# ---- block 1 ----
--- src/rtl/ysyx_23060236_lsu_split.sv ---
// ysyx_23060236_lsu_split: AXI-lite load/store unit, optional misaligned split via YSYX_23060236_LSU_MISALIGN_SPLIT_EN
module ysyx_23060236_lsu_split #(
  parameter int DATA_W = 32,
  parameter int ADDR_W = 32
) (
  input  logic                clock,
  input  logic                reset,
  input  logic                in_valid,
  output logic                in_ready,
  input  logic [ADDR_W-1:0]   in_addr,
  input  logic [DATA_W-1:0]   in_wdata,
  input  logic [DATA_W-1:0]   in_wb_val,
  input  logic [2:0]          in_funct3,
  input  logic                in_ren,
  input  logic                in_wen,
  output logic                out_valid,
  input  logic                out_ready,
  output logic [DATA_W-1:0]   out_data,
  output logic                out_fault,
  output logic [1:0]          out_cause,
  output logic [ADDR_W-1:0]   araddr,
  output logic                arvalid,
  output logic [2:0]          arsize,
  input  logic                arready,
  input  logic [DATA_W-1:0]   rdata,
  input  logic [1:0]          rresp,
  input  logic                rvalid,
  output logic                rready,
  output logic [ADDR_W-1:0]   awaddr,
  output logic                awvalid,
  output logic [2:0]          awsize,
  input  logic                awready,
  output logic [DATA_W-1:0]   wdata,
  output logic [DATA_W/8-1:0] wstrb,
  output logic                wvalid,
  input  logic                wready,
  input  logic [1:0]          bresp,
  input  logic                bvalid,
  output logic                bready
);
  localparam int NB = DATA_W / 8;
  localparam int OFFW = $clog2(NB);
  localparam logic [2:0] S_IDLE    = 3'd0;
  localparam logic [2:0] S_RD_REQ  = 3'd1;
  localparam logic [2:0] S_RD_RESP = 3'd2;
  localparam logic [2:0] S_WR_REQ  = 3'd3;
  localparam logic [2:0] S_WR_RESP = 3'd4;
  localparam logic [2:0] S_DONE    = 3'd5;

  logic [2:0]          state_q, state_d;
  logic                beat_q, beat_d;
  logic                aw_ok_q, aw_ok_d;
  logic                w_ok_q, w_ok_d;
  logic [ADDR_W-1:0]   addr_q, addr_d;
  logic [DATA_W-1:0]   wdata_q, wdata_d;
  logic [DATA_W-1:0]   buf0_q, buf0_d;
  logic [DATA_W-1:0]   od_q, od_d;
  logic [2:0]          f3_q, f3_d;
  logic                of_q, of_d;
  logic [1:0]          oc_q, oc_d;

  logic [OFFW-1:0]     off;
  logic [3:0]          sz;
  logic [6:0]          szb;
  logic                split, mis_bad, bad_size, sgn;
  logic [ADDR_W-1:0]   beat_addr;
  logic [2:0]          xsize;
  logic [DATA_W-1:0]   m, ext_mask, rd_ext;
  logic [2*DATA_W-1:0] wfull;
  logic [2*NB-1:0]     mfull;

  assign off = addr_q[OFFW-1:0];
  assign sz = 4'd1 << f3_q[1:0];
  assign szb = 7'd8 << f3_q[1:0];
  assign bad_size = (DATA_W == 32) && (in_funct3[1:0] == 2'd3 || in_funct3 == 3'b110);

`ifdef YSYX_23060236_LSU_MISALIGN_SPLIT_EN
  assign split = (int'(off) + int'(sz)) > NB;
  assign mis_bad = 1'b0;
`else
  assign split = 1'b0;
  assign mis_bad = (in_funct3[1:0] == 2'd1 && in_addr[0]) ||
                   (in_funct3[1:0] == 2'd2 && |in_addr[1:0]) ||
                   (in_funct3[1:0] == 2'd3 && |in_addr[2:0]);
`endif

  assign beat_addr = split ? ({addr_q[ADDR_W-1:OFFW], {OFFW{1'b0}}} + (beat_q ? ADDR_W'(NB) : '0)) : addr_q;
  assign xsize = split ? 3'(OFFW) : {1'b0, f3_q[1:0]};
  assign araddr = beat_addr;
  assign awaddr = beat_addr;
  assign arsize = xsize;
  assign awsize = xsize;
  assign in_ready = state_q == S_IDLE;
  assign arvalid = state_q == S_RD_REQ;
  assign rready = state_q == S_RD_RESP;
  assign awvalid = state_q == S_WR_REQ && !aw_ok_q;
  assign wvalid = state_q == S_WR_REQ && !w_ok_q;
  assign bready = state_q == S_WR_RESP;
  assign out_valid = state_q == S_DONE;
  assign out_data = od_q;
  assign out_fault = of_q;
  assign out_cause = oc_q;

  assign m = DATA_W'({(split ? rdata : {DATA_W{1'b0}}), (split ? buf0_q : rdata)} >> {off, 3'b000});
  assign sgn = ~f3_q[2] & (f3_q[1:0] == 2'd0 ? m[7] : f3_q[1:0] == 2'd1 ? m[15] : f3_q[1:0] == 2'd2 ? m[31] : m[DATA_W-1]);
  assign ext_mask = ~({DATA_W{1'b1}} << szb);
  assign rd_ext = (m & ext_mask) | ({DATA_W{sgn}} & ~ext_mask);
  assign wfull = {{DATA_W{1'b0}}, wdata_q} << {off, 3'b000};
  assign mfull = ~({(2*NB){1'b1}} << sz) << off;
  assign wdata = beat_q ? wfull[2*DATA_W-1:DATA_W] : wfull[DATA_W-1:0];
  assign wstrb = beat_q ? mfull[2*NB-1:NB] : mfull[NB-1:0];

  // next-state and result computation for the one access in flight
  always_comb begin
    state_d = state_q;
    beat_d = beat_q;
    aw_ok_d = aw_ok_q;
    w_ok_d = w_ok_q;
    addr_d = addr_q;
    wdata_d = wdata_q;
    buf0_d = buf0_q;
    f3_d = f3_q;
    od_d = od_q;
    of_d = of_q;
    oc_d = oc_q;
    case (state_q)
      S_IDLE: if (in_valid) begin
        addr_d = in_addr;
        wdata_d = in_wdata;
        f3_d = in_funct3;
        beat_d = 1'b0;
        aw_ok_d = 1'b0;
        w_ok_d = 1'b0;
        od_d = '0;
        of_d = 1'b1;
        state_d = S_DONE;
        if (in_ren && in_wen) oc_d = 2'b11;
        else if (!in_ren && !in_wen) begin
          of_d = 1'b0;
          oc_d = 2'b00;
          od_d = in_wb_val;
        end else if (bad_size || mis_bad) oc_d = 2'b01;
        else begin
          of_d = 1'b0;
          oc_d = 2'b00;
          state_d = in_ren ? S_RD_REQ : S_WR_REQ;
        end
      end
      S_RD_REQ: if (arready) state_d = S_RD_RESP;
      S_RD_RESP: if (rvalid) begin
        if (rresp != 2'b00) begin
          state_d = S_DONE;
          of_d = 1'b1;
          oc_d = 2'b10;
          od_d = '0;
        end else if (split && !beat_q) begin
          buf0_d = rdata;
          beat_d = 1'b1;
          state_d = S_RD_REQ;
        end else begin
          state_d = S_DONE;
          od_d = rd_ext;
        end
      end
      S_WR_REQ: begin
        aw_ok_d = aw_ok_q | awready;
        w_ok_d = w_ok_q | wready;
        if (aw_ok_d && w_ok_d) begin
          state_d = S_WR_RESP;
          aw_ok_d = 1'b0;
          w_ok_d = 1'b0;
        end
      end
      S_WR_RESP: if (bvalid) begin
        if (bresp != 2'b00) begin
          state_d = S_DONE;
          of_d = 1'b1;
          oc_d = 2'b10;
        end else if (split && !beat_q) begin
          beat_d = 1'b1;
          state_d = S_WR_REQ;
        end else state_d = S_DONE;
      end
      S_DONE: if (out_ready) state_d = S_IDLE;
      default: state_d = S_IDLE;
    endcase
  end

  // state registers; reset abandons any access in flight
  always_ff @(posedge clock) begin
    if (!reset) begin
      state_q <= S_IDLE;
      beat_q <= 1'b0;
      aw_ok_q <= 1'b0;
      w_ok_q <= 1'b0;
      addr_q <= '0;
      wdata_q <= '0;
      buf0_q <= '0;
      f3_q <= '0;
      od_q <= '0;
      of_q <= 1'b0;
      oc_q <= 2'b00;
    end else begin
      state_q <= state_d;
      beat_q <= beat_d;
      aw_ok_q <= aw_ok_d;
      w_ok_q <= w_ok_d;
      addr_q <= addr_d;
      wdata_q <= wdata_d;
      buf0_q <= buf0_d;
      f3_q <= f3_d;
      od_q <= od_d;
      of_q <= of_d;
      oc_q <= oc_d;
    end
  end
endmodule

--- config.mk ---
export PLATFORM = sky130hd
export DESIGN_NAME = ysyx_23060236_lsu_split
export DESIGN_NICKNAME = d
export VERILOG_FILES = /design/src/rtl/ysyx_23060236_lsu_split.sv
export SDC_FILE = /design/constraint.sdc
export NUM_CORES = 1
export LEC_CHECK = 0
export ABC_AREA = 1
export CORE_AREA = 2 2 123 125
export CTS_CLUSTER_DIAMETER = 100
export DETAILED_ROUTE_END_ITERATION = 10
export DIE_AREA = 0 0 125 127
export GPL_ROUTABILITY_DRIVEN = 0
export HOLD_SLACK_MARGIN = 0.06
export PLACE_DENSITY = 0.78
export SYNTH_ARGS = -nofsm -noshare
export SYNTH_HDL_FRONTEND = slang
export SYNTH_SLANG_ARGS = --single-unit
--- constraint.sdc ---
create_clock -name clock -period 4.18 [get_ports clock]
set_clock_uncertainty 0.2 [all_clocks]
set_input_delay 1.254 -clock clock [delete_from_list [all_inputs] [get_ports clock]]
set_output_delay 1.254 -clock clock [all_outputs]
set_load 0.005 [all_outputs]
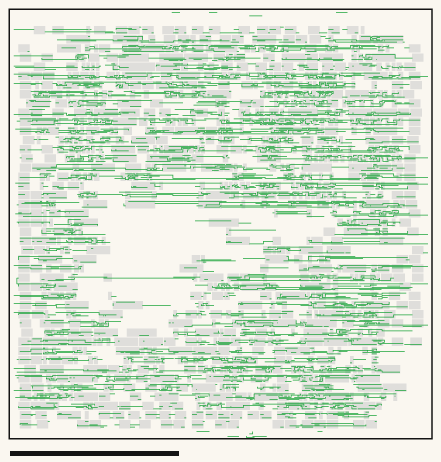
(block_1/m1.png)
Scale bar: 50 um.
- main direction: horizontal
- wire length on this layer: 8530 um

==> results.txt <==
run results: final number of setup-violating endpoints=0, Synth Instances=858, cell mode on critical path=buf_4, share of cells above drive strength 1=4.52%, Seq/Total Area, Yosys=37.5%, Setup crit start=araddr[1], Crit Reg-Reg Endpoint=out_data[23], Reg power frac=29.8%, Die Size=15900 sq um, hold worst-path end=wdata_q[30], Clock Tree Buf Depth=2, RSZ-0062 raised after global routing=no, Warnings, synthesis=0, setup ws final=0.423 ns, Synth cell types=32, design area=8720 sq um, num ports=294, count leader, synth=nand2_1, post-CTS setup buffers=0, status=completed, Crit path buffers/inverters=4, Avg Cell Area, Syn=6.65 sq um
## registers in the layout, indices dropped and copies added, names as in the netlist
register   count
out_fault      1
w_ok_q         1
aw_ok_q        1
f3_q           3
out_data      32
state_q        3
wdata_q       32
araddr        32
out_cause      2
## metal layers
layer / GRT usage [%] / vias up / share of wire [%]
li1: - / 3232 / -
met1: 31.3 / 2883 / 42
met2: 38.8 / 315 / 45
met3: 5.07 / 49 / 7.9
met4: 11.6 / 0 / 4.2
met5: 0 / - / 0
## area by class of cell
type,instances,area [sq um]
Fill cell,1354,5700
Clock inverter,4,57.6
Inverter,66,248
Tap cell,184,230
Multi-Input combinational cell,590,2770
Sequential cell,107,2140
Clock buffer,12,256
Timing Repair Buffer,306,3020
## layout by cell type, fill, tap and decap left out, drive strengths merged, types with 3 or more instances in the layout
cell type / instances
clkdlybuf4s50: 290
nand2: 250
dfxtp: 107
a21oi: 99
o21ai: 82
inv: 65
nand3: 59
nor2: 49
o221ai: 22
buf: 16
a31oi: 12
clkbuf: 12
nor3: 6
clkinv: 3
## cells by family after synthesis
| logic type | share of synthesized area [%] |
|---|---|
| simple gates | 26.8 |
| buf+inv | 14.2 |
| other cells | 0.0657 |
| flops | 37.5 |
| compound gates | 21.4 |

# ---- block 2 ----
==> block_2/m1.png <==
Scale bar: 20 um.
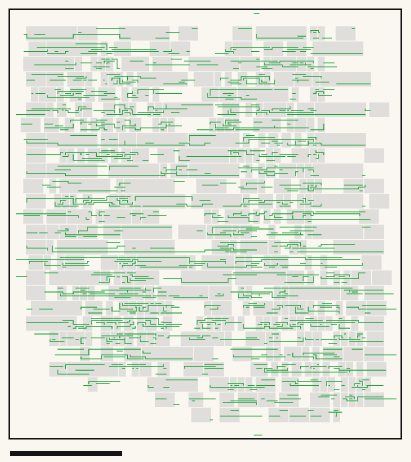
==> block_2/m2.png <==
Scale bar: 20 um.
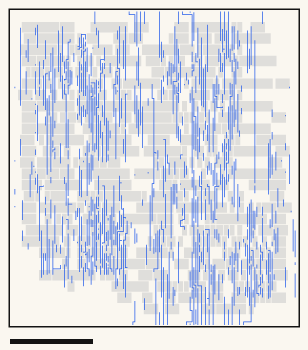
==> block_2/m3.png <==
Scale bar: 20 um.
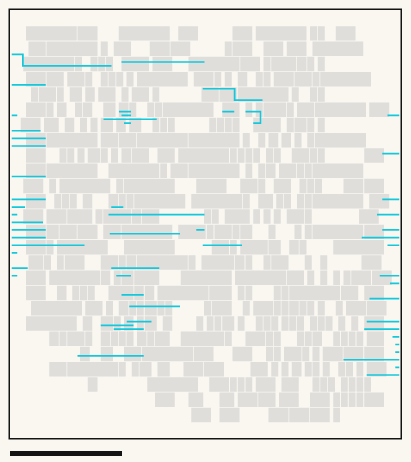
File: src/rtl/pipe_hazard_ctrl.sv
// Pipeline freeze/flush control for the 5-stage core: RAW/load-use hazards, EX branch flushes
// and multi-cycle SRAM stalls, plus saturating stall/bubble performance counters.
module pipe_hazard_ctrl #(
  parameter int REG_FILE_DEPTH = 4,
  parameter int MEM_TIMEOUT    = 64,
  parameter int CNT_WIDTH      = 16
) (
  input  logic                      clk,
  input  logic                      rst,
  input  logic [REG_FILE_DEPTH-1:0] id_src1,
  input  logic [REG_FILE_DEPTH-1:0] id_src2,
  input  logic                      id_two_src,
  input  logic                      id_valid,
  input  logic                      ex_wb_en,
  input  logic [REG_FILE_DEPTH-1:0] ex_dst,
  input  logic                      ex_mem_read,
  input  logic                      mem_wb_en,
  input  logic [REG_FILE_DEPTH-1:0] mem_dst,
  input  logic                      fwd_en,
  input  logic                      branch_taken,
  input  logic                      mem_req,
  input  logic                      mem_ready,
  output logic                      pc_freeze,
  output logic                      if_freeze,
  output logic                      if_flush,
  output logic                      id_freeze,
  output logic                      id_flush,
  output logic                      back_freeze,
  output logic                      mem_timeout,
  output logic [CNT_WIDTH-1:0]      stall_cnt,
  output logic [CNT_WIDTH-1:0]      bubble_cnt
);

  localparam int WAIT_W = $clog2(MEM_TIMEOUT + 1);
  localparam logic [WAIT_W-1:0] WAIT_MAX = WAIT_W'(MEM_TIMEOUT);

  typedef enum logic {M_IDLE, M_WAIT} mem_state_t;

  mem_state_t        state_reg, state_next;
  logic [WAIT_W-1:0] wait_cnt_reg, wait_cnt_next;
  logic              timeout_next;
  logic              flush_pending_reg, flush_pending_next;

  logic mem_freeze;
  logic raw1, raw2, load_use, hazard, br_flush;

  // Hazard detection on the ID operands
  always_comb begin
    raw1     = (ex_wb_en && ex_dst == id_src1) || (mem_wb_en && mem_dst == id_src1);
    raw2     = id_two_src && ((ex_wb_en && ex_dst == id_src2) || (mem_wb_en && mem_dst == id_src2));
    load_use = ex_mem_read && ex_wb_en &&
               (ex_dst == id_src1 || (id_two_src && ex_dst == id_src2));
    hazard   = id_valid && (fwd_en ? load_use : (raw1 || raw2));
  end

  assign mem_freeze = mem_req && !mem_ready;
  assign br_flush   = branch_taken || flush_pending_reg;

  assign back_freeze = mem_freeze;
  assign id_freeze   = mem_freeze;
  assign pc_freeze   = mem_freeze || (hazard && !br_flush);
  assign if_freeze   = pc_freeze;
  assign if_flush    = br_flush && !mem_freeze;
  assign id_flush    = br_flush || hazard;

  // Memory wait FSM and pending-flush bookkeeping
  always_comb begin
    state_next         = state_reg;
    wait_cnt_next      = wait_cnt_reg;
    timeout_next       = mem_timeout;
    flush_pending_next = mem_freeze ? (flush_pending_reg || branch_taken) : 1'b0;
    case (state_reg)
      M_IDLE: begin
        if (mem_req && !mem_ready) begin
          state_next    = M_WAIT;
          wait_cnt_next = WAIT_W'(1);
        end
      end
      M_WAIT: begin
        if (wait_cnt_reg == WAIT_MAX) timeout_next = 1'b1;
        if (mem_ready) begin
          state_next    = M_IDLE;
          wait_cnt_next = '0;
        end else if (wait_cnt_reg != WAIT_MAX) begin
          wait_cnt_next = wait_cnt_reg + WAIT_W'(1);
        end
      end
      default: begin
        state_next    = M_IDLE;
        wait_cnt_next = '0;
      end
    endcase
  end

  always_ff @(posedge clk or posedge rst) begin
    if (rst) begin
      state_reg         <= M_IDLE;
      wait_cnt_reg      <= '0;
      mem_timeout       <= 1'b0;
      flush_pending_reg <= 1'b0;
    end else begin
      state_reg         <= state_next;
      wait_cnt_reg      <= wait_cnt_next;
      mem_timeout       <= timeout_next;
      flush_pending_reg <= flush_pending_next;
    end
  end

  // Saturating performance counters
  always_ff @(posedge clk or posedge rst) begin
    if (rst) begin
      stall_cnt  <= '0;
      bubble_cnt <= '0;
    end else begin
      if (mem_freeze && stall_cnt != '1)
        stall_cnt <= stall_cnt + CNT_WIDTH'(1);
      if (hazard && !mem_freeze && !br_flush && bubble_cnt != '1)
        bubble_cnt <= bubble_cnt + CNT_WIDTH'(1);
    end
  end

endmodule

File: config.mk
export PLATFORM = sky130hd
export DESIGN_NAME = pipe_hazard_ctrl
export DESIGN_NICKNAME = d
export VERILOG_FILES = /design/src/rtl/pipe_hazard_ctrl.sv
export SDC_FILE = /design/constraint.sdc
export NUM_CORES = 1
export LEC_CHECK = 0
export ABC_AREA = 1
export CORE_ASPECT_RATIO = 1.1
export CORE_MARGIN = 1.5
export CORE_UTILIZATION = 53
export DETAILED_ROUTE_END_ITERATION = 8
export GPL_TIMING_DRIVEN = 0
export PLACE_DENSITY = 0.85
export SYNTH_ARGS = -nofsm -noshare
export SYNTH_HDL_FRONTEND = slang
export SYNTH_SLANG_ARGS = --single-unit
File: constraint.sdc
create_clock -name clk -period 4.93 [get_ports clk]
set_clock_uncertainty 0.2 [all_clocks]
set_input_delay 0.7395 -clock clk [delete_from_list [all_inputs] [get_ports clk]]
set_output_delay 0.7395 -clock clk [all_outputs]
set_load 0.02 [all_outputs]
==> results.txt <==
run results: status=completed, Die Size=5310 sq um, Syn Std Cell Area=2580 sq um, Post-Synth Adder-Cell Area=1.94%, Met1 Wirelength=2520 um, met3 usage in global routing=5.03%, first-pass GRT wire length=9890 um, final number of setup-violating endpoints=0, met2 GRT Util=38.1%, TritonCTS clock tree=done, worst hold slack=0.279 ns, met3 wire len=285 um, Synth cell types=28, Warnings, synthesis=0, Worst path max stage delay=0.58 ns, power per cell area=255 nW/um^2, Placer Congestion=0.831
About block_2/m1.png:
- share of all routed wire: 45%
- longest straight run: 27.1 um
- nets with wire on the layer: 385

About block_2/m2.png:
- nets with wire on the layer: 364
- wire length on this layer: 2730 um
- longest straight run: 34.3 um
- main direction: vertical
- share of all routed wire: 49%

About block_2/m3.png:
- nets with wire on the layer: 51
- main direction: horizontal
- longest straight run: 16.8 um
- share of all routed wire: 5.1%
- wire length on this layer: 285 um

[report_power, final]
group          internal, mW  switching [mW]  leakage (nW)  total, mW
clock network         0.100           0.122        0.0452      0.222
registers             0.375          0.0456         0.566      0.421
logic                 0.108           0.114          1.08      0.222
[area by class of cell]
class / instances / area (sq um)
repair buffers: 65 / 651
clock inverters: 2 / 13.8
well taps: 56 / 70.1
flip-flops and latches: 42 / 1050
inverters: 41 / 154
clock buffers: 6 / 72.6
multi-input cells: 254 / 1340
fillers: 397 / 1290
plain buffers: 5 / 41.3
[worst paths after layout]
kind	from	endpoint	slack, ns	depth (start not counted)
setup reg to reg	stall_cnt[0]	stall_cnt[10]	2.92	9
setup / recovery	ex_dst[0]	pc_freeze	1.23	13
hold / removal	mem_timeout	mem_timeout	0.28	1
hold reg to reg	mem_timeout	mem_timeout	0.28	1
max in group asynchronous	rst	stall_cnt[0]	3.25	2
min in group asynchronous	rst	stall_cnt[1]	0.73	2

# ---- block 3 ----
[src/rtl/bus_arbiter.sv]
// ---------------------------------------------------------------------------
// bus_arbiter
//   Single-port RAM arbiter that sits between two cores' private L1 caches
//   (an instruction side and a data side per core) and the shared RAM. It sits
//   downstream of the coherency controller. One requester holds the RAM at a
//   time, and the grant is kept across a block burst so that two-word fills
//   and writebacks are never interleaved.
//
//   Arbitration order:
//     1. snoop writeback from the coherency controller (data write)
//     2. data requests, round-robin between the cores
//     3. instruction requests, round-robin between the cores
//
// Ports
//   CLK, RST        clock (rising edge) and asynchronous active-high reset
//   iREN, iaddr     per-core instruction read request and address
//   dREN, dWEN      per-core data read / write request
//   daddr, dstore   per-core data address and write data
//   coh_free        coherency controller idle; new data reads may be granted
//   coh_wb          coherency controller is performing a snoop writeback
//   coh_wb_core     core performing that writeback
//   iwait, dwait    per-core stalls; low only in the owner's completing cycle
//   iload, dload    per-core read data, routed from ramload to the owner
//   ramREN, ramWEN  RAM read and write enables
//   ramaddr         RAM address
//   ramstore        RAM write data
//   ramload         RAM read data
//   ramstate        RAM status: 0 FREE, 1 BUSY, 2 ACCESS, 3 ERROR
//   bus_err         high for one cycle when an access completes with ERROR
// ---------------------------------------------------------------------------
module bus_arbiter #(
  parameter int WORD_W    = 32,
  parameter int BURST_MAX = 2
) (
  input  logic                   CLK,
  input  logic                   RST,
  input  logic [1:0]             iREN,
  input  logic [1:0][WORD_W-1:0] iaddr,
  input  logic [1:0]             dREN,
  input  logic [1:0]             dWEN,
  input  logic [1:0][WORD_W-1:0] daddr,
  input  logic [1:0][WORD_W-1:0] dstore,
  input  logic                   coh_free,
  input  logic                   coh_wb,
  input  logic                   coh_wb_core,
  output logic [1:0]             iwait,
  output logic [1:0]             dwait,
  output logic [1:0][WORD_W-1:0] iload,
  output logic [1:0][WORD_W-1:0] dload,
  output logic                   ramREN,
  output logic                   ramWEN,
  output logic [WORD_W-1:0]      ramaddr,
  output logic [WORD_W-1:0]      ramstore,
  input  logic [WORD_W-1:0]      ramload,
  input  logic [1:0]             ramstate,
  output logic                   bus_err
);

  localparam int CNT_W = $clog2(BURST_MAX + 1);

  localparam logic [1:0] RAM_ACCESS = 2'd2;
  localparam logic [1:0] RAM_ERROR  = 2'd3;

  // The grant kind (data or instruction) is carried by the state itself.
  typedef enum logic [1:0] {
    IDLE    = 2'd0,
    GRANT_D = 2'd1,
    GRANT_I = 2'd2
  } state_t;

  state_t           state_q, state_d;
  logic             owner_q, owner_d;
  logic [CNT_W-1:0] burst_cnt_q, burst_cnt_d;
  logic             rr_data_q, rr_data_d;   // core that last received a data grant
  logic             rr_inst_q, rr_inst_d;   // core that last received an instruction grant

  logic       granted;
  logic       own_req;
  logic       done;
  logic       last_word;
  logic       release_grant;
  logic [1:0] d_elig;
  logic       arb_valid;
  logic       arb_data;
  logic       arb_core;

  // Status decode for the current grant.
  always_comb begin
    granted = (state_q != IDLE);
    own_req = 1'b0;
    if (state_q == GRANT_D) begin
      own_req = dREN[owner_q] | dWEN[owner_q];
    end else if (state_q == GRANT_I) begin
      own_req = iREN[owner_q];
    end
    done          = granted && ((ramstate == RAM_ACCESS) || (ramstate == RAM_ERROR));
    last_word     = done && (burst_cnt_q == CNT_W'(BURST_MAX - 1));
    // A dropped request (including "no request at all") frees the RAM at the
    // next edge, and so does a burst that has reached its limit.
    release_grant = granted && (!own_req || last_word);
  end

  // Candidate for the next grant. The result is only used while idle or on
  // release, which makes a snoop writeback wait for the current grant to end.
  always_comb begin
    d_elig    = dWEN | (dREN & {2{coh_free}});
    arb_valid = 1'b0;
    arb_data  = 1'b0;
    arb_core  = 1'b0;
    if (coh_wb && dWEN[coh_wb_core]) begin
      arb_valid = 1'b1;
      arb_data  = 1'b1;
      arb_core  = coh_wb_core;
    end else if (|d_elig) begin
      arb_valid = 1'b1;
      arb_data  = 1'b1;
      arb_core  = (&d_elig) ? ~rr_data_q : d_elig[1];
    end else if (|iREN) begin
      arb_valid = 1'b1;
      arb_data  = 1'b0;
      arb_core  = (&iREN) ? ~rr_inst_q : iREN[1];
    end
  end

  // State register.
  always_ff @(posedge CLK or posedge RST) begin
    if (RST) begin
      state_q     <= IDLE;
      owner_q     <= 1'b0;
      burst_cnt_q <= '0;
      rr_data_q   <= 1'b0;
      rr_inst_q   <= 1'b0;
    end else begin
      state_q     <= state_d;
      owner_q     <= owner_d;
      burst_cnt_q <= burst_cnt_d;
      rr_data_q   <= rr_data_d;
      rr_inst_q   <= rr_inst_d;
    end
  end

  // Next-state logic. Release and re-arbitration happen at the same edge, so
  // back-to-back grants need no idle cycle in between.
  always_comb begin
    state_d     = state_q;
    owner_d     = owner_q;
    burst_cnt_d = burst_cnt_q;
    rr_data_d   = rr_data_q;
    rr_inst_d   = rr_inst_q;
    if (!granted || release_grant) begin
      state_d     = IDLE;
      burst_cnt_d = '0;
      if (arb_valid) begin
        state_d = arb_data ? GRANT_D : GRANT_I;
        owner_d = arb_core;
        if (arb_data) begin
          rr_data_d = arb_core;
        end else begin
          rr_inst_d = arb_core;
        end
      end
    end else if (done) begin
      burst_cnt_d = burst_cnt_q + CNT_W'(1);
    end
  end

  // Output logic. The outputs are derived from the registered grant, so an
  // asynchronous reset drops the RAM enables in the same cycle.
  always_comb begin
    iwait    = 2'b11;
    dwait    = 2'b11;
    iload    = '0;
    dload    = '0;
    ramREN   = 1'b0;
    ramWEN   = 1'b0;
    ramaddr  = '0;
    ramstore = '0;
    bus_err  = 1'b0;
    case (state_q)
      GRANT_D: begin
        // A write takes precedence when the core asserts both enables.
        ramWEN         = dWEN[owner_q];
        ramREN         = dREN[owner_q] & ~dWEN[owner_q];
        ramaddr        = daddr[owner_q];
        if (dWEN[owner_q]) begin
          ramstore = dstore[owner_q];
        end
        dload[owner_q] = ramload;
        dwait[owner_q] = ~done;
        bus_err        = done && (ramstate == RAM_ERROR);
      end
      GRANT_I: begin
        ramREN         = iREN[owner_q];
        ramaddr        = iaddr[owner_q];
        iload[owner_q] = ramload;
        iwait[owner_q] = ~done;
        bus_err        = done && (ramstate == RAM_ERROR);
      end
      default: begin
      end
    endcase
  end

endmodule
[config.mk]
export PLATFORM = sky130hd
export DESIGN_NAME = bus_arbiter
export DESIGN_NICKNAME = d
export VERILOG_FILES = /design/src/rtl/bus_arbiter.sv
export SDC_FILE = /design/constraint.sdc
export NUM_CORES = 1
export LEC_CHECK = 0
export ABC_AREA = 1
export CAP_MARGIN = 10
export CELL_PAD_IN_SITES_DETAIL_PLACEMENT = 2
export CELL_PAD_IN_SITES_GLOBAL_PLACEMENT = 2
export CORE_MARGIN = 4
export CORE_UTILIZATION = 10
export DETAILED_ROUTE_END_ITERATION = 8
export PLACE_DENSITY_LB_ADDON = 0.3
export SLEW_MARGIN = 15
export SYNTH_ARGS = -nofsm -noshare
export SYNTH_HDL_FRONTEND = slang
export SYNTH_SLANG_ARGS = --single-unit
[constraint.sdc]
create_clock -name CLK -period 3.7 [get_ports CLK]
set_input_delay 0.74 -clock CLK [delete_from_list [all_inputs] [get_ports CLK]]
set_output_delay 0.74 -clock CLK [all_outputs]
set_load 0.03 [all_outputs]
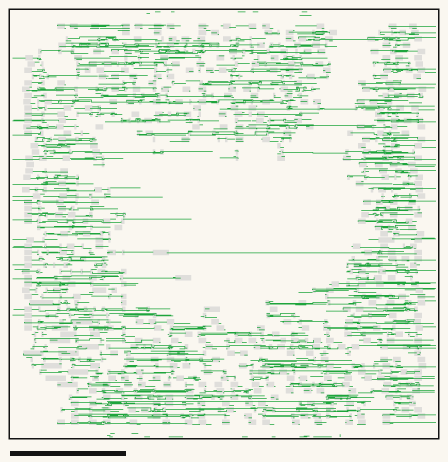
(block_3/m1.png)
Scale bar: 50 um.
- nets with wire on the layer: 1098
- longest straight run: 114 um
- share of all routed wire: 39%
- wire length on this layer: 10500 um
- main direction: horizontal

==> results.txt <==
run results: setup ws final=0.297 ns, RSZ-0062 raised after global routing=no, min Tclk post-route=3.40 ns, simple share=51.1%, Routed Wire Length=26600 um, Dominant comb cell=simple AND/OR/NAND/NOR gates, worst-case reg-to-reg path depth=10, Warnings, synthesis=0, drt via density=4.09, peak supply drop=0.000706 V, total stage count of the critical path=9, power per cell area=705 nW/um^2, Crit Reg-Reg Endpoint=owner_q, Pwr top=combinational cells, Max Freq=294 MHz, status=completed, worst reg2reg startpoint=owner_q, Layout Nets=1265, Leakage=2.90 nW, clock root buffer=clkbuf_16, leading area contributor after synthesis=nor3_1, Placer Congestion=0.837
through the flow:
stage               cell area (sq um)  power, mW  instances
CTS                              7940       5.73       1419
global route                     7940       6.04       1419
floorplan                        3140       3.31        631
global placement                 7860       5.49       1415
finish                           7950       5.60       1420
detailed placement               7860       5.53       1415
metal layers:
metal  global-route usage [%]  share of wire, %  vias up
li1                         -                 -     2856
met3                     3.36               7.8       14
met5                        0                 0        -
met4                     1.73               1.0        0
met1                     16.5                39     2697
met2                     26.6                52      235
cell usage in the layout (no fill, tap or decap):
cell             synthesis  final
xnor2_1                  1      1
a21oi_2                 30     30
nand2_2                  4      4
clkinv_2                 0      3
nand2_1                 93     93
nand4_1                  1      1
o21ai_0                 66     66
nor3_1                 128    128
nor2_4                   1      1
dfrtp_1                  7      6
dfrtp_4                  0      1
diode_2                  0      1
inv_1                   48     48
ha_1                     4      4
a21oi_1                 39     39
or2_2                    1      1
nor2_1                 131    131
nand3_1                  8      8
inv_4                    0      1
clkbuf_16                0      3
nand3_4                  1      1
and3_1                   1      1
buf_4                    7     11
nand3_2                  1      1
inv_2                    4      1
buf_12                   0      6
clkdlybuf4s50_1          0    433

# ---- block 4 ----
`config.mk`:
```
export PLATFORM = sky130hd
export DESIGN_NAME = instr_fetch
export DESIGN_NICKNAME = d
export VERILOG_FILES = /design/src/rtl/instr_fetch.sv
export SDC_FILE = /design/constraint.sdc
export NUM_CORES = 1
export LEC_CHECK = 0
export ABC_AREA = 1
export CAP_MARGIN = 25
export CORE_MARGIN = 3
export CORE_UTILIZATION = 44
export CTS_BUF_LIST = sky130_fd_sc_hd__clkbuf_8 sky130_fd_sc_hd__clkbuf_16
export DETAILED_ROUTE_END_ITERATION = 16
export PLACE_DENSITY = 0.95
export SYNTH_ARGS = -nofsm -noshare
export SYNTH_HDL_FRONTEND = slang
export SYNTH_SLANG_ARGS = --single-unit
```
`constraint.sdc`:
```
create_clock -name Clk -period 3.4 [get_ports Clk]
set_input_delay 0.68 -clock Clk [delete_from_list [all_inputs] [get_ports Clk]]
set_output_delay 0.68 -clock Clk [all_outputs]
set_load 0.01 [all_outputs]
```
`src/rtl/instr_fetch.sv`:
```
// Fetch stage: sequences the PC, reads the synchronous instruction ROM and hands each
// word to the controller through a valid/ready instruction register.
module instr_fetch #(
  parameter int unsigned DATA_W  = 16,
  parameter int unsigned ADDR_W  = 7,
  parameter bit          HALT_EN = 1'b1,
  parameter logic [3:0]  HALT_OP = 4'hF
) (
  input  logic              Clk,
  input  logic              Reset,
  input  logic              Start,
  input  logic              Flush,
  input  logic [ADDR_W-1:0] PcAddr,
  output logic              PcUp,
  output logic              PcClr,
  output logic [ADDR_W-1:0] RomAddr,
  input  logic [DATA_W-1:0] RomData,
  output logic [DATA_W-1:0] IR,
  output logic [ADDR_W-1:0] IrAddr,
  output logic              IrValid,
  input  logic              IrReady,
  output logic              Halted
);

  typedef enum logic [2:0] {
    StIdle,
    StClear,
    StIssue,
    StCapture,
    StHold,
    StDone
  } state_e;

  localparam logic [ADDR_W-1:0] LastAddr = '1;

  state_e              state_q, state_d;
  logic [DATA_W-1:0]   ir_q, ir_d;
  logic [ADDR_W-1:0]   ir_addr_q, ir_addr_d;
  logic                ir_valid_q, ir_valid_d;
  logic                halted_q, halted_d;
  logic                accept;
  logic                halt;

  assign RomAddr = PcAddr;
  assign IR      = ir_q;
  assign IrAddr  = ir_addr_q;
  assign IrValid = ir_valid_q;
  assign Halted  = halted_q;

  assign accept = ir_valid_q & IrReady;
  // The last-address halt keeps a saturated PC from refetching the final word.
  assign halt   = (HALT_EN && (ir_q[DATA_W-1 -: 4] == HALT_OP)) || (ir_addr_q == LastAddr);

  always_comb begin
    state_d    = state_q;
    ir_d       = ir_q;
    ir_addr_d  = ir_addr_q;
    ir_valid_d = ir_valid_q;
    halted_d   = halted_q;
    PcUp       = 1'b0;
    PcClr      = 1'b0;

    unique case (state_q)
      StIdle: begin
        if (Start) state_d = StClear;
      end
      StClear: begin
        PcUp    = 1'b1;
        PcClr   = 1'b1;
        state_d = StIssue;
      end
      StIssue: begin
        state_d = StCapture;
      end
      StCapture: begin
        ir_d       = RomData;
        ir_addr_d  = PcAddr;
        ir_valid_d = 1'b1;
        PcUp       = 1'b1;
        state_d    = StHold;
      end
      StHold: begin
        if (accept) begin
          ir_valid_d = 1'b0;
          if (halt) begin
            state_d  = StDone;
            halted_d = 1'b1;
          end else begin
            state_d  = StIssue;
          end
        end
      end
      StDone: begin
        if (Start) begin
          state_d  = StClear;
          halted_d = 1'b0;
        end
      end
      default: state_d = StIdle;
    endcase

    // Flush overrides Start and the handshake; IR and IrAddr keep their last value.
    if (Flush) begin
      state_d    = StIdle;
      ir_valid_d = 1'b0;
      halted_d   = 1'b0;
    end
  end

  always_ff @(posedge Clk or posedge Reset) begin
    if (Reset) begin
      state_q    <= StIdle;
      ir_q       <= '0;
      ir_addr_q  <= '0;
      ir_valid_q <= 1'b0;
      halted_q   <= 1'b0;
    end else begin
      state_q    <= state_d;
      ir_q       <= ir_d;
      ir_addr_q  <= ir_addr_d;
      ir_valid_q <= ir_valid_d;
      halted_q   <= halted_d;
    end
  end

endmodule

```
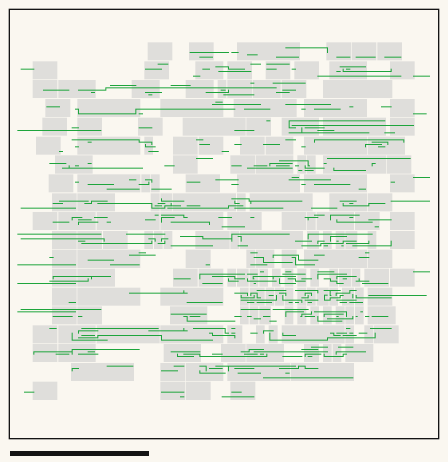
(block_4/m1.png)
Scale bar: 20 um.
- wire length on this layer: 1170 um
- nets with wire on the layer: 178
- main direction: horizontal
- longest straight run: 24.6 um

==> results.txt <==
run results: status=completed, Die Size=3810 sq um, design area=2010 sq um, crit path DRT=2.72 ns, Worst path max stage delay=0.56 ns, worst path arrival time=1.72 ns, final worst-path cycle share=70.7%, min Tclk post-route=2.40 ns, total stage count of the critical path=2, DP Area=1940 sq um, Max Freq=416 MHz, Area Growth Syn to Fin=47.1%, Syn Std Cell Area=1370 sq um, yosys xor share=0%, AO/OA Area Share=2.01%, grt ovf=0, num ports=62, peak supply drop=0.000400 V, hold_sp=Halted, top cells by count=dfrtp_1, nand2_1, mux2_4, inv_1, nor2_1, top cell type's share of synthesized area=51.3%, CP top delay family=buffers and inverters, Crit Reg-Reg Endpoint=IrAddr[6], RSZ-0062 raised after global routing=no, Initial DRC Count=80
-- flip-flops by register name, indices dropped and copies added (netlist names) --
signal   flops
Halted       1
IR          16
IrAddr       7
IrValid      1
state_q      3
-- per-layer routing --
| layer | global-route usage [%] | vias up | wire length (um) |
|---|---|---|---|
| met1 | 20.9 | 492 | 1170 |
| li1 | - | 502 | - |
| met2 | 31.5 | 49 | 1750 |
| met5 | 0 | - | 0 |
| met3 | 4.55 | 2 | 227 |
| met4 | 4.24 | 0 | 7 |
-- power by group --
part           leakage, nW  switching (mW)  internal, mW
clock               0.0216          0.0912        0.0792
combinational        0.628           0.305         0.526
sequential           0.335           0.116         0.490
-- final cells by class --
type                       instances  area, sq um  area share (%)
sequential                        28          701            34.9
tap                               31         38.8            1.93
multi-input combinational         73          542            27.0
clock buffer                       3         41.3            2.05
inverter                          13         48.8            2.43
timing repair buffer              62          638            31.8
-- cells by family (layout without fill, tap and decap cells) --
group,Yosys count,in the layout
AOI/OAI and AO/OA,5,5
buffers and inverters,22,78
DFF,28,28
muxes,22,22
and+or+nand+nor,46,46

# ---- block 5 ----
==> block_5/pinout.png <==
Scale bar: 20 um. Pins as bars across the die edge, other pins in grey.
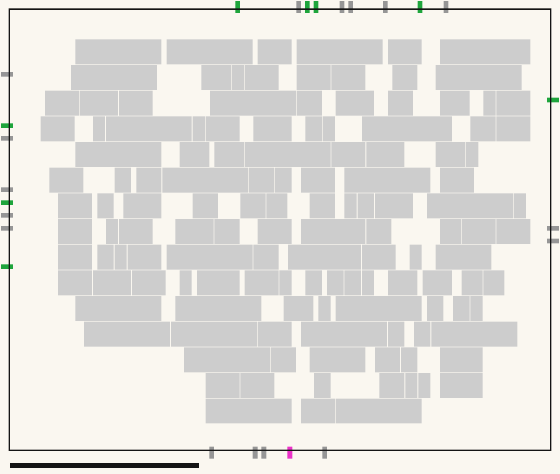
==> block_5/m1.png <==
Scale bar: 20 um.
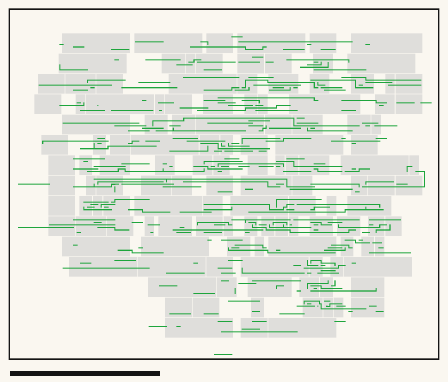
File: src/rtl/clk_div_pkg.sv
// Shared types and helpers for the clock-divider configuration path.
// Also imported by the divider testbench.
package clk_div_pkg;

  typedef enum logic [1:0] {
    IDLE    = 2'd0,
    QUIESCE = 2'd1,
    LOAD    = 2'd2,
    RUN     = 2'd3
  } state_t;

  localparam int unsigned MIN_RATIO = 2;

  // Ratios 0 and 1 cannot be produced by the divider.
  function automatic logic ratio_valid(input logic [31:0] ratio);
    return ratio >= MIN_RATIO;
  endfunction

endpackage

File: src/rtl/clk_div_settle_cnt.sv
// Loadable down-counter that times the quiesce window before a ratio change.
// Reloaded on every entry to QUIESCE, so it never needs to wrap.
module clk_div_settle_cnt #(
  parameter int SETTLE_CYC = 4
) (
  input  logic clk,
  input  logic rst_n,
  input  logic load,
  input  logic dec,
  output logic zero
);

  localparam int CNT_W = $clog2(SETTLE_CYC + 1);
  localparam logic [CNT_W-1:0] LOAD_VAL = CNT_W'(SETTLE_CYC - 1);

  logic [CNT_W-1:0] cnt;

  always_ff @(posedge clk or negedge rst_n) begin
    if (!rst_n) begin
      cnt <= '0;
    end else if (load) begin
      cnt <= LOAD_VAL;
    end else if (dec && (cnt != '0)) begin
      cnt <= cnt - 1'b1;
    end
  end

  assign zero = (cnt == '0);

endmodule

File: src/rtl/clk_div_cfg_ctrl.sv
// Sequences ratio changes into the integer divider: disable, wait, move ratio,
// re-enable. The divider never sees an illegal ratio or a change while enabled.
module clk_div_cfg_ctrl
  import clk_div_pkg::*;
#(
  parameter int DIV_W         = 8,
  parameter int SETTLE_CYC    = 4,
  parameter int DEFAULT_RATIO = 2
) (
  input  logic             I_ref_clk,
  input  logic             I_rst_n,
  input  logic             I_enable,
  input  logic             I_req_valid,
  input  logic [DIV_W-1:0] I_req_ratio,
  output logic             o_req_ready,
  input  logic             I_err_clr,
  output logic [DIV_W-1:0] o_div_ratio,
  output logic             o_clk_en,
  output logic             o_busy,
  output logic             o_err
);

  if (SETTLE_CYC < 1) begin : g_bad_settle
    $error("clk_div_cfg_ctrl: SETTLE_CYC must be >= 1");
  end
  if (DEFAULT_RATIO < int'(MIN_RATIO)) begin : g_bad_default
    $error("clk_div_cfg_ctrl: DEFAULT_RATIO must be >= 2");
  end

  state_t           state, next_state;
  logic [DIV_W-1:0] shadow;
  logic             accept, req_ok, reject, cnt_zero, cnt_load;
  logic             clk_en_d, busy_d, ready_d;

  assign accept   = I_req_valid && o_req_ready;
  assign req_ok   = ratio_valid(32'(I_req_ratio));
  assign reject   = accept && !req_ok;
  assign cnt_load = accept && req_ok && (state == RUN);

  clk_div_settle_cnt #(
    .SETTLE_CYC (SETTLE_CYC)
  ) u_settle_cnt (
    .clk   (I_ref_clk),
    .rst_n (I_rst_n),
    .load  (cnt_load),
    .dec   (state == QUIESCE),
    .zero  (cnt_zero)
  );

  always_ff @(posedge I_ref_clk or negedge I_rst_n) begin
    if (!I_rst_n) begin
      state       <= IDLE;
      o_clk_en    <= 1'b0;
      o_busy      <= 1'b0;
      o_req_ready <= 1'b0;
    end else begin
      state       <= next_state;
      o_clk_en    <= clk_en_d;
      o_busy      <= busy_d;
      o_req_ready <= ready_d;
    end
  end

  // A rejected request holds the current state, even if I_enable has moved.
  always_comb begin
    next_state = state;
    case (state)
      IDLE: begin
        if (accept) begin
          if (req_ok) next_state = LOAD;
        end else if (I_enable) begin
          next_state = RUN;
        end
      end
      RUN: begin
        if (accept) begin
          if (req_ok) next_state = QUIESCE;
        end else if (!I_enable) begin
          next_state = IDLE;
        end
      end
      QUIESCE: if (cnt_zero) next_state = LOAD;
      LOAD:    next_state = I_enable ? RUN : IDLE;
      default: next_state = IDLE;
    endcase
  end

  always_comb begin
    clk_en_d = (next_state == RUN);
    busy_d   = (next_state == QUIESCE) || (next_state == LOAD);
    ready_d  = (next_state == IDLE) || (next_state == RUN);
  end

  // From IDLE the divider is already disabled, so the ratio can move at once.
  always_ff @(posedge I_ref_clk or negedge I_rst_n) begin
    if (!I_rst_n) begin
      o_div_ratio <= DIV_W'(DEFAULT_RATIO);
      shadow      <= DIV_W'(DEFAULT_RATIO);
    end else begin
      if (accept && req_ok) shadow <= I_req_ratio;
      if ((state == IDLE) && accept && req_ok) begin
        o_div_ratio <= I_req_ratio;
      end else if ((state == QUIESCE) && cnt_zero) begin
        o_div_ratio <= shadow;
      end
    end
  end

  // Set beats clear when both happen in the same cycle.
  always_ff @(posedge I_ref_clk or negedge I_rst_n) begin
    if (!I_rst_n) begin
      o_err <= 1'b0;
    end else if (reject) begin
      o_err <= 1'b1;
    end else if (I_err_clr) begin
      o_err <= 1'b0;
    end
  end

endmodule

File: config.mk
export PLATFORM = sky130hd
export DESIGN_NAME = clk_div_cfg_ctrl
export DESIGN_NICKNAME = d
export VERILOG_FILES = /design/src/rtl/clk_div_pkg.sv /design/src/rtl/clk_div_settle_cnt.sv /design/src/rtl/clk_div_cfg_ctrl.sv
export SDC_FILE = /design/constraint.sdc
export NUM_CORES = 1
export LEC_CHECK = 0
export CAP_MARGIN = 20
export CORE_ASPECT_RATIO = 0.8
export CORE_MARGIN = 2
export CORE_UTILIZATION = 53
export DETAILED_ROUTE_END_ITERATION = 7
export PLACE_DENSITY = 0.85
export SLEW_MARGIN = 20
export SYNTH_ARGS = -nofsm -noshare
export SYNTH_HDL_FRONTEND = slang
export SYNTH_SLANG_ARGS = --single-unit
File: constraint.sdc
create_clock -name I_ref_clk -period 2.5 [get_ports I_ref_clk]
set_input_delay 0.5 -clock I_ref_clk [delete_from_list [all_inputs] [get_ports I_ref_clk]]
set_output_delay 0.5 -clock I_ref_clk [all_outputs]
set_load 0.02 [all_outputs]
==> results.txt <==
run results: Worst-Margin Slew=0.660 ns, status=completed, synth top area cells=dfrtp_1, mux2_2, dfstp_2, clk latency late pin=0.33 ns, # DRC=0, Placer Congestion=0.842, Max H-tree Level=1, antenna fix cells=0, Setup crit end kind=flop, clk_skew=0.00908 ns, # clk buffers=3, DP Area=1490 sq um, simple share=10.1%, Max-cap violations=0, Area Growth Syn to Fin=26.4%, CTS Buf Count=3, filler cell count=162, Synth Instances=100, final-layout non-clock buffer area share=18.3%
Notes on block_5/pinout.png above:
- magenta: `I_req_valid` (pins 1; direction input; edge south)
- green: `o_div_ratio` (pins 8; direction output; edge 4 north, 3 west, 1 east)
- all pins by edge: 9 north, 8 west, 5 south, 3 east

Notes on block_5/m1.png above:
- main direction: horizontal
- wire length on this layer: 1050 um

-- through the flow --
step                      power, mW  hold slack [ns]  setup WS, ns  util (%)
after global routing           1.89            0.509         0.331      70.4
after CTS                      1.78            0.491         0.482      70.4
final                          1.76            0.488         0.473      70.4
after global placement         1.56            0.467         0.209      69.2
after detailed placement       1.60            0.471         0.149      69.2
after floorplan                1.28            0.204         0.725         -
-- metal layers --
layer  wire [um]  GRT usage (%)  vias to the layer above  share of wire, %
met1        1050           24.2                      440                45
met4          50           10.7                        0               2.1
met2        1150           33.1                       14                49
met3          95           6.74                        4               4.1
met5           0              0                        -                 0
li1            -              -                      420                 -
-- power by group --
part           internal (mW)  total [mW]  switching (mW)
clock network         0.0602       0.181           0.121
logic                  0.419       0.842           0.422
registers              0.611       0.741           0.130
-- final timing paths --
check,startpoint,end,slack [ns],cells after the start
max in group asynchronous,I_rst_n,o_req_ready,1.34,2
min,o_div_ratio[1],o_div_ratio[1],0.49,2
min in group asynchronous,I_rst_n,shadow[7],0.55,1
max,I_req_ratio[2],o_req_ready,0.47,7
max reg2reg,u_settle_cnt.cnt[0],o_div_ratio[4],0.69,7
min reg2reg,o_div_ratio[1],o_div_ratio[1],0.49,2

# ---- block 6 ----
### src/rtl/clock_display_pkg.sv
// Shared constants and helpers for seven-segment time displays.
// Segment patterns are active-low, ordered a..g from bit 6 down to bit 0.
package clock_display_pkg;

   localparam int NUM_DIGITS = 6;

   localparam logic [6:0] SEG_0     = 7'b0000001;
   localparam logic [6:0] SEG_1     = 7'b1001111;
   localparam logic [6:0] SEG_2     = 7'b0010010;
   localparam logic [6:0] SEG_3     = 7'b0000110;
   localparam logic [6:0] SEG_4     = 7'b1001100;
   localparam logic [6:0] SEG_5     = 7'b0100100;
   localparam logic [6:0] SEG_6     = 7'b0100000;
   localparam logic [6:0] SEG_7     = 7'b0001111;
   localparam logic [6:0] SEG_8     = 7'b0000000;
   localparam logic [6:0] SEG_9     = 7'b0000100;
   localparam logic [6:0] SEG_DASH  = 7'b1111110;
   localparam logic [6:0] SEG_BLANK = 7'b1111111;

   typedef enum logic [2:0] {
      DIG_SEC_U = 3'd0,
      DIG_SEC_T = 3'd1,
      DIG_MIN_U = 3'd2,
      DIG_MIN_T = 3'd3,
      DIG_HRS_U = 3'd4,
      DIG_HRS_T = 3'd5
   } digit_e;

   typedef struct packed {
      logic [3:0] tens;
      logic [3:0] units;
   } bcd_t;

   // Compare-subtract split, exact for v <= 59; larger values are shown as dashes anyway.
   function automatic bcd_t bcd_split(input logic [5:0] v);
      logic [5:0] r;
      logic [3:0] t;
      bcd_t       res;
      r = v;
      t = 4'd0;
      for (int k = 0; k < 5; k++) begin
         if (r >= 6'd10) begin
            r = r - 6'd10;
            t = t + 4'd1;
         end
      end
      res.tens  = t;
      res.units = r[3:0];
      return res;
   endfunction

endpackage

### src/rtl/seg7_decode.sv
// Combinational BCD digit to active-low seven-segment pattern, with dash and blank overrides.
module seg7_decode
   import clock_display_pkg::*;
(
   input  logic [3:0] digit_i,
   input  logic       blank_i,
   input  logic       dash_i,
   output logic [6:0] seg_n_o
);

   always_comb begin
      seg_n_o = SEG_BLANK;
      if (dash_i) begin
         seg_n_o = SEG_DASH;
      end else if (!blank_i) begin
         case (digit_i)
            4'd0:    seg_n_o = SEG_0;
            4'd1:    seg_n_o = SEG_1;
            4'd2:    seg_n_o = SEG_2;
            4'd3:    seg_n_o = SEG_3;
            4'd4:    seg_n_o = SEG_4;
            4'd5:    seg_n_o = SEG_5;
            4'd6:    seg_n_o = SEG_6;
            4'd7:    seg_n_o = SEG_7;
            4'd8:    seg_n_o = SEG_8;
            4'd9:    seg_n_o = SEG_9;
            default: seg_n_o = SEG_BLANK;
         endcase
      end
   end

endmodule

### src/rtl/clock_display_scan.sv
// Six-digit multiplexed hh.mm.ss display driver; each frame is drawn from one
// snapshot of the clock counter taken at the digit-0 wrap.
module clock_display_scan
   import clock_display_pkg::*;
#(
   parameter int SCAN_DIV = 1000
) (
   input  logic       clk,
   input  logic       rstn,
   input  logic       en,
   input  logic [3:0] hrs,
   input  logic [5:0] min,
   input  logic [5:0] sec,
   output logic [6:0] seg_n,
   output logic       dp_n,
   output logic [5:0] an_n,
   output logic       frame_start
);

   localparam int CW = (SCAN_DIV > 2) ? $clog2(SCAN_DIV) : 1;

   logic [CW-1:0] cnt_q;
   digit_e        idx_q, idx_d;
   logic          started_q;
   logic [3:0]    hrs_s_q;
   logic [5:0]    min_s_q, sec_s_q;
   logic [6:0]    seg_n_q;
   logic          dp_n_q;
   logic [5:0]    an_n_q;
   logic          frame_start_q;

   logic          tick, wrap;
   logic [3:0]    h_src;
   logic [5:0]    m_src, s_src;
   logic          h_ok, m_ok, s_ok;
   bcd_t          h_bcd, m_bcd, s_bcd;
   logic [3:0]    dig_d;
   logic          dash_d, blank_d;
   logic [6:0]    seg_n_d;

   assign tick = en && (cnt_q == CW'(SCAN_DIV - 1));
   // The first tick after reset is treated as a wrap so frame 0 starts on digit 0.
   assign wrap = tick && (!started_q || idx_q == DIG_HRS_T);

   always_comb begin
      idx_d = idx_q;
      if (wrap)
         idx_d = DIG_SEC_U;
      else if (tick)
         idx_d = digit_e'(idx_q + 3'd1);
   end

   // On the wrap edge digit 0 is decoded from the live inputs being captured.
   assign h_src = wrap ? hrs : hrs_s_q;
   assign m_src = wrap ? min : min_s_q;
   assign s_src = wrap ? sec : sec_s_q;

   assign h_ok  = (h_src <= 4'd12);
   assign m_ok  = (m_src <= 6'd59);
   assign s_ok  = (s_src <= 6'd59);
   assign h_bcd = bcd_split({2'b00, h_src});
   assign m_bcd = bcd_split(m_src);
   assign s_bcd = bcd_split(s_src);

   always_comb begin
      dig_d   = 4'd0;
      dash_d  = 1'b0;
      blank_d = 1'b0;
      case (idx_d)
         DIG_SEC_U: begin dig_d = s_bcd.units; dash_d = !s_ok; end
         DIG_SEC_T: begin dig_d = s_bcd.tens;  dash_d = !s_ok; end
         DIG_MIN_U: begin dig_d = m_bcd.units; dash_d = !m_ok; end
         DIG_MIN_T: begin dig_d = m_bcd.tens;  dash_d = !m_ok; end
         DIG_HRS_U: begin dig_d = h_bcd.units; dash_d = !h_ok; end
         DIG_HRS_T: begin
            dig_d   = h_bcd.tens;
            dash_d  = !h_ok;
            blank_d = (h_bcd.tens == 4'd0);
         end
         default: ;
      endcase
   end

   seg7_decode u_seg7_decode (
      .digit_i (dig_d),
      .blank_i (blank_d),
      .dash_i  (dash_d),
      .seg_n_o (seg_n_d)
   );

   always_ff @(posedge clk or negedge rstn) begin
      if (!rstn) begin
         cnt_q         <= '0;
         idx_q         <= DIG_SEC_U;
         started_q     <= 1'b0;
         hrs_s_q       <= '0;
         min_s_q       <= '0;
         sec_s_q       <= '0;
         seg_n_q       <= SEG_BLANK;
         dp_n_q        <= 1'b1;
         an_n_q        <= '1;
         frame_start_q <= 1'b0;
      end else begin
         frame_start_q <= wrap;
         if (en)
            cnt_q <= tick ? '0 : cnt_q + CW'(1);
         if (tick) begin
            idx_q     <= idx_d;
            started_q <= 1'b1;
            seg_n_q   <= seg_n_d;
            dp_n_q    <= !(idx_d == DIG_MIN_U || idx_d == DIG_HRS_U);
            an_n_q    <= ~(6'd1 << idx_d);
         end else if (!en) begin
            an_n_q <= '1;
         end else if (started_q) begin
            an_n_q <= ~(6'd1 << idx_q);
         end
         if (wrap) begin
            hrs_s_q <= hrs;
            min_s_q <= min;
            sec_s_q <= sec;
         end
      end
   end

   assign seg_n       = seg_n_q;
   assign dp_n        = dp_n_q;
   assign an_n        = an_n_q;
   assign frame_start = frame_start_q;

endmodule

### config.mk
export PLATFORM = sky130hd
export DESIGN_NAME = clock_display_scan
export DESIGN_NICKNAME = d
export VERILOG_FILES = /design/src/rtl/clock_display_pkg.sv /design/src/rtl/seg7_decode.sv /design/src/rtl/clock_display_scan.sv
export SDC_FILE = /design/constraint.sdc
export NUM_CORES = 1
export LEC_CHECK = 0
export ABC_CLOCK_PERIOD_IN_PS = 19400
export CAP_MARGIN = 20
export CORE_ASPECT_RATIO = 1.75
export CORE_MARGIN = 3
export CORE_UTILIZATION = 45
export DETAILED_ROUTE_END_ITERATION = 6
export GPL_TIMING_DRIVEN = 0
export SYNTH_ARGS = -nofsm -noshare
export SYNTH_HDL_FRONTEND = slang
export SYNTH_HIERARCHICAL = 1
export SYNTH_SLANG_ARGS = --single-unit
### constraint.sdc
create_clock -name clk -period 19.4 [get_ports clk]
set_input_delay 2.91 -clock clk [delete_from_list [all_inputs] [get_ports clk]]
set_output_delay 2.91 -clock clk [all_outputs]
set_load 0.02 [all_outputs]
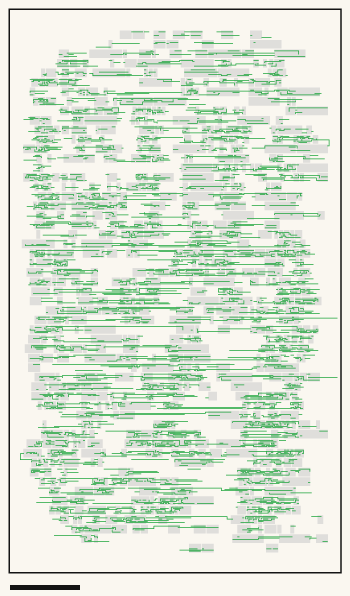
(block_6/m1.png)
Scale bar: 20 um.
- share of all routed wire: 40%
- nets with wire on the layer: 817
- longest straight run: 39.1 um
- main direction: horizontal

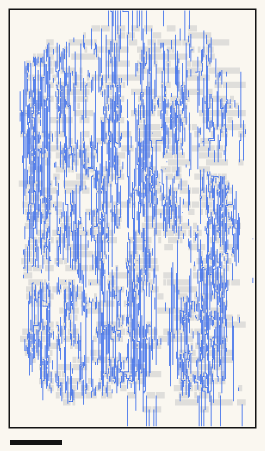
(block_6/m2.png)
Scale bar: 20 um.
- nets with wire on the layer: 764
- main direction: vertical
- share of all routed wire: 55%
- longest straight run: 53.4 um

==> results.txt <==
run results: clock root buffer=clkbuf_16, Most used DFF post-synth=dfrtp_1, TritonCTS clock tree=done, post-layout util=52.1%, Final Slew Violations=0, Pre-Repair DR Iteration Count=5, row cnt=55, Final ANT Viol Nets=0, Seq/Total Area, Yosys=18.6%, global-route usage over all layers=23.9%, leading area contributor after synthesis=dfrtp_1, Warnings, synthesis=6, final worst-path cycle share=70.5%, Placer Congestion=0.920, grt ovf=0, hold_sp=seg_n[6], Die Size=15200 sq um, Area Growth Syn to Fin=11.1%, yosys xor share=5.20%, Yosys Instances=776, Synth Instances=776, CP max-delay cell=or4_1, Synth cell types=106, crit path capture=seg_n[0], Core Area=13100 sq um, antenna fix cells=0, status=completed, RSZ-0062 raised after global routing=no, setup TNS=0 ns
logic make-up after synthesis:
kind of cell	after synthesis
flops	45
fa+ha+maj	44
simple gates	298
mux	56
compound gates	216
buf+inv	83
xor+xnor	34
area by class of cell:
class,count,area (sq um),area share [%]
multi-input combinational,648,4610,67.3
sequential,45,1140,16.7
timing repair buffer,32,325,4.75
tap,171,214,3.13
buffer,32,206,3.02
inverter,51,199,2.91
clock buffer,5,125,1.83
clock inverter,3,21.3,0.311
report_power, final:
group	internal [mW]	switching (mW)
Clock	0.0481	0.0415
Combinational	0.0143	0.0138
Sequential	0.101	0.00935
Total	0.163	0.0647
sequential cells by signal, summed over array words and instances (netlist names):
signal and cells:
sec_s_q 6, cnt_q 10, started_q 1, an_n 6, frame_start 1, seg_n 7
idx_q 3, hrs_s_q 4, dp_n 1, min_s_q 6
layer usage:
layer | GRT usage [%] | vias to the layer above | part of all wire (%) | routed length, um
met2 | 46.0 | 121 | 55 | 9860
met5 | 0 | - | 0 | 0
met4 | 8.02 | 0 | 2.2 | 400
met1 | 27.0 | 2903 | 40 | 7200
met3 | 1.45 | 29 | 2.1 | 380
li1 | - | 2930 | - | -

# ---- block 7 ----
==> block_7/m1.png <==
Scale bar: 20 um.
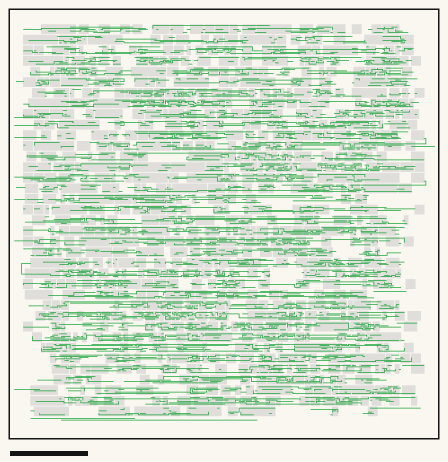
==> block_7/m2.png <==
Scale bar: 20 um.
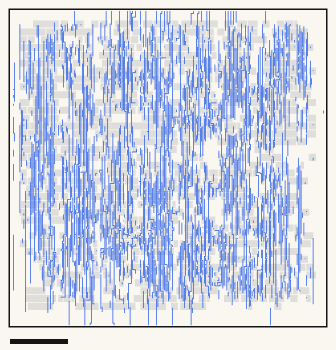
## config.mk

```make
export PLATFORM = sky130hd
export DESIGN_NAME = core_exec_unit
export DESIGN_NICKNAME = d
export VERILOG_FILES = /design/src/rtl/core_exec_unit.sv
export SDC_FILE = /design/constraint.sdc
export NUM_CORES = 1
export LEC_CHECK = 0
export ABC_AREA = 0
export CAP_MARGIN = 20
export CORE_MARGIN = 3
export CORE_UTILIZATION = 50
export CTS_CLUSTER_DIAMETER = 80
export DETAILED_ROUTE_END_ITERATION = 10
export PLACE_DENSITY_LB_ADDON = 0.05
export SYNTH_ARGS = -nofsm -noshare
export SYNTH_HDL_FRONTEND = slang
export SYNTH_SLANG_ARGS = --single-unit
```

## constraint.sdc

```tcl
create_clock -name clock -period 3 [get_ports clock]
set_clock_uncertainty 0.05 [all_clocks]
set_input_delay 0.6 -clock clock [delete_from_list [all_inputs] [get_ports clock]]
set_output_delay 0.6 -clock clock [all_outputs]
set_load 0.1 [all_outputs]
```

## src/rtl/core_exec_unit.sv

```systemverilog
// ---------------------------------------------------------------------------
// core_exec_unit
//
// Fetch/execute slice of the 8051-style core: the 16-bit instruction
// register loaded byte-wise from ROM, the 8-bit accumulator ALU with its
// carry flag, and the 16-bit program counter that addresses the ROM.
// All strobes come from the control FSM; this block only registers state.
//
// Ports
//   clock          system clock, rising-edge
//   reset          asynchronous, active-low reset
//   rom_byte       byte read from ROM at rom_addr
//   ir_load_high   load rom_byte into ir[15:8] (opcode)
//   ir_load_low    load rom_byte into ir[7:0]  (operand / immediate)
//   alu_en         execute opcode in ir[15:8], register result and carry
//   acc            accumulator value (ALU operand 1)
//   dptr           data pointer for indirect jumps
//   pc_inc         PC <= PC + 1
//   pc_inc_offset  PC <= PC + sign-extended ir[7:0]
//   pc_set         PC <= {8'h00, ir[7:0]}
//   pc_jmp_ind     PC <= dptr + acc
//   int_a          interrupt acknowledge, PC <= 16'h0003
//   ir             instruction register
//   opcode         ir[15:8]
//   alu_result     registered ALU result, bit 8 = carry/borrow
//   carry          carry flag (PSW.CY)
//   rom_addr       program counter
// ---------------------------------------------------------------------------
module core_exec_unit (
    input  logic        clock,
    input  logic        reset,
    input  logic [7:0]  rom_byte,
    input  logic        ir_load_high,
    input  logic        ir_load_low,
    input  logic        alu_en,
    input  logic [7:0]  acc,
    input  logic [15:0] dptr,
    input  logic        pc_inc,
    input  logic        pc_inc_offset,
    input  logic        pc_set,
    input  logic        pc_jmp_ind,
    input  logic        int_a,
    output logic [15:0] ir,
    output logic [7:0]  opcode,
    output logic [8:0]  alu_result,
    output logic        carry,
    output logic [15:0] rom_addr
);

    localparam logic [7:0] OP_ADD  = 8'h24;
    localparam logic [7:0] OP_ADDC = 8'h34;
    localparam logic [7:0] OP_SUBB = 8'h94;
    localparam logic [7:0] OP_ORL  = 8'h44;
    localparam logic [7:0] OP_ANL  = 8'h54;
    localparam logic [7:0] OP_XRL  = 8'h64;
    localparam logic [7:0] OP_MOV  = 8'h74;
    localparam logic [7:0] OP_INC  = 8'h04;
    localparam logic [7:0] OP_DEC  = 8'h14;
    localparam logic [7:0] OP_CLR  = 8'hE4;
    localparam logic [7:0] OP_CPL  = 8'hF4;
    localparam logic [7:0] OP_RL   = 8'h23;
    localparam logic [7:0] OP_RR   = 8'h03;
    localparam logic [7:0] OP_CLRC = 8'hC3;
    localparam logic [7:0] OP_SETC = 8'hD3;

    logic [15:0] ir_reg;
    logic [8:0]  alu_result_reg;
    logic        carry_reg;
    logic [15:0] pc_reg;

    logic [8:0]  alu_next;
    logic        carry_next;
    logic [15:0] pc_next;
    logic [7:0]  imm;

    assign imm = ir_reg[7:0];

    // ALU: operates on the pre-edge IR, acc and carry. Only ADD/ADDC/SUBB
    // produce a bit-8 carry; CLR C / SETB C touch only the flag.
    always_comb begin
        alu_next   = {1'b0, acc};
        carry_next = carry_reg;
        unique case (ir_reg[15:8])
            OP_ADD: begin
                alu_next   = {1'b0, acc} + {1'b0, imm};
                carry_next = alu_next[8];
            end
            OP_ADDC: begin
                alu_next   = {1'b0, acc} + {1'b0, imm} + {8'h00, carry_reg};
                carry_next = alu_next[8];
            end
            OP_SUBB: begin
                // 9-bit wraparound makes bit 8 the borrow out.
                alu_next   = {1'b0, acc} - {1'b0, imm} - {8'h00, carry_reg};
                carry_next = alu_next[8];
            end
            OP_ORL:  alu_next = {1'b0, acc | imm};
            OP_ANL:  alu_next = {1'b0, acc & imm};
            OP_XRL:  alu_next = {1'b0, acc ^ imm};
            OP_MOV:  alu_next = {1'b0, imm};
            OP_INC:  alu_next = {1'b0, acc + 8'h01};
            OP_DEC:  alu_next = {1'b0, acc - 8'h01};
            OP_CLR:  alu_next = 9'h000;
            OP_CPL:  alu_next = {1'b0, ~acc};
            OP_RL:   alu_next = {1'b0, acc[6:0], acc[7]};
            OP_RR:   alu_next = {1'b0, acc[0], acc[7:1]};
            OP_CLRC: carry_next = 1'b0;
            OP_SETC: carry_next = 1'b1;
            default: alu_next = {1'b0, acc};
        endcase
    end

    // PC source select; the if-chain encodes the strobe priority.
    always_comb begin
        pc_next = pc_reg;
        if (int_a)
            pc_next = 16'h0003;
        else if (pc_set)
            pc_next = {8'h00, imm};
        else if (pc_jmp_ind)
            pc_next = dptr + {8'h00, acc};
        else if (pc_inc_offset)
            pc_next = pc_reg + {{8{imm[7]}}, imm};
        else if (pc_inc)
            pc_next = pc_reg + 16'h0001;
    end

    always_ff @(posedge clock or negedge reset) begin
        if (!reset) begin
            ir_reg         <= 16'h0000;
            alu_result_reg <= 9'h000;
            carry_reg      <= 1'b0;
            pc_reg         <= 16'h0000;
        end else begin
            if (ir_load_high)
                ir_reg[15:8] <= rom_byte;
            if (ir_load_low)
                ir_reg[7:0] <= rom_byte;
            if (alu_en) begin
                alu_result_reg <= alu_next;
                carry_reg      <= carry_next;
            end
            pc_reg <= pc_next;
        end
    end

    assign ir         = ir_reg;
    assign opcode     = ir_reg[15:8];
    assign alu_result = alu_result_reg;
    assign carry      = carry_reg;
    assign rom_addr   = pc_reg;

endmodule

```

==> results.txt <==
run results: Seq/Total Area, Yosys=19.6%, worst reg2reg startpoint=ir[8], setup ws final=-0.119 ns, simple share=21.5%, final number of setup-violating endpoints=5, Die Size=12000 sq um, first-pass GRT wire length=30700 um, Warnings, synthesis=0, Die H=110 um, Clock Sinks=42, ys async rst share=100%, dominant logic cell type in the layout=buf_4, status=finished, violations left, min Tclk post-route=3.12 ns, AO/OA Area Share=25.5%, failing checks=negative setup slack, Crit Reg-Reg Endpoint=alu_result[5], most crowded layer after global routing=met2
## Picture notes: block_7/m1.png
- longest straight run: 51.1 um
- wire length on this layer: 8380 um

## Picture notes: block_7/m2.png
- main direction: vertical
- share of all routed wire: 46%
- longest straight run: 47.9 um
- wire length on this layer: 9060 um
- nets with wire on the layer: 860

-- per-stage QoR --
stage                     total power [mW]  hold WS [ns]
after CTS                             3.03         0.305
after detailed placement              2.57         0.472
final                                 3.07         0.284
after floorplan                       1.93         0.254
after global routing                  3.22         0.317
after global placement                2.54         0.470
-- timing repair --
item / in CTS / in global routing
hold buffers: 0 / 0
endpoints found under the setup margin: 15 / 17
setup buffers: 1 / 1
cloned: 0 / 0
resized: 19 / 19
pin swaps: 16 / 13
-- final cells by class --
| cell class | instances | area share, % |
|---|---|---|
| Tap cell | 136 | 2.29 |
| Clock buffer | 5 | 0.927 |
| Clock inverter | 3 | 0.337 |
| Sequential cell | 42 | 14.5 |
| Multi-Input combinational cell | 561 | 55.9 |
| Inverter | 42 | 2.12 |
| Timing Repair Buffer | 218 | 23.9 |
-- power by group --
part | leakage (nW) | switching, mW | total, mW | internal [mW]
registers | 0.504 | 0.0612 | 0.689 | 0.628
clock network | 0.0447 | 0.264 | 0.434 | 0.169
logic | 2.83 | 1.23 | 1.94 | 0.716

# ---- block 8 ----
==> block_8/m1.png <==
Scale bar: 10 um.
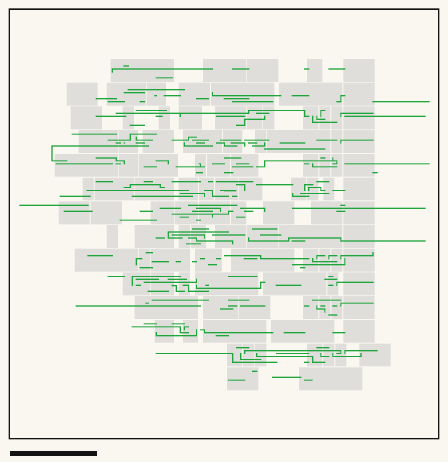
==> block_8/m2.png <==
Scale bar: 10 um.
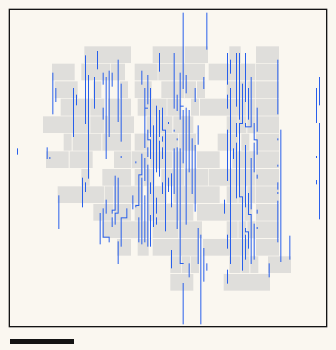
$ cat src/rtl/fifo_burst_writer.sv
// Burst writer: moves BURST_LEN source words into a FIFO write port through a one-word
// output register with Full backpressure. Optional macro FIFO_WR_STATS_EN adds Stall_cnt.
module fifo_burst_writer #(
   parameter int unsigned SIZE      = 8,
   parameter int unsigned BURST_LEN = 4,
   parameter int unsigned CNT_SIZE  = 3
) (
   input  logic            Wr_clk,
   input  logic            RST,
   input  logic            Start,
   input  logic [SIZE-1:0] Src_Data,
   input  logic            Src_Valid,
   output logic            Src_Ready,
   input  logic            Full,
   output logic [SIZE-1:0] Fifo_Data,
   output logic            Fifo_Wr_En,
   output logic            Busy,
   output logic            Done
`ifdef FIFO_WR_STATS_EN
   ,
   output logic [15:0]     Stall_cnt
`endif
);

   typedef enum logic [1:0] {StIdle, StXfer, StDrain, StDone} state_e;

   state_e              state_q, state_d;
   logic [CNT_SIZE-1:0] rem_q, rem_d;
   logic [SIZE-1:0]     data_q, data_d;
   logic                wr_en_q, wr_en_d;
   logic                handshake;
   logic                accept;

   always_ff @(posedge Wr_clk) begin
      if (RST) begin
         state_q <= StIdle;
         rem_q   <= '0;
         data_q  <= '0;
         wr_en_q <= 1'b0;
      end else begin
         state_q <= state_d;
         rem_q   <= rem_d;
         data_q  <= data_d;
         wr_en_q <= wr_en_d;
      end
   end

   always_comb begin
      state_d   = state_q;
      rem_d     = rem_q;
      data_d    = data_q;
      wr_en_d   = wr_en_q;
      // The output register can take a new word when empty or when the FIFO drains it now.
      Src_Ready = (state_q == StXfer) && (!wr_en_q || !Full);
      handshake = Src_Ready && Src_Valid;
      accept    = wr_en_q && !Full;

      if (handshake) begin
         data_d  = Src_Data;
         wr_en_d = 1'b1;
      end else if (accept) begin
         wr_en_d = 1'b0;
      end

      unique case (state_q)
         StIdle: begin
            if (Start) begin
               state_d = StXfer;
               rem_d   = CNT_SIZE'(BURST_LEN);
            end
         end
         StXfer: begin
            if (handshake) begin
               rem_d = rem_q - CNT_SIZE'(1);
               if (rem_q == CNT_SIZE'(1)) begin
                  state_d = StDrain;
               end
            end
         end
         StDrain: begin
            if (accept) begin
               state_d = StDone;
            end
         end
         StDone: begin
            state_d = StIdle;
         end
         default: begin
            state_d = StIdle;
         end
      endcase
   end

   assign Fifo_Data  = data_q;
   assign Fifo_Wr_En = wr_en_q;
   assign Busy       = (state_q != StIdle);
   assign Done       = (state_q == StDone);

`ifdef FIFO_WR_STATS_EN
   logic [15:0] stall_q;

   // Saturating count of edges where a pending write is refused by the FIFO.
   always_ff @(posedge Wr_clk) begin
      if (RST) begin
         stall_q <= '0;
      end else if (wr_en_q && Full && (stall_q != 16'hFFFF)) begin
         stall_q <= stall_q + 16'd1;
      end
   end

   assign Stall_cnt = stall_q;
`endif

endmodule

$ cat config.mk
export PLATFORM = sky130hd
export DESIGN_NAME = fifo_burst_writer
export DESIGN_NICKNAME = d
export VERILOG_FILES = /design/src/rtl/fifo_burst_writer.sv
export SDC_FILE = /design/constraint.sdc
export NUM_CORES = 1
export LEC_CHECK = 0
export ABC_CLOCK_PERIOD_IN_PS = 4000
export CAP_MARGIN = 20
export CORE_MARGIN = 5
export CORE_UTILIZATION = 46
export CTS_CLUSTER_DIAMETER = 150
export CTS_CLUSTER_SIZE = 20
export DETAILED_ROUTE_END_ITERATION = 16
export PLACE_DENSITY = 0.85
export SETUP_SLACK_MARGIN = 0.4
export SLEW_MARGIN = 20
export SYNTH_ARGS = -nofsm -noshare
export SYNTH_HDL_FRONTEND = slang
export SYNTH_SLANG_ARGS = --single-unit
$ cat constraint.sdc
create_clock -name Wr_clk -period 4 [get_ports Wr_clk]
set_input_delay 0.8 -clock Wr_clk [delete_from_list [all_inputs] [get_ports Wr_clk]]
set_output_delay 0.8 -clock Wr_clk [all_outputs]
set_load 0.005 [all_outputs]
==> results.txt <==
run results: Seq/Total Area, Yosys=39.9%, initial antenna violation count=0, num ports=25, Max-cap violations=0, Clock Sinks=14, count leader, synth=nand2_1, worst reg-to-reg setup slack=2.42 ns, worst hold slack=0.456 ns, number of enable flip-flop cells=0, clk latency late pin=0.27 ns, Non-Filler Instances=123, min Tclk post-route=2.87 ns, met2 routed wirelength=735 um, Hold Violations, Final=0, status=completed, crit-path max FO=4, worst-case reg-to-reg path depth=6, CP top delay family=buffers and inverters, met1 usage=14.4%, row cnt=14, Synth Net Count=101, Setup crit start=Full, Routed Wire Length=1530 um, leading area contributor after synthesis=dfxtp_1
## Picture notes: block_8/m1.png
- nets with wire on the layer: 105
- share of all routed wire: 42%
- main direction: horizontal
- longest straight run: 15.2 um

## Picture notes: block_8/m2.png
- share of all routed wire: 48%
- nets with wire on the layer: 99
- main direction: vertical
- longest straight run: 27.2 um
- wire length on this layer: 735 um

[worst min-delay path: cells and delay by family (launching register included)]
kind             cells  cell delay, ns
AND/OR/NAND/NOR      1            0.05
flip-flops           1            0.31
AND-OR/OR-AND        1            0.05
[flip-flops by register name, indices dropped and copies added (netlist names)]
name,cells
state_q,2
Fifo_Data,8
rem_q,3
Fifo_Wr_En,1
[area by class of cell]
cell class	instances	area (sq um)
inverters	7	26.3
clock buffers	4	36.3
fillers	118	487
repair buffers	24	240
flip-flops and latches	14	280
well taps	16	20.0
multi-input cells	58	382
[power groups by stage]
| stage | clock network, mW | logic (mW) | registers (mW) |
|---|---|---|---|
| after floorplan | 0 | 0.141 | 0.185 |
| after global placement | 0 | 0.213 | 0.186 |
| after detailed placement | 0 | 0.224 | 0.188 |
| after CTS | 0.104 | 0.226 | 0.184 |
| after global routing | 0.113 | 0.253 | 0.188 |
| final | 0.100 | 0.223 | 0.185 |
[layout by cell type (no fill, tap or decap), types with 2 or more instances in the layout]
master,Yosys,routed
mux2i_1,2,2
ha_1,7,7
clkdlybuf4s50_1,0,24
clkbuf_4,0,3
a21oi_1,10,10
nand2b_1,4,4
nand2_1,18,18
inv_1,7,7
dfxtp_1,14,14

# ---- block 9 ----
==> block_9/m1.png <==
Scale bar: 50 um.
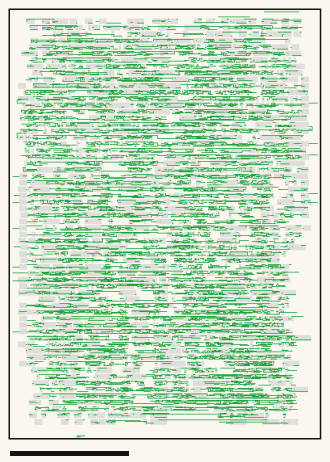
==> block_9/m2.png <==
Scale bar: 50 um.
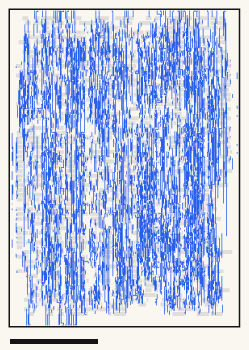
==> block_9/m3.png <==
Scale bar: 50 um.
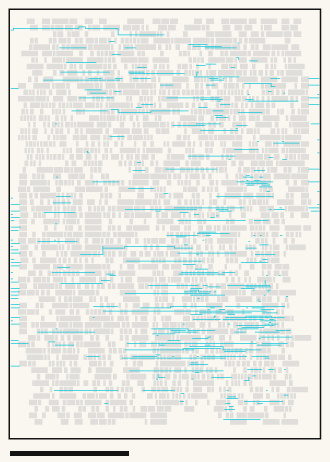
===== config.mk =====
export PLATFORM = sky130hd
export DESIGN_NAME = fp_addsub_sequencer
export DESIGN_NICKNAME = d
export VERILOG_FILES = /design/src/rtl/fp_addsub_sequencer.sv
export SDC_FILE = /design/constraint.sdc
export NUM_CORES = 1
export LEC_CHECK = 0
export ABC_AREA = 1
export CORE_ASPECT_RATIO = 1.4
export CORE_MARGIN = 3
export CORE_UTILIZATION = 60
export CTS_CLUSTER_DIAMETER = 30
export DETAILED_ROUTE_END_ITERATION = 16
export GPL_ROUTABILITY_DRIVEN = 0
export PLACE_DENSITY_LB_ADDON = 0.1
export SYNTH_ARGS = -nofsm -noshare
export SYNTH_HDL_FRONTEND = slang
export SYNTH_SLANG_ARGS = --single-unit

===== constraint.sdc =====
create_clock -name clk -period 11 [get_ports clk]
set_input_delay 1.1 -clock clk [delete_from_list [all_inputs] [get_ports clk]]
set_output_delay 1.1 -clock clk [all_outputs]
set_load 0.005 [all_outputs]

===== src/rtl/fp_addsub_sequencer.sv =====
// Multi-cycle IEEE-754 single-precision add/subtract controller.
// One shared shift/add datapath steps through unpack, align, add, normalize
// and round. Alignment and normalization move one bit per cycle.
module fp_addsub_sequencer #(
  parameter int MANT_W    = 28,
  parameter int MAX_ALIGN = 27
) (
  input  logic        clk,
  input  logic        rst,
  input  logic        in_valid,
  output logic        in_ready,
  input  logic [31:0] op_a,
  input  logic [31:0] op_b,
  input  logic        op_sub,
  output logic        out_valid,
  input  logic        out_ready,
  output logic [31:0] result,
  output logic        flag_invalid,
  output logic        flag_overflow,
  output logic        flag_inexact
);

  typedef enum logic [2:0] {
    S_IDLE, S_UNPACK, S_ALIGN, S_ADD, S_NORM, S_ROUND, S_DONE
  } state_t;

  typedef enum logic [2:0] {
    T_ZERO, T_DENORM, T_NORMAL, T_INF, T_NAN
  } fp_type_t;

  function automatic fp_type_t classify(input logic [31:0] x);
    fp_type_t t;
    if (x[30:23] == 8'hFF) begin
      if (x[22:0] != 23'd0) t = T_NAN;
      else                  t = T_INF;
    end else if (x[30:23] == 8'h00) begin
      if (x[22:0] != 23'd0) t = T_DENORM;
      else                  t = T_ZERO;
    end else begin
      t = T_NORMAL;
    end
    return t;
  endfunction

  state_t              state_q, state_d;
  logic [31:0]         opa_q, opa_d, opb_q, opb_d;
  logic                sub_q, sub_d;
  logic [MANT_W-1:0]   mant_l_q, mant_l_d, mant_s_q, mant_s_d;
  logic [9:0]          exp_q, exp_d;
  logic                sign_q, sign_d;
  logic                eff_sub_q, eff_sub_d;
  logic                zero_sign_q, zero_sign_d;
  logic [4:0]          cnt_q, cnt_d;
  logic [31:0]         result_q, result_d;
  logic                invalid_q, invalid_d;
  logic                overflow_q, overflow_d;
  logic                inexact_q, inexact_d;
  logic                out_valid_q, out_valid_d;

  fp_type_t            type_a, type_b;
  logic                sign_a, sign_b;
  logic [7:0]          exp_a_eff, exp_b_eff;
  logic [MANT_W-1:0]   mant_a, mant_b;
  logic                a_larger;
  logic [7:0]          exp_diff;
  logic [4:0]          align_cnt;
  logic                round_up;
  logic                grs_any;
  logic [24:0]         rounded;
  logic [9:0]          exp_rnd;

  // Unpack view of the captured operands; B's sign is flipped for subtraction
  assign type_a    = classify(opa_q);
  assign type_b    = classify(opb_q);
  assign sign_a    = opa_q[31];
  assign sign_b    = opb_q[31] ^ sub_q;
  assign exp_a_eff = (opa_q[30:23] == 8'h00) ? 8'd1 : opa_q[30:23];
  assign exp_b_eff = (opb_q[30:23] == 8'h00) ? 8'd1 : opb_q[30:23];
  assign mant_a    = {1'b0, opa_q[30:23] != 8'h00, opa_q[22:0], 3'b000};
  assign mant_b    = {1'b0, opb_q[30:23] != 8'h00, opb_q[22:0], 3'b000};
  assign a_larger  = {exp_a_eff, mant_a} >= {exp_b_eff, mant_b};
  assign exp_diff  = a_larger ? (exp_a_eff - exp_b_eff) : (exp_b_eff - exp_a_eff);
  assign align_cnt = (exp_diff > 8'(MAX_ALIGN)) ? 5'(MAX_ALIGN) : exp_diff[4:0];

  // Round-to-nearest-even on guard/round/sticky with bit 3 as the LSB
  assign grs_any  = |mant_l_q[2:0];
  assign round_up = mant_l_q[2] & (mant_l_q[1] | mant_l_q[0] | mant_l_q[3]);
  assign rounded  = {1'b0, mant_l_q[26:3]} + {24'd0, round_up};
  assign exp_rnd  = exp_q + {9'd0, rounded[24]};

  assign in_ready      = (state_q == S_IDLE);
  assign out_valid     = out_valid_q;
  assign result        = result_q;
  assign flag_invalid  = invalid_q;
  assign flag_overflow = overflow_q;
  assign flag_inexact  = inexact_q;

  // Next-state and datapath step for the current phase of the operation
  always_comb begin
    state_d     = state_q;
    opa_d       = opa_q;
    opb_d       = opb_q;
    sub_d       = sub_q;
    mant_l_d    = mant_l_q;
    mant_s_d    = mant_s_q;
    exp_d       = exp_q;
    sign_d      = sign_q;
    eff_sub_d   = eff_sub_q;
    zero_sign_d = zero_sign_q;
    cnt_d       = cnt_q;
    result_d    = result_q;
    invalid_d   = invalid_q;
    overflow_d  = overflow_q;
    inexact_d   = inexact_q;
    out_valid_d = out_valid_q;
    case (state_q)
      S_IDLE: begin
        if (in_valid) begin
          opa_d      = op_a;
          opb_d      = op_b;
          sub_d      = op_sub;
          invalid_d  = 1'b0;
          overflow_d = 1'b0;
          inexact_d  = 1'b0;
          state_d    = S_UNPACK;
        end
      end
      S_UNPACK: begin
        if (type_a == T_NAN || type_b == T_NAN ||
            (type_a == T_INF && type_b == T_INF && sign_a != sign_b)) begin
          result_d  = 32'h7FC00000;
          invalid_d = 1'b1;
          state_d   = S_DONE;
        end else if (type_a == T_INF) begin
          result_d = {sign_a, 8'hFF, 23'd0};
          state_d  = S_DONE;
        end else if (type_b == T_INF) begin
          result_d = {sign_b, 8'hFF, 23'd0};
          state_d  = S_DONE;
        end else begin
          mant_l_d    = a_larger ? mant_a : mant_b;
          mant_s_d    = a_larger ? mant_b : mant_a;
          exp_d       = {2'b00, a_larger ? exp_a_eff : exp_b_eff};
          sign_d      = a_larger ? sign_a : sign_b;
          eff_sub_d   = sign_a ^ sign_b;
          zero_sign_d = sign_a & sign_b;
          cnt_d       = align_cnt;
          state_d     = (align_cnt == 5'd0) ? S_ADD : S_ALIGN;
        end
      end
      S_ALIGN: begin
        mant_s_d = {1'b0, mant_s_q[MANT_W-1:2], mant_s_q[1] | mant_s_q[0]};
        cnt_d    = cnt_q - 5'd1;
        if (cnt_q == 5'd1) state_d = S_ADD;
      end
      S_ADD: begin
        mant_l_d = eff_sub_q ? (mant_l_q - mant_s_q) : (mant_l_q + mant_s_q);
        state_d  = S_NORM;
      end
      S_NORM: begin
        if (mant_l_q[27]) begin
          mant_l_d = {1'b0, mant_l_q[27:2], mant_l_q[1] | mant_l_q[0]};
          exp_d    = exp_q + 10'd1;
          state_d  = S_ROUND;
        end else if (!mant_l_q[26] && mant_l_q != '0 && exp_q > 10'd1) begin
          mant_l_d = {mant_l_q[26:0], 1'b0};
          exp_d    = exp_q - 10'd1;
        end else begin
          state_d = S_ROUND;
        end
      end
      S_ROUND: begin
        if (mant_l_q == '0) begin
          result_d = {zero_sign_q, 31'd0};
        end else if (exp_rnd >= 10'd255) begin
          result_d   = {sign_q, 8'hFF, 23'd0};
          overflow_d = 1'b1;
          inexact_d  = 1'b1;
        end else begin
          result_d[31]    = sign_q;
          result_d[30:23] = (rounded[24] | rounded[23]) ? exp_rnd[7:0] : 8'h00;
          result_d[22:0]  = rounded[24] ? rounded[23:1] : rounded[22:0];
          inexact_d       = grs_any;
        end
        state_d = S_DONE;
      end
      S_DONE: begin
        if (!out_valid_q) begin
          out_valid_d = 1'b1;
        end else if (out_ready) begin
          out_valid_d = 1'b0;
          state_d     = S_IDLE;
        end
      end
      default: state_d = S_IDLE;
    endcase
  end

  // State and datapath registers with synchronous reset
  always_ff @(posedge clk) begin
    if (rst) begin
      state_q     <= S_IDLE;
      opa_q       <= '0;
      opb_q       <= '0;
      sub_q       <= 1'b0;
      mant_l_q    <= '0;
      mant_s_q    <= '0;
      exp_q       <= '0;
      sign_q      <= 1'b0;
      eff_sub_q   <= 1'b0;
      zero_sign_q <= 1'b0;
      cnt_q       <= '0;
      result_q    <= '0;
      invalid_q   <= 1'b0;
      overflow_q  <= 1'b0;
      inexact_q   <= 1'b0;
      out_valid_q <= 1'b0;
    end else begin
      state_q     <= state_d;
      opa_q       <= opa_d;
      opb_q       <= opb_d;
      sub_q       <= sub_d;
      mant_l_q    <= mant_l_d;
      mant_s_q    <= mant_s_d;
      exp_q       <= exp_d;
      sign_q      <= sign_d;
      eff_sub_q   <= eff_sub_d;
      zero_sign_q <= zero_sign_d;
      cnt_q       <= cnt_d;
      result_q    <= result_d;
      invalid_q   <= invalid_d;
      overflow_q  <= overflow_d;
      inexact_q   <= inexact_d;
      out_valid_q <= out_valid_d;
    end
  end

endmodule


==> results.txt <==
run results: status=completed, Clock Sinks=177, number of enable flip-flop cells=0, clk_skew=0.0103 ns, # DRC=0, Die Wd=130 um, top cell type's share of synthesized area=27.3%, ys flops=177, Synth Instances=1958, Clock Tree Buf Depth=2, top cells by count=nand2_1, a21oi_1, inv_1, o21ai_0, dfxtp_1, synth top area cells=dfxtp_1, a21oi_1, o21ai_0, CTS Buf Count=17, worst-case reg-to-reg path depth=25, post-CTS setup buffers=0, Top cells excl fill/tap=nand2_1, a21oi_1, inv_1, Gate Area=8060 sq um, P_int=2.11 mW
## Picture notes: block_9/m1.png
- longest straight run: 48.3 um
- nets with wire on the layer: 2004
- wire length on this layer: 15400 um

## Picture notes: block_9/m2.png
- longest straight run: 78.5 um
- main direction: vertical
- share of all routed wire: 49%
- wire length on this layer: 18700 um

## Picture notes: block_9/m3.png
- nets with wire on the layer: 201
- share of all routed wire: 6.0%
- longest straight run: 54.3 um
- main direction: horizontal
- wire length on this layer: 2270 um

==> metrics by stage <==
stage | total power [mW] | cell area, sq um | setup slack, ns | utilization, %
CTS | 4.46 | 14600 | 6.54 | 68.7
global route | 4.93 | 14600 | 6.02 | 68.7
detailed placement | 3.82 | 14000 | 6.56 | 65.9
floorplan | 3.17 | 13000 | 7.54 | -
global placement | 3.76 | 14000 | 6.80 | 65.9
finish | 4.51 | 14600 | 6.44 | 68.7
==> layer usage <==
| layer | vias to the layer above | GRT usage (%) |
|---|---|---|
| met5 | - | 0 |
| li1 | 6705 | - |
| met2 | 502 | 54.3 |
| met3 | 116 | 5.49 |
| met4 | 0 | 15.1 |
| met1 | 6172 | 39.0 |
==> worst max-delay path by stage <==
stage,from,depth (start not counted),slack (ns),end
6_report,mant_l_q[2],25,6.44,result[27]
5_1_grt,mant_l_q[2],25,6.02,result[14]
4_1_cts,mant_l_q[2],25,6.54,result[27]
3_5_place_dp,mant_l_q[2],25,6.56,result[27]
3_3_place_gp,mant_l_q[2],25,6.80,result[27]
2_1_floorplan,mant_l_q[2],25,7.54,result[25]

# ---- block 10 ----
==> block_10/m1.png <==
Scale bar: 20 um.
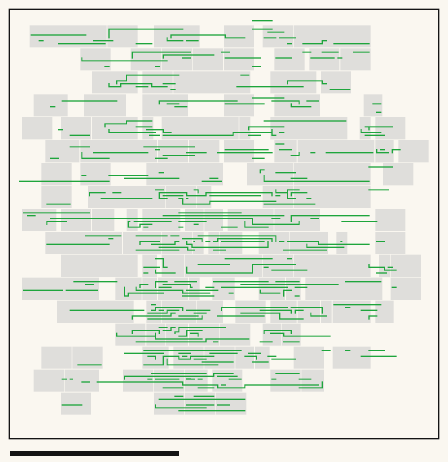
==> block_10/m2.png <==
Scale bar: 20 um.
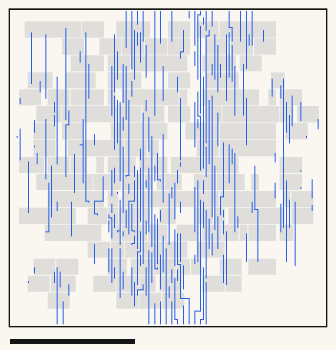
## src/rtl/sram_mbank_fsm_pkg.sv

```systemverilog
// Shared definitions for the multi-bank SRAM sequencer: FSM state encodings
// (same values as the single-bank wait-state FSM) and a bank-index width helper.
package sram_mbank_fsm_pkg;

  localparam logic [1:0] S_IDLE   = 2'd0;
  localparam logic [1:0] S_WAIT   = 2'd1;
  localparam logic [1:0] S_SAMPLE = 2'd2;
  localparam logic [1:0] S_ERROR  = 2'd3;

  // Bank index width: at least one bit so a single-bank build still has a field.
  function automatic int bidx_width(input int n_banks);
    return (n_banks <= 2) ? 1 : $clog2(n_banks);
  endfunction

endpackage

```

## src/rtl/sram_mbank_fsm_if.sv

```systemverilog
// abus slave-port bundle: request strobe, direction and address from the
// master, acknowledge and error back from the slave.
interface sram_mbank_fsm_if #(
  parameter int ADDR_W = 16
);
  logic              sreq;
  logic              wr;
  logic [ADDR_W-1:0] addr;
  logic              sack;
  logic              serr;

  modport master (output sreq, output wr, output addr, input sack, input serr);
  modport slave  (input sreq, input wr, input addr, output sack, output serr);
endinterface

```

## src/rtl/sram_wait_counter.sv

```systemverilog
// Wait-state down-counter: loaded at request acceptance, decremented while the
// FSM waits, saturating at zero so it can never wrap.
module sram_wait_counter #(
  parameter int WAIT_W = 4
) (
  input  logic              abus_clk,
  input  logic              abus_rstb,
  input  logic              load,
  input  logic [WAIT_W-1:0] load_val,
  input  logic              dec,
  output logic              counter_le1
);

  logic [WAIT_W-1:0] cnt_q;
  logic [WAIT_W-1:0] cnt_d;

  // Next count: a load wins over a decrement; decrement stops at zero.
  always_comb begin
    cnt_d = cnt_q;
    if (load) begin
      cnt_d = load_val;
    end else if (dec && (cnt_q != '0)) begin
      cnt_d = cnt_q - 1'b1;
    end
  end

  // Count register, cleared by the abus reset.
  always_ff @(posedge abus_clk or negedge abus_rstb) begin
    if (!abus_rstb) begin
      cnt_q <= '0;
    end else begin
      cnt_q <= cnt_d;
    end
  end

  assign counter_le1 = (cnt_q <= WAIT_W'(1));

endmodule

```

## src/rtl/sram_mbank_fsm.sv

```systemverilog
// Multi-bank SRAM slave sequencer. Decodes an abus request into one of
// N_BANKS banks, holds chip-select for a programmable number of wait cycles
// and acknowledges; out-of-range addresses get an error acknowledge.
// All outputs come from registered state and latches only.
module sram_mbank_fsm
  import sram_mbank_fsm_pkg::*;
#(
  parameter int                N_BANKS   = 2,
  parameter int                ADDR_W    = 16,
  parameter int                BANK_AW   = 10,
  parameter logic [ADDR_W-1:0] BASE_ADDR = 16'h0000,
  parameter int                WAIT_W    = 4
) (
  input  logic                 abus_clk,
  input  logic                 abus_rstb,
  sram_mbank_fsm_if.slave      abus,
  input  logic [WAIT_W-1:0]    cfg_rd_wait,
  input  logic [WAIT_W-1:0]    cfg_wr_wait,
  output logic [N_BANKS-1:0]   sram_cs,
  output logic                 sram_we,
  output logic [BANK_AW-1:0]   sram_addr,
  output logic [1:0]           current_state
);

  localparam int BIDX_W = bidx_width(N_BANKS);
  localparam int UB     = BANK_AW + BIDX_W;

  logic [1:0]         state_q, state_d;
  logic [BIDX_W-1:0]  bank_q, bank_d;
  logic [BANK_AW-1:0] addr_q, addr_d;
  logic               wr_q, wr_d;

  logic               cnt_load;
  logic [WAIT_W-1:0]  cnt_load_val;
  logic               cnt_dec;
  logic               counter_le1;

  logic [BIDX_W-1:0]  req_bidx;
  logic               req_in_range;
  logic               active;

  assign req_bidx     = abus.addr[UB-1:BANK_AW];
  // In range: same region as BASE_ADDR above the bank field, and an existing bank.
  assign req_in_range = ((abus.addr >> UB) == (BASE_ADDR >> UB)) &&
                        ({1'b0, req_bidx} < (BIDX_W + 1)'(N_BANKS));

  // FSM next state, request latches and counter control.
  always_comb begin
    state_d      = state_q;
    bank_d       = bank_q;
    addr_d       = addr_q;
    wr_d         = wr_q;
    cnt_load     = 1'b0;
    cnt_load_val = '0;
    cnt_dec      = 1'b0;
    case (state_q)
      S_WAIT: begin
        // Requests arriving here are protocol violations and are dropped.
        cnt_dec = 1'b1;
        if (counter_le1) begin
          state_d = S_SAMPLE;
        end
      end
      default: begin
        // IDLE, SAMPLE and ERROR all accept a new request, enabling back-to-back.
        if (abus.sreq) begin
          if (req_in_range) begin
            bank_d       = req_bidx;
            addr_d       = abus.addr[BANK_AW-1:0];
            wr_d         = abus.wr;
            cnt_load     = 1'b1;
            cnt_load_val = abus.wr ? cfg_wr_wait : cfg_rd_wait;
            state_d      = (cnt_load_val != '0) ? S_WAIT : S_SAMPLE;
          end else begin
            state_d = S_ERROR;
          end
        end else begin
          state_d = S_IDLE;
        end
      end
    endcase
  end

  // State and request latches; async reset so chip-select drops immediately.
  always_ff @(posedge abus_clk or negedge abus_rstb) begin
    if (!abus_rstb) begin
      state_q <= S_IDLE;
      bank_q  <= '0;
      addr_q  <= '0;
      wr_q    <= 1'b0;
    end else begin
      state_q <= state_d;
      bank_q  <= bank_d;
      addr_q  <= addr_d;
      wr_q    <= wr_d;
    end
  end

  sram_wait_counter #(
    .WAIT_W (WAIT_W)
  ) u_wait_counter (
    .abus_clk    (abus_clk),
    .abus_rstb   (abus_rstb),
    .load        (cnt_load),
    .load_val    (cnt_load_val),
    .dec         (cnt_dec),
    .counter_le1 (counter_le1)
  );

  assign active        = (state_q == S_WAIT) || (state_q == S_SAMPLE);
  assign sram_cs       = active ? (N_BANKS'(1) << bank_q) : '0;
  assign sram_we       = wr_q & active;
  assign sram_addr     = addr_q;
  assign abus.sack     = (state_q == S_SAMPLE) || (state_q == S_ERROR);
  assign abus.serr     = (state_q == S_ERROR);
  assign current_state = state_q;

endmodule

```

## src/flat_wrapper.sv

```systemverilog
// flat-port wrapper written by rule: the top's interface ports become plain ports
module sram_mbank_fsm_flat import sram_mbank_fsm_pkg::*;
#(
  parameter int                N_BANKS   = 2,
  parameter int                ADDR_W    = 16,
  parameter int                BANK_AW   = 10,
  parameter logic [ADDR_W-1:0] BASE_ADDR = 16'h0000,
  parameter int                WAIT_W    = 4
)
  (abus_clk, abus_rstb, cfg_rd_wait, cfg_wr_wait, sram_cs, sram_we, sram_addr, current_state, abus_sreq, abus_wr, abus_addr, abus_sack, abus_serr);
  sram_mbank_fsm_if #(.ADDR_W(ADDR_W)) abus_i ();
  input  logic abus_clk;
  input  logic abus_rstb;
  input  logic [WAIT_W-1:0] cfg_rd_wait;
  input  logic [WAIT_W-1:0] cfg_wr_wait;
  output logic [N_BANKS-1:0] sram_cs;
  output logic sram_we;
  output logic [BANK_AW-1:0] sram_addr;
  output logic [1:0] current_state;
  input wire logic [$bits(abus_i.sreq)-1:0] abus_sreq;
  input wire logic [$bits(abus_i.wr)-1:0] abus_wr;
  input wire logic [$bits(abus_i.addr)-1:0] abus_addr;
  output wire logic [$bits(abus_i.sack)-1:0] abus_sack;
  output wire logic [$bits(abus_i.serr)-1:0] abus_serr;
  assign abus_i.sreq = abus_sreq;
  assign abus_i.wr = abus_wr;
  assign abus_i.addr = abus_addr;
  assign abus_sack = abus_i.sack;
  assign abus_serr = abus_i.serr;
  sram_mbank_fsm #(.N_BANKS(N_BANKS), .ADDR_W(ADDR_W), .BANK_AW(BANK_AW), .BASE_ADDR(BASE_ADDR), .WAIT_W(WAIT_W)) u_core (.abus_clk(abus_clk), .abus_rstb(abus_rstb), .abus(abus_i), .cfg_rd_wait(cfg_rd_wait), .cfg_wr_wait(cfg_wr_wait), .sram_cs(sram_cs), .sram_we(sram_we), .sram_addr(sram_addr), .current_state(current_state));
endmodule
```

## config.mk

```make
export PLATFORM = sky130hd
export DESIGN_NAME = sram_mbank_fsm_flat
export DESIGN_NICKNAME = d
export VERILOG_FILES = /design/src/rtl/sram_mbank_fsm_pkg.sv /design/src/rtl/sram_mbank_fsm_if.sv /design/src/rtl/sram_wait_counter.sv /design/src/rtl/sram_mbank_fsm.sv /design/src/flat_wrapper.sv
export SDC_FILE = /design/constraint.sdc
export NUM_CORES = 1
export LEC_CHECK = 0
export CAP_MARGIN = 0
export CORE_UTILIZATION = 45
export DETAILED_ROUTE_END_ITERATION = 16
export PLACE_DENSITY = 0.84
export SLEW_MARGIN = 15
export SYNTH_ARGS = -nofsm -noshare
export SYNTH_HDL_FRONTEND = slang
export SYNTH_SLANG_ARGS = --single-unit
```

## constraint.sdc

```tcl
create_clock -name abus_clk -period 3.21 [get_ports abus_clk]
set_input_delay 0.642 -clock abus_clk [delete_from_list [all_inputs] [get_ports abus_clk]]
set_output_delay 0.642 -clock abus_clk [all_outputs]
set_load 0.02 [all_outputs]
```

==> results.txt <==
run results: top cells by count=dfrtp_1, mux2_4, ha_1, inv_1, crit-path max FO=5, top cell type's share of synthesized area=42.2%, setup TNS=0 ns, CTS Buf Count=3, Max H-tree Level=1, ys async rst share=100%, Reg power frac=32.8%, worst hold slack=0.525 ns, count leader, synth=dfrtp_1, Max-cap violations=0, worst reg-to-reg setup slack=0.85 ns, final number of setup-violating endpoints=0, dominant logic cell type in the layout=clkdlybuf4s50_1, worst reg2reg startpoint=u_core.current_state[1], filler cell count=172, post-CTS resize count=0, dpl ws=0.505 ns, Most used DFF post-synth=dfrtp_1, Core Area=2230 sq um, CP max-delay cell=clkdlybuf4s50_1, hold_sp=u_core.sram_addr[7], status=completed, worst-case reg-to-reg path depth=5, ys flops=18, Crit Reg-Reg Endpoint=u_core.sram_addr[2], vias=856
Notes on block_10/m1.png above:
- main direction: horizontal
- longest straight run: 23.9 um
- wire length on this layer: 1020 um
- nets with wire on the layer: 142
- share of all routed wire: 43%

Notes on block_10/m2.png above:
- longest straight run: 27.0 um
- share of all routed wire: 51%

## area by class of cell
cell class	instances	area share [%]
inverter	5	1.23
timing repair buffer	44	28.8
clock buffer	4	2.37
tap	28	2.29
sequential	18	29.5
multi-input combinational	60	35.8
## state kept, by name (all words and copies together) (netlist names)
signal and count:
u_core.bank_q 1, u_core.current_state 2, u_core.sram_addr 10, u_core.u_wait_counter.cnt_q 4, u_core.wr_q 1
## layer usage
metal | wire length (um) | GRT usage (%) | vias to the layer above
met5 | 0 | 0 | -
met4 | 40 | 10.6 | 0
met3 | 97 | 5.76 | 4
met2 | 1200 | 33.3 | 22
met1 | 1020 | 25.2 | 418
li1 | - | - | 412
## cells by family after synthesis
| group | after synthesis | share of synthesized area [%] |
|---|---|---|
| and+or+nand+nor | 25 | 15.2 |
| DFF | 18 | 42.2 |
| adders and majority gates | 5 | 5.85 |
| buffers and inverters | 10 | 6.56 |
| AOI/OAI and AO/OA | 14 | 10.7 |
| muxes | 16 | 19.6 |

# ---- block 11 ----
`config.mk`:
```
export PLATFORM = sky130hd
export DESIGN_NAME = stim_sequencer
export DESIGN_NICKNAME = d
export VERILOG_FILES = /design/src/rtl/tb_gen_pkg.sv /design/src/rtl/stim_sequencer_lfsr32.sv /design/src/rtl/stim_sequencer.sv
export SDC_FILE = /design/constraint.sdc
export NUM_CORES = 1
export LEC_CHECK = 0
export CAP_MARGIN = 30
export CORE_UTILIZATION = 50
export CTS_CLUSTER_SIZE = 10
export DETAILED_ROUTE_END_ITERATION = 16
export DONT_BUFFER_PORTS = 1
export PLACE_DENSITY_LB_ADDON = 0.1
export SYNTH_ARGS = -nofsm -noshare
export SYNTH_HDL_FRONTEND = slang
export SYNTH_SLANG_ARGS = --single-unit
```
`constraint.sdc`:
```
create_clock -name clk -period 2.9 [get_ports clk]
set_input_delay 0.58 -clock clk [delete_from_list [all_inputs] [get_ports clk]]
set_output_delay 0.58 -clock clk [all_outputs]
set_load 0.005 [all_outputs]
```
`src/rtl/tb_gen_pkg.sv`:
```
// Shared types and constants for the stimulus sequencer: FSM states and the
// Galois LFSR definition used for the pseudo-random stimulus phase.
package tb_gen_pkg;

  typedef enum logic [2:0] {
    ST_IDLE,
    ST_PLAY,
    ST_RAND,
    ST_DRAIN,
    ST_DONE
  } state_t;

  localparam logic [31:0] LFSR_MASK    = 32'h8020_0003;
  localparam logic [31:0] DEFAULT_SEED = 32'h0000_0001;

  // Right-shifting Galois step for x^32+x^22+x^2+x+1.
  function automatic logic [31:0] lfsr_step(input logic [31:0] q);
    return {1'b0, q[31:1]} ^ (q[0] ? LFSR_MASK : 32'h0);
  endfunction

  // An all-zero state would lock the LFSR, so a zero seed becomes 1.
  function automatic logic [31:0] seed_fix(input logic [31:0] s);
    return (s == 32'h0) ? 32'h1 : s;
  endfunction

endpackage

```
`src/rtl/stim_sequencer_lfsr32.sv`:
```
// 32-bit Galois LFSR with synchronous seed load and step enable.
module lfsr32
  import tb_gen_pkg::*;
(
  input  logic        clk,
  input  logic        rst,
  input  logic        load,
  input  logic        en,
  input  logic [31:0] seed,
  output logic [31:0] q
);

  always_ff @(posedge clk or negedge rst) begin
    if (!rst) begin
      q <= seed_fix(seed);
    end else if (load) begin
      q <= seed_fix(seed);
    end else if (en) begin
      q <= lfsr_step(q);
    end
  end

endmodule

```
`src/rtl/stim_sequencer.sv`:
```
// Stimulus sequencer: replays stored vectors with a one-cycle-latency response
// check, then issues LFSR stimulus, drains one cycle and reports done.
module stim_sequencer
  import tb_gen_pkg::*;
#(
  parameter int          VEC_W       = 15,
  parameter int          RESP_W      = 4,
  parameter int          DEPTH       = 10,
  parameter int          RAND_CYCLES = 30,
  parameter logic [31:0] SEED        = DEFAULT_SEED,
  localparam int         AW          = (DEPTH > 1) ? $clog2(DEPTH) : 1,
  localparam int         MW          = VEC_W + RESP_W
) (
  input  logic              clk,
  input  logic              rst,
  input  logic              load_en,
  input  logic [AW-1:0]     load_addr,
  input  logic [MW-1:0]     load_data,
  input  logic              start,
  input  logic [RESP_W-1:0] resp_in,
  output logic [VEC_W-1:0]  stim_out,
  output logic              stim_valid,
  output logic              err_pulse,
  output logic [31:0]       vec_num,
  output logic [31:0]       err_cnt,
  output logic              busy,
  output logic              done
);

  localparam logic [AW:0]  DEPTH_W = (AW + 1)'(DEPTH);
  localparam logic [31:0]  RC      = 32'(RAND_CYCLES);

  function automatic logic [31:0] sat_inc(input logic [31:0] v);
    return (v == 32'hFFFF_FFFF) ? v : v + 32'd1;
  endfunction

  logic [MW-1:0]     mem [DEPTH];
  state_t            state;
  logic [AW:0]       ptr;
  logic [31:0]       rand_cnt;
  logic [RESP_W-1:0] exp_p0, exp_p1;
  logic              vld_p0, vld_p1;
  logic [31:0]       lfsr_q;
  logic [VEC_W-1:0]  rand_vec;
  logic              idle_like, play_last, lfsr_load, lfsr_en, mismatch;

  always_comb begin
    idle_like = (state == ST_IDLE) || (state == ST_DONE);
    play_last = (ptr == DEPTH_W);
    lfsr_load = idle_like && start;
    lfsr_en   = ((state == ST_PLAY) && play_last && (RC != 32'd0)) ||
                ((state == ST_RAND) && (rand_cnt != RC));
    rand_vec  = VEC_W'(lfsr_q);
    mismatch  = vld_p1 && (resp_in != exp_p1);
  end

  lfsr32 u_lfsr (
    .clk  (clk),
    .rst  (rst),
    .load (lfsr_load),
    .en   (lfsr_en),
    .seed (SEED),
    .q    (lfsr_q)
  );

  // Vector memory: written only while idle, never reset.
  always_ff @(posedge clk) begin
    if (load_en && idle_like && ({1'b0, load_addr} < DEPTH_W)) begin
      mem[load_addr] <= load_data;
    end
  end

  always_ff @(posedge clk or negedge rst) begin
    if (!rst) begin
      state      <= ST_IDLE;
      stim_out   <= '0;
      stim_valid <= 1'b0;
      err_pulse  <= 1'b0;
      vec_num    <= '0;
      err_cnt    <= '0;
      busy       <= 1'b0;
      done       <= 1'b0;
      ptr        <= '0;
      rand_cnt   <= '0;
      vld_p0     <= 1'b0;
      vld_p1     <= 1'b0;
    end else begin
      // p1: expected value aligned with the cycle the response arrives
      vld_p1    <= vld_p0;
      exp_p1    <= exp_p0;
      vld_p0    <= 1'b0;
      // compare: response against the vector issued one cycle earlier
      err_pulse <= mismatch;
      if (mismatch) begin
        err_cnt <= sat_inc(err_cnt);
      end

      case (state)
        ST_IDLE, ST_DONE: begin
          if (start) begin
            state      <= ST_PLAY;
            busy       <= 1'b1;
            done       <= 1'b0;
            stim_out   <= mem[0][MW-1:RESP_W];
            exp_p0     <= mem[0][RESP_W-1:0];
            vld_p0     <= 1'b1;
            stim_valid <= 1'b1;
            ptr        <= (AW + 1)'(1);
            vec_num    <= 32'd1;
            err_cnt    <= '0;
            rand_cnt   <= '0;
          end
        end
        ST_PLAY: begin
          if (play_last) begin
            if (RC != 32'd0) begin
              state    <= ST_RAND;
              stim_out <= rand_vec;
              rand_cnt <= 32'd1;
              vec_num  <= vec_num + 32'd1;
            end else begin
              state      <= ST_DRAIN;
              stim_valid <= 1'b0;
            end
          end else begin
            stim_out <= mem[ptr[AW-1:0]][MW-1:RESP_W];
            exp_p0   <= mem[ptr[AW-1:0]][RESP_W-1:0];
            vld_p0   <= 1'b1;
            ptr      <= ptr + (AW + 1)'(1);
            vec_num  <= vec_num + 32'd1;
          end
        end
        ST_RAND: begin
          if (rand_cnt == RC) begin
            state      <= ST_DRAIN;
            stim_valid <= 1'b0;
          end else begin
            stim_out <= rand_vec;
            rand_cnt <= rand_cnt + 32'd1;
            vec_num  <= vec_num + 32'd1;
          end
        end
        ST_DRAIN: begin
          state <= ST_DONE;
          busy  <= 1'b0;
          done  <= 1'b1;
        end
        default: state <= ST_IDLE;
      endcase
    end
  end

endmodule
```
==> results.txt <==
run results: Top cells excl fill/tap=edfxtp_1, dfrtp_1, nand2_1, Seq/Total Area, Yosys=62.4%, max reg flops=190, worst-case reg-to-reg path depth=6, failing checks=design-rule violations, negative hold slack, P_seq=6.28 mW, Inverters=18, Layout Nets=1322, status=finished, violations left, Avg Cell Area, Syn=12.5 sq um, Placed Cells=1637, Area-dominant class=registers, Die H=180 um, largest net degree at the start of global routing=163, # DRC=10, tool warnings=32, Final Slew Violations=0, Setup crit start kind=flop, DP Area=16500 sq um, top cells by count=edfxtp_1, dfrtp_1, nand2_1, nand3_1, o21ai_0, Max Freq=393 MHz, worst hold slack=-0.258 ns, total power=15.5 mW, power per cell area=876 nW/um^2, Hold Violations, Final=157, Syn Std Cell Area=15800 sq um, Area Growth Syn to Fin=11.9%
[metal layers]
layer | wire length (um) | share of wire (%) | up-vias | track usage, %
met2 | 18000 | 49 | 301 | 38.7
met5 | 0 | 0 | - | 0
li1 | - | - | 4971 | -
met3 | 2540 | 6.9 | 69 | 5.61
met1 | 15500 | 42 | 5321 | 30.0
met4 | 905 | 2.4 | 0 | 7.34
[worst max path at each step]
stage	to	slack (ns)	startpoint	cells past startpoint
6_report	vec_num[22]	0.36	vec_num[4]	6
5_1_grt	vec_num[20]	0.15	vec_num[4]	6
4_1_cts	vec_num[20]	0.38	vec_num[4]	6
3_5_place_dp	vec_num[20]	0.38	vec_num[4]	6
3_3_place_gp	vec_num[31]	0.47	rand_cnt[0]	8
2_1_floorplan	mem[4][0]	0.17	state[0]	6
[worst max-delay path, stage by stage, from the launching register on]
cell	delay [ns]
dfrtp_1	0.44
nand3_1	0.21
nor4_2	0.57
nand3_1	0.37
buf_4	0.27
or4_1	0.46
a21oi_1	0.15
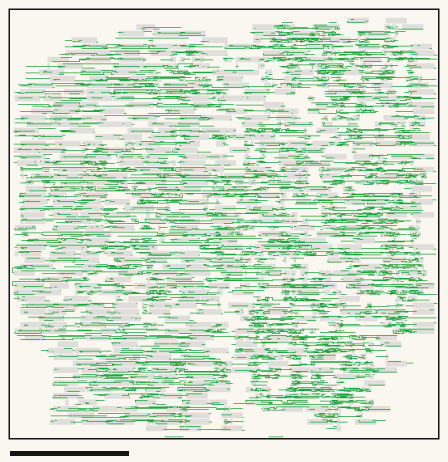
(block_11/m1.png)
Scale bar: 50 um.
- main direction: horizontal
- wire length on this layer: 15500 um
- nets with wire on the layer: 1251
- share of all routed wire: 42%


# ---- block 12 ----
==> block_12/m1.png <==
Scale bar: 50 um.
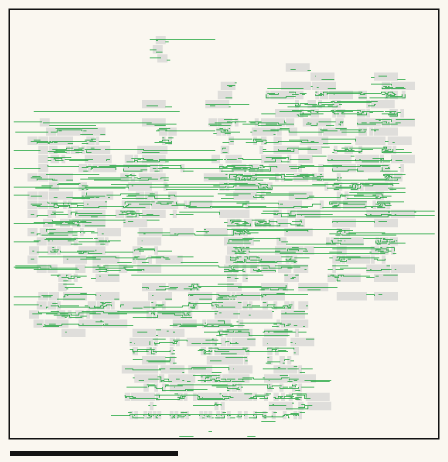
==> src/rtl/slice_adder_pkg.sv <==
// Shared types and sizing helpers for the sequential slice adder.
// The slice width is fixed by the 8-bit hybrid_adder datapath.
package slice_adder_pkg;

   localparam int SLICE = 8;

   typedef enum logic [1:0] {
      S_IDLE = 2'd0,
      S_RUN  = 2'd1,
      S_DONE = 2'd2
   } state_t;

   function automatic int nslice(input int width, input int slice);
      return width / slice;
   endfunction

   // Index needs at least one bit even when only a single slice exists.
   function automatic int idx_width(input int n);
      return (n > 1) ? $clog2(n) : 1;
   endfunction

endpackage

==> src/rtl/slice_adder_seq_hybrid_adder.sv <==
// 8-bit hybrid adder: rippled low nibble, carry-selected high nibble.
// Shared slice datapath for the sequential wide adder.
module hybrid_adder (
   input  logic [7:0] a,
   input  logic [7:0] b,
   input  logic       cy_in,
   output logic [7:0] sum,
   output logic       cy_out
);

   logic [4:0] c;
   logic [4:0] hi0;
   logic [4:0] hi1;

   assign c[0] = cy_in;

   genvar gi;
   generate
      for (gi = 0; gi < 4; gi++) begin : g_ripple
         assign sum[gi]  = a[gi] ^ b[gi] ^ c[gi];
         assign c[gi+1]  = (a[gi] & b[gi]) | (c[gi] & (a[gi] ^ b[gi]));
      end
   endgenerate

   // Both high-nibble candidates are formed in parallel with the ripple.
   assign hi0 = {1'b0, a[7:4]} + {1'b0, b[7:4]};
   assign hi1 = hi0 + 5'd1;

   assign sum[7:4] = c[4] ? hi1[3:0] : hi0[3:0];
   assign cy_out   = c[4] ? hi1[4]   : hi0[4];

endmodule

==> src/rtl/slice_adder_seq.sv <==
// WIDTH-bit add/subtract built from one 8-bit slice reused over WIDTH/8
// cycles, with the inter-slice carry held in a register.
import slice_adder_pkg::*;

module slice_adder_seq #(
   parameter int WIDTH = 32,
   parameter int SLICE = slice_adder_pkg::SLICE
) (
   input  logic             clk,
   input  logic             rst,
   input  logic             start,
   input  logic [WIDTH-1:0] op_a,
   input  logic [WIDTH-1:0] op_b,
   input  logic             sub,
   output logic             busy,
   output logic             done,
   output logic [WIDTH-1:0] result,
   output logic             cy_out,
   output logic             ovf
);

   localparam int NSLICE = nslice(WIDTH, SLICE);
   localparam int IDX_W  = idx_width(NSLICE);
   localparam int MSB    = WIDTH - 1;

   state_t             state_reg, state_next;
   logic [IDX_W-1:0]   idx_reg;
   logic               carry_reg;
   logic [WIDTH-1:0]   a_reg;
   logic [WIDTH-1:0]   b_reg;
   logic [WIDTH-1:0]   result_reg;
   logic               cy_out_reg;
   logic               ovf_reg;

   logic [SLICE-1:0]   slice_a;
   logic [SLICE-1:0]   slice_b;
   logic [SLICE-1:0]   slice_sum;
   logic               slice_cy;
   logic               last_slice;

   assign slice_a    = a_reg[int'(idx_reg)*SLICE +: SLICE];
   assign slice_b    = b_reg[int'(idx_reg)*SLICE +: SLICE];
   assign last_slice = (idx_reg == IDX_W'(NSLICE - 1));

   hybrid_adder u_slice (
      .a      (slice_a),
      .b      (slice_b),
      .cy_in  (carry_reg),
      .sum    (slice_sum),
      .cy_out (slice_cy)
   );

   always_ff @(posedge clk) begin
      if (rst) state_reg <= S_IDLE;
      else     state_reg <= state_next;
   end

   always_comb begin
      state_next = state_reg;
      busy       = 1'b0;
      done       = 1'b0;
      case (state_reg)
         S_IDLE: if (start) state_next = S_RUN;
         S_RUN: begin
            busy = 1'b1;
            if (last_slice) state_next = S_DONE;
         end
         S_DONE: begin
            busy       = 1'b1;
            done       = 1'b1;
            state_next = S_IDLE;
         end
         default: state_next = S_IDLE;
      endcase
   end

   // Subtraction is A + ~B + 1: B is stored inverted and the carry seeded.
   always_ff @(posedge clk) begin
      if (rst) begin
         a_reg      <= '0;
         b_reg      <= '0;
         carry_reg  <= 1'b0;
         idx_reg    <= '0;
         result_reg <= '0;
         cy_out_reg <= 1'b0;
         ovf_reg    <= 1'b0;
      end else begin
         case (state_reg)
            S_IDLE: if (start) begin
               a_reg      <= op_a;
               b_reg      <= sub ? ~op_b : op_b;
               carry_reg  <= sub;
               idx_reg    <= '0;
               result_reg <= '0;
               cy_out_reg <= 1'b0;
               ovf_reg    <= 1'b0;
            end
            S_RUN: begin
               result_reg[int'(idx_reg)*SLICE +: SLICE] <= slice_sum;
               carry_reg <= slice_cy;
               idx_reg   <= idx_reg + 1'b1;
               if (last_slice) begin
                  cy_out_reg <= slice_cy;
                  ovf_reg    <= (a_reg[MSB] == b_reg[MSB]) &&
                                (slice_sum[SLICE-1] != a_reg[MSB]);
               end
            end
            default: ;
         endcase
      end
   end

   assign result = result_reg;
   assign cy_out = cy_out_reg;
   assign ovf    = ovf_reg;

endmodule
==> config.mk <==
export PLATFORM = sky130hd
export DESIGN_NAME = slice_adder_seq
export DESIGN_NICKNAME = d
export VERILOG_FILES = /design/src/rtl/slice_adder_pkg.sv /design/src/rtl/slice_adder_seq_hybrid_adder.sv /design/src/rtl/slice_adder_seq.sv
export SDC_FILE = /design/constraint.sdc
export NUM_CORES = 1
export LEC_CHECK = 0
export CAP_MARGIN = 20
export CORE_MARGIN = 5
export CORE_UTILIZATION = 35
export DETAILED_ROUTE_END_ITERATION = 12
export DONT_BUFFER_PORTS = 1
export SLEW_MARGIN = 5
export SYNTH_ARGS = -nofsm -noshare
export SYNTH_HDL_FRONTEND = slang
export SYNTH_SLANG_ARGS = --single-unit
==> constraint.sdc <==
create_clock -name clk -period 9.2 [get_ports clk]
set_clock_uncertainty 0.2 [all_clocks]
set_input_delay 2.3 -clock clk [delete_from_list [all_inputs] [get_ports clk]]
set_output_delay 2.3 -clock clk [all_outputs]
set_load 0.05 [all_outputs]
==> results.txt <==
run results: status=completed, min Tclk post-route=3.89 ns, Max Freq=257 MHz, worst slew margin relative to its limit=48.0%, Crit path buffers/inverters=3, post-CTS setup buffers=0, Hold Crit Depth=2, grt ovf=0, crit path capture=carry_reg, input/output buffers=0, Die H=127 um, Final Slew Violations=0, drt via density=5.16, Floorplan Utilization=36.1%, filler cell count=1347, kind of critical path=reg2reg, crit-path max FO=23, Hold Buf Count CTS=0
About block_12/m1.png:
- longest straight run: 43.2 um
- wire length on this layer: 5010 um
- share of all routed wire: 44%

[routing by layer]
layer / vias to the layer above / track usage [%] / part of all wire [%]
met5: - / 0 / 0
met4: 0 / 4.10 / 1.0
met3: 10 / 5.51 / 7.0
met2: 109 / 23.4 / 48
met1: 1607 / 17.6 / 44
li1: 1731 / - / -
[logic make-up (layout without fill, tap and decap cells)]
logic type / after synthesis / in the layout / synth area share [%]
AND/OR/NAND/NOR: 160 / 160 / 15.7
AND-OR/OR-AND: 121 / 121 / 16.5
flip-flops: 103 / 103 / 42.8
buffers and inverters: 53 / 38 / 4.60
XOR/XNOR: 36 / 36 / 7.02
multiplexers: 19 / 19 / 8.14
adder cells (fa/ha/maj): 17 / 17 / 5.20
[final cells by class]
cell class,instances,area [sq um],area share (%)
Clock inverter,6,92.6,1.76
Multi-Input combinational cell,353,2530,48.2
Tap cell,176,220,4.19
Sequential cell,103,2060,39.3
Timing Repair Buffer,4,50.0,0.953
Clock buffer,10,229,4.36
Inverter,18,67.6,1.29

# ---- block 13 ----
**config.mk**
```make
export PLATFORM = sky130hd
export DESIGN_NAME = little_window_detector
export DESIGN_NICKNAME = d
export VERILOG_FILES = /design/src/rtl/little_window_detector.sv
export SDC_FILE = /design/constraint.sdc
export NUM_CORES = 1
export LEC_CHECK = 0
export CAP_MARGIN = 20
export CORE_MARGIN = 5
export CORE_UTILIZATION = 55
export DETAILED_ROUTE_END_ITERATION = 12
export PLACE_DENSITY_LB_ADDON = 0.3
export SETUP_SLACK_MARGIN = 0.5
export SLEW_MARGIN = 25
export SYNTH_ARGS = -nofsm -noshare
export SYNTH_HDL_FRONTEND = slang
export SYNTH_SLANG_ARGS = --single-unit
```
**constraint.sdc**
```tcl
create_clock -name pclk -period 5.15 [get_ports pclk]
set_input_delay 1.03 -clock pclk [delete_from_list [all_inputs] [get_ports pclk]]
set_output_delay 1.03 -clock pclk [all_outputs]
set_load 0.02 [all_outputs]
```
**src/rtl/little_window_detector.sv**
```systemverilog
`default_nettype none
// ============================================================================
//  Module      : little_window_detector
//  Description : Pixel-clock sink that measures active frame size and the
//                bounding box of non-background pixels, compares the box to
//                expected coefficients and reports one result set per frame.
//                Optional CRC output enabled by LITTLE_WINDOW_CRC_EN.
//  Revision    : 1.0 - initial release
// ============================================================================
module little_window_detector #(
    parameter logic [23:0] BG_COLOR = 24'h000000,
    parameter int          CW       = 12,
    parameter int          AW       = 16
) (
    input  logic          pclk,
    input  logic          prst,
    input  logic          enable,
    input  logic          vsync,
    input  logic          hsync,
    input  logic          de,
    input  logic [23:0]   data,
    input  logic [CW-1:0] exp_top,
    input  logic [CW-1:0] exp_left,
    input  logic [CW-1:0] exp_width,
    input  logic [CW-1:0] exp_height,
    output logic [AW-1:0] hactive,
    output logic [AW-1:0] vactive,
    output logic [CW-1:0] win_top,
    output logic [CW-1:0] win_left,
    output logic [CW-1:0] win_width,
    output logic [CW-1:0] win_height,
    output logic          win_found,
    output logic          line_err,
`ifdef LITTLE_WINDOW_CRC_EN
    output logic [15:0]   win_crc,
`endif
    output logic          match,
    output logic          meas_valid
);

    typedef enum logic [1:0] {
        IDLE = 2'd0,
        SYNC = 2'd1,
        MEAS = 2'd2
    } state_t;

    state_t          state_q, state_d;
    logic            vsync_q, vsync_p_q, de_q, de_p_q;
    logic [23:0]     data_q;
    logic [AW-1:0]   x_cnt_q, x_cnt_d, y_cnt_q, y_cnt_d, hlen_ref_q, hlen_ref_d;
    logic            hlen_set_q, hlen_set_d, err_q, err_d, found_q, found_d;
    logic [CW-1:0]   min_x_q, min_x_d, max_x_q, max_x_d, min_y_q, min_y_d, max_y_q, max_y_d;
    logic [AW-1:0]   hactive_q, hactive_d, vactive_q, vactive_d;
    logic [CW-1:0]   win_top_q, win_top_d, win_left_q, win_left_d;
    logic [CW-1:0]   win_width_q, win_width_d, win_height_q, win_height_d;
    logic            win_found_q, win_found_d, line_err_q, line_err_d;
    logic            match_q, match_d, meas_valid_q, meas_valid_d;
`ifdef LITTLE_WINDOW_CRC_EN
    logic [15:0]     crc_acc_q, crc_acc_d, win_crc_q, win_crc_d;
`endif

    logic            w_vs_rise, w_de_rise, w_de_fall, w_active, w_frame_end;
    logic [AW-1:0]   x_pos;
    logic [CW-1:0]   px_x, px_y;
    logic            w_unused;

    assign w_unused = hsync;

    function automatic logic [AW-1:0] sat_inc(input logic [AW-1:0] v);
        return (&v) ? v : v + 1'b1;
    endfunction

    // Clamp a line/pixel count into the coordinate range.
    function automatic logic [CW-1:0] to_coord(input logic [AW-1:0] v);
        return ((v >> CW) != '0) ? {CW{1'b1}} : v[CW-1:0];
    endfunction

`ifdef LITTLE_WINDOW_CRC_EN
    function automatic logic [15:0] crc_step(input logic [15:0] c, input logic [23:0] d);
        logic [15:0] r;
        logic        fb;
        r = c;
        for (int i = 23; i >= 0; i--) begin
            fb = r[15] ^ d[i];
            r  = {r[14:0], 1'b0};
            if (fb) r = r ^ 16'h1021;
        end
        return r;
    endfunction
`endif

    assign w_vs_rise   = vsync_q & ~vsync_p_q;
    assign w_de_rise   = de_q & ~de_p_q;
    assign w_de_fall   = ~de_q & de_p_q;
    assign w_active    = enable && (state_q != IDLE);
    assign w_frame_end = w_active && (state_q == MEAS) && w_vs_rise;

    always_comb begin
        state_d      = state_q;
        x_cnt_d      = x_cnt_q;
        y_cnt_d      = y_cnt_q;
        hlen_ref_d   = hlen_ref_q;
        hlen_set_d   = hlen_set_q;
        err_d        = err_q;
        found_d      = found_q;
        min_x_d      = min_x_q;
        max_x_d      = max_x_q;
        min_y_d      = min_y_q;
        max_y_d      = max_y_q;
        hactive_d    = hactive_q;
        vactive_d    = vactive_q;
        win_top_d    = win_top_q;
        win_left_d   = win_left_q;
        win_width_d  = win_width_q;
        win_height_d = win_height_q;
        win_found_d  = win_found_q;
        line_err_d   = line_err_q;
        match_d      = match_q;
        meas_valid_d = 1'b0;
`ifdef LITTLE_WINDOW_CRC_EN
        crc_acc_d    = crc_acc_q;
        win_crc_d    = win_crc_q;
`endif
        x_pos        = '0;
        px_x         = '0;
        px_y         = '0;

        case (state_q)
            IDLE:    if (enable) state_d = SYNC;
            SYNC:    if (w_vs_rise) state_d = MEAS;
            MEAS:    state_d = MEAS;
            default: state_d = IDLE;
        endcase
        if (!enable) state_d = IDLE;

        if (!w_active) begin
            x_cnt_d    = '0;
            y_cnt_d    = '0;
            hlen_ref_d = '0;
            hlen_set_d = 1'b0;
            err_d      = 1'b0;
            found_d    = 1'b0;
            min_x_d    = '0;
            max_x_d    = '0;
            min_y_d    = '0;
            max_y_d    = '0;
`ifdef LITTLE_WINDOW_CRC_EN
            crc_acc_d  = 16'hFFFF;
`endif
        end else begin
            // A line ending on the vsync-rise cycle still belongs to the closing frame.
            if (w_de_fall) begin
                y_cnt_d = sat_inc(y_cnt_q);
                if (!hlen_set_q) begin
                    hlen_ref_d = x_cnt_q;
                    hlen_set_d = 1'b1;
                end else if (x_cnt_q != hlen_ref_q) begin
                    err_d = 1'b1;
                end
            end

            if (w_frame_end) begin
                hactive_d   = hlen_ref_d;
                vactive_d   = y_cnt_d;
                win_found_d = found_q;
                line_err_d  = err_d;
                if (found_q) begin
                    win_left_d   = min_x_q;
                    win_top_d    = min_y_q;
                    win_width_d  = max_x_q - min_x_q + 1'b1;
                    win_height_d = max_y_q - min_y_q + 1'b1;
                end else begin
                    win_left_d   = '0;
                    win_top_d    = '0;
                    win_width_d  = '0;
                    win_height_d = '0;
                end
                match_d = found_q && (win_top_d == exp_top) && (win_left_d == exp_left) &&
                          (win_width_d == exp_width) && (win_height_d == exp_height);
                meas_valid_d = 1'b1;
`ifdef LITTLE_WINDOW_CRC_EN
                win_crc_d = crc_acc_q;
`endif
            end

            if (w_vs_rise) begin
                y_cnt_d    = '0;
                hlen_ref_d = '0;
                hlen_set_d = 1'b0;
                err_d      = 1'b0;
                found_d    = 1'b0;
`ifdef LITTLE_WINDOW_CRC_EN
                crc_acc_d  = 16'hFFFF;
`endif
            end

            // A pixel on the vsync-rise cycle is the first of the new frame.
            if (de_q) begin
                x_pos   = w_de_rise ? '0 : x_cnt_q;
                x_cnt_d = sat_inc(x_pos);
                px_x    = to_coord(x_pos);
                px_y    = to_coord(y_cnt_d);
`ifdef LITTLE_WINDOW_CRC_EN
                crc_acc_d = crc_step(crc_acc_d, data_q);
`endif
                if (data_q != BG_COLOR) begin
                    if (!found_d) begin
                        min_x_d = px_x;
                        max_x_d = px_x;
                        min_y_d = px_y;
                        max_y_d = px_y;
                        found_d = 1'b1;
                    end else begin
                        if (px_x < min_x_d) min_x_d = px_x;
                        if (px_x > max_x_d) max_x_d = px_x;
                        if (px_y < min_y_d) min_y_d = px_y;
                        if (px_y > max_y_d) max_y_d = px_y;
                    end
                end
            end
        end
    end

    always_ff @(posedge pclk) begin
        if (prst) begin
            state_q      <= IDLE;
            vsync_q      <= 1'b0;
            vsync_p_q    <= 1'b0;
            de_q         <= 1'b0;
            de_p_q       <= 1'b0;
            data_q       <= '0;
            x_cnt_q      <= '0;
            y_cnt_q      <= '0;
            hlen_ref_q   <= '0;
            hlen_set_q   <= 1'b0;
            err_q        <= 1'b0;
            found_q      <= 1'b0;
            min_x_q      <= '0;
            max_x_q      <= '0;
            min_y_q      <= '0;
            max_y_q      <= '0;
            hactive_q    <= '0;
            vactive_q    <= '0;
            win_top_q    <= '0;
            win_left_q   <= '0;
            win_width_q  <= '0;
            win_height_q <= '0;
            win_found_q  <= 1'b0;
            line_err_q   <= 1'b0;
            match_q      <= 1'b0;
            meas_valid_q <= 1'b0;
`ifdef LITTLE_WINDOW_CRC_EN
            crc_acc_q    <= '0;
            win_crc_q    <= '0;
`endif
        end else begin
            state_q      <= state_d;
            vsync_q      <= vsync;
            vsync_p_q    <= vsync_q;
            de_q         <= de;
            de_p_q       <= de_q;
            data_q       <= data;
            x_cnt_q      <= x_cnt_d;
            y_cnt_q      <= y_cnt_d;
            hlen_ref_q   <= hlen_ref_d;
            hlen_set_q   <= hlen_set_d;
            err_q        <= err_d;
            found_q      <= found_d;
            min_x_q      <= min_x_d;
            max_x_q      <= max_x_d;
            min_y_q      <= min_y_d;
            max_y_q      <= max_y_d;
            hactive_q    <= hactive_d;
            vactive_q    <= vactive_d;
            win_top_q    <= win_top_d;
            win_left_q   <= win_left_d;
            win_width_q  <= win_width_d;
            win_height_q <= win_height_d;
            win_found_q  <= win_found_d;
            line_err_q   <= line_err_d;
            match_q      <= match_d;
            meas_valid_q <= meas_valid_d;
`ifdef LITTLE_WINDOW_CRC_EN
            crc_acc_q    <= crc_acc_d;
            win_crc_q    <= win_crc_d;
`endif
        end
    end

    assign hactive    = hactive_q;
    assign vactive    = vactive_q;
    assign win_top    = win_top_q;
    assign win_left   = win_left_q;
    assign win_width  = win_width_q;
    assign win_height = win_height_q;
    assign win_found  = win_found_q;
    assign line_err   = line_err_q;
    assign match      = match_q;
    assign meas_valid = meas_valid_q;
`ifdef LITTLE_WINDOW_CRC_EN
    assign win_crc    = win_crc_q;
`endif

endmodule
`default_nettype wire

```
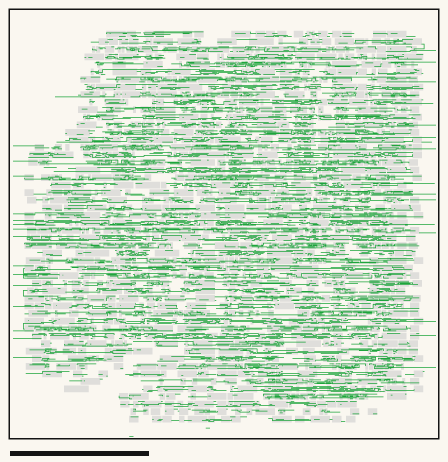
(block_13/m1.png)
Scale bar: 50 um.
- longest straight run: 35.0 um
- nets with wire on the layer: 1542
- share of all routed wire: 43%
- main direction: horizontal
- wire length on this layer: 13700 um

==> results.txt <==
run results: power per cell area=250 nW/um^2, Setup crit start=y_cnt_q[3], total power=3.49 mW, global-route usage over all layers=25.7%, multi-input gates=985, # clk buffers=34, row cnt=52, TritonCTS clock tree=done, Die Wd=154 um, Clock-cell share=5.33%, Final Slew Violations=0, Max Freq=228 MHz, status=completed, worst path arrival time=4.76 ns, Area Growth Syn to Fin=21.9%, grt ovf=0, worst slew margin relative to its limit=40.2%, Die Size=23800 sq um, Leakage=5.24 nW, Placer Congestion=0.944, most flop-heavy register=data_q, Core Area=20400 sq um, top cell type's share of synthesized area=37.3%, worst hold slack=0.448 ns, DR WL/cell=17.9 um, dominant logic cell type in the layout=dfxtp_1, Non-Filler Instances=1757
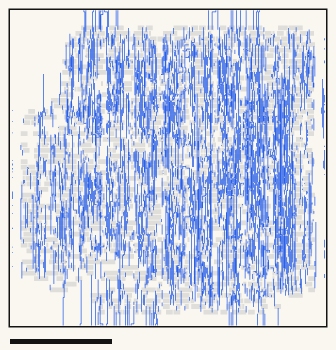
(block_13/m2.png)
Scale bar: 50 um.
- wire length on this layer: 14500 um
- main direction: vertical
- nets with wire on the layer: 1414
- longest straight run: 71.4 um
- share of all routed wire: 46%

[final timing paths]
check / slack [ns] / to / cells after the start
setup / recovery: 0.76 / min_y_q[3] / 12
hold / removal: 0.45 / win_left[10] / 2
setup reg to reg: 0.76 / min_y_q[3] / 12
hold reg to reg: 0.45 / win_left[10] / 2
[repair_timing]
item / 4_1_cts / 5_1_grt
resized: 1 / 2
pin swaps: 0 / 0
endpoints found under the setup margin: 1 / 21
[layer usage]
layer  vias up  part of all wire (%)  track usage (%)
li1       5016                     -                -
met1      4778                    43             34.1
met2       375                    46             43.1
met3        56                   7.5             4.33
met4         0                   2.9             7.74
met5         -                     0                0
[cell families after synthesis]
family	after synthesis	share of synthesized area [%]
DFF	213	37.3
adders and majority gates	95	10.5
AOI/OAI and AO/OA	278	16.2
and+or+nand+nor	491	21.1
muxes	44	3.90
xor gates and xnor gates	77	5.89
buffers and inverters	147	5.08
[power groups by stage]
stage / clock network (mW) / logic (mW) / registers, mW
finish: 1.61 / 0.210 / 1.67
global placement: 0 / 0.203 / 1.70
floorplan: 0 / 0.109 / 1.70
global route: 1.71 / 0.225 / 1.67
detailed placement: 0 / 0.206 / 1.70
CTS: 1.64 / 0.209 / 1.67

# ---- block 14 ----
==> block_14/m1.png <==
Scale bar: 50 um.
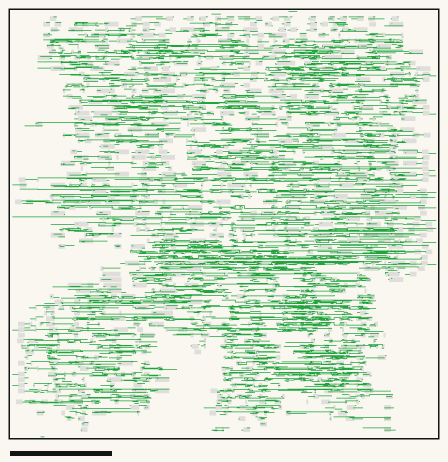
==> block_14/m2.png <==
Scale bar: 50 um.
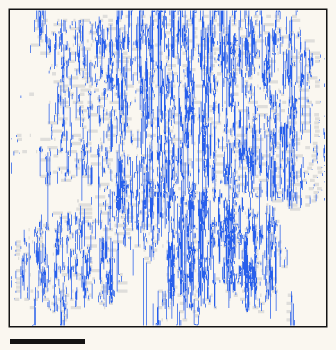
### config.mk
export PLATFORM = sky130hd
export DESIGN_NAME = hd_err_inject_chan
export DESIGN_NICKNAME = d
export VERILOG_FILES = /design/src/rtl/hd_chan_pkg.sv /design/src/rtl/hd_lfsr.sv /design/src/rtl/hd_err_inject_chan.sv
export SDC_FILE = /design/constraint.sdc
export NUM_CORES = 1
export LEC_CHECK = 0
export CAP_MARGIN = 15
export CELL_PAD_IN_SITES_DETAIL_PLACEMENT = 2
export CELL_PAD_IN_SITES_GLOBAL_PLACEMENT = 2
export CORE_UTILIZATION = 25
export DETAILED_ROUTE_END_ITERATION = 6
export GPL_TIMING_DRIVEN = 0
export PLACE_DENSITY_LB_ADDON = 0.25
export SYNTH_ARGS = -nofsm -noshare
export SYNTH_HDL_FRONTEND = slang
export SYNTH_HIERARCHICAL = 1
export SYNTH_SLANG_ARGS = --single-unit
### constraint.sdc
create_clock -name clk -period 20.6 [get_ports clk]
set_clock_uncertainty 0.2 [all_clocks]
set_input_delay 4.12 -clock clk [delete_from_list [all_inputs] [get_ports clk]]
set_output_delay 4.12 -clock clk [all_outputs]
set_load 0.1 [all_outputs]
### src/rtl/hd_chan_pkg.sv
// Shared types, constants and helpers for the Hamming error-injection channel.
package hd_chan_pkg;

  typedef enum logic [1:0] {
    RANDOM = 2'd0,
    FIXED  = 2'd1,
    BURST  = 2'd2,
    RSVD   = 2'd3
  } err_mode_e;

  typedef enum logic [1:0] {
    IDLE,
    PICK,
    HOLD
  } chan_state_e;

  // Galois form of x^32 + x^22 + x^2 + x + 1 for a right-shifting register.
  localparam logic [31:0] LFSR_TAPS = 32'h8020_0003;
  localparam logic [31:0] CNT_MAX   = 32'hFFFF_FFFF;

  function automatic logic [31:0] popcount(input logic [63:0] vec);
    logic [31:0] cnt;
    cnt = '0;
    for (int i = 0; i < 64; i++) cnt = cnt + 32'(vec[i]);
    return cnt;
  endfunction

  function automatic logic [31:0] sat_add(input logic [31:0] lhs, input logic [31:0] rhs);
    logic [32:0] sum;
    sum = {1'b0, lhs} + {1'b0, rhs};
    return sum[32] ? CNT_MAX : sum[31:0];
  endfunction

endpackage

### src/rtl/hd_lfsr.sv
// Galois LFSR with step enable; a zero seed is promoted to 1 so it cannot lock up.
module hd_lfsr #(
  parameter int              W     = 32,
  parameter logic [W-1:0]    SEED  = {{(W-1){1'b0}}, 1'b1},
  parameter logic [W-1:0]    TAPS  = hd_chan_pkg::LFSR_TAPS,
  parameter int              OUT_W = W
) (
  input  logic             clk,
  input  logic             rst_n,
  input  logic             en_i,
  output logic [OUT_W-1:0] rnd_o
);

  localparam logic [W-1:0] SEED_NZ = (SEED == '0) ? {{(W-1){1'b0}}, 1'b1} : SEED;

  logic [W-1:0] state_q, state_d;

  // NOTE: every signal written in always_comb gets a default first, so no path leaves it unassigned and no latch is inferred.
  always_comb begin
    state_d = state_q;
    if (en_i) state_d = state_q[0] ? ((state_q >> 1) ^ TAPS) : (state_q >> 1);
  end

  // NOTE: state registers use non-blocking assignments so all flops update together at the edge.
  always_ff @(posedge clk) begin
    if (!rst_n) state_q <= SEED_NZ;
    else        state_q <= state_d;
  end

  assign rnd_o = state_q[OUT_W-1:0];

endmodule

### src/rtl/hd_err_inject_chan.sv
// Valid/ready noisy channel: flips fixed, burst or LFSR-chosen distinct bits of each codeword.
module hd_err_inject_chan
  import hd_chan_pkg::*;
#(
  parameter int                K      = 11,
  parameter int                M      = 4,
  parameter int                IDX_W  = $clog2(K+M),
  parameter int                LFSR_W = 32,
  parameter logic [LFSR_W-1:0] SEED   = 32'hACE1_2022
) (
  input  logic             clk,
  input  logic             rst_n,
  input  logic             in_valid,
  output logic             in_ready,
  input  logic [K+M-1:0]   cin,
  output logic             out_valid,
  input  logic             out_ready,
  output logic [K+M-1:0]   cout_err,
  output logic [K+M-1:0]   err_mask,
  input  logic [1:0]       num_errs,
  input  logic [1:0]       error_mode,
  input  logic [IDX_W-1:0] err_pos_0,
  input  logic [IDX_W-1:0] err_pos_1,
  input  logic [IDX_W-1:0] err_pos_2,
  input  logic [15:0]      err_period,
  output logic [31:0]      word_cnt,
  output logic [31:0]      bit_err_cnt
);

  localparam int           N     = K + M;
  localparam int           EXT_W = 2 ** IDX_W;
  localparam logic [N-1:0] ONE   = {{(N-1){1'b0}}, 1'b1};

  chan_state_e      state_q, state_d;
  logic [N-1:0]     cin_q, cin_d;
  logic [1:0]       num_q, num_d;
  logic [N-1:0]     mask_q, mask_d;
  logic [1:0]       picks_q, picks_d;
  logic [N-1:0]     cout_q, cout_d;
  logic [N-1:0]     emask_q, emask_d;
  logic [31:0]      wcnt_q, wcnt_d;
  logic [31:0]      bcnt_q, bcnt_d;
  logic [15:0]      per_q, per_d;

  logic             lfsr_en;
  logic [IDX_W-1:0] cand;
  logic [EXT_W-1:0] mask_ext;
  logic             cand_ok;
  logic [N-1:0]     fixed_mask, burst_mask;
  logic [15:0]      period_eff;
  logic [16:0]      per_inc;
  logic             go_hold;
  logic [N-1:0]     hold_src, hold_mask;
  err_mode_e        mode;

  hd_lfsr #(
    .W     (LFSR_W),
    .SEED  (SEED),
    .TAPS  (LFSR_TAPS),
    .OUT_W (IDX_W)
  ) u_lfsr (
    .clk   (clk),
    .rst_n (rst_n),
    .en_i  (lfsr_en),
    .rnd_o (cand)
  );

  assign mode       = err_mode_e'(error_mode);
  assign mask_ext   = EXT_W'(mask_q);
  assign cand_ok    = (int'(cand) < N) && !mask_ext[cand];
  assign period_eff = (err_period == 16'd0) ? 16'd1 : err_period;
  assign per_inc    = {1'b0, per_q} + 17'd1;

  // Shifting ONE by a position >= N drops it, so out-of-range fixed positions add nothing.
  always_comb begin
    int b;
    b          = 0;
    fixed_mask = '0;
    burst_mask = '0;
    if (num_errs >= 2'd1) fixed_mask = fixed_mask | (ONE << err_pos_0);
    if (num_errs >= 2'd2) fixed_mask = fixed_mask | (ONE << err_pos_1);
    if (num_errs == 2'd3) fixed_mask = fixed_mask | (ONE << err_pos_2);
    if (int'(err_pos_0) < N) begin
      for (int j = 0; j < 3; j++) begin
        if (j < int'(num_errs)) begin
          b = int'(err_pos_0) + j;
          if (b >= N) b = b - N;
          burst_mask = burst_mask | (ONE << b);
        end
      end
    end
  end

  always_comb begin
    state_d   = state_q;
    cin_d     = cin_q;
    num_d     = num_q;
    mask_d    = mask_q;
    picks_d   = picks_q;
    cout_d    = cout_q;
    emask_d   = emask_q;
    wcnt_d    = wcnt_q;
    bcnt_d    = bcnt_q;
    per_d     = per_q;
    lfsr_en   = 1'b0;
    go_hold   = 1'b0;
    hold_src  = '0;
    hold_mask = '0;

    case (state_q)
      IDLE: begin
        if (in_valid) begin
          cin_d  = cin;
          num_d  = num_errs;
          wcnt_d = sat_add(wcnt_q, 32'd1);
          per_d  = (per_inc >= {1'b0, period_eff}) ? 16'd0 : per_inc[15:0];
          if (per_q != 16'd0 || num_errs == 2'd0 || mode == RSVD) begin
            go_hold  = 1'b1;
            hold_src = cin;
          end else if (mode == FIXED) begin
            go_hold   = 1'b1;
            hold_src  = cin;
            hold_mask = fixed_mask;
          end else if (mode == BURST) begin
            go_hold   = 1'b1;
            hold_src  = cin;
            hold_mask = burst_mask;
          end else begin
            mask_d  = '0;
            picks_d = '0;
            state_d = PICK;
          end
        end
      end
      PICK: begin
        lfsr_en = 1'b1;
        if (cand_ok) begin
          mask_d  = mask_q | (ONE << cand);
          picks_d = picks_q + 2'd1;
          if ((picks_q + 2'd1) == num_q) begin
            go_hold   = 1'b1;
            hold_src  = cin_q;
            hold_mask = mask_d;
          end
        end
      end
      HOLD: begin
        if (out_ready) state_d = IDLE;
      end
      default: state_d = IDLE;
    endcase

    if (go_hold) begin
      state_d = HOLD;
      cout_d  = hold_src ^ hold_mask;
      emask_d = hold_mask;
      bcnt_d  = sat_add(bcnt_q, popcount(64'(hold_mask)));
    end
  end

  always_ff @(posedge clk) begin
    if (!rst_n) begin
      state_q <= IDLE;
      cin_q   <= '0;
      num_q   <= '0;
      mask_q  <= '0;
      picks_q <= '0;
      cout_q  <= '0;
      emask_q <= '0;
      wcnt_q  <= '0;
      bcnt_q  <= '0;
      per_q   <= '0;
    end else begin
      state_q <= state_d;
      cin_q   <= cin_d;
      num_q   <= num_d;
      mask_q  <= mask_d;
      picks_q <= picks_d;
      cout_q  <= cout_d;
      emask_q <= emask_d;
      wcnt_q  <= wcnt_d;
      bcnt_q  <= bcnt_d;
      per_q   <= per_d;
    end
  end

  assign in_ready    = (state_q == IDLE);
  assign out_valid   = (state_q == HOLD);
  assign cout_err    = cout_q;
  assign err_mask    = emask_q;
  assign word_cnt    = wcnt_q;
  assign bit_err_cnt = bcnt_q;

endmodule

==> results.txt <==
run results: status=completed, tool warnings=39, Clock net power=0.339 mW, dpl ws=7.24 ns, Warnings, synthesis=6, Syn Std Cell Area=10800 sq um, Routed Wire Length=41100 um, ys async rst share=0%, Synth Instances=1270, min Tclk post-route=13.09 ns, P_int=0.624 mW, Pre-Repair DR Iteration Count=4, largest net degree at the start of global routing=17, area occupied by registers=3560 sq um, kind of critical path=in2reg, Synth cell types=83, Leakage=4.92 nW, Reg power frac=38.9%, Placed Cells=1954, Inverters=50, Max H-tree Level=4, post-CTS setup buffers=0, clock root buffer=clkbuf_16, filler cell count=4858
## Picture notes: block_14/m1.png
- wire length on this layer: 19600 um
- main direction: horizontal
- longest straight run: 67.8 um
- nets with wire on the layer: 1436
- share of all routed wire: 48%

## Picture notes: block_14/m2.png
- main direction: vertical
- wire length on this layer: 19900 um

[sequential cells by signal, summed over array words and instances, names as in the netlist]
| name | cells |
|---|---|
| cin_q | 15 |
| picks_q | 2 |
| num_q | 2 |
| u_lfsr/state_q | 32 |
| cout_err | 15 |
| state_q | 2 |
| bit_err_cnt | 32 |
| mask_q | 15 |
| word_cnt | 32 |
| per_q | 16 |
| err_mask | 15 |
[critical path: cells and delay by family]
kind                       cells  cell delay, ns
AOI/OAI and AO/OA              8            2.50
xor gates and xnor gates       1            0.47
adders and majority gates      8            3.31
buffers and inverters          6            1.57
and+or+nand+nor                6            1.16
[final timing paths]
check | start | end | slack (ns)
setup / recovery | err_pos_0[1] | bit_err_cnt[13] | 7.51
hold / removal | cin_q[10] | cin_q[10] | 0.26
setup reg to reg | state_q[1] | bit_err_cnt[13] | 12.38
hold reg to reg | cin_q[10] | cin_q[10] | 0.26
[logic make-up after synthesis]
group / count (synthesis) / synth area share, %
buf+inv: 130 / 5.47
mux: 42 / 4.19
simple gates: 469 / 22.3
compound gates: 323 / 21.8
flops: 178 / 33.1
fa+ha+maj: 55 / 7.16
xor+xnor: 73 / 5.94

# ---- block 15 ----
==> block_15/m1.png <==
Scale bar: 50 um.
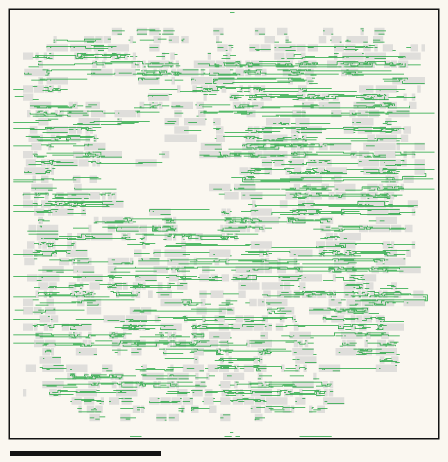
==> block_15/m2.png <==
Scale bar: 50 um.
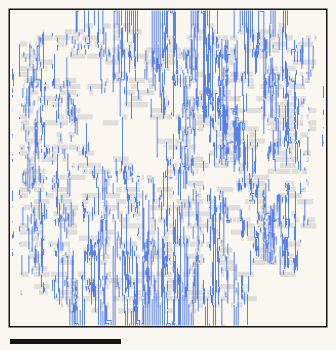
`config.mk`:
```
export PLATFORM = sky130hd
export DESIGN_NAME = dmem_bus_adapter_flat
export DESIGN_NICKNAME = d
export VERILOG_FILES = /design/src/rtl/dmem_bus_adapter_if.sv /design/src/rtl/dmem_bus_adapter.sv /design/src/flat_wrapper.sv
export SDC_FILE = /design/constraint.sdc
export NUM_CORES = 1
export LEC_CHECK = 0
export CELL_PAD_IN_SITES_DETAIL_PLACEMENT = 0
export CELL_PAD_IN_SITES_GLOBAL_PLACEMENT = 1
export CORE_MARGIN = 4
export CORE_UTILIZATION = 30
export CTS_BUF_LIST = sky130_fd_sc_hd__clkbuf_8
export DETAILED_ROUTE_END_ITERATION = 7
export PLACE_DENSITY_LB_ADDON = 0.1
export RECOVER_POWER = 25
export SLEW_MARGIN = 25
export SYNTH_ARGS = -nofsm -noshare
export SYNTH_HDL_FRONTEND = slang
export SYNTH_SLANG_ARGS = --single-unit
```
`constraint.sdc`:
```
create_clock -name CLK -period 2.5 [get_ports CLK]
set_input_delay 0.5 -clock CLK [delete_from_list [all_inputs] [get_ports CLK]]
set_output_delay 0.5 -clock CLK [all_outputs]
set_load 0.1 [all_outputs]
```
`src/rtl/dmem_bus_adapter_if.sv`:
```
// Word-aligned on-chip data bus between the load/store adapter (master) and a slave.
interface dmem_bus_adapter_if;
   logic [31:0] BusAddr;
   logic [31:0] BusWData;
   logic [3:0]  BusBE;
   logic        BusWE;
   logic        BusValid;
   logic        BusReady;
   logic [31:0] BusRData;

   modport master (
      output BusAddr, BusWData, BusBE, BusWE, BusValid,
      input  BusReady, BusRData
   );

   modport slave (
      input  BusAddr, BusWData, BusBE, BusWE, BusValid,
      output BusReady, BusRData
   );
endinterface

```
`src/rtl/dmem_bus_adapter.sv`:
```
// RV32I load/store unit: turns one MEM-stage request into a single word-aligned bus
// transaction with byte enables, stalls through wait states and aligns/extends loads.
//
// state  | meaning
// IDLE   | sample request; flag misaligned/unsupported or launch transaction
// REQ    | BusValid high, waiting for BusReady or the timeout terminal count
// DONE   | present load result / timeout flag for one cycle, release the stall
module dmem_bus_adapter #(
   parameter int unsigned TIMEOUT = 255
) (
   input  logic                CLK,
   input  logic                RST,
   input  logic [31:0]         AddressM,
   input  logic [31:0]         WriteDataM,
   input  logic                MemWriteM,
   input  logic                MemReadM,
   input  logic [2:0]          StrobeM,
   output logic [31:0]         ReadDataM,
   output logic                StallM,
   output logic                MisalignM,
   output logic                TimeoutErr,
   dmem_bus_adapter_if.master  bus
);

   typedef enum logic [1:0] {S_IDLE, S_REQ, S_DONE} state_t;

   localparam logic [9:0] TMR_LOAD = 10'(TIMEOUT - 1);

   state_t      r_state;
   logic [9:0]  r_tmr;
   logic [2:0]  r_strobe;
   logic [1:0]  r_lo;
   logic        r_load;
   logic        r_valid;
   logic        r_timeout_err;
   logic [31:0] r_read_data;
   logic [31:0] r_addr;
   logic [31:0] r_wdata;
   logic [3:0]  r_be;
   logic        r_we;

   logic        w_req;
   logic        w_bad;
   logic [3:0]  w_be;
   logic [31:0] w_wdata;
   logic [7:0]  w_byte;
   logic [15:0] w_half;
   logic [31:0] w_ext;

   assign w_req = MemReadM | MemWriteM;

   always_comb begin
      w_bad   = 1'b0;
      w_be    = 4'b0000;
      w_wdata = WriteDataM;
      case (StrobeM)
         3'b000, 3'b100: begin
            w_be    = 4'b0001 << AddressM[1:0];
            w_wdata = {4{WriteDataM[7:0]}};
         end
         3'b001, 3'b101: begin
            w_be    = AddressM[1] ? 4'b1100 : 4'b0011;
            w_wdata = {2{WriteDataM[15:0]}};
            w_bad   = AddressM[0];
         end
         3'b010: begin
            w_be  = 4'b1111;
            w_bad = |AddressM[1:0];
         end
         default: w_bad = 1'b1;
      endcase
   end

   always_comb begin
      w_byte = bus.BusRData[{r_lo, 3'b000} +: 8];
      w_half = bus.BusRData[{r_lo[1], 4'b0000} +: 16];
      case (r_strobe)
         3'b000:  w_ext = {{24{w_byte[7]}}, w_byte};
         3'b100:  w_ext = {24'h000000, w_byte};
         3'b001:  w_ext = {{16{w_half[15]}}, w_half};
         3'b101:  w_ext = {16'h0000, w_half};
         default: w_ext = bus.BusRData;
      endcase
   end

   always_ff @(posedge CLK) begin
      if (RST) begin
         r_state       <= S_IDLE;
         r_tmr         <= '0;
         r_strobe      <= '0;
         r_lo          <= '0;
         r_load        <= 1'b0;
         r_valid       <= 1'b0;
         r_timeout_err <= 1'b0;
         r_read_data   <= '0;
         r_addr        <= '0;
         r_wdata       <= '0;
         r_be          <= '0;
         r_we          <= 1'b0;
      end else begin
         case (r_state)
            S_IDLE: begin
               if (w_req && !w_bad) begin
                  r_addr   <= {AddressM[31:2], 2'b00};
                  r_wdata  <= w_wdata;
                  r_be     <= w_be;
                  r_we     <= MemWriteM;
                  r_strobe <= StrobeM;
                  r_lo     <= AddressM[1:0];
                  r_load   <= MemReadM;
                  r_tmr    <= TMR_LOAD;
                  r_valid  <= 1'b1;
                  r_state  <= S_REQ;
               end
            end
            S_REQ: begin
               // BusReady in the terminal-count cycle still completes normally
               if (bus.BusReady) begin
                  r_valid     <= 1'b0;
                  r_read_data <= r_load ? w_ext : 32'h0;
                  r_state     <= S_DONE;
               end else if (r_tmr == 10'd0) begin
                  r_valid       <= 1'b0;
                  r_timeout_err <= 1'b1;
                  r_read_data   <= 32'h0;
                  r_state       <= S_DONE;
               end else begin
                  r_tmr <= r_tmr - 10'd1;
               end
            end
            default: begin
               r_read_data   <= 32'h0;
               r_timeout_err <= 1'b0;
               r_state       <= S_IDLE;
            end
         endcase
      end
   end

   assign StallM     = r_valid | ((r_state == S_IDLE) & w_req & ~w_bad);
   assign MisalignM  = (r_state == S_IDLE) & w_req & w_bad;
   assign TimeoutErr = r_timeout_err;
   assign ReadDataM  = r_read_data;

   assign bus.BusAddr  = r_addr;
   assign bus.BusWData = r_wdata;
   assign bus.BusBE    = r_be;
   assign bus.BusWE    = r_we;
   assign bus.BusValid = r_valid;

endmodule

```
`src/flat_wrapper.sv`:
```
// flat-port wrapper written by rule: the top's interface ports become plain ports
module dmem_bus_adapter_flat 
#(
   parameter int unsigned TIMEOUT = 255
)
  (CLK, RST, AddressM, WriteDataM, MemWriteM, MemReadM, StrobeM, ReadDataM, StallM, MisalignM, TimeoutErr, bus_BusAddr, bus_BusWData, bus_BusBE, bus_BusWE, bus_BusValid, bus_BusReady, bus_BusRData);
  dmem_bus_adapter_if bus_i ();
  input  logic CLK;
  input  logic RST;
  input  logic [31:0] AddressM;
  input  logic [31:0] WriteDataM;
  input  logic MemWriteM;
  input  logic MemReadM;
  input  logic [2:0] StrobeM;
  output logic [31:0] ReadDataM;
  output logic StallM;
  output logic MisalignM;
  output logic TimeoutErr;
  output wire logic [$bits(bus_i.BusAddr)-1:0] bus_BusAddr;
  output wire logic [$bits(bus_i.BusWData)-1:0] bus_BusWData;
  output wire logic [$bits(bus_i.BusBE)-1:0] bus_BusBE;
  output wire logic [$bits(bus_i.BusWE)-1:0] bus_BusWE;
  output wire logic [$bits(bus_i.BusValid)-1:0] bus_BusValid;
  input wire logic [$bits(bus_i.BusReady)-1:0] bus_BusReady;
  input wire logic [$bits(bus_i.BusRData)-1:0] bus_BusRData;
  assign bus_BusAddr = bus_i.BusAddr;
  assign bus_BusWData = bus_i.BusWData;
  assign bus_BusBE = bus_i.BusBE;
  assign bus_BusWE = bus_i.BusWE;
  assign bus_BusValid = bus_i.BusValid;
  assign bus_i.BusReady = bus_BusReady;
  assign bus_i.BusRData = bus_BusRData;
  dmem_bus_adapter #(.TIMEOUT(TIMEOUT)) u_core (.CLK(CLK), .RST(RST), .AddressM(AddressM), .WriteDataM(WriteDataM), .MemWriteM(MemWriteM), .MemReadM(MemReadM), .StrobeM(StrobeM), .ReadDataM(ReadDataM), .StallM(StallM), .MisalignM(MisalignM), .TimeoutErr(TimeoutErr), .bus(bus_i));
endmodule
```
==> results.txt <==
run results: kind of critical path=in2out, most crowded layer after global routing=met2, Final Slew Violations=0, first-pass GRT wire length=27900 um, Area-dominant class=multi-input combinational cells, row cnt=48, Clock Sinks=119, status=completed, detailed placer's ending HPWL=12900 um, AO/OA Area Share=23.3%, logic share of the area=35.2%, Die H=142 um, Setup crit end kind=output port, Most used DFF post-synth=dfxtp_1, Net Switching=2.03 mW, tool warnings=27, Max-cap violations=0
Notes on block_15/m1.png above:
- share of all routed wire: 43%
- nets with wire on the layer: 832
- wire length on this layer: 7680 um
- main direction: horizontal
- longest straight run: 44.6 um

Notes on block_15/m2.png above:
- longest straight run: 57.6 um
- main direction: vertical

worst max-delay path by stage:
stage,to,slack (ns),cells after the start
after floorplan,MisalignM,0.07,4
after global placement,StallM,0.05,6
after detailed placement,u_core.bus.BusWData[12],0.03,7
after CTS,StallM,0.03,6
after global routing,MisalignM,0.05,4
final,StallM,0.13,6
cell usage after synthesis (all sizes together) (3+ instances only):
master	count
nand2	130
dfxtp	119
a21oi	69
nor2	34
clkbuf	31
o21ai	27
buf	21
nand2b	21
mux2i	18
a32o	17
inv	14
nor3	14
a211oi	13
a311oi	9
mux2	7
o2bb2ai	7
a31oi	6
or3	5
a211o	4
a21o	4
a221oi	4
a22o	4
and3b	4
mux4	4
nor2b	4
o21bai	4
o31ai	4
a221o	3
o22ai	3
or4	3
critical path: stages:
cell and delay, ns:
clkdlybuf4s50_1 0.43, nor4_2 0.37, o221a_4 0.26, nor2_2 0.05, clkinvlp_4 0.08, buf_12 0.17
timing repair:
item                                    CTS  global route
endpoints found under the setup margin    0             1
gates resized                             0             2
hold buffers                              0             0

# ---- block 16 ----
==> config.mk <==
export PLATFORM = sky130hd
export DESIGN_NAME = disp_scan_sched
export DESIGN_NICKNAME = d
export VERILOG_FILES = /design/src/rtl/disp_scan_sched.sv
export SDC_FILE = /design/constraint.sdc
export NUM_CORES = 1
export LEC_CHECK = 0
export CELL_PAD_IN_SITES_DETAIL_PLACEMENT = 1
export CELL_PAD_IN_SITES_GLOBAL_PLACEMENT = 1
export CORE_ASPECT_RATIO = 0.8
export CORE_UTILIZATION = 40
export CTS_CLUSTER_DIAMETER = 50
export DETAILED_ROUTE_END_ITERATION = 8
export PLACE_DENSITY_LB_ADDON = 0.3
export REMOVE_ABC_BUFFERS = 1
export SLEW_MARGIN = 10
export SYNTH_ARGS = -nofsm -noshare
export SYNTH_HDL_FRONTEND = slang
export SYNTH_SLANG_ARGS = --single-unit
export TNS_END_PERCENT = 5
==> constraint.sdc <==
create_clock -name clk -period 3.6 [get_ports clk]
set_clock_uncertainty 0.05 [all_clocks]
set_input_delay 0.72 -clock clk [delete_from_list [all_inputs] [get_ports clk]]
set_output_delay 0.72 -clock clk [all_outputs]
set_load 0.01 [all_outputs]
==> src/rtl/disp_scan_sched.sv <==
// disp_scan_sched: 8-digit 7-seg scan scheduler with ghost gaps, leading-zero blanking, blink and dp.
module disp_scan_sched #(
  parameter int DWELL_CYCLES = 100000,
  parameter int GHOST_CYCLES = 1000,
  parameter int BLINK_FRAMES = 250
) (
  input  logic        clk,
  input  logic        rst,
  input  logic [31:0] digits,
  input  logic [7:0]  dp_mask,
  input  logic [7:0]  blink_mask,
  input  logic        lz_blank_en,
  output logic [7:0]  an,
  output logic [3:0]  dec_code,
  output logic        dp_n,
  output logic        frame_start
);
  localparam int TMAX = DWELL_CYCLES > GHOST_CYCLES ? DWELL_CYCLES : GHOST_CYCLES;
  localparam int TW = TMAX > 1 ? $clog2(TMAX) : 1;
  localparam int FW = BLINK_FRAMES > 1 ? $clog2(BLINK_FRAMES) : 1;
  typedef enum logic {GHOST, DWELL} state_t;
  state_t state, state_nx;
  logic [TW-1:0] timer;
  logic [2:0] idx;
  logic [FW-1:0] frame_cnt;
  logic blink_phase;
  logic [31:0] snap_digits, cur_digits;
  logic [7:0] snap_dp, snap_blink, cur_dp, cur_blink, lz;
  logic snap_lz, cur_lz, first, ghost_done, dwell_done, blank, run;
  logic [3:0] code;
  // digit 0's slot latches a fresh snapshot, so it must already see the live inputs
  always_comb begin
    first = idx == 3'd0;
    ghost_done = state == GHOST && timer == TW'(GHOST_CYCLES - 1);
    dwell_done = state == DWELL && timer == TW'(DWELL_CYCLES - 1);
    state_nx = ghost_done ? DWELL : dwell_done ? GHOST : state;
    cur_digits = first ? digits : snap_digits;
    cur_dp = first ? dp_mask : snap_dp;
    cur_blink = first ? blink_mask : snap_blink;
    cur_lz = first ? lz_blank_en : snap_lz;
    lz = '0;
    run = 1'b1;
    for (int i = 7; i >= 1; i--) begin
      run = run && cur_digits[4*i +: 4] == 4'd0;
      lz[i] = run;
    end
    code = cur_digits[{idx, 2'b00} +: 4];
    blank = (cur_lz && lz[idx]) || (blink_phase && cur_blink[idx]);
  end
  always_ff @(posedge clk) begin
    if (rst) begin
      state <= GHOST;
      timer <= '0;
      idx <= '0;
      frame_cnt <= '0;
      blink_phase <= 1'b0;
      snap_digits <= '0;
      snap_dp <= '0;
      snap_blink <= '0;
      snap_lz <= 1'b0;
      an <= 8'hFF;
      dec_code <= 4'hF;
      dp_n <= 1'b1;
      frame_start <= 1'b0;
    end else begin
      state <= state_nx;
      frame_start <= ghost_done && first;
      if (ghost_done) begin
        timer <= '0;
        an <= blank ? 8'hFF : ~(8'h01 << idx);
        dec_code <= blank ? 4'hF : code;
        dp_n <= blank || !cur_dp[idx];
        if (first) begin
          snap_digits <= digits;
          snap_dp <= dp_mask;
          snap_blink <= blink_mask;
          snap_lz <= lz_blank_en;
        end
      end else if (dwell_done) begin
        timer <= '0;
        idx <= idx + 3'd1;
        an <= 8'hFF;
        dec_code <= 4'hF;
        dp_n <= 1'b1;
        if (idx == 3'd7) begin
          frame_cnt <= frame_cnt == FW'(BLINK_FRAMES - 1) ? '0 : frame_cnt + FW'(1);
          blink_phase <= frame_cnt == FW'(BLINK_FRAMES - 1) ? !blink_phase : blink_phase;
        end
      end else begin
        timer <= timer + TW'(1);
      end
    end
  end
endmodule

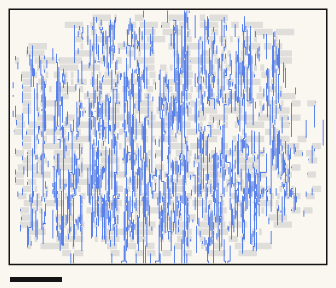
(block_16/m2.png)
Scale bar: 20 um.
- nets with wire on the layer: 585
- wire length on this layer: 6250 um
- share of all routed wire: 46%
- main direction: vertical
- longest straight run: 45.9 um

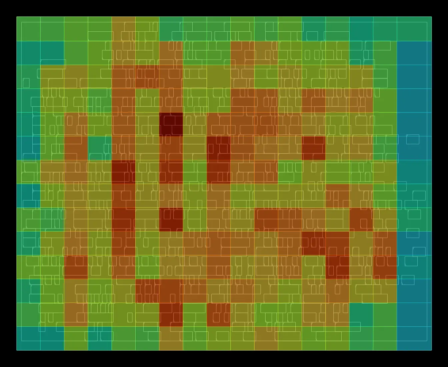
(block_16/congestion_map.png)
met2 GRT Util: 40.0%
met3 usage in global routing: 4.89%
met1 usage: 34.4%
DR WL/cell: 17.9 um

==> results.txt <==
run results: mux share=7.52%, number of enable flip-flop cells=0, met2 routed wirelength=6250 um, worst path cell trace=inv_2 > ha_1 > nor2b_2 > buf_12 > o41ai_1 > a31oi_1 > nor4_1 > nor3_2 > a31oi_1, yosys xor share=4.48%, Worst path max stage delay=0.63 ns, Clock Sinks=93, Most used DFF post-synth=dfxtp_1, setup ws final=0.439 ns, post-CTS resize count=0, max reg flops=32, Avg Cell Area, Syn=8.02 sq um, post-CTS setup buffers=0, first-pass GRT wire length=22900 um, Synth cell types=49, crit-path max FO=12, clock root buffer=clkbuf_16, status=completed, Dominant comb cell=simple AND/OR/NAND/NOR gates, Pre-Repair DR Iteration Count=4
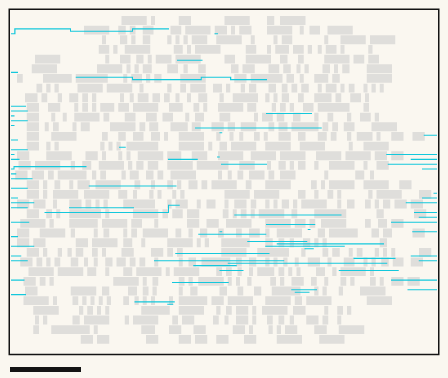
(block_16/m3.png)
Scale bar: 20 um.
- share of all routed wire: 5.9%
- nets with wire on the layer: 62
- main direction: horizontal

==> logic make-up (layout without fill, tap and decap cells) <==
kind of cell             after synthesis  count (layout)
AND-OR/OR-AND                        100             100
XOR/XNOR                              23              23
adder cells (fa/ha/maj)                9               9
buffers and inverters                 45             103
flip-flops                            93              93
multiplexers                          22              22
AND/OR/NAND/NOR                      268             268
==> worst paths after layout <==
check	cells after the start	slack, ns	to	startpoint
min reg2reg	2	0.40	snap_blink[6]	snap_blink[6]
max	9	0.44	an[6]	idx[1]
min	2	0.40	snap_blink[6]	snap_blink[6]
max reg2reg	9	0.44	an[6]	idx[1]
==> power breakdown <==
| part | internal, mW | switching (mW) | total, mW |
|---|---|---|---|
| logic | 0.0673 | 0.0539 | 0.121 |
| clock network | 0.576 | 0.418 | 0.994 |
| registers | 1.03 | 0.00275 | 1.03 |
| total | 1.67 | 0.475 | 2.15 |
==> final cells by class <==
| class | instances | area [sq um] |
|---|---|---|
| multi-input combinational | 422 | 2440 |
| inverter | 8 | 30.0 |
| tap | 144 | 180 |
| sequential | 93 | 1860 |
| fill | 1338 | 5300 |
| timing repair buffer | 79 | 761 |
| clock buffer | 11 | 253 |
| clock inverter | 5 | 58.8 |

# ---- block 17 ----
==> block_17/m1.png <==
Scale bar: 20 um.
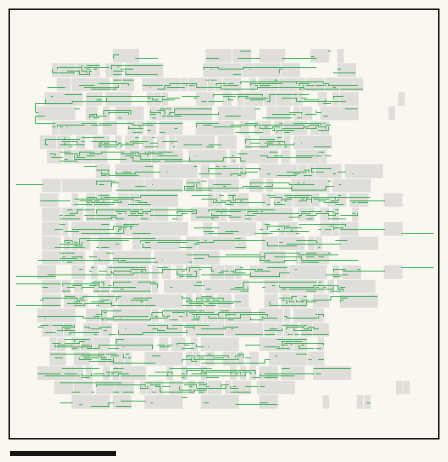
==> block_17/m2.png <==
Scale bar: 20 um.
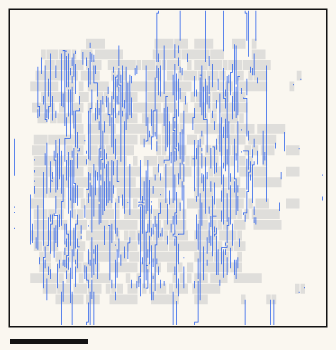
==> block_17/m3.png <==
Scale bar: 20 um.
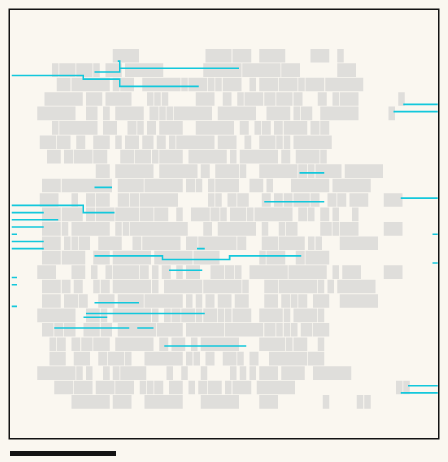
`src/rtl/score_tracker.sv`:
```
// Frame-sampled score counter with collision freeze, high score and a sequential
// double-dabble BCD copy. Optional high score: define SCORE_TRACKER_HIGH_SCORE_EN.
module score_tracker #(
  parameter int unsigned SCORE_MAX  = 255,
  parameter int unsigned HOLD_TICKS = 8
) (
  input  logic        i_clk,
  input  logic        i_rst,
  input  logic        i_frame_tick,
  input  logic        i_move,
  input  logic        i_collision,
  input  logic        i_restart,
  output logic [7:0]  o_score,
  output logic [7:0]  o_high_score,
  output logic [11:0] o_bcd,
  output logic        o_bcd_busy,
  output logic        o_game_over
);

  typedef enum logic {PLAY = 1'b0, OVER = 1'b1} state_t;

  localparam logic [7:0] HOLD_RELOAD = 8'(HOLD_TICKS - 1);
  localparam logic [7:0] SCORE_TOP   = 8'(SCORE_MAX);
  localparam logic [3:0] LAST_ITER   = 4'd8;

  state_t      state_q, state_d;
  logic [7:0]  score_q;
  logic [7:0]  hold_q, hold_d;
  logic        prev_q, prev_d;
  logic        armed_q, armed_d;
  logic        inc_req, inc_go, restart_go, collision_go;

  logic        conv_req_q;
  logic [19:0] shift_q;
  logic [3:0]  iter_q;

  // A hold run only exists after a real press; a button held through reset or
  // restart must never reach the zero-counter auto-increment branch.
  always_comb begin
    // NOTE: every signal gets a default first so no path leaves it unassigned (no latch).
    state_d      = state_q;
    hold_d       = hold_q;
    prev_d       = prev_q;
    armed_d      = armed_q;
    inc_req      = 1'b0;
    restart_go   = 1'b0;
    collision_go = 1'b0;
    case (state_q)
      PLAY: begin
        if (i_collision) begin
          collision_go = 1'b1;
          state_d      = OVER;
        end else if (i_frame_tick) begin
          prev_d = i_move;
          if (!i_move) begin
            hold_d  = 8'd0;
            armed_d = 1'b0;
          end else if (!prev_q) begin
            inc_req = 1'b1;
            hold_d  = HOLD_RELOAD;
            armed_d = 1'b1;
          end else if (armed_q) begin
            if (hold_q != 8'd0) begin
              hold_d = hold_q - 8'd1;
            end else begin
              inc_req = 1'b1;
              hold_d  = HOLD_RELOAD;
            end
          end
        end
      end
      OVER: begin
        if (i_restart) begin
          restart_go = 1'b1;
          state_d    = PLAY;
          hold_d     = 8'd0;
          prev_d     = 1'b1;
          armed_d    = 1'b0;
        end
      end
      default: state_d = PLAY;
    endcase
  end

  assign inc_go = inc_req && (score_q != SCORE_TOP);

  // NOTE: sequential state uses non-blocking assignments so every register samples pre-edge values.
  always_ff @(posedge i_clk) begin
    if (i_rst) begin
      state_q <= PLAY;
      score_q <= 8'd0;
      hold_q  <= 8'd0;
      prev_q  <= 1'b1;
      armed_q <= 1'b0;
    end else begin
      state_q <= state_d;
      hold_q  <= hold_d;
      prev_q  <= prev_d;
      armed_q <= armed_d;
      if (restart_go)  score_q <= 8'd0;
      else if (inc_go) score_q <= score_q + 8'd1;
    end
  end

`ifdef SCORE_TRACKER_HIGH_SCORE_EN
  logic [7:0] high_q;
  always_ff @(posedge i_clk) begin
    if (i_rst) begin
      high_q <= 8'd0;
    end else if (collision_go && (score_q > high_q)) begin
      high_q <= score_q;
    end
  end
  assign o_high_score = high_q;
`else
  assign o_high_score = 8'd0;
`endif

  // One double-dabble step: add 3 to each BCD nibble >= 5, then shift left.
  function automatic logic [19:0] dabble(input logic [19:0] s);
    logic [19:0] r;
    r = s;
    for (int i = 0; i < 3; i++) begin
      if (r[8 + 4*i +: 4] >= 4'd5) r[8 + 4*i +: 4] = r[8 + 4*i +: 4] + 4'd3;
    end
    return {r[18:0], 1'b0};
  endfunction

  // A pending request always wins over the running conversion, which aborts it.
  always_ff @(posedge i_clk) begin
    if (i_rst) begin
      conv_req_q <= 1'b0;
      shift_q    <= 20'd0;
      iter_q     <= 4'd0;
      o_bcd      <= 12'd0;
      o_bcd_busy <= 1'b0;
    end else begin
      conv_req_q <= inc_go || restart_go;
      if (conv_req_q) begin
        shift_q    <= {12'd0, score_q};
        iter_q     <= 4'd0;
        o_bcd_busy <= 1'b1;
      end else if (o_bcd_busy) begin
        if (iter_q == LAST_ITER) begin
          o_bcd      <= shift_q[19:8];
          o_bcd_busy <= 1'b0;
        end else begin
          shift_q <= dabble(shift_q);
          iter_q  <= iter_q + 4'd1;
        end
      end
    end
  end

  assign o_score     = score_q;
  assign o_game_over = (state_q == OVER);

endmodule

```
`config.mk`:
```
export PLATFORM = sky130hd
export DESIGN_NAME = score_tracker
export DESIGN_NICKNAME = d
export VERILOG_FILES = /design/src/rtl/score_tracker.sv
export SDC_FILE = /design/constraint.sdc
export NUM_CORES = 1
export LEC_CHECK = 0
export CAP_MARGIN = 40
export CORE_MARGIN = 5
export CORE_UTILIZATION = 54
export DETAILED_ROUTE_END_ITERATION = 10
export GPL_TIMING_DRIVEN = 1
export PLACE_DENSITY = 0.82
export SLEW_MARGIN = 20
export SYNTH_ARGS = -nofsm -noshare
export SYNTH_HDL_FRONTEND = slang
export SYNTH_SLANG_ARGS = --single-unit
```
`constraint.sdc`:
```
create_clock -name i_clk -period 2.35 [get_ports i_clk]
set_clock_uncertainty 0.05 [all_clocks]
set_input_delay 0.5875 -clock i_clk [delete_from_list [all_inputs] [get_ports i_clk]]
set_output_delay 0.5875 -clock i_clk [all_outputs]
set_load 0.02 [all_outputs]
```
==> results.txt <==
run results: leading area contributor after synthesis=dfxtp_1, Routed Wire Length=5480 um, sequential share of cell area=35.0%, Seq cells=57, Clock net power=0.979 mW, Hold Crit Depth=2, Area Growth Syn to Fin=20.9%, P_int=1.66 mW, status=completed, min Tclk post-route=2.09 ns, Yosys Instances=321, Avg Cell Area, Syn=8.41 sq um, # DRC=0, clk latency late pin=0.34 ns, P_seq=1.01 mW, Initial DRC Count=137, yosys xor share=5.84%, RSZ-0062 raised after global routing=no, Max Freq=479 MHz, Tapcell Cnt=67, total power=2.18 mW, Floorplan Utilization=56.4%, detailed placer's ending HPWL=3630 um, met3 wire len=286 um, most crowded layer after global routing=met2, crit-path max FO=8
Notes on block_17/m1.png above:
- wire length on this layer: 2460 um
- longest straight run: 18.4 um
- share of all routed wire: 45%
- nets with wire on the layer: 338

Notes on block_17/m2.png above:
- longest straight run: 34.7 um
- share of all routed wire: 48%

Notes on block_17/m3.png above:
- wire length on this layer: 287 um
- share of all routed wire: 5.2%
- main direction: horizontal

[cell usage in the layout (no fill, tap or decap), types with 2 or more instances in the layout]
cell / n
nor2_1: 45
nand3b_1: 5
xnor2_1: 10
nand4_1: 3
buf_4: 10
a21oi_1: 33
a211oi_1: 2
and2_1: 3
nor3_1: 5
ha_1: 11
a21o_1: 8
xor2_1: 8
mux2i_1: 13
clkdlybuf4s50_1: 27
conb_1: 8
nand2b_1: 5
o21ai_0: 11
dfxtp_1: 57
clkbuf_8: 13
a31o_2: 2
nand2_1: 44
inv_1: 11
nand3_1: 5
[registers in the layout (all words and copies together) (netlist names)]
name         flops
shift_q         20
o_bcd           12
hold_q           8
o_score          8
iter_q           4
armed_q          1
conv_req_q       1
o_bcd_busy       1
o_game_over      1
prev_q           1
[metrics by stage]
stage	instance area (sq um)	setup slack [ns]	util (%)
2_1_floorplan	2730	0.370	-
3_3_place_gp	3050	0.00470	63.7
3_5_place_dp	3050	-0.0400	63.7
4_1_cts	3260	0.252	68.2
5_1_grt	3260	0.162	68.2
6_report	3260	0.261	68.2

# ---- block 18 ----
$ cat src/rtl/hazard_pkg.sv
// Shared types and constants for the hazard/flush controller.
//   state_e  : branch-freeze FSM states (RUN, WAIT)
//   slot_t   : one scoreboard entry {valid, destination register}
//   make_slot: builds an entry; writes to $0 never become valid
//   slot_hit : true when a valid entry names the given register
package hazard_pkg;

    typedef enum logic [0:0] {
        RUN  = 1'b0,
        WAIT = 1'b1
    } state_e;

    typedef struct packed {
        logic       valid;
        logic [4:0] regnum;
    } slot_t;

    localparam logic [4:0] REG_ZERO         = 5'd0;
    localparam logic [1:0] CTRL_WAIT_CYCLES = 2'd1;
    localparam slot_t      SLOT_INVALID     = '{valid: 1'b0, regnum: 5'd0};

    function automatic slot_t make_slot(input logic wr, input logic [4:0] r);
        slot_t s;
        s.valid  = wr && (r != REG_ZERO);
        s.regnum = r;
        return s;
    endfunction

    function automatic logic slot_hit(input slot_t s, input logic [4:0] r);
        return s.valid && (s.regnum == r);
    endfunction

endpackage

$ cat src/rtl/sat_counter.sv
// Saturating up-counter: holds at all-ones instead of wrapping.
//   Clk, Reset : clock and synchronous active-high clear
//   inc        : count enable for this cycle
//   count      : registered count value
module sat_counter #(
    parameter int W = 32
) (
    input  logic         Clk,
    input  logic         Reset,
    input  logic         inc,
    output logic [W-1:0] count
);

    logic [W-1:0] count_q;

    // Count register with saturation at all-ones.
    always_ff @(posedge Clk) begin
        if (Reset) begin
            count_q <= '0;
        end else if (inc && (count_q != '1)) begin
            count_q <= count_q + W'(1);
        end
    end

    assign count = count_q;

endmodule

$ cat src/rtl/hazard_flush_controller.sv
// Pipeline sequencing controller for a 5-stage MIPS datapath without
// forwarding. Tracks in-flight destination registers (EX/MEM/WB), stalls
// ID on RAW hazards and handles MEM-resolved control transfers either by
// squashing (BRANCH_POLICY=0) or by freezing fetch (BRANCH_POLICY=1).
//   Inputs : Clk, Reset, ID operand/destination info, id_is_ctrl, pc_src
//   Outputs: pc_write, ifid_write, ifid_flush, idex_bubble, exmem_flush
//            (combinational), stall_cycles/flush_events (registered)
module hazard_flush_controller
    import hazard_pkg::*;
#(
    parameter int BRANCH_POLICY  = 0,
    parameter int WB_WRITE_FIRST = 1,
    parameter int CNT_W          = 32
) (
    input  logic             Clk,
    input  logic             Reset,
    input  logic [4:0]       id_rs,
    input  logic [4:0]       id_rt,
    input  logic             id_uses_rs,
    input  logic             id_uses_rt,
    input  logic             id_reg_write,
    input  logic [4:0]       id_dest,
    input  logic             id_is_ctrl,
    input  logic             pc_src,
    output logic             pc_write,
    output logic             ifid_write,
    output logic             ifid_flush,
    output logic             idex_bubble,
    output logic             exmem_flush,
    output logic [CNT_W-1:0] stall_cycles,
    output logic [CNT_W-1:0] flush_events
);

    localparam bit FREEZE   = (BRANCH_POLICY != 32'sd0);
    localparam bit WB_CHECK = (WB_WRITE_FIRST == 32'sd0);

    slot_t      ex_q, mem_q, wb_q;
    slot_t      ex_d, mem_d, wb_d;
    state_e     state_q;
    logic [1:0] cnt_q;

    logic hit_rs, hit_rt, raw, in_wait, issue, go_wait, stall_inc;

    // Hazard detection and issue decision.
    always_comb begin
        hit_rs = slot_hit(ex_q, id_rs) || slot_hit(mem_q, id_rs) ||
                 (WB_CHECK && slot_hit(wb_q, id_rs));
        hit_rt = slot_hit(ex_q, id_rt) || slot_hit(mem_q, id_rt) ||
                 (WB_CHECK && slot_hit(wb_q, id_rt));
        raw = (id_uses_rs && (id_rs != REG_ZERO) && hit_rs) ||
              (id_uses_rt && (id_rt != REG_ZERO) && hit_rt);
        in_wait   = (state_q == WAIT);
        issue     = !raw && !pc_src && !in_wait;
        go_wait   = FREEZE && issue && id_is_ctrl;
        // In WAIT the ID stage holds a NOP, so a matching operand is not a stall.
        stall_inc = raw && !pc_src && !in_wait;
    end

    // Scoreboard next state; a redirect kills the instruction heading for MEM.
    always_comb begin
        wb_d  = mem_q;
        mem_d = pc_src ? SLOT_INVALID : ex_q;
        ex_d  = issue ? make_slot(id_reg_write, id_dest) : SLOT_INVALID;
    end

    // Stage controls.
    always_comb begin
        pc_write    = 1'b1;
        ifid_write  = 1'b1;
        ifid_flush  = 1'b0;
        idex_bubble = 1'b0;
        exmem_flush = 1'b0;
        if (Reset) begin
            pc_write = 1'b1;
        end else if (!FREEZE) begin
            if (pc_src) begin
                // Redirect outranks a simultaneous stall.
                ifid_flush  = 1'b1;
                idex_bubble = 1'b1;
                exmem_flush = 1'b1;
            end else if (raw) begin
                pc_write    = 1'b0;
                ifid_write  = 1'b0;
                idex_bubble = 1'b1;
            end else begin
                pc_write = 1'b1;
            end
        end else begin
            if (in_wait) begin
                // cnt_q==0: the control instruction is in MEM and resolves now.
                pc_write   = (cnt_q == 2'd0);
                ifid_flush = (cnt_q == 2'd0) ? pc_src : 1'b1;
            end else if (stall_inc) begin
                pc_write    = 1'b0;
                ifid_write  = 1'b0;
                idex_bubble = 1'b1;
            end else if (go_wait) begin
                // Hold PC at ctrl+4 and feed NOPs until the branch resolves.
                pc_write   = 1'b0;
                ifid_flush = 1'b1;
            end else begin
                pc_write = 1'b1;
            end
        end
    end

    // Scoreboard registers and freeze FSM.
    always_ff @(posedge Clk) begin
        if (Reset) begin
            ex_q    <= SLOT_INVALID;
            mem_q   <= SLOT_INVALID;
            wb_q    <= SLOT_INVALID;
            state_q <= RUN;
            cnt_q   <= 2'd0;
        end else begin
            ex_q  <= ex_d;
            mem_q <= mem_d;
            wb_q  <= wb_d;
            case (state_q)
                RUN: begin
                    if (go_wait) begin
                        state_q <= WAIT;
                        cnt_q   <= CTRL_WAIT_CYCLES;
                    end
                end
                WAIT: begin
                    if (cnt_q == 2'd0) begin
                        state_q <= RUN;
                    end else begin
                        cnt_q <= cnt_q - 2'd1;
                    end
                end
                default: begin
                    state_q <= RUN;
                    cnt_q   <= 2'd0;
                end
            endcase
        end
    end

    sat_counter #(.W(CNT_W)) u_stall_cnt (
        .Clk   (Clk),
        .Reset (Reset),
        .inc   (stall_inc),
        .count (stall_cycles)
    );

    sat_counter #(.W(CNT_W)) u_flush_cnt (
        .Clk   (Clk),
        .Reset (Reset),
        .inc   (pc_src),
        .count (flush_events)
    );

endmodule

$ cat config.mk
export PLATFORM = sky130hd
export DESIGN_NAME = hazard_flush_controller
export DESIGN_NICKNAME = d
export VERILOG_FILES = /design/src/rtl/hazard_pkg.sv /design/src/rtl/sat_counter.sv /design/src/rtl/hazard_flush_controller.sv
export SDC_FILE = /design/constraint.sdc
export NUM_CORES = 1
export LEC_CHECK = 0
export ABC_CLOCK_PERIOD_IN_PS = 5930
export CAP_MARGIN = 25
export CORE_AREA = 2 2 90 92
export CTS_CLUSTER_DIAMETER = 100
export CTS_CLUSTER_SIZE = 8
export DETAILED_ROUTE_END_ITERATION = 7
export DIE_AREA = 0 0 92 94
export GPL_TIMING_DRIVEN = 0
export PLACE_DENSITY = 0.88
export RECOVER_POWER = 100
export SYNTH_ARGS = -nofsm -noshare
export SYNTH_HDL_FRONTEND = slang
export SYNTH_SLANG_ARGS = --single-unit
export TNS_END_PERCENT = 10
$ cat constraint.sdc
create_clock -name Clk -period 5.93 [get_ports Clk]
set_input_delay 1.4825 -clock Clk [delete_from_list [all_inputs] [get_ports Clk]]
set_output_delay 1.4825 -clock Clk [all_outputs]
set_load 0.02 [all_outputs]
==> results.txt <==
run results: number of enable flip-flop cells=0, Dominant comb cell=simple AND/OR/NAND/NOR gates, post-CTS resize count=0, antenna fix cells=0, Layout Nets=601, Clock power frac=43.8%, synth top area cells=dfxtp_1, xnor2_1, nor2_1, simple share=33.3%, ys flops=79, Synth Net Count=502, worst path arrival time=4.20 ns, setup TNS=0 ns, combinational cell fraction of total power=5.7%, Clock net power=0.467 mW, Floorplan Utilization=54.1%, crit path DRT=4.45 ns, met2 GRT Util=43.1%, row cnt=32, Final Slew Violations=0, Yosys Instances=477, mux share=3.04%, status=completed, total power=1.07 mW, P_comb=0.0604 mW, Avg Cell Area, Syn=8.62 sq um, Crit path buffers/inverters=5
==> metrics by stage <==
stage	cells	cell area [sq um]	hold WS, ns
final	683	5310	0.502
after global routing	683	5310	0.519
after CTS	683	5360	0.505
after detailed placement	667	5120	0.494
after global placement	667	5120	0.482
after floorplan	477	4110	0.452
==> registers in the layout (all words and copies together) (netlist names) <==
| signal | cells |
|---|---|
| cnt_q | 2 |
| ex_q | 6 |
| in_wait | 1 |
| mem_q | 6 |
| u_flush_cnt.count | 32 |
| u_stall_cnt.count | 32 |
==> layout by cell type, fill, tap and decap left out, types with 13 or more instances in the layout <==
cell type	n
xnor2_1	31
a21oi_1	31
nand4_1	26
clkbuf_1	13
or3_1	20
clkdlybuf4s50_1	17
dlygate4sd3_1	71
nand3_1	27
and3_1	13
nand2_1	33
nor2_1	48
or4_1	13
dfxtp_1	79
xor2_1	15
==> worst paths after layout <==
| check | startpoint | to | depth (start not counted) |
|---|---|---|---|
| hold reg to reg | ex_q[5] | mem_q[5] | 1 |
| setup / recovery | id_rt[0] | pc_write | 9 |
| setup reg to reg | u_stall_cnt.count[0] | u_stall_cnt.count[26] | 7 |
| hold / removal | ex_q[5] | mem_q[5] | 1 |
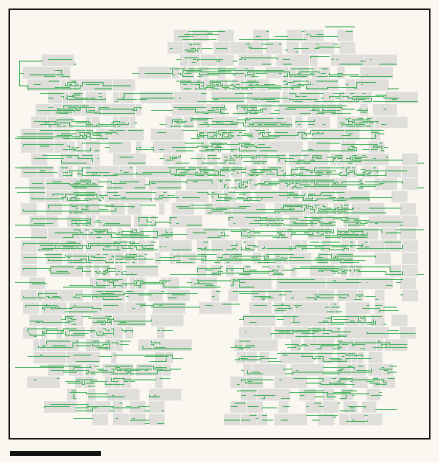
(block_18/m1.png)
Scale bar: 20 um.
- main direction: horizontal
- longest straight run: 30.8 um
- share of all routed wire: 41%
- nets with wire on the layer: 534

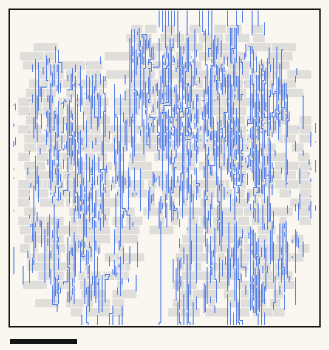
(block_18/m2.png)
Scale bar: 20 um.
- share of all routed wire: 49%
- main direction: vertical
- nets with wire on the layer: 539
- wire length on this layer: 5170 um
- longest straight run: 45.2 um


# ---- block 19 ----
==> config.mk <==
export PLATFORM = sky130hd
export DESIGN_NAME = io_bus_arbiter
export DESIGN_NICKNAME = d
export VERILOG_FILES = /design/src/rtl/io_bus_pkg.sv /design/src/rtl/rr_arbiter2.sv /design/src/rtl/io_bus_arbiter.sv
export SDC_FILE = /design/constraint.sdc
export NUM_CORES = 1
export LEC_CHECK = 0
export CAP_MARGIN = 20
export CORE_UTILIZATION = 38
export DETAILED_ROUTE_END_ITERATION = 10
export PLACE_DENSITY = 0.79
export SYNTH_ARGS = -nofsm -noshare
export SYNTH_HDL_FRONTEND = slang
export SYNTH_SLANG_ARGS = --single-unit
==> constraint.sdc <==
create_clock -name clk -period 2.05 [get_ports clk]
set_input_delay 0.41 -clock clk [delete_from_list [all_inputs] [get_ports clk]]
set_output_delay 0.41 -clock clk [all_outputs]
set_load 0.02 [all_outputs]
==> src/rtl/io_bus_pkg.sv <==
// Shared definitions for the CPU-side I/O port bus.
// Any master that arbitrates for the port bus imports this package.
package io_bus_pkg;

  localparam int DIR_W  = 5;
  localparam int DATA_W = 16;

  localparam logic [DIR_W-1:0] IDLE_DIR = '0;

  typedef enum logic [1:0] {
    IDLE   = 2'd0,
    ACCESS = 2'd1,
    DONE   = 2'd2
  } state_t;

endpackage

==> src/rtl/rr_arbiter2.sv <==
// Two-way round-robin pick.
// On a tie, the requester that did not win last time is chosen.
module rr_arbiter2 (
  input  logic req0,
  input  logic req1,
  input  logic last_winner,
  output logic winner,
  output logic valid
);

  always_comb begin
    valid = req0 | req1;
    if (req0 && req1) begin
      winner = ~last_winner;
    end else begin
      winner = req1;
    end
  end

endmodule

==> src/rtl/io_bus_arbiter.sv <==
// Round-robin arbiter sharing the CPU-side I/O port bus between the core (m0)
// and a secondary master (m1). Each grant runs one fixed-length bus transaction.
module io_bus_arbiter #(
  parameter int DIR_W         = io_bus_pkg::DIR_W,
  parameter int DATA_W        = io_bus_pkg::DATA_W,
  parameter int ACCESS_CYCLES = 1
) (
  input  logic              clk,
  input  logic              reset,
  input  logic              m0_req,
  input  logic [DIR_W-1:0]  m0_dir,
  input  logic [DATA_W-1:0] m0_wdata,
  input  logic              m0_we,
  output logic              m0_gnt,
  output logic              m0_done,
  output logic [DATA_W-1:0] m0_rdata,
  input  logic              m1_req,
  input  logic [DIR_W-1:0]  m1_dir,
  input  logic [DATA_W-1:0] m1_wdata,
  input  logic              m1_we,
  output logic              m1_gnt,
  output logic              m1_done,
  output logic [DATA_W-1:0] m1_rdata,
  output logic [DIR_W-1:0]  dirport,
  output logic [DATA_W-1:0] outport,
  output logic              we,
  input  logic [DATA_W-1:0] inport
);

  import io_bus_pkg::*;

  if (ACCESS_CYCLES < 1 || ACCESS_CYCLES > 15) begin : g_bad_access_cycles
    $error("io_bus_arbiter: ACCESS_CYCLES must be in the range 1..15");
  end

  localparam logic [3:0] CNT_LOAD = 4'(ACCESS_CYCLES - 1);

  state_t              state_q, state_d;
  logic [3:0]          cnt_q, cnt_d;
  logic                last_winner_q, last_winner_d;
  logic [DIR_W-1:0]    dirport_q, dirport_d;
  logic [DATA_W-1:0]   outport_q, outport_d;
  logic                we_q, we_d;
  logic                m0_gnt_q, m0_gnt_d, m1_gnt_q, m1_gnt_d;
  logic                m0_done_q, m0_done_d, m1_done_q, m1_done_d;
  logic [DATA_W-1:0]   m0_rdata_q, m0_rdata_d, m1_rdata_q, m1_rdata_d;

  logic pick_winner;
  logic pick_valid;

  rr_arbiter2 u_rr_arbiter2 (
    .req0        (m0_req),
    .req1        (m1_req),
    .last_winner (last_winner_q),
    .winner      (pick_winner),
    .valid       (pick_valid)
  );

  // last_winner_q doubles as the owner of the transaction in flight.
  always_comb begin
    state_d       = state_q;
    cnt_d         = cnt_q;
    last_winner_d = last_winner_q;
    dirport_d     = dirport_q;
    outport_d     = outport_q;
    we_d          = we_q;
    m0_gnt_d      = m0_gnt_q;
    m1_gnt_d      = m1_gnt_q;
    m0_done_d     = 1'b0;
    m1_done_d     = 1'b0;
    m0_rdata_d    = m0_rdata_q;
    m1_rdata_d    = m1_rdata_q;

    case (state_q)
      IDLE: begin
        dirport_d = DIR_W'(IDLE_DIR);
        outport_d = '0;
        we_d      = 1'b0;
        if (pick_valid) begin
          dirport_d     = pick_winner ? m1_dir   : m0_dir;
          outport_d     = pick_winner ? m1_wdata : m0_wdata;
          we_d          = pick_winner ? m1_we    : m0_we;
          m0_gnt_d      = ~pick_winner;
          m1_gnt_d      = pick_winner;
          last_winner_d = pick_winner;
          cnt_d         = CNT_LOAD;
          state_d       = ACCESS;
        end
      end

      ACCESS: begin
        // The write strobe lives only in the first access cycle: one device write per grant.
        we_d = 1'b0;
        if (cnt_q == 4'd0) begin
          if (last_winner_q) begin
            m1_rdata_d = inport;
            m1_done_d  = 1'b1;
          end else begin
            m0_rdata_d = inport;
            m0_done_d  = 1'b1;
          end
          m0_gnt_d  = 1'b0;
          m1_gnt_d  = 1'b0;
          dirport_d = DIR_W'(IDLE_DIR);
          outport_d = '0;
          state_d   = DONE;
        end else begin
          cnt_d = cnt_q - 4'd1;
        end
      end

      DONE: begin
        state_d = IDLE;
      end

      default: begin
        state_d = IDLE;
      end
    endcase
  end

  always_ff @(posedge clk or posedge reset) begin
    if (reset) begin
      state_q       <= IDLE;
      cnt_q         <= 4'd0;
      last_winner_q <= 1'b1;
      dirport_q     <= '0;
      outport_q     <= '0;
      we_q          <= 1'b0;
      m0_gnt_q      <= 1'b0;
      m1_gnt_q      <= 1'b0;
      m0_done_q     <= 1'b0;
      m1_done_q     <= 1'b0;
      m0_rdata_q    <= '0;
      m1_rdata_q    <= '0;
    end else begin
      state_q       <= state_d;
      cnt_q         <= cnt_d;
      last_winner_q <= last_winner_d;
      dirport_q     <= dirport_d;
      outport_q     <= outport_d;
      we_q          <= we_d;
      m0_gnt_q      <= m0_gnt_d;
      m1_gnt_q      <= m1_gnt_d;
      m0_done_q     <= m0_done_d;
      m1_done_q     <= m1_done_d;
      m0_rdata_q    <= m0_rdata_d;
      m1_rdata_q    <= m1_rdata_d;
    end
  end

  assign dirport  = dirport_q;
  assign outport  = outport_q;
  assign we       = we_q;
  assign m0_gnt   = m0_gnt_q;
  assign m1_gnt   = m1_gnt_q;
  assign m0_done  = m0_done_q;
  assign m1_done  = m1_done_q;
  assign m0_rdata = m0_rdata_q;
  assign m1_rdata = m1_rdata_q;

endmodule

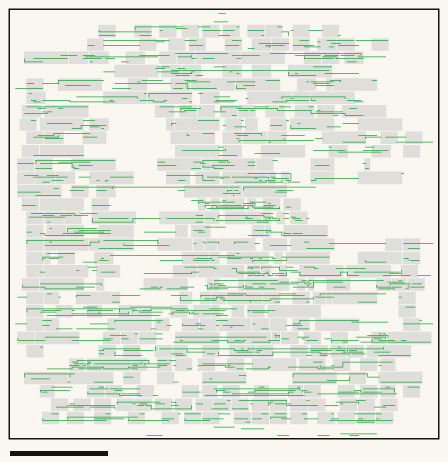
(block_19/m1.png)
Scale bar: 20 um.
- share of all routed wire: 43%
- longest straight run: 34.0 um
- nets with wire on the layer: 340

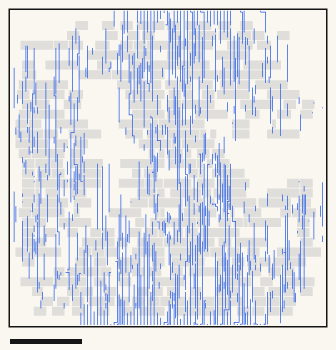
(block_19/m2.png)
Scale bar: 20 um.
- longest straight run: 31.3 um
- main direction: vertical

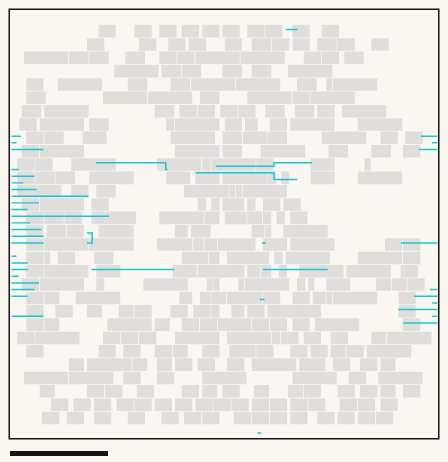
(block_19/m3.png)
Scale bar: 20 um.
- wire length on this layer: 242 um
- nets with wire on the layer: 37
- longest straight run: 19.6 um
- main direction: horizontal
- share of all routed wire: 3.6%

==> results.txt <==
run results: Worst-Margin Slew=0.439 ns, Clock Sinks=65, post-CTS resize count=0, Routed Wire Length=6640 um, Setup crit end kind=flop, Net Switching=2.49 mW, worst reg2reg startpoint=cnt_q[0], Final ANT Viol Nets=0, Met1 Wirelength=2860 um, Die Wd=87.3 um, Leakage=1.83 nW, Pwr top=combinational cells, combinational cell fraction of total power=50.8%, worst slew margin relative to its limit=70.7%, sequential share of cell area=37.6%, Clock Tree Buf Depth=2, Reg power frac=33.5%, Seq/Total Area, Yosys=58.9%, Final Slew Violations=0, share of cells above drive strength 1=20.3%, met3 wire len=241 um, Initial DRC Count=73, filler cell count=574, P_seq=2.26 mW, Max Freq=564 MHz, Crit path buffers/inverters=1, status=completed, multi-input gates=110, CP max-delay cell=or3b_1, Post-Synth Adder-Cell Area=0.906%
## cell usage after synthesis (all sizes together)
master | count | area, sq um
nand3 | 3 | 15.0
a21o | 1 | 15.0
o2bb2ai | 22 | 205
clkbuf | 2 | 7.51
mux2i | 24 | 240
nand4 | 1 | 21.3
a31oi | 1 | 6.26
a21boi | 1 | 7.51
nor2b | 1 | 6.26
dfstp | 1 | 26.3
or4bb | 1 | 11.3
nor3 | 1 | 5.00
nand4b | 1 | 23.8
buf | 9 | 68.8
nor2 | 3 | 11.3
nand2 | 2 | 7.51
inv | 5 | 18.8
a21oi | 1 | 5.00
and3 | 1 | 7.51
o22ai | 1 | 6.26
dfrtp | 64 | 1600
ha | 2 | 25.0
o21ai | 9 | 45.0
or3b | 1 | 8.76
or2 | 1 | 6.26
mux2 | 32 | 360
## per-stage QoR
stage / instance area [sq um] / utilization [%] / total power, mW / setup slack [ns]
2_1_floorplan: 2760 / - / 4.23 / 0.0152
3_3_place_gp: 4130 / 59.8 / 5.65 / 0.247
3_5_place_dp: 4130 / 59.8 / 5.72 / 0.204
4_1_cts: 4330 / 62.6 / 6.82 / 0.272
5_1_grt: 4330 / 62.6 / 7.14 / 0.194
6_report: 4330 / 62.6 / 6.73 / 0.277

# ---- block 20 ----
<file path="src/rtl/decompressor.sv">
// Zero-run decompressor: expands up to five (zero-run, value) groups per 64-bit word
// into 16-byte output beats, with flush support for partially filled beats.
module decompressor (
  input  logic            clk,
  input  logic            rst_n,
  input  logic            in_valid,
  input  logic [63:0]     in_data,
  output logic            in_ready,
  input  logic            flush,
  output logic [15:0][7:0] out_data,
  output logic [4:0]      out_valid_num,
  output logic            out_valid,
  input  logic            out_ready
);

  typedef enum logic [1:0] {IDLE = 2'd0, EXPAND = 2'd1, EMIT = 2'd2} state_t;

  state_t          state_q;
  logic [63:0]     word_q;
  logic [2:0]      grp_q;
  logic [2:0]      ngrp_q;
  logic            tail_q;
  logic [3:0]      rem_q;
  logic            vpend_q;
  logic [4:0]      fill_q;
  logic            active_q;
  logic [15:0][7:0] buf_q;
  logic [4:0]      num_q;
  logic            ovalid_q;

  logic [4:0] space_s, k_s, fill_n_s, fill_w_s;
  logic [3:0] rem_n_s;
  logic       vpend_n_s, wr_s, grp_done_s, last_s;
  logic [2:0] next_grp_s, in_n_s;

  function automatic logic [2:0] clamp_n(input logic [2:0] n);
    return (n > 3'd5) ? 3'd5 : n;
  endfunction

  function automatic logic [3:0] grp_z(input logic [63:0] w, input logic [2:0] g);
    case (g)
      3'd0:    return w[3:0];
      3'd1:    return w[15:12];
      3'd2:    return w[27:24];
      3'd3:    return w[39:36];
      3'd4:    return w[51:48];
      default: return 4'd0;
    endcase
  endfunction

  function automatic logic [7:0] grp_v(input logic [63:0] w, input logic [2:0] g);
    case (g)
      3'd0:    return w[11:4];
      3'd1:    return w[23:16];
      3'd2:    return w[35:28];
      3'd3:    return w[47:40];
      3'd4:    return w[59:52];
      default: return 8'd0;
    endcase
  endfunction

  // The value of the final valid group is only emitted when the tail flag is set.
  function automatic logic vpresent(input logic [2:0] g, input logic [2:0] n, input logic t);
    return ((g + 3'd1) < n) || (((g + 3'd1) == n) && t);
  endfunction

  assign in_n_s        = clamp_n(in_data[62:60]);
  assign in_ready      = (state_q == IDLE) && !ovalid_q;
  assign out_data      = buf_q;
  assign out_valid_num = num_q;
  assign out_valid     = ovalid_q;

  // Bytes above fill are always zero, so a zero run only advances fill.
  always_comb begin
    space_s    = 5'd16 - fill_q;
    k_s        = ({1'b0, rem_q} < space_s) ? {1'b0, rem_q} : space_s;
    rem_n_s    = rem_q - k_s[3:0];
    fill_n_s   = fill_q + k_s;
    vpend_n_s  = vpend_q;
    wr_s       = 1'b0;
    if ((rem_n_s == 4'd0) && vpend_q && (fill_n_s < 5'd16)) begin
      wr_s      = 1'b1;
      vpend_n_s = 1'b0;
    end else begin
      wr_s      = 1'b0;
    end
    fill_w_s   = fill_n_s + {4'd0, wr_s};
    grp_done_s = (rem_n_s == 4'd0) && !vpend_n_s;
    next_grp_s = grp_q + 3'd1;
    last_s     = grp_done_s && (next_grp_s >= ngrp_q);
  end

  always_ff @(posedge clk) begin
    if (!rst_n) begin
      state_q  <= IDLE;
      word_q   <= 64'd0;
      grp_q    <= 3'd0;
      ngrp_q   <= 3'd0;
      tail_q   <= 1'b0;
      rem_q    <= 4'd0;
      vpend_q  <= 1'b0;
      fill_q   <= 5'd0;
      active_q <= 1'b0;
      buf_q    <= 128'd0;
      num_q    <= 5'd0;
      ovalid_q <= 1'b0;
    end else begin
      case (state_q)
        IDLE: begin
          if (in_valid && in_ready) begin
            if (in_n_s != 3'd0) begin
              word_q   <= in_data;
              ngrp_q   <= in_n_s;
              tail_q   <= in_data[63];
              grp_q    <= 3'd0;
              rem_q    <= grp_z(in_data, 3'd0);
              vpend_q  <= vpresent(3'd0, in_n_s, in_data[63]);
              active_q <= 1'b1;
              state_q  <= EXPAND;
            end
          end else if (flush && (fill_q != 5'd0)) begin
            ovalid_q <= 1'b1;
            num_q    <= fill_q;
            state_q  <= EMIT;
          end
        end
        EXPAND: begin
          fill_q  <= fill_w_s;
          rem_q   <= rem_n_s;
          vpend_q <= vpend_n_s;
          if (wr_s) begin
            buf_q[fill_n_s[3:0]] <= grp_v(word_q, grp_q);
          end
          if (last_s) begin
            active_q <= 1'b0;
          end else if (grp_done_s) begin
            grp_q   <= next_grp_s;
            rem_q   <= grp_z(word_q, next_grp_s);
            vpend_q <= vpresent(next_grp_s, ngrp_q, tail_q);
          end
          if (fill_w_s == 5'd16) begin
            ovalid_q <= 1'b1;
            num_q    <= 5'd16;
            state_q  <= EMIT;
          end else if (last_s) begin
            state_q  <= IDLE;
          end
        end
        EMIT: begin
          if (out_ready) begin
            ovalid_q <= 1'b0;
            num_q    <= 5'd0;
            fill_q   <= 5'd0;
            buf_q    <= 128'd0;
            state_q  <= active_q ? EXPAND : IDLE;
          end
        end
        default: state_q <= IDLE;
      endcase
    end
  end

endmodule

</file>
<file path="config.mk">
export PLATFORM = sky130hd
export DESIGN_NAME = decompressor
export DESIGN_NICKNAME = d
export VERILOG_FILES = /design/src/rtl/decompressor.sv
export SDC_FILE = /design/constraint.sdc
export NUM_CORES = 1
export LEC_CHECK = 0
export CAP_MARGIN = 20
export CORE_UTILIZATION = 45
export DETAILED_ROUTE_END_ITERATION = 6
export PLACE_DENSITY_LB_ADDON = 0.12
export SETUP_SLACK_MARGIN = 0.1
export SYNTH_ARGS = -nofsm -noshare
export SYNTH_HDL_FRONTEND = slang
export SYNTH_SLANG_ARGS = --single-unit
</file>
<file path="constraint.sdc">
create_clock -name clk -period 8.2 [get_ports clk]
set_clock_uncertainty 0.1 [all_clocks]
set_input_delay 0.82 -clock clk [delete_from_list [all_inputs] [get_ports clk]]
set_output_delay 0.82 -clock clk [all_outputs]
set_load 0.03 [all_outputs]
</file>
==> results.txt <==
run results: Setup crit end kind=flop, Synth Net Count=1184, worst path cell trace=inv_1 > ha_1 > xnor2_1 > inv_1 > ha_1 > o21a_1 > o21ai_1 > nor2_1 > o21ai_0 > fa_1 > a21o_1 > a21o_1 > or4bb_1 > nand4_4 > nand2_1 > nor2_1 > ha_1 > ha_1 > nor2_1 > nand3_1 > nor3_1 > mux2i_1 > a21oi_2 > mux2i_1, synth top area cells=dfxtp_1, nand2_1, o22ai_1, Area-dominant class=multi-input combinational cells, setup TNS=0 ns, final-layout non-clock buffer area share=16.8%, Warnings, synthesis=0, Clock net power=1.09 mW, Die Size=21300 sq um, status=completed, Worst-Margin Slew=1.08 ns, YS chip area=9320 sq um, Crit path buffers/inverters=2, share of cells above drive strength 1=5.33%
==> metrics by stage <==
stage	utilization, %	power (mW)	hold WS, ns	cell area [sq um]	std cells
2_1_floorplan	-	1.95	0.341	9320	1078
3_3_place_gp	56.4	2.15	0.340	11400	1485
3_5_place_dp	56.4	2.17	0.349	11400	1485
4_1_cts	60.4	3.26	0.355	12200	1527
5_1_grt	60.4	3.43	0.370	12200	1527
6_report	60.4	3.25	0.353	12200	1528
==> cells in the mapped netlist, drive strengths merged, types with 4 or more instances <==
library cell / number
o22ai: 130
xnor2: 5
and2: 4
nand4: 12
or3: 4
mux2i: 9
nand2: 284
o211ai: 10
nor2: 38
a21oi: 23
nand3: 33
ha: 35
a32oi: 10
dfxtp: 214
inv: 24
a41oi: 5
a221oi: 4
a222oi: 8
nor2b: 11
xor2: 5
clkbuf: 53
a22o: 4
o21ai: 25
buf: 16
a21boi: 65
nand3b: 5
==> cells by family after synthesis <==
kind of cell,count (synthesis),synth area share (%)
muxes,11,1.21
buffers and inverters,93,4.20
DFF,214,46.0
xor gates and xnor gates,10,0.940
and+or+nand+nor,408,19.9
adders and majority gates,37,5.13
AOI/OAI and AO/OA,305,22.6
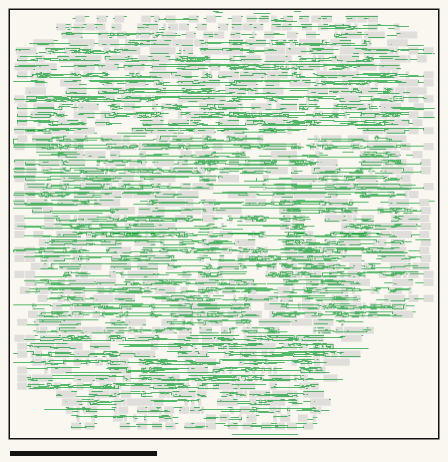
(block_20/m1.png)
Scale bar: 50 um.
- wire length on this layer: 13000 um
- share of all routed wire: 48%
- nets with wire on the layer: 1222
- longest straight run: 58.4 um

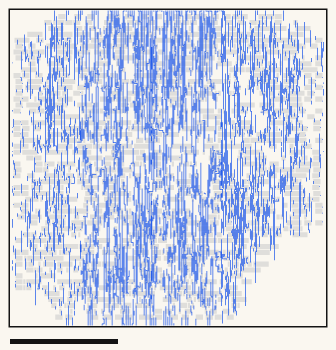
(block_20/m2.png)
Scale bar: 50 um.
- share of all routed wire: 44%
- main direction: vertical


# ---- block 21 ----
==> block_21/m1.png <==
Scale bar: 20 um.
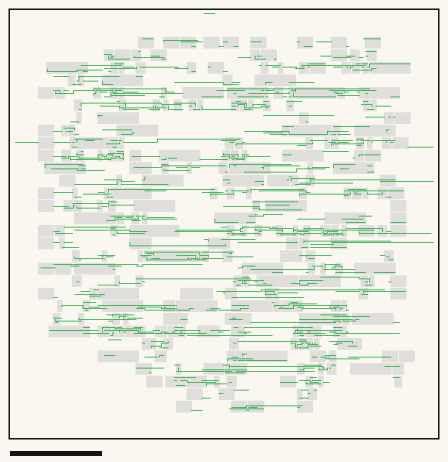
==> block_21/m2.png <==
Scale bar: 20 um.
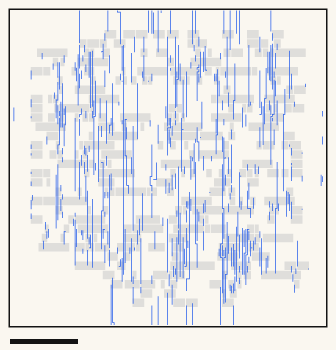
==> block_21/m3.png <==
Scale bar: 20 um.
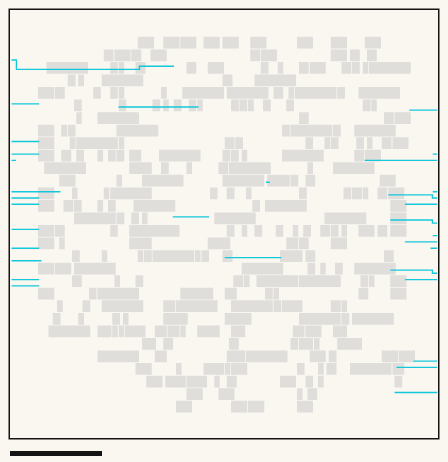
`src/rtl/reg_dump_reader_pkg.sv`:
```
// rtl/reg_dump_reader_pkg.sv - shared debug package for the register dump path
// Holds FSM state encodings, default register-file geometry and the
// bytes-per-word helper used by the dump reader and its serializer.
package reg_dump_reader_pkg;

  localparam int DEF_N_REGS = 32;
  localparam int DEF_ADDR_W = 5;
  localparam int DEF_DATA_W = 32;

  localparam int BYTES_PER_WORD = DEF_DATA_W / 8;

  localparam logic [1:0] ST_IDLE = 2'd0;
  localparam logic [1:0] ST_LOAD = 2'd1;
  localparam logic [1:0] ST_SEND = 2'd2;
  localparam logic [1:0] ST_DONE = 2'd3;

  function automatic int bytes_per_word(input int data_w);
    return data_w / 8;
  endfunction

endpackage

```
`src/rtl/reg_dump_reader_word_serializer.sv`:
```
// rtl/reg_dump_reader_word_serializer.sv - splits one captured word into a byte stream
// Ports:
//   clk, i_rst_n         clock, async active-low reset
//   i_load               capture i_word and start sending its bytes
//   i_word               word to serialize
//   o_tx_data/o_tx_valid byte stream toward the transmitter
//   i_tx_ready           transmitter accepts the byte this cycle
//   o_last_acc           last byte of the word accepted this cycle
module reg_dump_reader_word_serializer
  import reg_dump_reader_pkg::*;
#(
  parameter int DATA_W    = DEF_DATA_W,
  parameter int MSB_FIRST = 1
) (
  input  logic              clk,
  input  logic              i_rst_n,
  input  logic              i_load,
  input  logic [DATA_W-1:0] i_word,
  output logic [7:0]        o_tx_data,
  output logic              o_tx_valid,
  input  logic              i_tx_ready,
  output logic              o_last_acc
);

  localparam int BPW   = bytes_per_word(DATA_W);
  localparam int CNT_W = (BPW > 1) ? $clog2(BPW) : 1;

  logic [DATA_W-1:0] shift_q, shift_d;
  logic [CNT_W-1:0]  cnt_q, cnt_d;
  logic              valid_q, valid_d;
  logic              hs;
  logic              last_byte;

  assign hs        = valid_q & i_tx_ready;
  assign last_byte = (cnt_q == CNT_W'(BPW - 1));

  always_comb begin
    shift_d = shift_q;
    cnt_d   = cnt_q;
    valid_d = valid_q;
    if (i_load) begin
      shift_d = i_word;
      cnt_d   = '0;
      valid_d = 1'b1;
    end else if (hs) begin
      if (last_byte) begin
        valid_d = 1'b0;
      end else begin
        cnt_d = cnt_q + 1'b1;
        // The byte on the wire is always at a fixed end of the shift
        // register, so shifting presents the next byte in order.
        shift_d = (MSB_FIRST != 0) ? (shift_q << 8) : (shift_q >> 8);
      end
    end
  end

  always_ff @(posedge clk or negedge i_rst_n) begin
    if (!i_rst_n) begin
      shift_q <= '0;
      cnt_q   <= '0;
      valid_q <= 1'b0;
    end else begin
      shift_q <= shift_d;
      cnt_q   <= cnt_d;
      valid_q <= valid_d;
    end
  end

  assign o_tx_valid = valid_q;
  assign o_tx_data  = !valid_q ? 8'h00 :
                      (MSB_FIRST != 0) ? shift_q[DATA_W-1 -: 8] : shift_q[7:0];
  assign o_last_acc = hs & last_byte;

endmodule

```
`src/rtl/reg_dump_reader.sv`:
```
// rtl/reg_dump_reader.sv - walks the register file debug port and streams every word as bytes
// Ports:
//   clk, i_rst_n          clock, async active-low reset
//   i_start               dump request, level-sampled in IDLE
//   o_rd_addr, i_rd_data  register file debug read port (combinational data)
//   o_tx_data/o_tx_valid  byte stream to the debug transmitter
//   i_tx_ready            transmitter accepts the byte this cycle
//   o_busy                dump in progress
//   o_done                one-cycle pulse after the final byte is accepted
module reg_dump_reader
  import reg_dump_reader_pkg::*;
#(
  parameter int N_REGS    = DEF_N_REGS,
  parameter int ADDR_W    = DEF_ADDR_W,
  parameter int DATA_W    = DEF_DATA_W,
  parameter int MSB_FIRST = 1
) (
  input  logic              clk,
  input  logic              i_rst_n,
  input  logic              i_start,
  output logic [ADDR_W-1:0] o_rd_addr,
  input  logic [DATA_W-1:0] i_rd_data,
  output logic [7:0]        o_tx_data,
  output logic              o_tx_valid,
  input  logic              i_tx_ready,
  output logic              o_busy,
  output logic              o_done
);

  logic [1:0]        state_q, state_d;
  logic [ADDR_W-1:0] idx_q, idx_d;
  logic              load;
  logic              last_acc;

  assign load = (state_q == ST_LOAD);

  always_comb begin
    state_d = state_q;
    idx_d   = idx_q;
    case (state_q)
      ST_IDLE: begin
        if (i_start) begin
          state_d = ST_LOAD;
          idx_d   = '0;
        end
      end
      ST_LOAD: state_d = ST_SEND;
      ST_SEND: begin
        if (last_acc) begin
          // Index saturates at the final register; it never wraps.
          if (idx_q < ADDR_W'(N_REGS - 1)) begin
            idx_d   = idx_q + 1'b1;
            state_d = ST_LOAD;
          end else begin
            state_d = ST_DONE;
          end
        end
      end
      default: state_d = ST_IDLE;
    endcase
  end

  always_ff @(posedge clk or negedge i_rst_n) begin
    if (!i_rst_n) begin
      state_q <= ST_IDLE;
      idx_q   <= '0;
    end else begin
      state_q <= state_d;
      idx_q   <= idx_d;
    end
  end

  reg_dump_reader_word_serializer #(
    .DATA_W   (DATA_W),
    .MSB_FIRST(MSB_FIRST)
  ) u_ser (
    .clk       (clk),
    .i_rst_n   (i_rst_n),
    .i_load    (load),
    .i_word    (i_rd_data),
    .o_tx_data (o_tx_data),
    .o_tx_valid(o_tx_valid),
    .i_tx_ready(i_tx_ready),
    .o_last_acc(last_acc)
  );

  assign o_rd_addr = idx_q;
  assign o_busy    = (state_q == ST_LOAD) || (state_q == ST_SEND);
  assign o_done    = (state_q == ST_DONE);

endmodule
```
`config.mk`:
```
export PLATFORM = sky130hd
export DESIGN_NAME = reg_dump_reader
export DESIGN_NICKNAME = d
export VERILOG_FILES = /design/src/rtl/reg_dump_reader_pkg.sv /design/src/rtl/reg_dump_reader_word_serializer.sv /design/src/rtl/reg_dump_reader.sv
export SDC_FILE = /design/constraint.sdc
export NUM_CORES = 1
export LEC_CHECK = 0
export CAP_MARGIN = 30
export CELL_PAD_IN_SITES_DETAIL_PLACEMENT = 0
export CELL_PAD_IN_SITES_GLOBAL_PLACEMENT = 1
export CORE_MARGIN = 4
export CORE_UTILIZATION = 30
export CTS_BUF_LIST = sky130_fd_sc_hd__clkbuf_4 sky130_fd_sc_hd__clkbuf_8 sky130_fd_sc_hd__clkbuf_16
export DETAILED_ROUTE_END_ITERATION = 7
export HOLD_SLACK_MARGIN = 0.12
export PLACE_DENSITY_LB_ADDON = 0.08
export SLEW_MARGIN = 30
export SYNTH_ARGS = -nofsm -noshare
export SYNTH_HDL_FRONTEND = slang
export SYNTH_HIERARCHICAL = 1
export SYNTH_SLANG_ARGS = --single-unit
```
`constraint.sdc`:
```
create_clock -name clk -period 2.7 [get_ports clk]
set_clock_uncertainty 0.05 [all_clocks]
set_input_delay 0.81 -clock clk [delete_from_list [all_inputs] [get_ports clk]]
set_output_delay 0.81 -clock clk [all_outputs]
set_load 0.02 [all_outputs]
```
==> results.txt <==
run results: Final ANT Viol Nets=0, clk latency late pin=0.29 ns, status=completed, grt ovf=0, Met1 Wirelength=2440 um, Yosys Instances=237, DP Area=2720 sq um, hold_sp=u_ser/shift_q[24], Hold Buf Count CTS=0, Top cells excl fill/tap=a21oi_1, clkdlybuf4s50_1, nand2_1, Crit Reg-Reg Endpoint=state_q[1], final number of setup-violating endpoints=0, Setup crit start=state_q[0], clock root buffer=clkbuf_8, Synth Instances=237, CP max-delay cell=clkdlybuf4s50_1, met2 GRT Util=19.1%
## Picture notes: block_21/m1.png
- share of all routed wire: 49%
- longest straight run: 30.8 um
- main direction: horizontal
- wire length on this layer: 2440 um
- nets with wire on the layer: 285

## Picture notes: block_21/m2.png
- longest straight run: 67.3 um
- wire length on this layer: 2280 um

## Picture notes: block_21/m3.png
- nets with wire on the layer: 30
- longest straight run: 26.7 um
- wire length on this layer: 242 um
- main direction: horizontal
- share of all routed wire: 4.8%

-- report_power, final --
group | switching, mW | total (mW) | internal (mW)
logic | 0.855 | 1.61 | 0.757
registers | 0.198 | 1.12 | 0.922
clock network | 0.216 | 0.513 | 0.297
-- critical path: cells and delay by family (launching register included) --
family	cells	cell delay, ns
DFF	1	0.43
adders and majority gates	1	0.28
buffers and inverters	2	0.70
-- cell type report --
cell class	instances	area (sq um)	share of cell area (%)
tap	96	120	4.23
clock buffer	7	83.8	2.95
sequential	42	1050	37.0
inverter	4	15.0	0.529
multi-input combinational	175	990	34.9
timing repair buffer	55	548	19.3
clock inverter	1	30.0	1.06
-- cells by family (layout without fill, tap and decap cells) --
| logic type | count (synthesis) | after routing | synth area share (%) |
|---|---|---|---|
| AND-OR/OR-AND | 67 | 67 | 16.7 |
| XOR/XNOR | 1 | 1 | 0.406 |
| adder cells (fa/ha/maj) | 6 | 6 | 3.48 |
| buffers and inverters | 20 | 67 | 5.46 |
| flip-flops | 42 | 42 | 48.8 |
| multiplexers | 2 | 2 | 0.987 |
| AND/OR/NAND/NOR | 99 | 99 | 24.2 |

# ---- block 22 ----
===== src/rtl/cyclic_code_pkg.sv =====
`default_nettype none
// +--------------------------------------------------------------------------+
// | Module   : cyclic_code_pkg                                               |
// | Purpose  : Shared constants, types and the syndrome step function for    |
// |            the systematic (15,11) cyclic code with generator x^4+x+1.    |
// |            The coder and the Meggitt decoder both use this package.      |
// | Revision : 1.0  initial release                                          |
// +--------------------------------------------------------------------------+
package cyclic_code_pkg;

   localparam int N     = 15;              // codeword length
   localparam int K     = 11;              // data length
   localparam int R     = N - K;           // syndrome width
   localparam int CNT_W = $clog2(N);       // bit-position counter width

   localparam logic [R:0]   GEN     = 5'b10011;  // MSB is x^R
   localparam logic [R-1:0] ERR_PAT = 4'b1001;   // x^(N-1) mod GEN

   typedef logic [R-1:0]     syn_t;
   typedef logic [CNT_W-1:0] cnt_t;

   // One division step: (syn * x + in_bit) mod GEN.
   // When the outgoing x^(R-1) term is set, the shift produces x^R, which
   // is reduced by XORing the low R bits of the generator.
   function automatic syn_t syn_step(input syn_t syn, input logic in_bit);
      syn_t nxt;
      nxt = {syn[R-2:0], in_bit};
      if (syn[R-1]) begin
         nxt = nxt ^ GEN[R-1:0];
      end
      return nxt;
   endfunction

endpackage
`default_nettype wire


===== src/rtl/cyclic_syndrome_lfsr.sv =====
`default_nettype none
// +--------------------------------------------------------------------------+
// | Module   : cyclic_syndrome_lfsr                                          |
// | Purpose  : R-bit register dividing a serial bit stream by GEN.           |
// |            Priority: load > clr > shift.                                 |
// | Ports    : clk, rst       clock, synchronous active-high reset           |
// |            clr            clear the remainder to zero                    |
// |            load/load_val  overwrite the remainder                        |
// |            shift/in_bit   advance one division step with in_bit         |
// |            pre_xor        pattern XORed into the remainder before a step |
// |            syn            current remainder                              |
// | Revision : 1.0  initial release                                          |
// +--------------------------------------------------------------------------+
module cyclic_syndrome_lfsr
   import cyclic_code_pkg::*;
(
   input  logic clk,
   input  logic rst,
   input  logic clr,
   input  logic load,
   input  syn_t load_val,
   input  logic shift,
   input  logic in_bit,
   input  syn_t pre_xor,
   output syn_t syn
);

   syn_t syn_q;
   syn_t syn_d;

   always_comb begin
      syn_d = syn_q;
      if (load) begin
         syn_d = load_val;
      end else if (clr) begin
         syn_d = '0;
      end else if (shift) begin
         syn_d = syn_step(syn_q ^ pre_xor, in_bit);
      end
   end

   always_ff @(posedge clk) begin
      if (rst) begin
         syn_q <= '0;
      end else begin
         syn_q <= syn_d;
      end
   end

   assign syn = syn_q;

endmodule
`default_nettype wire


===== src/rtl/cyclic_decoder_meggitt.sv =====
`default_nettype none
// +--------------------------------------------------------------------------+
// | Module   : cyclic_decoder_meggitt                                        |
// | Purpose  : Serial Meggitt decoder for the (15,11) cyclic code, GEN =     |
// |            x^4+x+1. A capture stage computes the syndrome while bits     |
// |            arrive; a free-running correction stage emits the buffered    |
// |            frame, flipping the single erroneous bit. The two stages are  |
// |            double-buffered so frames stream back-to-back.                |
// | Ports    : clk            clock                                          |
// |            rst            synchronous active-high reset                  |
// |            enable         qualifies `in`                                 |
// |            in             received bit, x^14 first                       |
// |            out            corrected bit, same order                      |
// |            out_valid      `out` carries one of the 11 data bits          |
// |            err_detected   1-cycle pulse: loaded frame syndrome nonzero   |
// |            err_corrected  `out` bit in this cycle was flipped            |
// | Config   : CYCLIC_DECODER_CORRECT_EN defined -> single-error correction; |
// |            undefined -> detection only (raw bits out, err_corrected=0).  |
// | Revision : 1.0  initial release                                          |
// +--------------------------------------------------------------------------+
module cyclic_decoder_meggitt
   import cyclic_code_pkg::*;
(
   input  logic clk,
   input  logic rst,
   input  logic enable,
   input  logic in,
   output logic out,
   output logic out_valid,
   output logic err_detected,
   output logic err_corrected
);

   localparam cnt_t c_last_cnt = cnt_t'(N - 1);
   localparam cnt_t c_data_cnt = cnt_t'(K);

   // capture stage
   cnt_t           rx_cnt_q, rx_cnt_d;
   logic [N-2:0]   rx_buf_q, rx_buf_d;
   syn_t           rx_syn;
   syn_t           rx_syn_final;

   // correction stage
   logic [N-1:0]   cx_buf_q, cx_buf_d;
   cnt_t           cx_cnt_q, cx_cnt_d;
   logic           cx_act_q, cx_act_d;
   logic           err_det_q, err_det_d;

   logic           frame_end;
   logic           flip;

   assign frame_end    = enable & (rx_cnt_q == c_last_cnt);
   // Syndrome including the bit accepted on this edge; this is what gets
   // handed to the correction stage at frame end.
   assign rx_syn_final = syn_step(rx_syn, in);

   cyclic_syndrome_lfsr u_rx_syn (
      .clk      (clk),
      .rst      (rst),
      .clr      (frame_end),
      .load     (1'b0),
      .load_val ('0),
      .shift    (enable),
      .in_bit   (in),
      .pre_xor  ('0),
      .syn      (rx_syn)
   );

`ifdef CYCLIC_DECODER_CORRECT_EN
   syn_t cx_syn;

   // The correction syndrome is shifted with zero input. After j shifts a
   // single error at x^p reads x^(p+j) mod GEN, which equals ERR_PAT exactly
   // when the erroneous bit is at the buffer MSB. Removing ERR_PAT on the
   // flip returns the syndrome to zero for the rest of the frame.
   cyclic_syndrome_lfsr u_cx_syn (
      .clk      (clk),
      .rst      (rst),
      .clr      (1'b0),
      .load     (frame_end),
      .load_val (rx_syn_final),
      .shift    (cx_act_q),
      .in_bit   (1'b0),
      .pre_xor  (flip ? ERR_PAT : '0),
      .syn      (cx_syn)
   );

   assign flip = cx_act_q & (cx_syn == ERR_PAT);
`else
   assign flip = 1'b0;
`endif

   always_comb begin
      rx_cnt_d  = rx_cnt_q;
      rx_buf_d  = rx_buf_q;
      cx_buf_d  = cx_buf_q;
      cx_cnt_d  = cx_cnt_q;
      cx_act_d  = cx_act_q;
      err_det_d = 1'b0;

      if (enable) begin
         rx_buf_d = {rx_buf_q[N-3:0], in};
         rx_cnt_d = frame_end ? '0 : rx_cnt_q + cnt_t'(1);
      end

      // A load always wins over the end of the previous correction pass,
      // which is what gives gap-free streaming.
      if (frame_end) begin
         cx_buf_d  = {rx_buf_q, in};
         cx_cnt_d  = '0;
         cx_act_d  = 1'b1;
         err_det_d = |rx_syn_final;
      end else if (cx_act_q) begin
         cx_buf_d = {cx_buf_q[N-2:0], 1'b0};
         cx_cnt_d = cx_cnt_q + cnt_t'(1);
         cx_act_d = (cx_cnt_q != c_last_cnt);
      end
   end

   always_ff @(posedge clk) begin
      if (rst) begin
         rx_cnt_q  <= '0;
         rx_buf_q  <= '0;
         cx_buf_q  <= '0;
         cx_cnt_q  <= '0;
         cx_act_q  <= 1'b0;
         err_det_q <= 1'b0;
      end else begin
         rx_cnt_q  <= rx_cnt_d;
         rx_buf_q  <= rx_buf_d;
         cx_buf_q  <= cx_buf_d;
         cx_cnt_q  <= cx_cnt_d;
         cx_act_q  <= cx_act_d;
         err_det_q <= err_det_d;
      end
   end

   assign out           = cx_buf_q[N-1] ^ flip;
   assign out_valid     = cx_act_q & (cx_cnt_q < c_data_cnt);
   assign err_detected  = err_det_q;
   assign err_corrected = flip;

endmodule
`default_nettype wire

===== config.mk =====
export PLATFORM = sky130hd
export DESIGN_NAME = cyclic_decoder_meggitt
export DESIGN_NICKNAME = d
export VERILOG_FILES = /design/src/rtl/cyclic_code_pkg.sv /design/src/rtl/cyclic_syndrome_lfsr.sv /design/src/rtl/cyclic_decoder_meggitt.sv
export SDC_FILE = /design/constraint.sdc
export NUM_CORES = 1
export LEC_CHECK = 0
export CORE_ASPECT_RATIO = 0.6
export CORE_MARGIN = 2
export CORE_UTILIZATION = 61
export CTS_CLUSTER_DIAMETER = 200
export DETAILED_ROUTE_END_ITERATION = 6
export GPL_TIMING_DRIVEN = 0
export PLACE_DENSITY = 0.88
export SETUP_SLACK_MARGIN = 0.05
export SLEW_MARGIN = 20
export SYNTH_ARGS = -nofsm -noshare
export SYNTH_HDL_FRONTEND = slang
export SYNTH_SLANG_ARGS = --single-unit

===== constraint.sdc =====
create_clock -name clk -period 2.8 [get_ports clk]
set_input_delay 0.84 -clock clk [delete_from_list [all_inputs] [get_ports clk]]
set_output_delay 0.84 -clock clk [all_outputs]
set_load 0.05 [all_outputs]

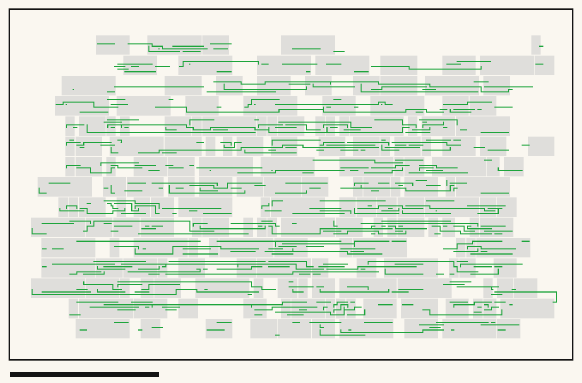
(block_22/m1.png)
Scale bar: 20 um.
- nets with wire on the layer: 180
- share of all routed wire: 51%

==> results.txt <==
run results: post-layout util=71.6%, kind of critical path=reg2out, TritonCTS clock tree=done, Setup crit end kind=output port, Clock Tree Buf Depth=2, worst reg2reg startpoint=rx_cnt_q[0], sequential share of cell area=41.6%, Top cells excl fill/tap=dfxtp_1, nor2_1, mux2i_1, Max Freq=401 MHz, hold_sp=rx_buf_q[13], Crit path buffers/inverters=1, num ports=8, number of global-route vias before repair=1153, clk_skew=0.00756 ns, Synth cell types=25, share of cells above drive strength 1=18.9%, Setup crit start kind=flop, YS chip area=1870 sq um, filler cell count=214, global-route usage over all layers=22.0%, design area=2070 sq um, status=completed, met2 GRT Util=34.4%, Routed Wire Length=3390 um, worst path cell trace=ha_1 > o21ai_0 > and2_1 > dlygate4sd2_1, Placed Cells=224, drt via density=5.37, vias=1246, Core Area=2890 sq um
==> worst min-delay path, stage by stage, from the launching register on <==
cell,delay (ns)
dfxtp_1,0.34
mux2i_1,0.07
nor2_1,0.08
==> kinds of logic after synthesis <==
| family | synth area share [%] |
|---|---|
| AND/OR/NAND/NOR | 13.1 |
| XOR/XNOR | 3.75 |
| flip-flops | 46.1 |
| adder cells (fa/ha/maj) | 2.68 |
| AND-OR/OR-AND | 12.7 |
| multiplexers | 16.6 |
| other | 0.201 |
| buffers and inverters | 4.89 |
==> sequential cells by signal, indices dropped and copies added (netlist names) <==
| signal | flops |
|---|---|
| cx_cnt_q | 4 |
| u_rx_syn.syn | 4 |
| rx_cnt_q | 4 |
| cx_buf_q | 15 |
| err_detected | 1 |
| cx_act_q | 1 |
| rx_buf_q | 14 |
==> power breakdown <==
group	total, mW	internal, mW	switching (mW)	leakage (nW)
registers	0.627	0.619	0.00855	0.348
logic	0.0606	0.0243	0.0363	0.414
clock network	0.429	0.225	0.204	0.0515

# ---- block 23 ----
==> block_23/congestion_map.png <==
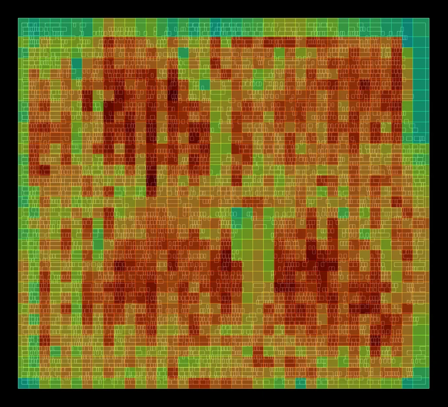
==> block_23/m3.png <==
Scale bar: 100 um.
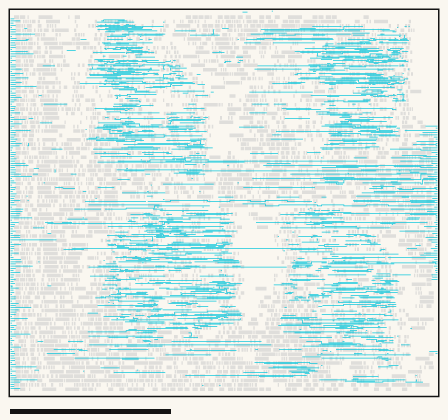
[src/rtl/inv_sub_bytes_sched_pkg.sv]
// Shared types/constants for inv_sub_bytes_sched: FSM states, widths, counter
// sizing and the inverse S-box table. Option: INV_SUB_SCHED_PIPE_EN.
package inv_sub_bytes_sched_pkg;

  localparam int WORD_W    = 32;
  localparam int BLK_W     = 128;
  localparam int NUM_WORDS = 4;

`ifdef INV_SUB_SCHED_PIPE_EN
  localparam int LATENCY = 5;
  localparam int CNT_W   = 3;
`else
  localparam int LATENCY = 4;
  localparam int CNT_W   = 2;
`endif

  // Counter value on the last RUN cycle.
  localparam logic [CNT_W-1:0] CNT_LAST =
    CNT_W'(LATENCY - 1);

  typedef enum logic [1:0] {
    ST_IDLE,
    ST_RUN,
    ST_DONE
  } state_t;

  // Entry 0 sits in the top byte.
  localparam logic [2047:0] INV_SBOX = {
    128'h52096ad53036a538bf40a39e81f3d7fb,
    128'h7ce339829b2fff87348e4344c4dee9cb,
    128'h547b9432a6c2233dee4c950b42fac34e,
    128'h082ea16628d924b2765ba2496d8bd125,
    128'h72f8f66486689816d4a45ccc5d65b692,
    128'h6c704850fdedb9da5e154657a78d9d84,
    128'h90d8ab008cbcd30af7e45805b8b34506,
    128'hd02c1e8fca3f0f02c1afbd0301138a6b,
    128'h3a9111414f67dcea97f2cfcef0b4e673,
    128'h96ac7422e7ad3585e2f937e81c75df6e,
    128'h47f11a711d29c5896fb7620eaa18be1b,
    128'hfc563e4bc6d279209adbc0fe78cd5af4,
    128'h1fdda8338807c731b11210592780ec5f,
    128'h60517fa919b54a0d2de57a9f93c99cef,
    128'ha0e03b4dae2af5b0c8ebbb3c83539961,
    128'h172b047eba77d626e169146355210c7d
  };

  function automatic logic [7:0] inv_sbox(
    input logic [7:0] b
  );
    logic [10:0] idx;
    idx = {b, 3'b000};
    return INV_SBOX[11'd2047 - idx -: 8];
  endfunction

endpackage

[src/rtl/inv_sub_bytes_sched_four.sv]
// inverse_sub_bytes_four: InvSubBytes on one 32-bit column word.
// Ports: data_in/data_out word, sub_round_in/sub_round_out passthrough flag.
module inverse_sub_bytes_four
  import inv_sub_bytes_sched_pkg::*;
(
  input  logic [WORD_W-1:0] data_in,
  input  logic              sub_round_in,
  output logic [WORD_W-1:0] data_out,
  output logic              sub_round_out
);

  for (genvar g = 0; g < 4; g++) begin : g_byte
    assign data_out[8*g +: 8] =
      inv_sbox(data_in[8*g +: 8]);
  end

  assign sub_round_out = sub_round_in;

endmodule

[src/rtl/inv_sub_bytes_sched.sv]
// Two-port round-robin scheduler sharing one InvSubBytes column unit.
// Ports: req0/req1 valid-ready-data in, out valid-ready-data-id, busy.
// Option INV_SUB_SCHED_PIPE_EN registers the S-box output (latency 5).
module inv_sub_bytes_sched
  import inv_sub_bytes_sched_pkg::*;
(
  input  logic             clk,
  input  logic             rst_n,
  input  logic             req0_valid,
  input  logic [BLK_W-1:0] req0_data,
  output logic             req0_ready,
  input  logic             req1_valid,
  input  logic [BLK_W-1:0] req1_data,
  output logic             req1_ready,
  output logic             out_valid,
  output logic [BLK_W-1:0] out_data,
  output logic             out_id,
  input  logic             out_ready,
  output logic             busy
);

  state_t            r_state;
  state_t            w_state_nxt;
  logic [CNT_W-1:0]  r_cnt;
  logic [BLK_W-1:0]  r_src;
  logic [BLK_W-1:0]  r_res;
  logic              r_id;
  logic              r_last;

  logic              w_idle;
  logic              w_run;
  logic              w_gnt0;
  logic              w_gnt1;
  logic              w_acc;
  logic              w_xfer;
  logic              w_cnt_last;
  logic [WORD_W-1:0] w_word_in;
  logic [WORD_W-1:0] w_word_out;
  logic [WORD_W-1:0] w_wr_data;
  logic [1:0]        w_wr_idx;
  logic              w_wr_en;

  assign w_idle = (r_state == ST_IDLE);
  assign w_run  = (r_state == ST_RUN);

  // r_last == 1 means port 1 was served last,
  // so port 0 wins a tie.
  assign w_gnt0 = req0_valid &
                  (~req1_valid | r_last);
  assign w_gnt1 = req1_valid &
                  (~req0_valid | ~r_last);

  assign req0_ready = rst_n & w_idle & w_gnt0;
  assign req1_ready = rst_n & w_idle & w_gnt1;
  assign w_acc      = req0_ready | req1_ready;

  assign out_valid  = (r_state == ST_DONE);
  assign w_xfer     = out_valid & out_ready;
  assign out_data   = r_res;
  assign out_id     = r_id;
  assign busy       = ~w_idle;

  assign w_cnt_last = (r_cnt == CNT_LAST);

  always_comb begin
    w_word_in = r_src[127:96];
    unique case (r_cnt[1:0])
      2'd0: w_word_in = r_src[127:96];
      2'd1: w_word_in = r_src[95:64];
      2'd2: w_word_in = r_src[63:32];
      2'd3: w_word_in = r_src[31:0];
      default: w_word_in = r_src[127:96];
    endcase
  end

  inverse_sub_bytes_four u_sbox (
    .data_in       (w_word_in),
    .sub_round_in  (1'b0),
    .data_out      (w_word_out),
    .sub_round_out ()
  );

`ifdef INV_SUB_SCHED_PIPE_EN
  logic [WORD_W-1:0] r_pipe;

  // Word k is issued at count k and lands
  // at count k+1; count 4 wraps idx to 3.
  assign w_wr_data = r_pipe;
  assign w_wr_idx  = r_cnt[1:0] - 2'd1;
  assign w_wr_en   = (r_cnt != '0);

  always_ff @(posedge clk or negedge rst_n) begin
    if (!rst_n) begin
      r_pipe <= '0;
    end else if (w_run) begin
      r_pipe <= w_word_out;
    end
  end
`else
  assign w_wr_data = w_word_out;
  assign w_wr_idx  = r_cnt;
  assign w_wr_en   = 1'b1;
`endif

  always_ff @(posedge clk or negedge rst_n) begin
    if (!rst_n) begin
      r_state <= ST_IDLE;
    end else begin
      r_state <= w_state_nxt;
    end
  end

  always_comb begin
    w_state_nxt = r_state;
    unique case (r_state)
      ST_IDLE: if (w_acc)      w_state_nxt = ST_RUN;
      ST_RUN:  if (w_cnt_last) w_state_nxt = ST_DONE;
      ST_DONE: if (out_ready)  w_state_nxt = ST_IDLE;
      default:                 w_state_nxt = ST_IDLE;
    endcase
  end

  always_ff @(posedge clk or negedge rst_n) begin
    if (!rst_n) begin
      r_cnt  <= '0;
      r_src  <= '0;
      r_res  <= '0;
      r_id   <= 1'b0;
      r_last <= 1'b1;
    end else begin
      if (w_acc) begin
        r_src <= w_gnt1 ? req1_data : req0_data;
        r_id  <= w_gnt1;
        r_cnt <= '0;
      end
      if (w_run) begin
        if (!w_cnt_last) begin
          r_cnt <= r_cnt + 1'b1;
        end
        if (w_wr_en) begin
          unique case (w_wr_idx)
            2'd0: r_res[127:96] <= w_wr_data;
            2'd1: r_res[95:64]  <= w_wr_data;
            2'd2: r_res[63:32]  <= w_wr_data;
            2'd3: r_res[31:0]   <= w_wr_data;
            default: ;
          endcase
        end
      end
      if (w_xfer) begin
        r_last <= r_id;
      end
    end
  end

endmodule

[config.mk]
export PLATFORM = sky130hd
export DESIGN_NAME = inv_sub_bytes_sched
export DESIGN_NICKNAME = d
export VERILOG_FILES = /design/src/rtl/inv_sub_bytes_sched_pkg.sv /design/src/rtl/inv_sub_bytes_sched_four.sv /design/src/rtl/inv_sub_bytes_sched.sv
export SDC_FILE = /design/constraint.sdc
export NUM_CORES = 1
export LEC_CHECK = 0
export ABC_AREA = 1
export ABC_CLOCK_PERIOD_IN_PS = 3110
export CAP_MARGIN = 20
export CORE_ASPECT_RATIO = 0.9
export CORE_MARGIN = 2
export CORE_UTILIZATION = 40
export CTS_CLUSTER_DIAMETER = 100
export CTS_CLUSTER_SIZE = 14
export DETAILED_ROUTE_END_ITERATION = 8
export PLACE_DENSITY = 0.7
export SYNTH_ARGS = -nofsm -noshare
export SYNTH_HDL_FRONTEND = slang
export SYNTH_SLANG_ARGS = --single-unit
[constraint.sdc]
create_clock -name clk -period 3.11 [get_ports clk]
set_input_delay 0.311 -clock clk [delete_from_list [all_inputs] [get_ports clk]]
set_output_delay 0.311 -clock clk [all_outputs]
set_load 0.005 [all_outputs]
==> results.txt <==
run results: status=completed, top cells by count=nand2_1, nand3_1, inv_1, dfrtp_1, o21ai_0, Area Growth Syn to Fin=39.5%, Gate Area=16200 sq um, Setup crit start=r_cnt[0], final worst-path cycle share=97.8%, final-layout non-clock buffer area share=25.6%, Seq/Total Area, Yosys=26.6%, area occupied by registers=6560 sq um, Setup crit start kind=flop, crit-path max FO=5, row cnt=86, worst reg2reg startpoint=r_cnt[0], Top cells excl fill/tap=nand2_1, nand3_1, buf_4, CTS Buf Count=24, Inverters=305, Synth Net Count=4439, Reg clk slew, reported paths=0.07 ns, clk_skew=0.0294 ns, top layer used by detailed routing=met4, detailed placer's ending HPWL=98300 um, largest net degree at the start of global routing=145, share of cells above drive strength 1=17.9%, Non-CTS buffers=931, # DRC=0, filler cell count=6099
Notes on block_23/congestion_map.png above:
post-layout util: 56.4%
most crowded layer after global routing: met2
met3 usage in global routing: 7.98%
met1 usage: 53.8%

Notes on block_23/m3.png above:
- main direction: horizontal
- nets with wire on the layer: 869

==> sequential cells by signal (all words and copies together), names as in the netlist <==
| name | flops |
|---|---|
| r_last | 1 |
| out_id | 1 |
| r_src | 128 |
| out_data | 128 |
| r_state | 2 |
| r_cnt | 2 |
==> stage by stage <==
step	instances	hold WS, ns	area [sq um]	setup TNS (ns)	setup WS [ns]
6_report	5595	0.158	34500	0	0.0697
3_3_place_gp	5534	0.158	32800	-2.95	-0.164
2_1_floorplan	4117	0.0154	24700	0	0.138
3_5_place_dp	5534	0.160	32800	-6.24	-0.242
5_1_grt	5595	0.158	34500	-1.17	-0.0531
4_1_cts	5577	0.145	33600	-0.0214	-0.0151
==> logic make-up after synthesis <==
logic type               Yosys count  share of synthesized area, %
AND/OR/NAND/NOR                 2761                          49.2
buffers and inverters            587                          11.0
AND-OR/OR-AND                    446                          10.1
flip-flops                       262                          26.6
adder cells (fa/ha/maj)           61                          3.09

# ---- block 24 ----
==> block_24/m1.png <==
Scale bar: 20 um.
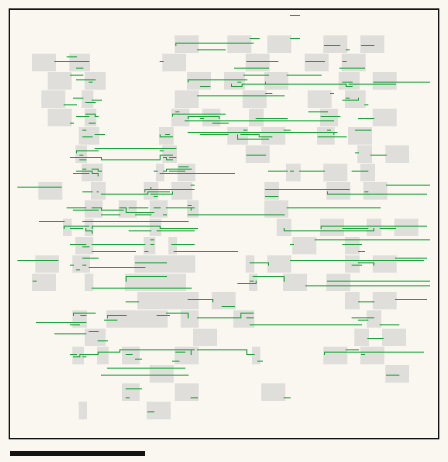
==> block_24/m2.png <==
Scale bar: 20 um.
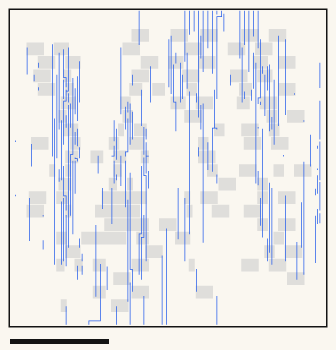
File: src/rtl/cpu_pkg.sv
// Shared types and constants for the processor control unit: opcodes, FSM
// state encoding, ALU select values and instruction field positions.
package cpu_pkg;

  typedef enum logic [3:0] {
    OP_NOOP  = 4'd0,
    OP_STORE = 4'd1,
    OP_LOAD  = 4'd2,
    OP_ADD   = 4'd3,
    OP_SUB   = 4'd4,
    OP_HALT  = 4'd5
  } opcode_e;

  // Values double as the OutState debug encoding.
  typedef enum logic [3:0] {
    INIT    = 4'd0,
    FETCH   = 4'd1,
    DECODE  = 4'd2,
    NOOP_S  = 4'd3,
    LOAD_A  = 4'd4,
    LOAD_B  = 4'd5,
    STORE_S = 4'd6,
    ADD_S   = 4'd7,
    SUB_S   = 4'd8,
    HALT_S  = 4'd9
  } state_e;

  localparam logic [2:0] ALU_PASS = 3'd0;
  localparam logic [2:0] ALU_ADD  = 3'd1;
  localparam logic [2:0] ALU_SUB  = 3'd2;

  localparam int OPC_LSB  = 12;
  localparam int ADDR_LSB = 4;
  localparam int RA_LSB   = 0;
  localparam int RB_LSB   = 8;
  localparam int RC_LSB   = 4;

endpackage

File: src/rtl/ir_field_decode.sv
// Combinational split of the 16-bit instruction word into opcode, memory
// address and register-file operand fields.
module ir_field_decode
  import cpu_pkg::*;
#(
  parameter int DADDR_W = 8,
  parameter int RADDR_W = 4
) (
  input  logic [15:0]        ir,
  output opcode_e            opcode,
  output logic [DADDR_W-1:0] addr,
  output logic [RADDR_W-1:0] ra,
  output logic [RADDR_W-1:0] rb,
  output logic [RADDR_W-1:0] rc
);

  // Undefined opcodes pass through unchanged; the FSM treats them as NOOP.
  assign opcode = opcode_e'(ir[OPC_LSB +: 4]);
  assign addr   = ir[ADDR_LSB +: DADDR_W];
  assign ra     = ir[RA_LSB +: RADDR_W];
  assign rb     = ir[RB_LSB +: RADDR_W];
  assign rc     = ir[RC_LSB +: RADDR_W];

endmodule

File: src/rtl/control_fsm.sv
// Instruction-sequencing Moore FSM: fetch, decode and per-class execute control.
// Optional retired-instruction counter enabled by defining CONTROL_RETIRE_CNT_EN.
module control_fsm
  import cpu_pkg::*;
#(
  parameter int DADDR_W = 8,
  parameter int RADDR_W = 4
) (
  input  logic               Clock,
  input  logic               ResetN,
  input  logic [15:0]        IR,
  output logic               IR_ld,
  output logic               PC_up,
  output logic               PC_clr,
  output logic [DADDR_W-1:0] D_addr,
  output logic               D_wr,
  output logic               RF_s,
  output logic [RADDR_W-1:0] RF_W_addr,
  output logic               RF_W_en,
  output logic [RADDR_W-1:0] RF_Ra_addr,
  output logic [RADDR_W-1:0] RF_Rb_addr,
  output logic [2:0]         ALU_s0,
`ifdef CONTROL_RETIRE_CNT_EN
  output logic [15:0]        Retired,
`endif
  output logic [3:0]         OutState
);

  state_e             state, state_nxt;
  opcode_e            opcode;
  logic [DADDR_W-1:0] addr;
  logic [RADDR_W-1:0] ra, rb, rc;

  ir_field_decode #(
    .DADDR_W (DADDR_W),
    .RADDR_W (RADDR_W)
  ) u_decode (
    .ir     (IR),
    .opcode (opcode),
    .addr   (addr),
    .ra     (ra),
    .rb     (rb),
    .rc     (rc)
  );

  always_ff @(posedge Clock or negedge ResetN) begin
    if (!ResetN) state <= INIT;
    else         state <= state_nxt;
  end

  always_comb begin
    state_nxt = INIT;
    case (state)
      INIT:    state_nxt = FETCH;
      FETCH:   state_nxt = DECODE;
      DECODE: begin
        case (opcode)
          OP_STORE: state_nxt = STORE_S;
          OP_LOAD:  state_nxt = LOAD_A;
          OP_ADD:   state_nxt = ADD_S;
          OP_SUB:   state_nxt = SUB_S;
          OP_HALT:  state_nxt = HALT_S;
          default:  state_nxt = NOOP_S;
        endcase
      end
      NOOP_S:  state_nxt = FETCH;
      LOAD_A:  state_nxt = LOAD_B;
      LOAD_B:  state_nxt = FETCH;
      STORE_S: state_nxt = FETCH;
      ADD_S:   state_nxt = FETCH;
      SUB_S:   state_nxt = FETCH;
      HALT_S:  state_nxt = HALT_S;
      default: state_nxt = INIT;
    endcase
  end

  always_comb begin
    IR_ld      = 1'b0;
    PC_up      = 1'b0;
    PC_clr     = 1'b0;
    D_addr     = '0;
    D_wr       = 1'b0;
    RF_s       = 1'b0;
    RF_W_addr  = '0;
    RF_W_en    = 1'b0;
    RF_Ra_addr = '0;
    RF_Rb_addr = '0;
    ALU_s0     = ALU_PASS;
    case (state)
      INIT:  PC_clr = 1'b1;
      FETCH: begin
        IR_ld = 1'b1;
        PC_up = 1'b1;
      end
      // LOAD_A gives the synchronous data memory a cycle before write-back.
      LOAD_A: begin
        D_addr    = addr;
        RF_s      = 1'b1;
        RF_W_addr = ra;
      end
      LOAD_B: begin
        D_addr    = addr;
        RF_s      = 1'b1;
        RF_W_addr = ra;
        RF_W_en   = 1'b1;
      end
      STORE_S: begin
        D_addr     = addr;
        RF_Ra_addr = ra;
        D_wr       = 1'b1;
      end
      ADD_S, SUB_S: begin
        RF_Ra_addr = rb;
        RF_Rb_addr = rc;
        RF_W_addr  = ra;
        RF_W_en    = 1'b1;
        ALU_s0     = (state == ADD_S) ? ALU_ADD : ALU_SUB;
      end
      default: ;
    endcase
  end

  assign OutState = state;

`ifdef CONTROL_RETIRE_CNT_EN
  logic retire;

  // Every execute state returns to FETCH unconditionally.
  assign retire = (state == NOOP_S) || (state == LOAD_B) || (state == STORE_S) ||
                  (state == ADD_S)  || (state == SUB_S);

  always_ff @(posedge Clock or negedge ResetN) begin
    if (!ResetN)     Retired <= '0;
    else if (retire) Retired <= Retired + 16'd1;
  end
`endif

endmodule

File: config.mk
export PLATFORM = sky130hd
export DESIGN_NAME = control_fsm
export DESIGN_NICKNAME = d
export VERILOG_FILES = /design/src/rtl/cpu_pkg.sv /design/src/rtl/ir_field_decode.sv /design/src/rtl/control_fsm.sv
export SDC_FILE = /design/constraint.sdc
export NUM_CORES = 1
export LEC_CHECK = 0
export ABC_CLOCK_PERIOD_IN_PS = 3900
export CELL_PAD_IN_SITES_DETAIL_PLACEMENT = 2
export CELL_PAD_IN_SITES_GLOBAL_PLACEMENT = 2
export CORE_MARGIN = 2
export CORE_UTILIZATION = 14
export DETAILED_ROUTE_END_ITERATION = 8
export PLACE_DENSITY_LB_ADDON = 0.1
export SETUP_SLACK_MARGIN = 0.1
export SLEW_MARGIN = 20
export SYNTH_ARGS = -nofsm -noshare
export SYNTH_HDL_FRONTEND = slang
export SYNTH_SLANG_ARGS = --single-unit
File: constraint.sdc
create_clock -name Clock -period 3.9 [get_ports Clock]
set_clock_uncertainty 0.2 [all_clocks]
set_input_delay 0.78 -clock Clock [delete_from_list [all_inputs] [get_ports Clock]]
set_output_delay 0.78 -clock Clock [all_outputs]
set_load 0.01 [all_outputs]
==> results.txt <==
run results: min Tclk post-route=3.29 ns, largest net degree at the start of global routing=14, TritonCTS clock tree=done, DP Area=1010 sq um, share of cells above drive strength 1=4.46%, status=completed, Worst path max stage delay=0.62 ns, Setup crit end kind=output port, dpl ws=0.824 ns, row cnt=21, Final ANT Viol Nets=0, Synth cell types=29, setup ws final=0.610 ns, worst-case reg-to-reg path depth=3, Layout Nets=132, Core Area=3360 sq um, Top cells excl fill/tap=clkdlybuf4s50_1, and2_1, hold worst-path end=OutState[2], post-CTS setup buffers=0, peak supply drop=0.000172 V, Non-Filler Instances=158, Die H=63.6 um, worst hold slack=0.474 ns, Yosys Instances=66
About block_24/m1.png:
- share of all routed wire: 39%
- nets with wire on the layer: 109
- longest straight run: 22.1 um
- main direction: horizontal
- wire length on this layer: 871 um

About block_24/m2.png:
- longest straight run: 29.2 um
- share of all routed wire: 56%
- wire length on this layer: 1270 um
- main direction: vertical

==> layer usage <==
metal	up-vias	GRT usage (%)	routed length, um
li1	324	-	-
met1	326	11.0	871
met2	30	22.8	1260
met3	2	1.07	109
met4	0	3.26	16
met5	-	0	0
==> power by group <==
group / internal, mW / switching [mW] / leakage [nW] / total, mW
sequential: 0.0544 / 0.0415 / 0.0503 / 0.0960
combinational: 0.127 / 0.0905 / 0.317 / 0.218
clock: 0.0345 / 0.0181 / 0.0138 / 0.0526
total: 0.216 / 0.150 / 0.381 / 0.366
==> how the worst max path moves through the flow <==
stage	from	end	slack (ns)	depth (start not counted)
global route	OutState[0]	RF_Ra_addr[0]	0.49	4
global placement	OutState[2]	RF_Ra_addr[1]	0.84	4
detailed placement	OutState[1]	RF_Ra_addr[0]	0.82	4
floorplan	OutState[0]	RF_W_addr[0]	1.54	4
finish	OutState[0]	RF_Ra_addr[0]	0.61	4
CTS	OutState[2]	RF_Ra_addr[0]	0.56	4
==> area by class of cell <==
type | instances | area [sq um]
repair buffers | 49 | 490
inverters | 2 | 7.51
fillers | 408 | 2330
clock buffers | 3 | 22.5
flip-flops and latches | 4 | 100
multi-input cells | 54 | 354
well taps | 46 | 57.6

# ---- block 25 ----
==> block_25/m1.png <==
Scale bar: 20 um.
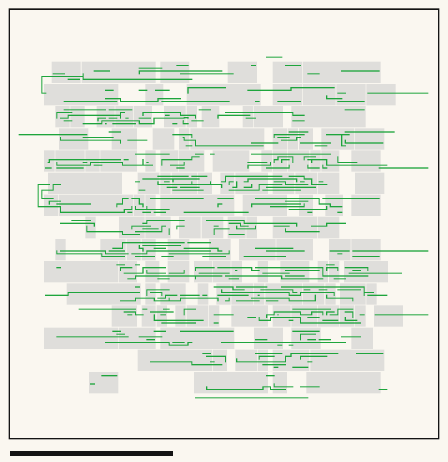
## src/rtl/ddr_mux2_arbiter_pkg.sv

```systemverilog
// Shared types and helpers for the two-requester DDR mux arbiter.
package ddr_mux2_arbiter_pkg;

  typedef enum logic [1:0] {
    ST_IDLE = 2'b00,
    ST_GNT0 = 2'b01,
    ST_GNT1 = 2'b10
  } arb_state_e;

  localparam int MAX_BURST_DEF = 16;
  localparam int TIMEOUT_DEF   = 64;

  // Bits needed to hold the value max_val (inclusive).
  function automatic int cnt_width(input int max_val);
    return (max_val < 1) ? 1 : $clog2(max_val + 1);
  endfunction

  // Grant state for requester idx.
  function automatic arb_state_e gnt_state(input logic idx);
    return idx ? ST_GNT1 : ST_GNT0;
  endfunction

endpackage

```

## src/rtl/ddr_mux2_arbiter.sv

```systemverilog
// Round-robin, burst-aware arbiter driving the one-hot select of the
// 2-input DDR datapath mux. Bursts are locked to one requester until the
// last beat, the beat cap, or a mid-burst stall timeout.
//
//  state   | meaning
//  --------+------------------------------------------------------------
//  IDLE    | no grant; arbitrate this cycle, first beat the next cycle
//  GNT0    | requester 0 owns the mux; beats issue when req0 & dn_ready
//  GNT1    | requester 1 owns the mux; beats issue when req1 & dn_ready
module ddr_mux2_arbiter
  import ddr_mux2_arbiter_pkg::*;
#(
  parameter int MAX_BURST = MAX_BURST_DEF,
  parameter int CNT_W     = cnt_width(MAX_BURST),
  parameter int TIMEOUT   = TIMEOUT_DEF,
  parameter int TO_W      = cnt_width(TIMEOUT)
) (
  input  logic             i_clk,
  input  logic             i_rst_n,
  input  logic             i_req0,
  input  logic             i_req1,
  input  logic             i_last0,
  input  logic             i_last1,
  input  logic             i_dn_ready,
  output logic [1:0]       o_sel_en,
  output logic             o_ack0,
  output logic             o_ack1,
  output logic             o_busy,
  output logic             o_owner,
  output logic [CNT_W-1:0] o_beat_cnt,
  output logic             o_err_timeout
);

  localparam logic [CNT_W-1:0] BEAT_LAST = CNT_W'(MAX_BURST - 1);
  localparam logic [TO_W-1:0]  TO_LAST   = TO_W'(TIMEOUT - 1);

  arb_state_e       r_state;
  arb_state_e       w_nxt_state;
  logic             r_last_served;
  logic             w_nxt_last_served;
  logic             r_owner;
  logic             w_nxt_owner;
  logic [CNT_W-1:0] r_beat_cnt;
  logic [CNT_W-1:0] w_nxt_beat_cnt;
  logic [TO_W-1:0]  r_to_cnt;
  logic [TO_W-1:0]  w_nxt_to_cnt;
  logic             r_err_timeout;
  logic             w_nxt_err_timeout;
  logic [1:0]       w_sel_en;

  logic             w_cur;
  logic             w_cur_req;
  logic             w_cur_last;
  logic             w_oth_req;
  logic             w_burst_full;
  logic             w_to_expired;

  // View of the inputs from the point of view of the current grant holder.
  always_comb begin
    w_cur        = (r_state == ST_GNT1);
    w_cur_req    = w_cur ? i_req1  : i_req0;
    w_oth_req    = w_cur ? i_req0  : i_req1;
    w_cur_last   = w_cur ? i_last1 : i_last0;
    w_burst_full = (r_beat_cnt == BEAT_LAST);
    w_to_expired = (r_to_cnt == TO_LAST);
  end

  // Next-state, counter updates and the combinational mux select.
  always_comb begin
    w_nxt_state       = r_state;
    w_nxt_last_served = r_last_served;
    w_nxt_beat_cnt    = r_beat_cnt;
    w_nxt_to_cnt      = r_to_cnt;
    w_nxt_err_timeout = 1'b0;
    w_sel_en          = 2'b00;

    case (r_state)
      ST_IDLE: begin
        // A tie goes to whoever was not served last.
        if (i_req0 && (!i_req1 || r_last_served)) begin
          w_nxt_state = ST_GNT0;
        end else if (i_req1) begin
          w_nxt_state = ST_GNT1;
        end
      end

      ST_GNT0, ST_GNT1: begin
        if (w_cur_req && i_dn_ready) begin
          w_sel_en     = w_cur ? 2'b10 : 2'b01;
          w_nxt_to_cnt = '0;
          if (w_cur_last || w_burst_full) begin
            // Tenure ends; hand straight over so the next cycle can issue.
            w_nxt_last_served = w_cur;
            w_nxt_beat_cnt    = '0;
            w_nxt_state       = w_oth_req ? gnt_state(!w_cur) : gnt_state(w_cur);
          end else begin
            w_nxt_beat_cnt = r_beat_cnt + CNT_W'(1);
          end
        end else if (!w_cur_req) begin
          // Stalled by the requester itself; back-pressure is not counted.
          if (w_to_expired) begin
            w_nxt_err_timeout = 1'b1;
            w_nxt_last_served = w_cur;
            w_nxt_beat_cnt    = '0;
            w_nxt_to_cnt      = '0;
            w_nxt_state       = w_oth_req ? gnt_state(!w_cur) : ST_IDLE;
          end else begin
            w_nxt_to_cnt = r_to_cnt + TO_W'(1);
          end
        end
      end

      default: begin
        w_nxt_state    = ST_IDLE;
        w_nxt_beat_cnt = '0;
        w_nxt_to_cnt   = '0;
      end
    endcase
  end

  // Owner follows entry into a grant state and holds through IDLE.
  always_comb begin
    w_nxt_owner = r_owner;
    if (w_nxt_state == ST_GNT0) begin
      w_nxt_owner = 1'b0;
    end else if (w_nxt_state == ST_GNT1) begin
      w_nxt_owner = 1'b1;
    end
  end

  // State register.
  always_ff @(posedge i_clk or negedge i_rst_n) begin
    if (!i_rst_n) begin
      r_state <= ST_IDLE;
    end else begin
      r_state <= w_nxt_state;
    end
  end

  // Tenure bookkeeping registers; last_served resets to 1 so req0 wins the first tie.
  always_ff @(posedge i_clk or negedge i_rst_n) begin
    if (!i_rst_n) begin
      r_last_served <= 1'b1;
      r_owner       <= 1'b0;
      r_beat_cnt    <= '0;
      r_to_cnt      <= '0;
      r_err_timeout <= 1'b0;
    end else begin
      r_last_served <= w_nxt_last_served;
      r_owner       <= w_nxt_owner;
      r_beat_cnt    <= w_nxt_beat_cnt;
      r_to_cnt      <= w_nxt_to_cnt;
      r_err_timeout <= w_nxt_err_timeout;
    end
  end

  assign o_sel_en      = w_sel_en;
  assign o_ack0        = w_sel_en[0];
  assign o_ack1        = w_sel_en[1];
  assign o_busy        = (r_state != ST_IDLE);
  assign o_owner       = r_owner;
  assign o_beat_cnt    = r_beat_cnt;
  assign o_err_timeout = r_err_timeout;

endmodule

```

## config.mk

```make
export PLATFORM = sky130hd
export DESIGN_NAME = ddr_mux2_arbiter
export DESIGN_NICKNAME = d
export VERILOG_FILES = /design/src/rtl/ddr_mux2_arbiter_pkg.sv /design/src/rtl/ddr_mux2_arbiter.sv
export SDC_FILE = /design/constraint.sdc
export NUM_CORES = 1
export LEC_CHECK = 0
export CORE_MARGIN = 4
export CORE_UTILIZATION = 56
export DETAILED_ROUTE_END_ITERATION = 7
export PLACE_DENSITY = 0.84
export SYNTH_ARGS = -nofsm -noshare
export SYNTH_HDL_FRONTEND = slang
export SYNTH_SLANG_ARGS = --single-unit
export TNS_END_PERCENT = 100
```

## constraint.sdc

```tcl
create_clock -name i_clk -period 4.4 [get_ports i_clk]
set_input_delay 1.32 -clock i_clk [delete_from_list [all_inputs] [get_ports i_clk]]
set_output_delay 1.32 -clock i_clk [all_outputs]
set_load 0.02 [all_outputs]
```

==> results.txt <==
run results: TritonCTS clock tree=done, Most used DFF post-synth=dfrtp_1, top cell type's share of synthesized area=36.0%, ys flops=17, initial antenna violation count=0, Initial DRC Count=13, vias=984, number of global-route vias before repair=955, combinational cell fraction of total power=58.7%, status=completed, Net Sw Frac=44.5%, dominant logic cell type in the layout=clkdlybuf4s50_1, design area=1350 sq um, Layout Nets=156, setup ws final=0.187 ns, Reg clk slew, reported paths=0.10 ns, mux share=5.63%, row cnt=15, hold_sp=o_beat_cnt[3], power per cell area=551 nW/um^2, Avg Cell Area, Syn=9.34 sq um, Synth cell types=40, Clock Sinks=17, detailed placer's ending HPWL=1750 um, DP Area=1330 sq um, Pwr top=combinational cells
## Picture notes: block_25/m1.png
- longest straight run: 15.2 um
- main direction: horizontal
- nets with wire on the layer: 142
- share of all routed wire: 46%
- wire length on this layer: 1100 um

[state kept, by name, indices dropped and copies added (netlist names)]
name and flops:
r_to_cnt 7, o_beat_cnt 5, r_last_served 1, o_owner 1
r_state 2, o_err_timeout 1
[critical path, cell delays in order]
cell and delay, ns:
clkdlybuf4s50_1 0.49, mux2_4 0.18, nand2_1 0.07, nor3_1 0.18
clkdlybuf4s50_1 0.65
[path summary, 6_finish.rpt]
kind,to,slack (ns),depth (start not counted)
setup / recovery,o_ack0,0.19,5
hold / removal,o_beat_cnt[3],0.51,1
setup reg to reg,o_owner,1.17,10
hold reg to reg,o_beat_cnt[3],0.51,1
max in group asynchronous,r_state[1],2.46,1
min in group asynchronous,o_beat_cnt[1],1.47,1
[layout make-up]
type | instances | share of cell area (%)
multi-input combinational | 88 | 46.1
sequential | 17 | 31.6
timing repair buffer | 22 | 15.6
inverter | 9 | 2.50
tap | 25 | 2.31
clock buffer | 4 | 1.94
[layer usage]
metal	vias up	global-route usage (%)	wire, um
li1	484	-	-
met1	458	28.1	1100
met2	37	31.8	1110
met3	5	3.70	126
met4	0	6.38	33
met5	-	0	0


## Gallery

Routing congestion.
panel A
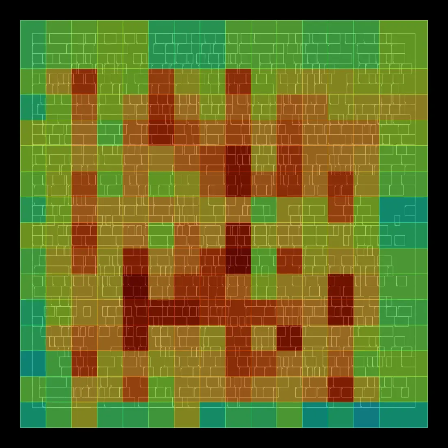
panel B
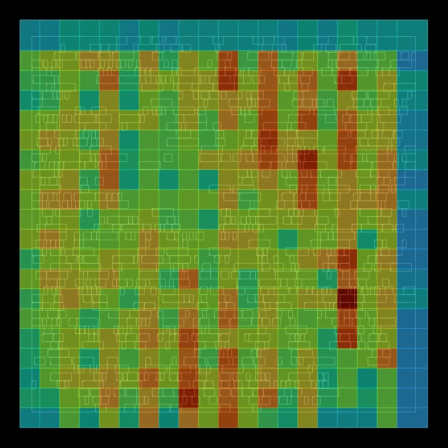
panel C
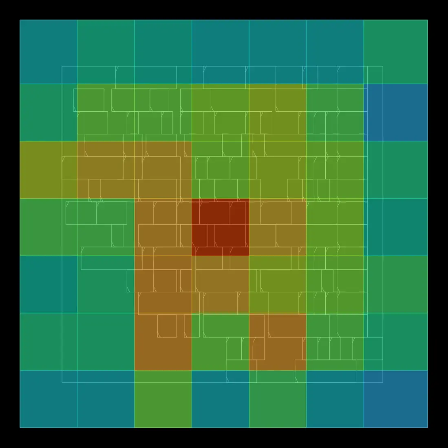
panel D
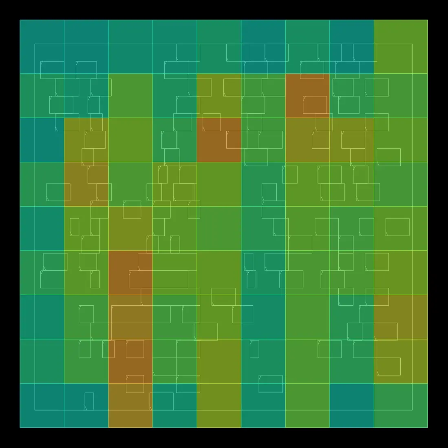
panel E
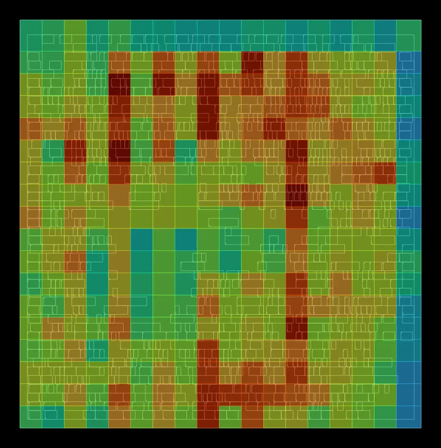
panel F
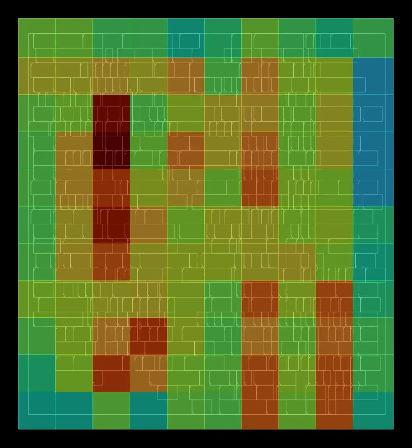
The one with the most wire per cell is panel A.
- panel A = block 7
- panel F = block 2
- panel E = block 1
- panel D = block 24
- panel C = block 8
- panel B = block 15


## Gallery

Met3 routing.
picture 1
Scale bar: 20 um.
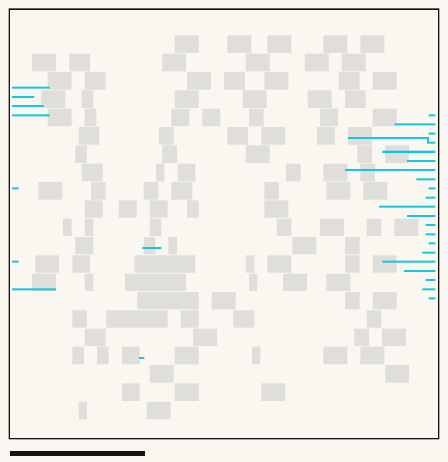
picture 2
Scale bar: 20 um.
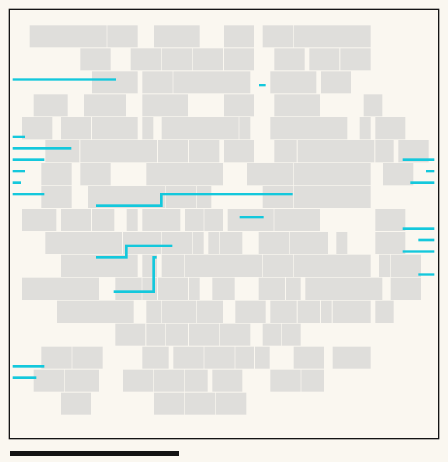
picture 3
Scale bar: 50 um.
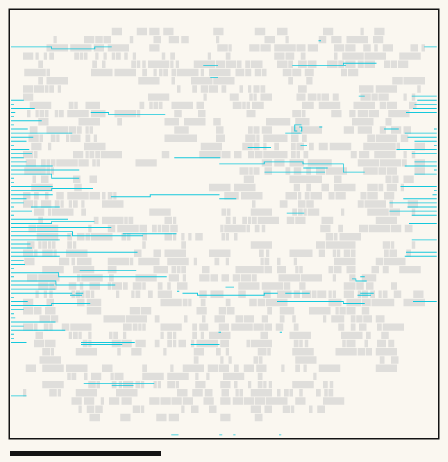
picture 4
Scale bar: 50 um.
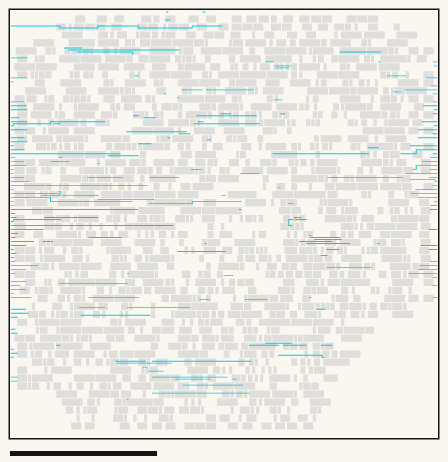
picture 5
Scale bar: 20 um.
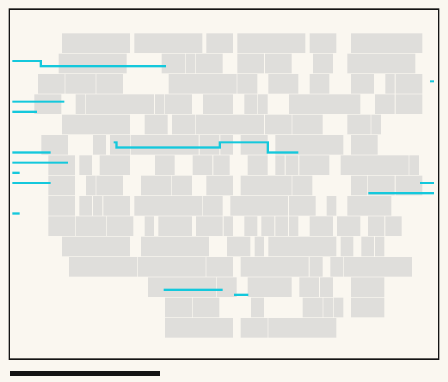
picture 6
Scale bar: 50 um.
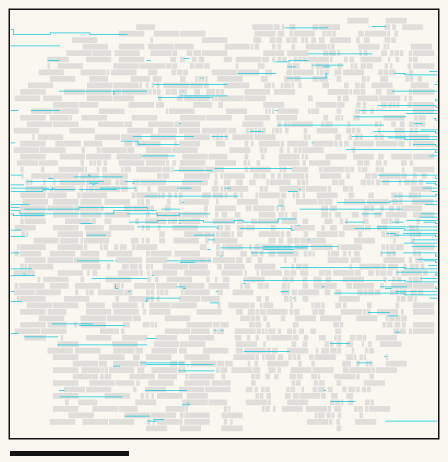
Picture 6 is block 11.
Picture 4 is block 20.
Picture 5 is block 5.
Picture 1 is block 24.
Picture 3 is block 15.
Picture 2 is block 10.
- largest die: picture 6

No activity file was given, so power comes from the tool's default toggle rates.
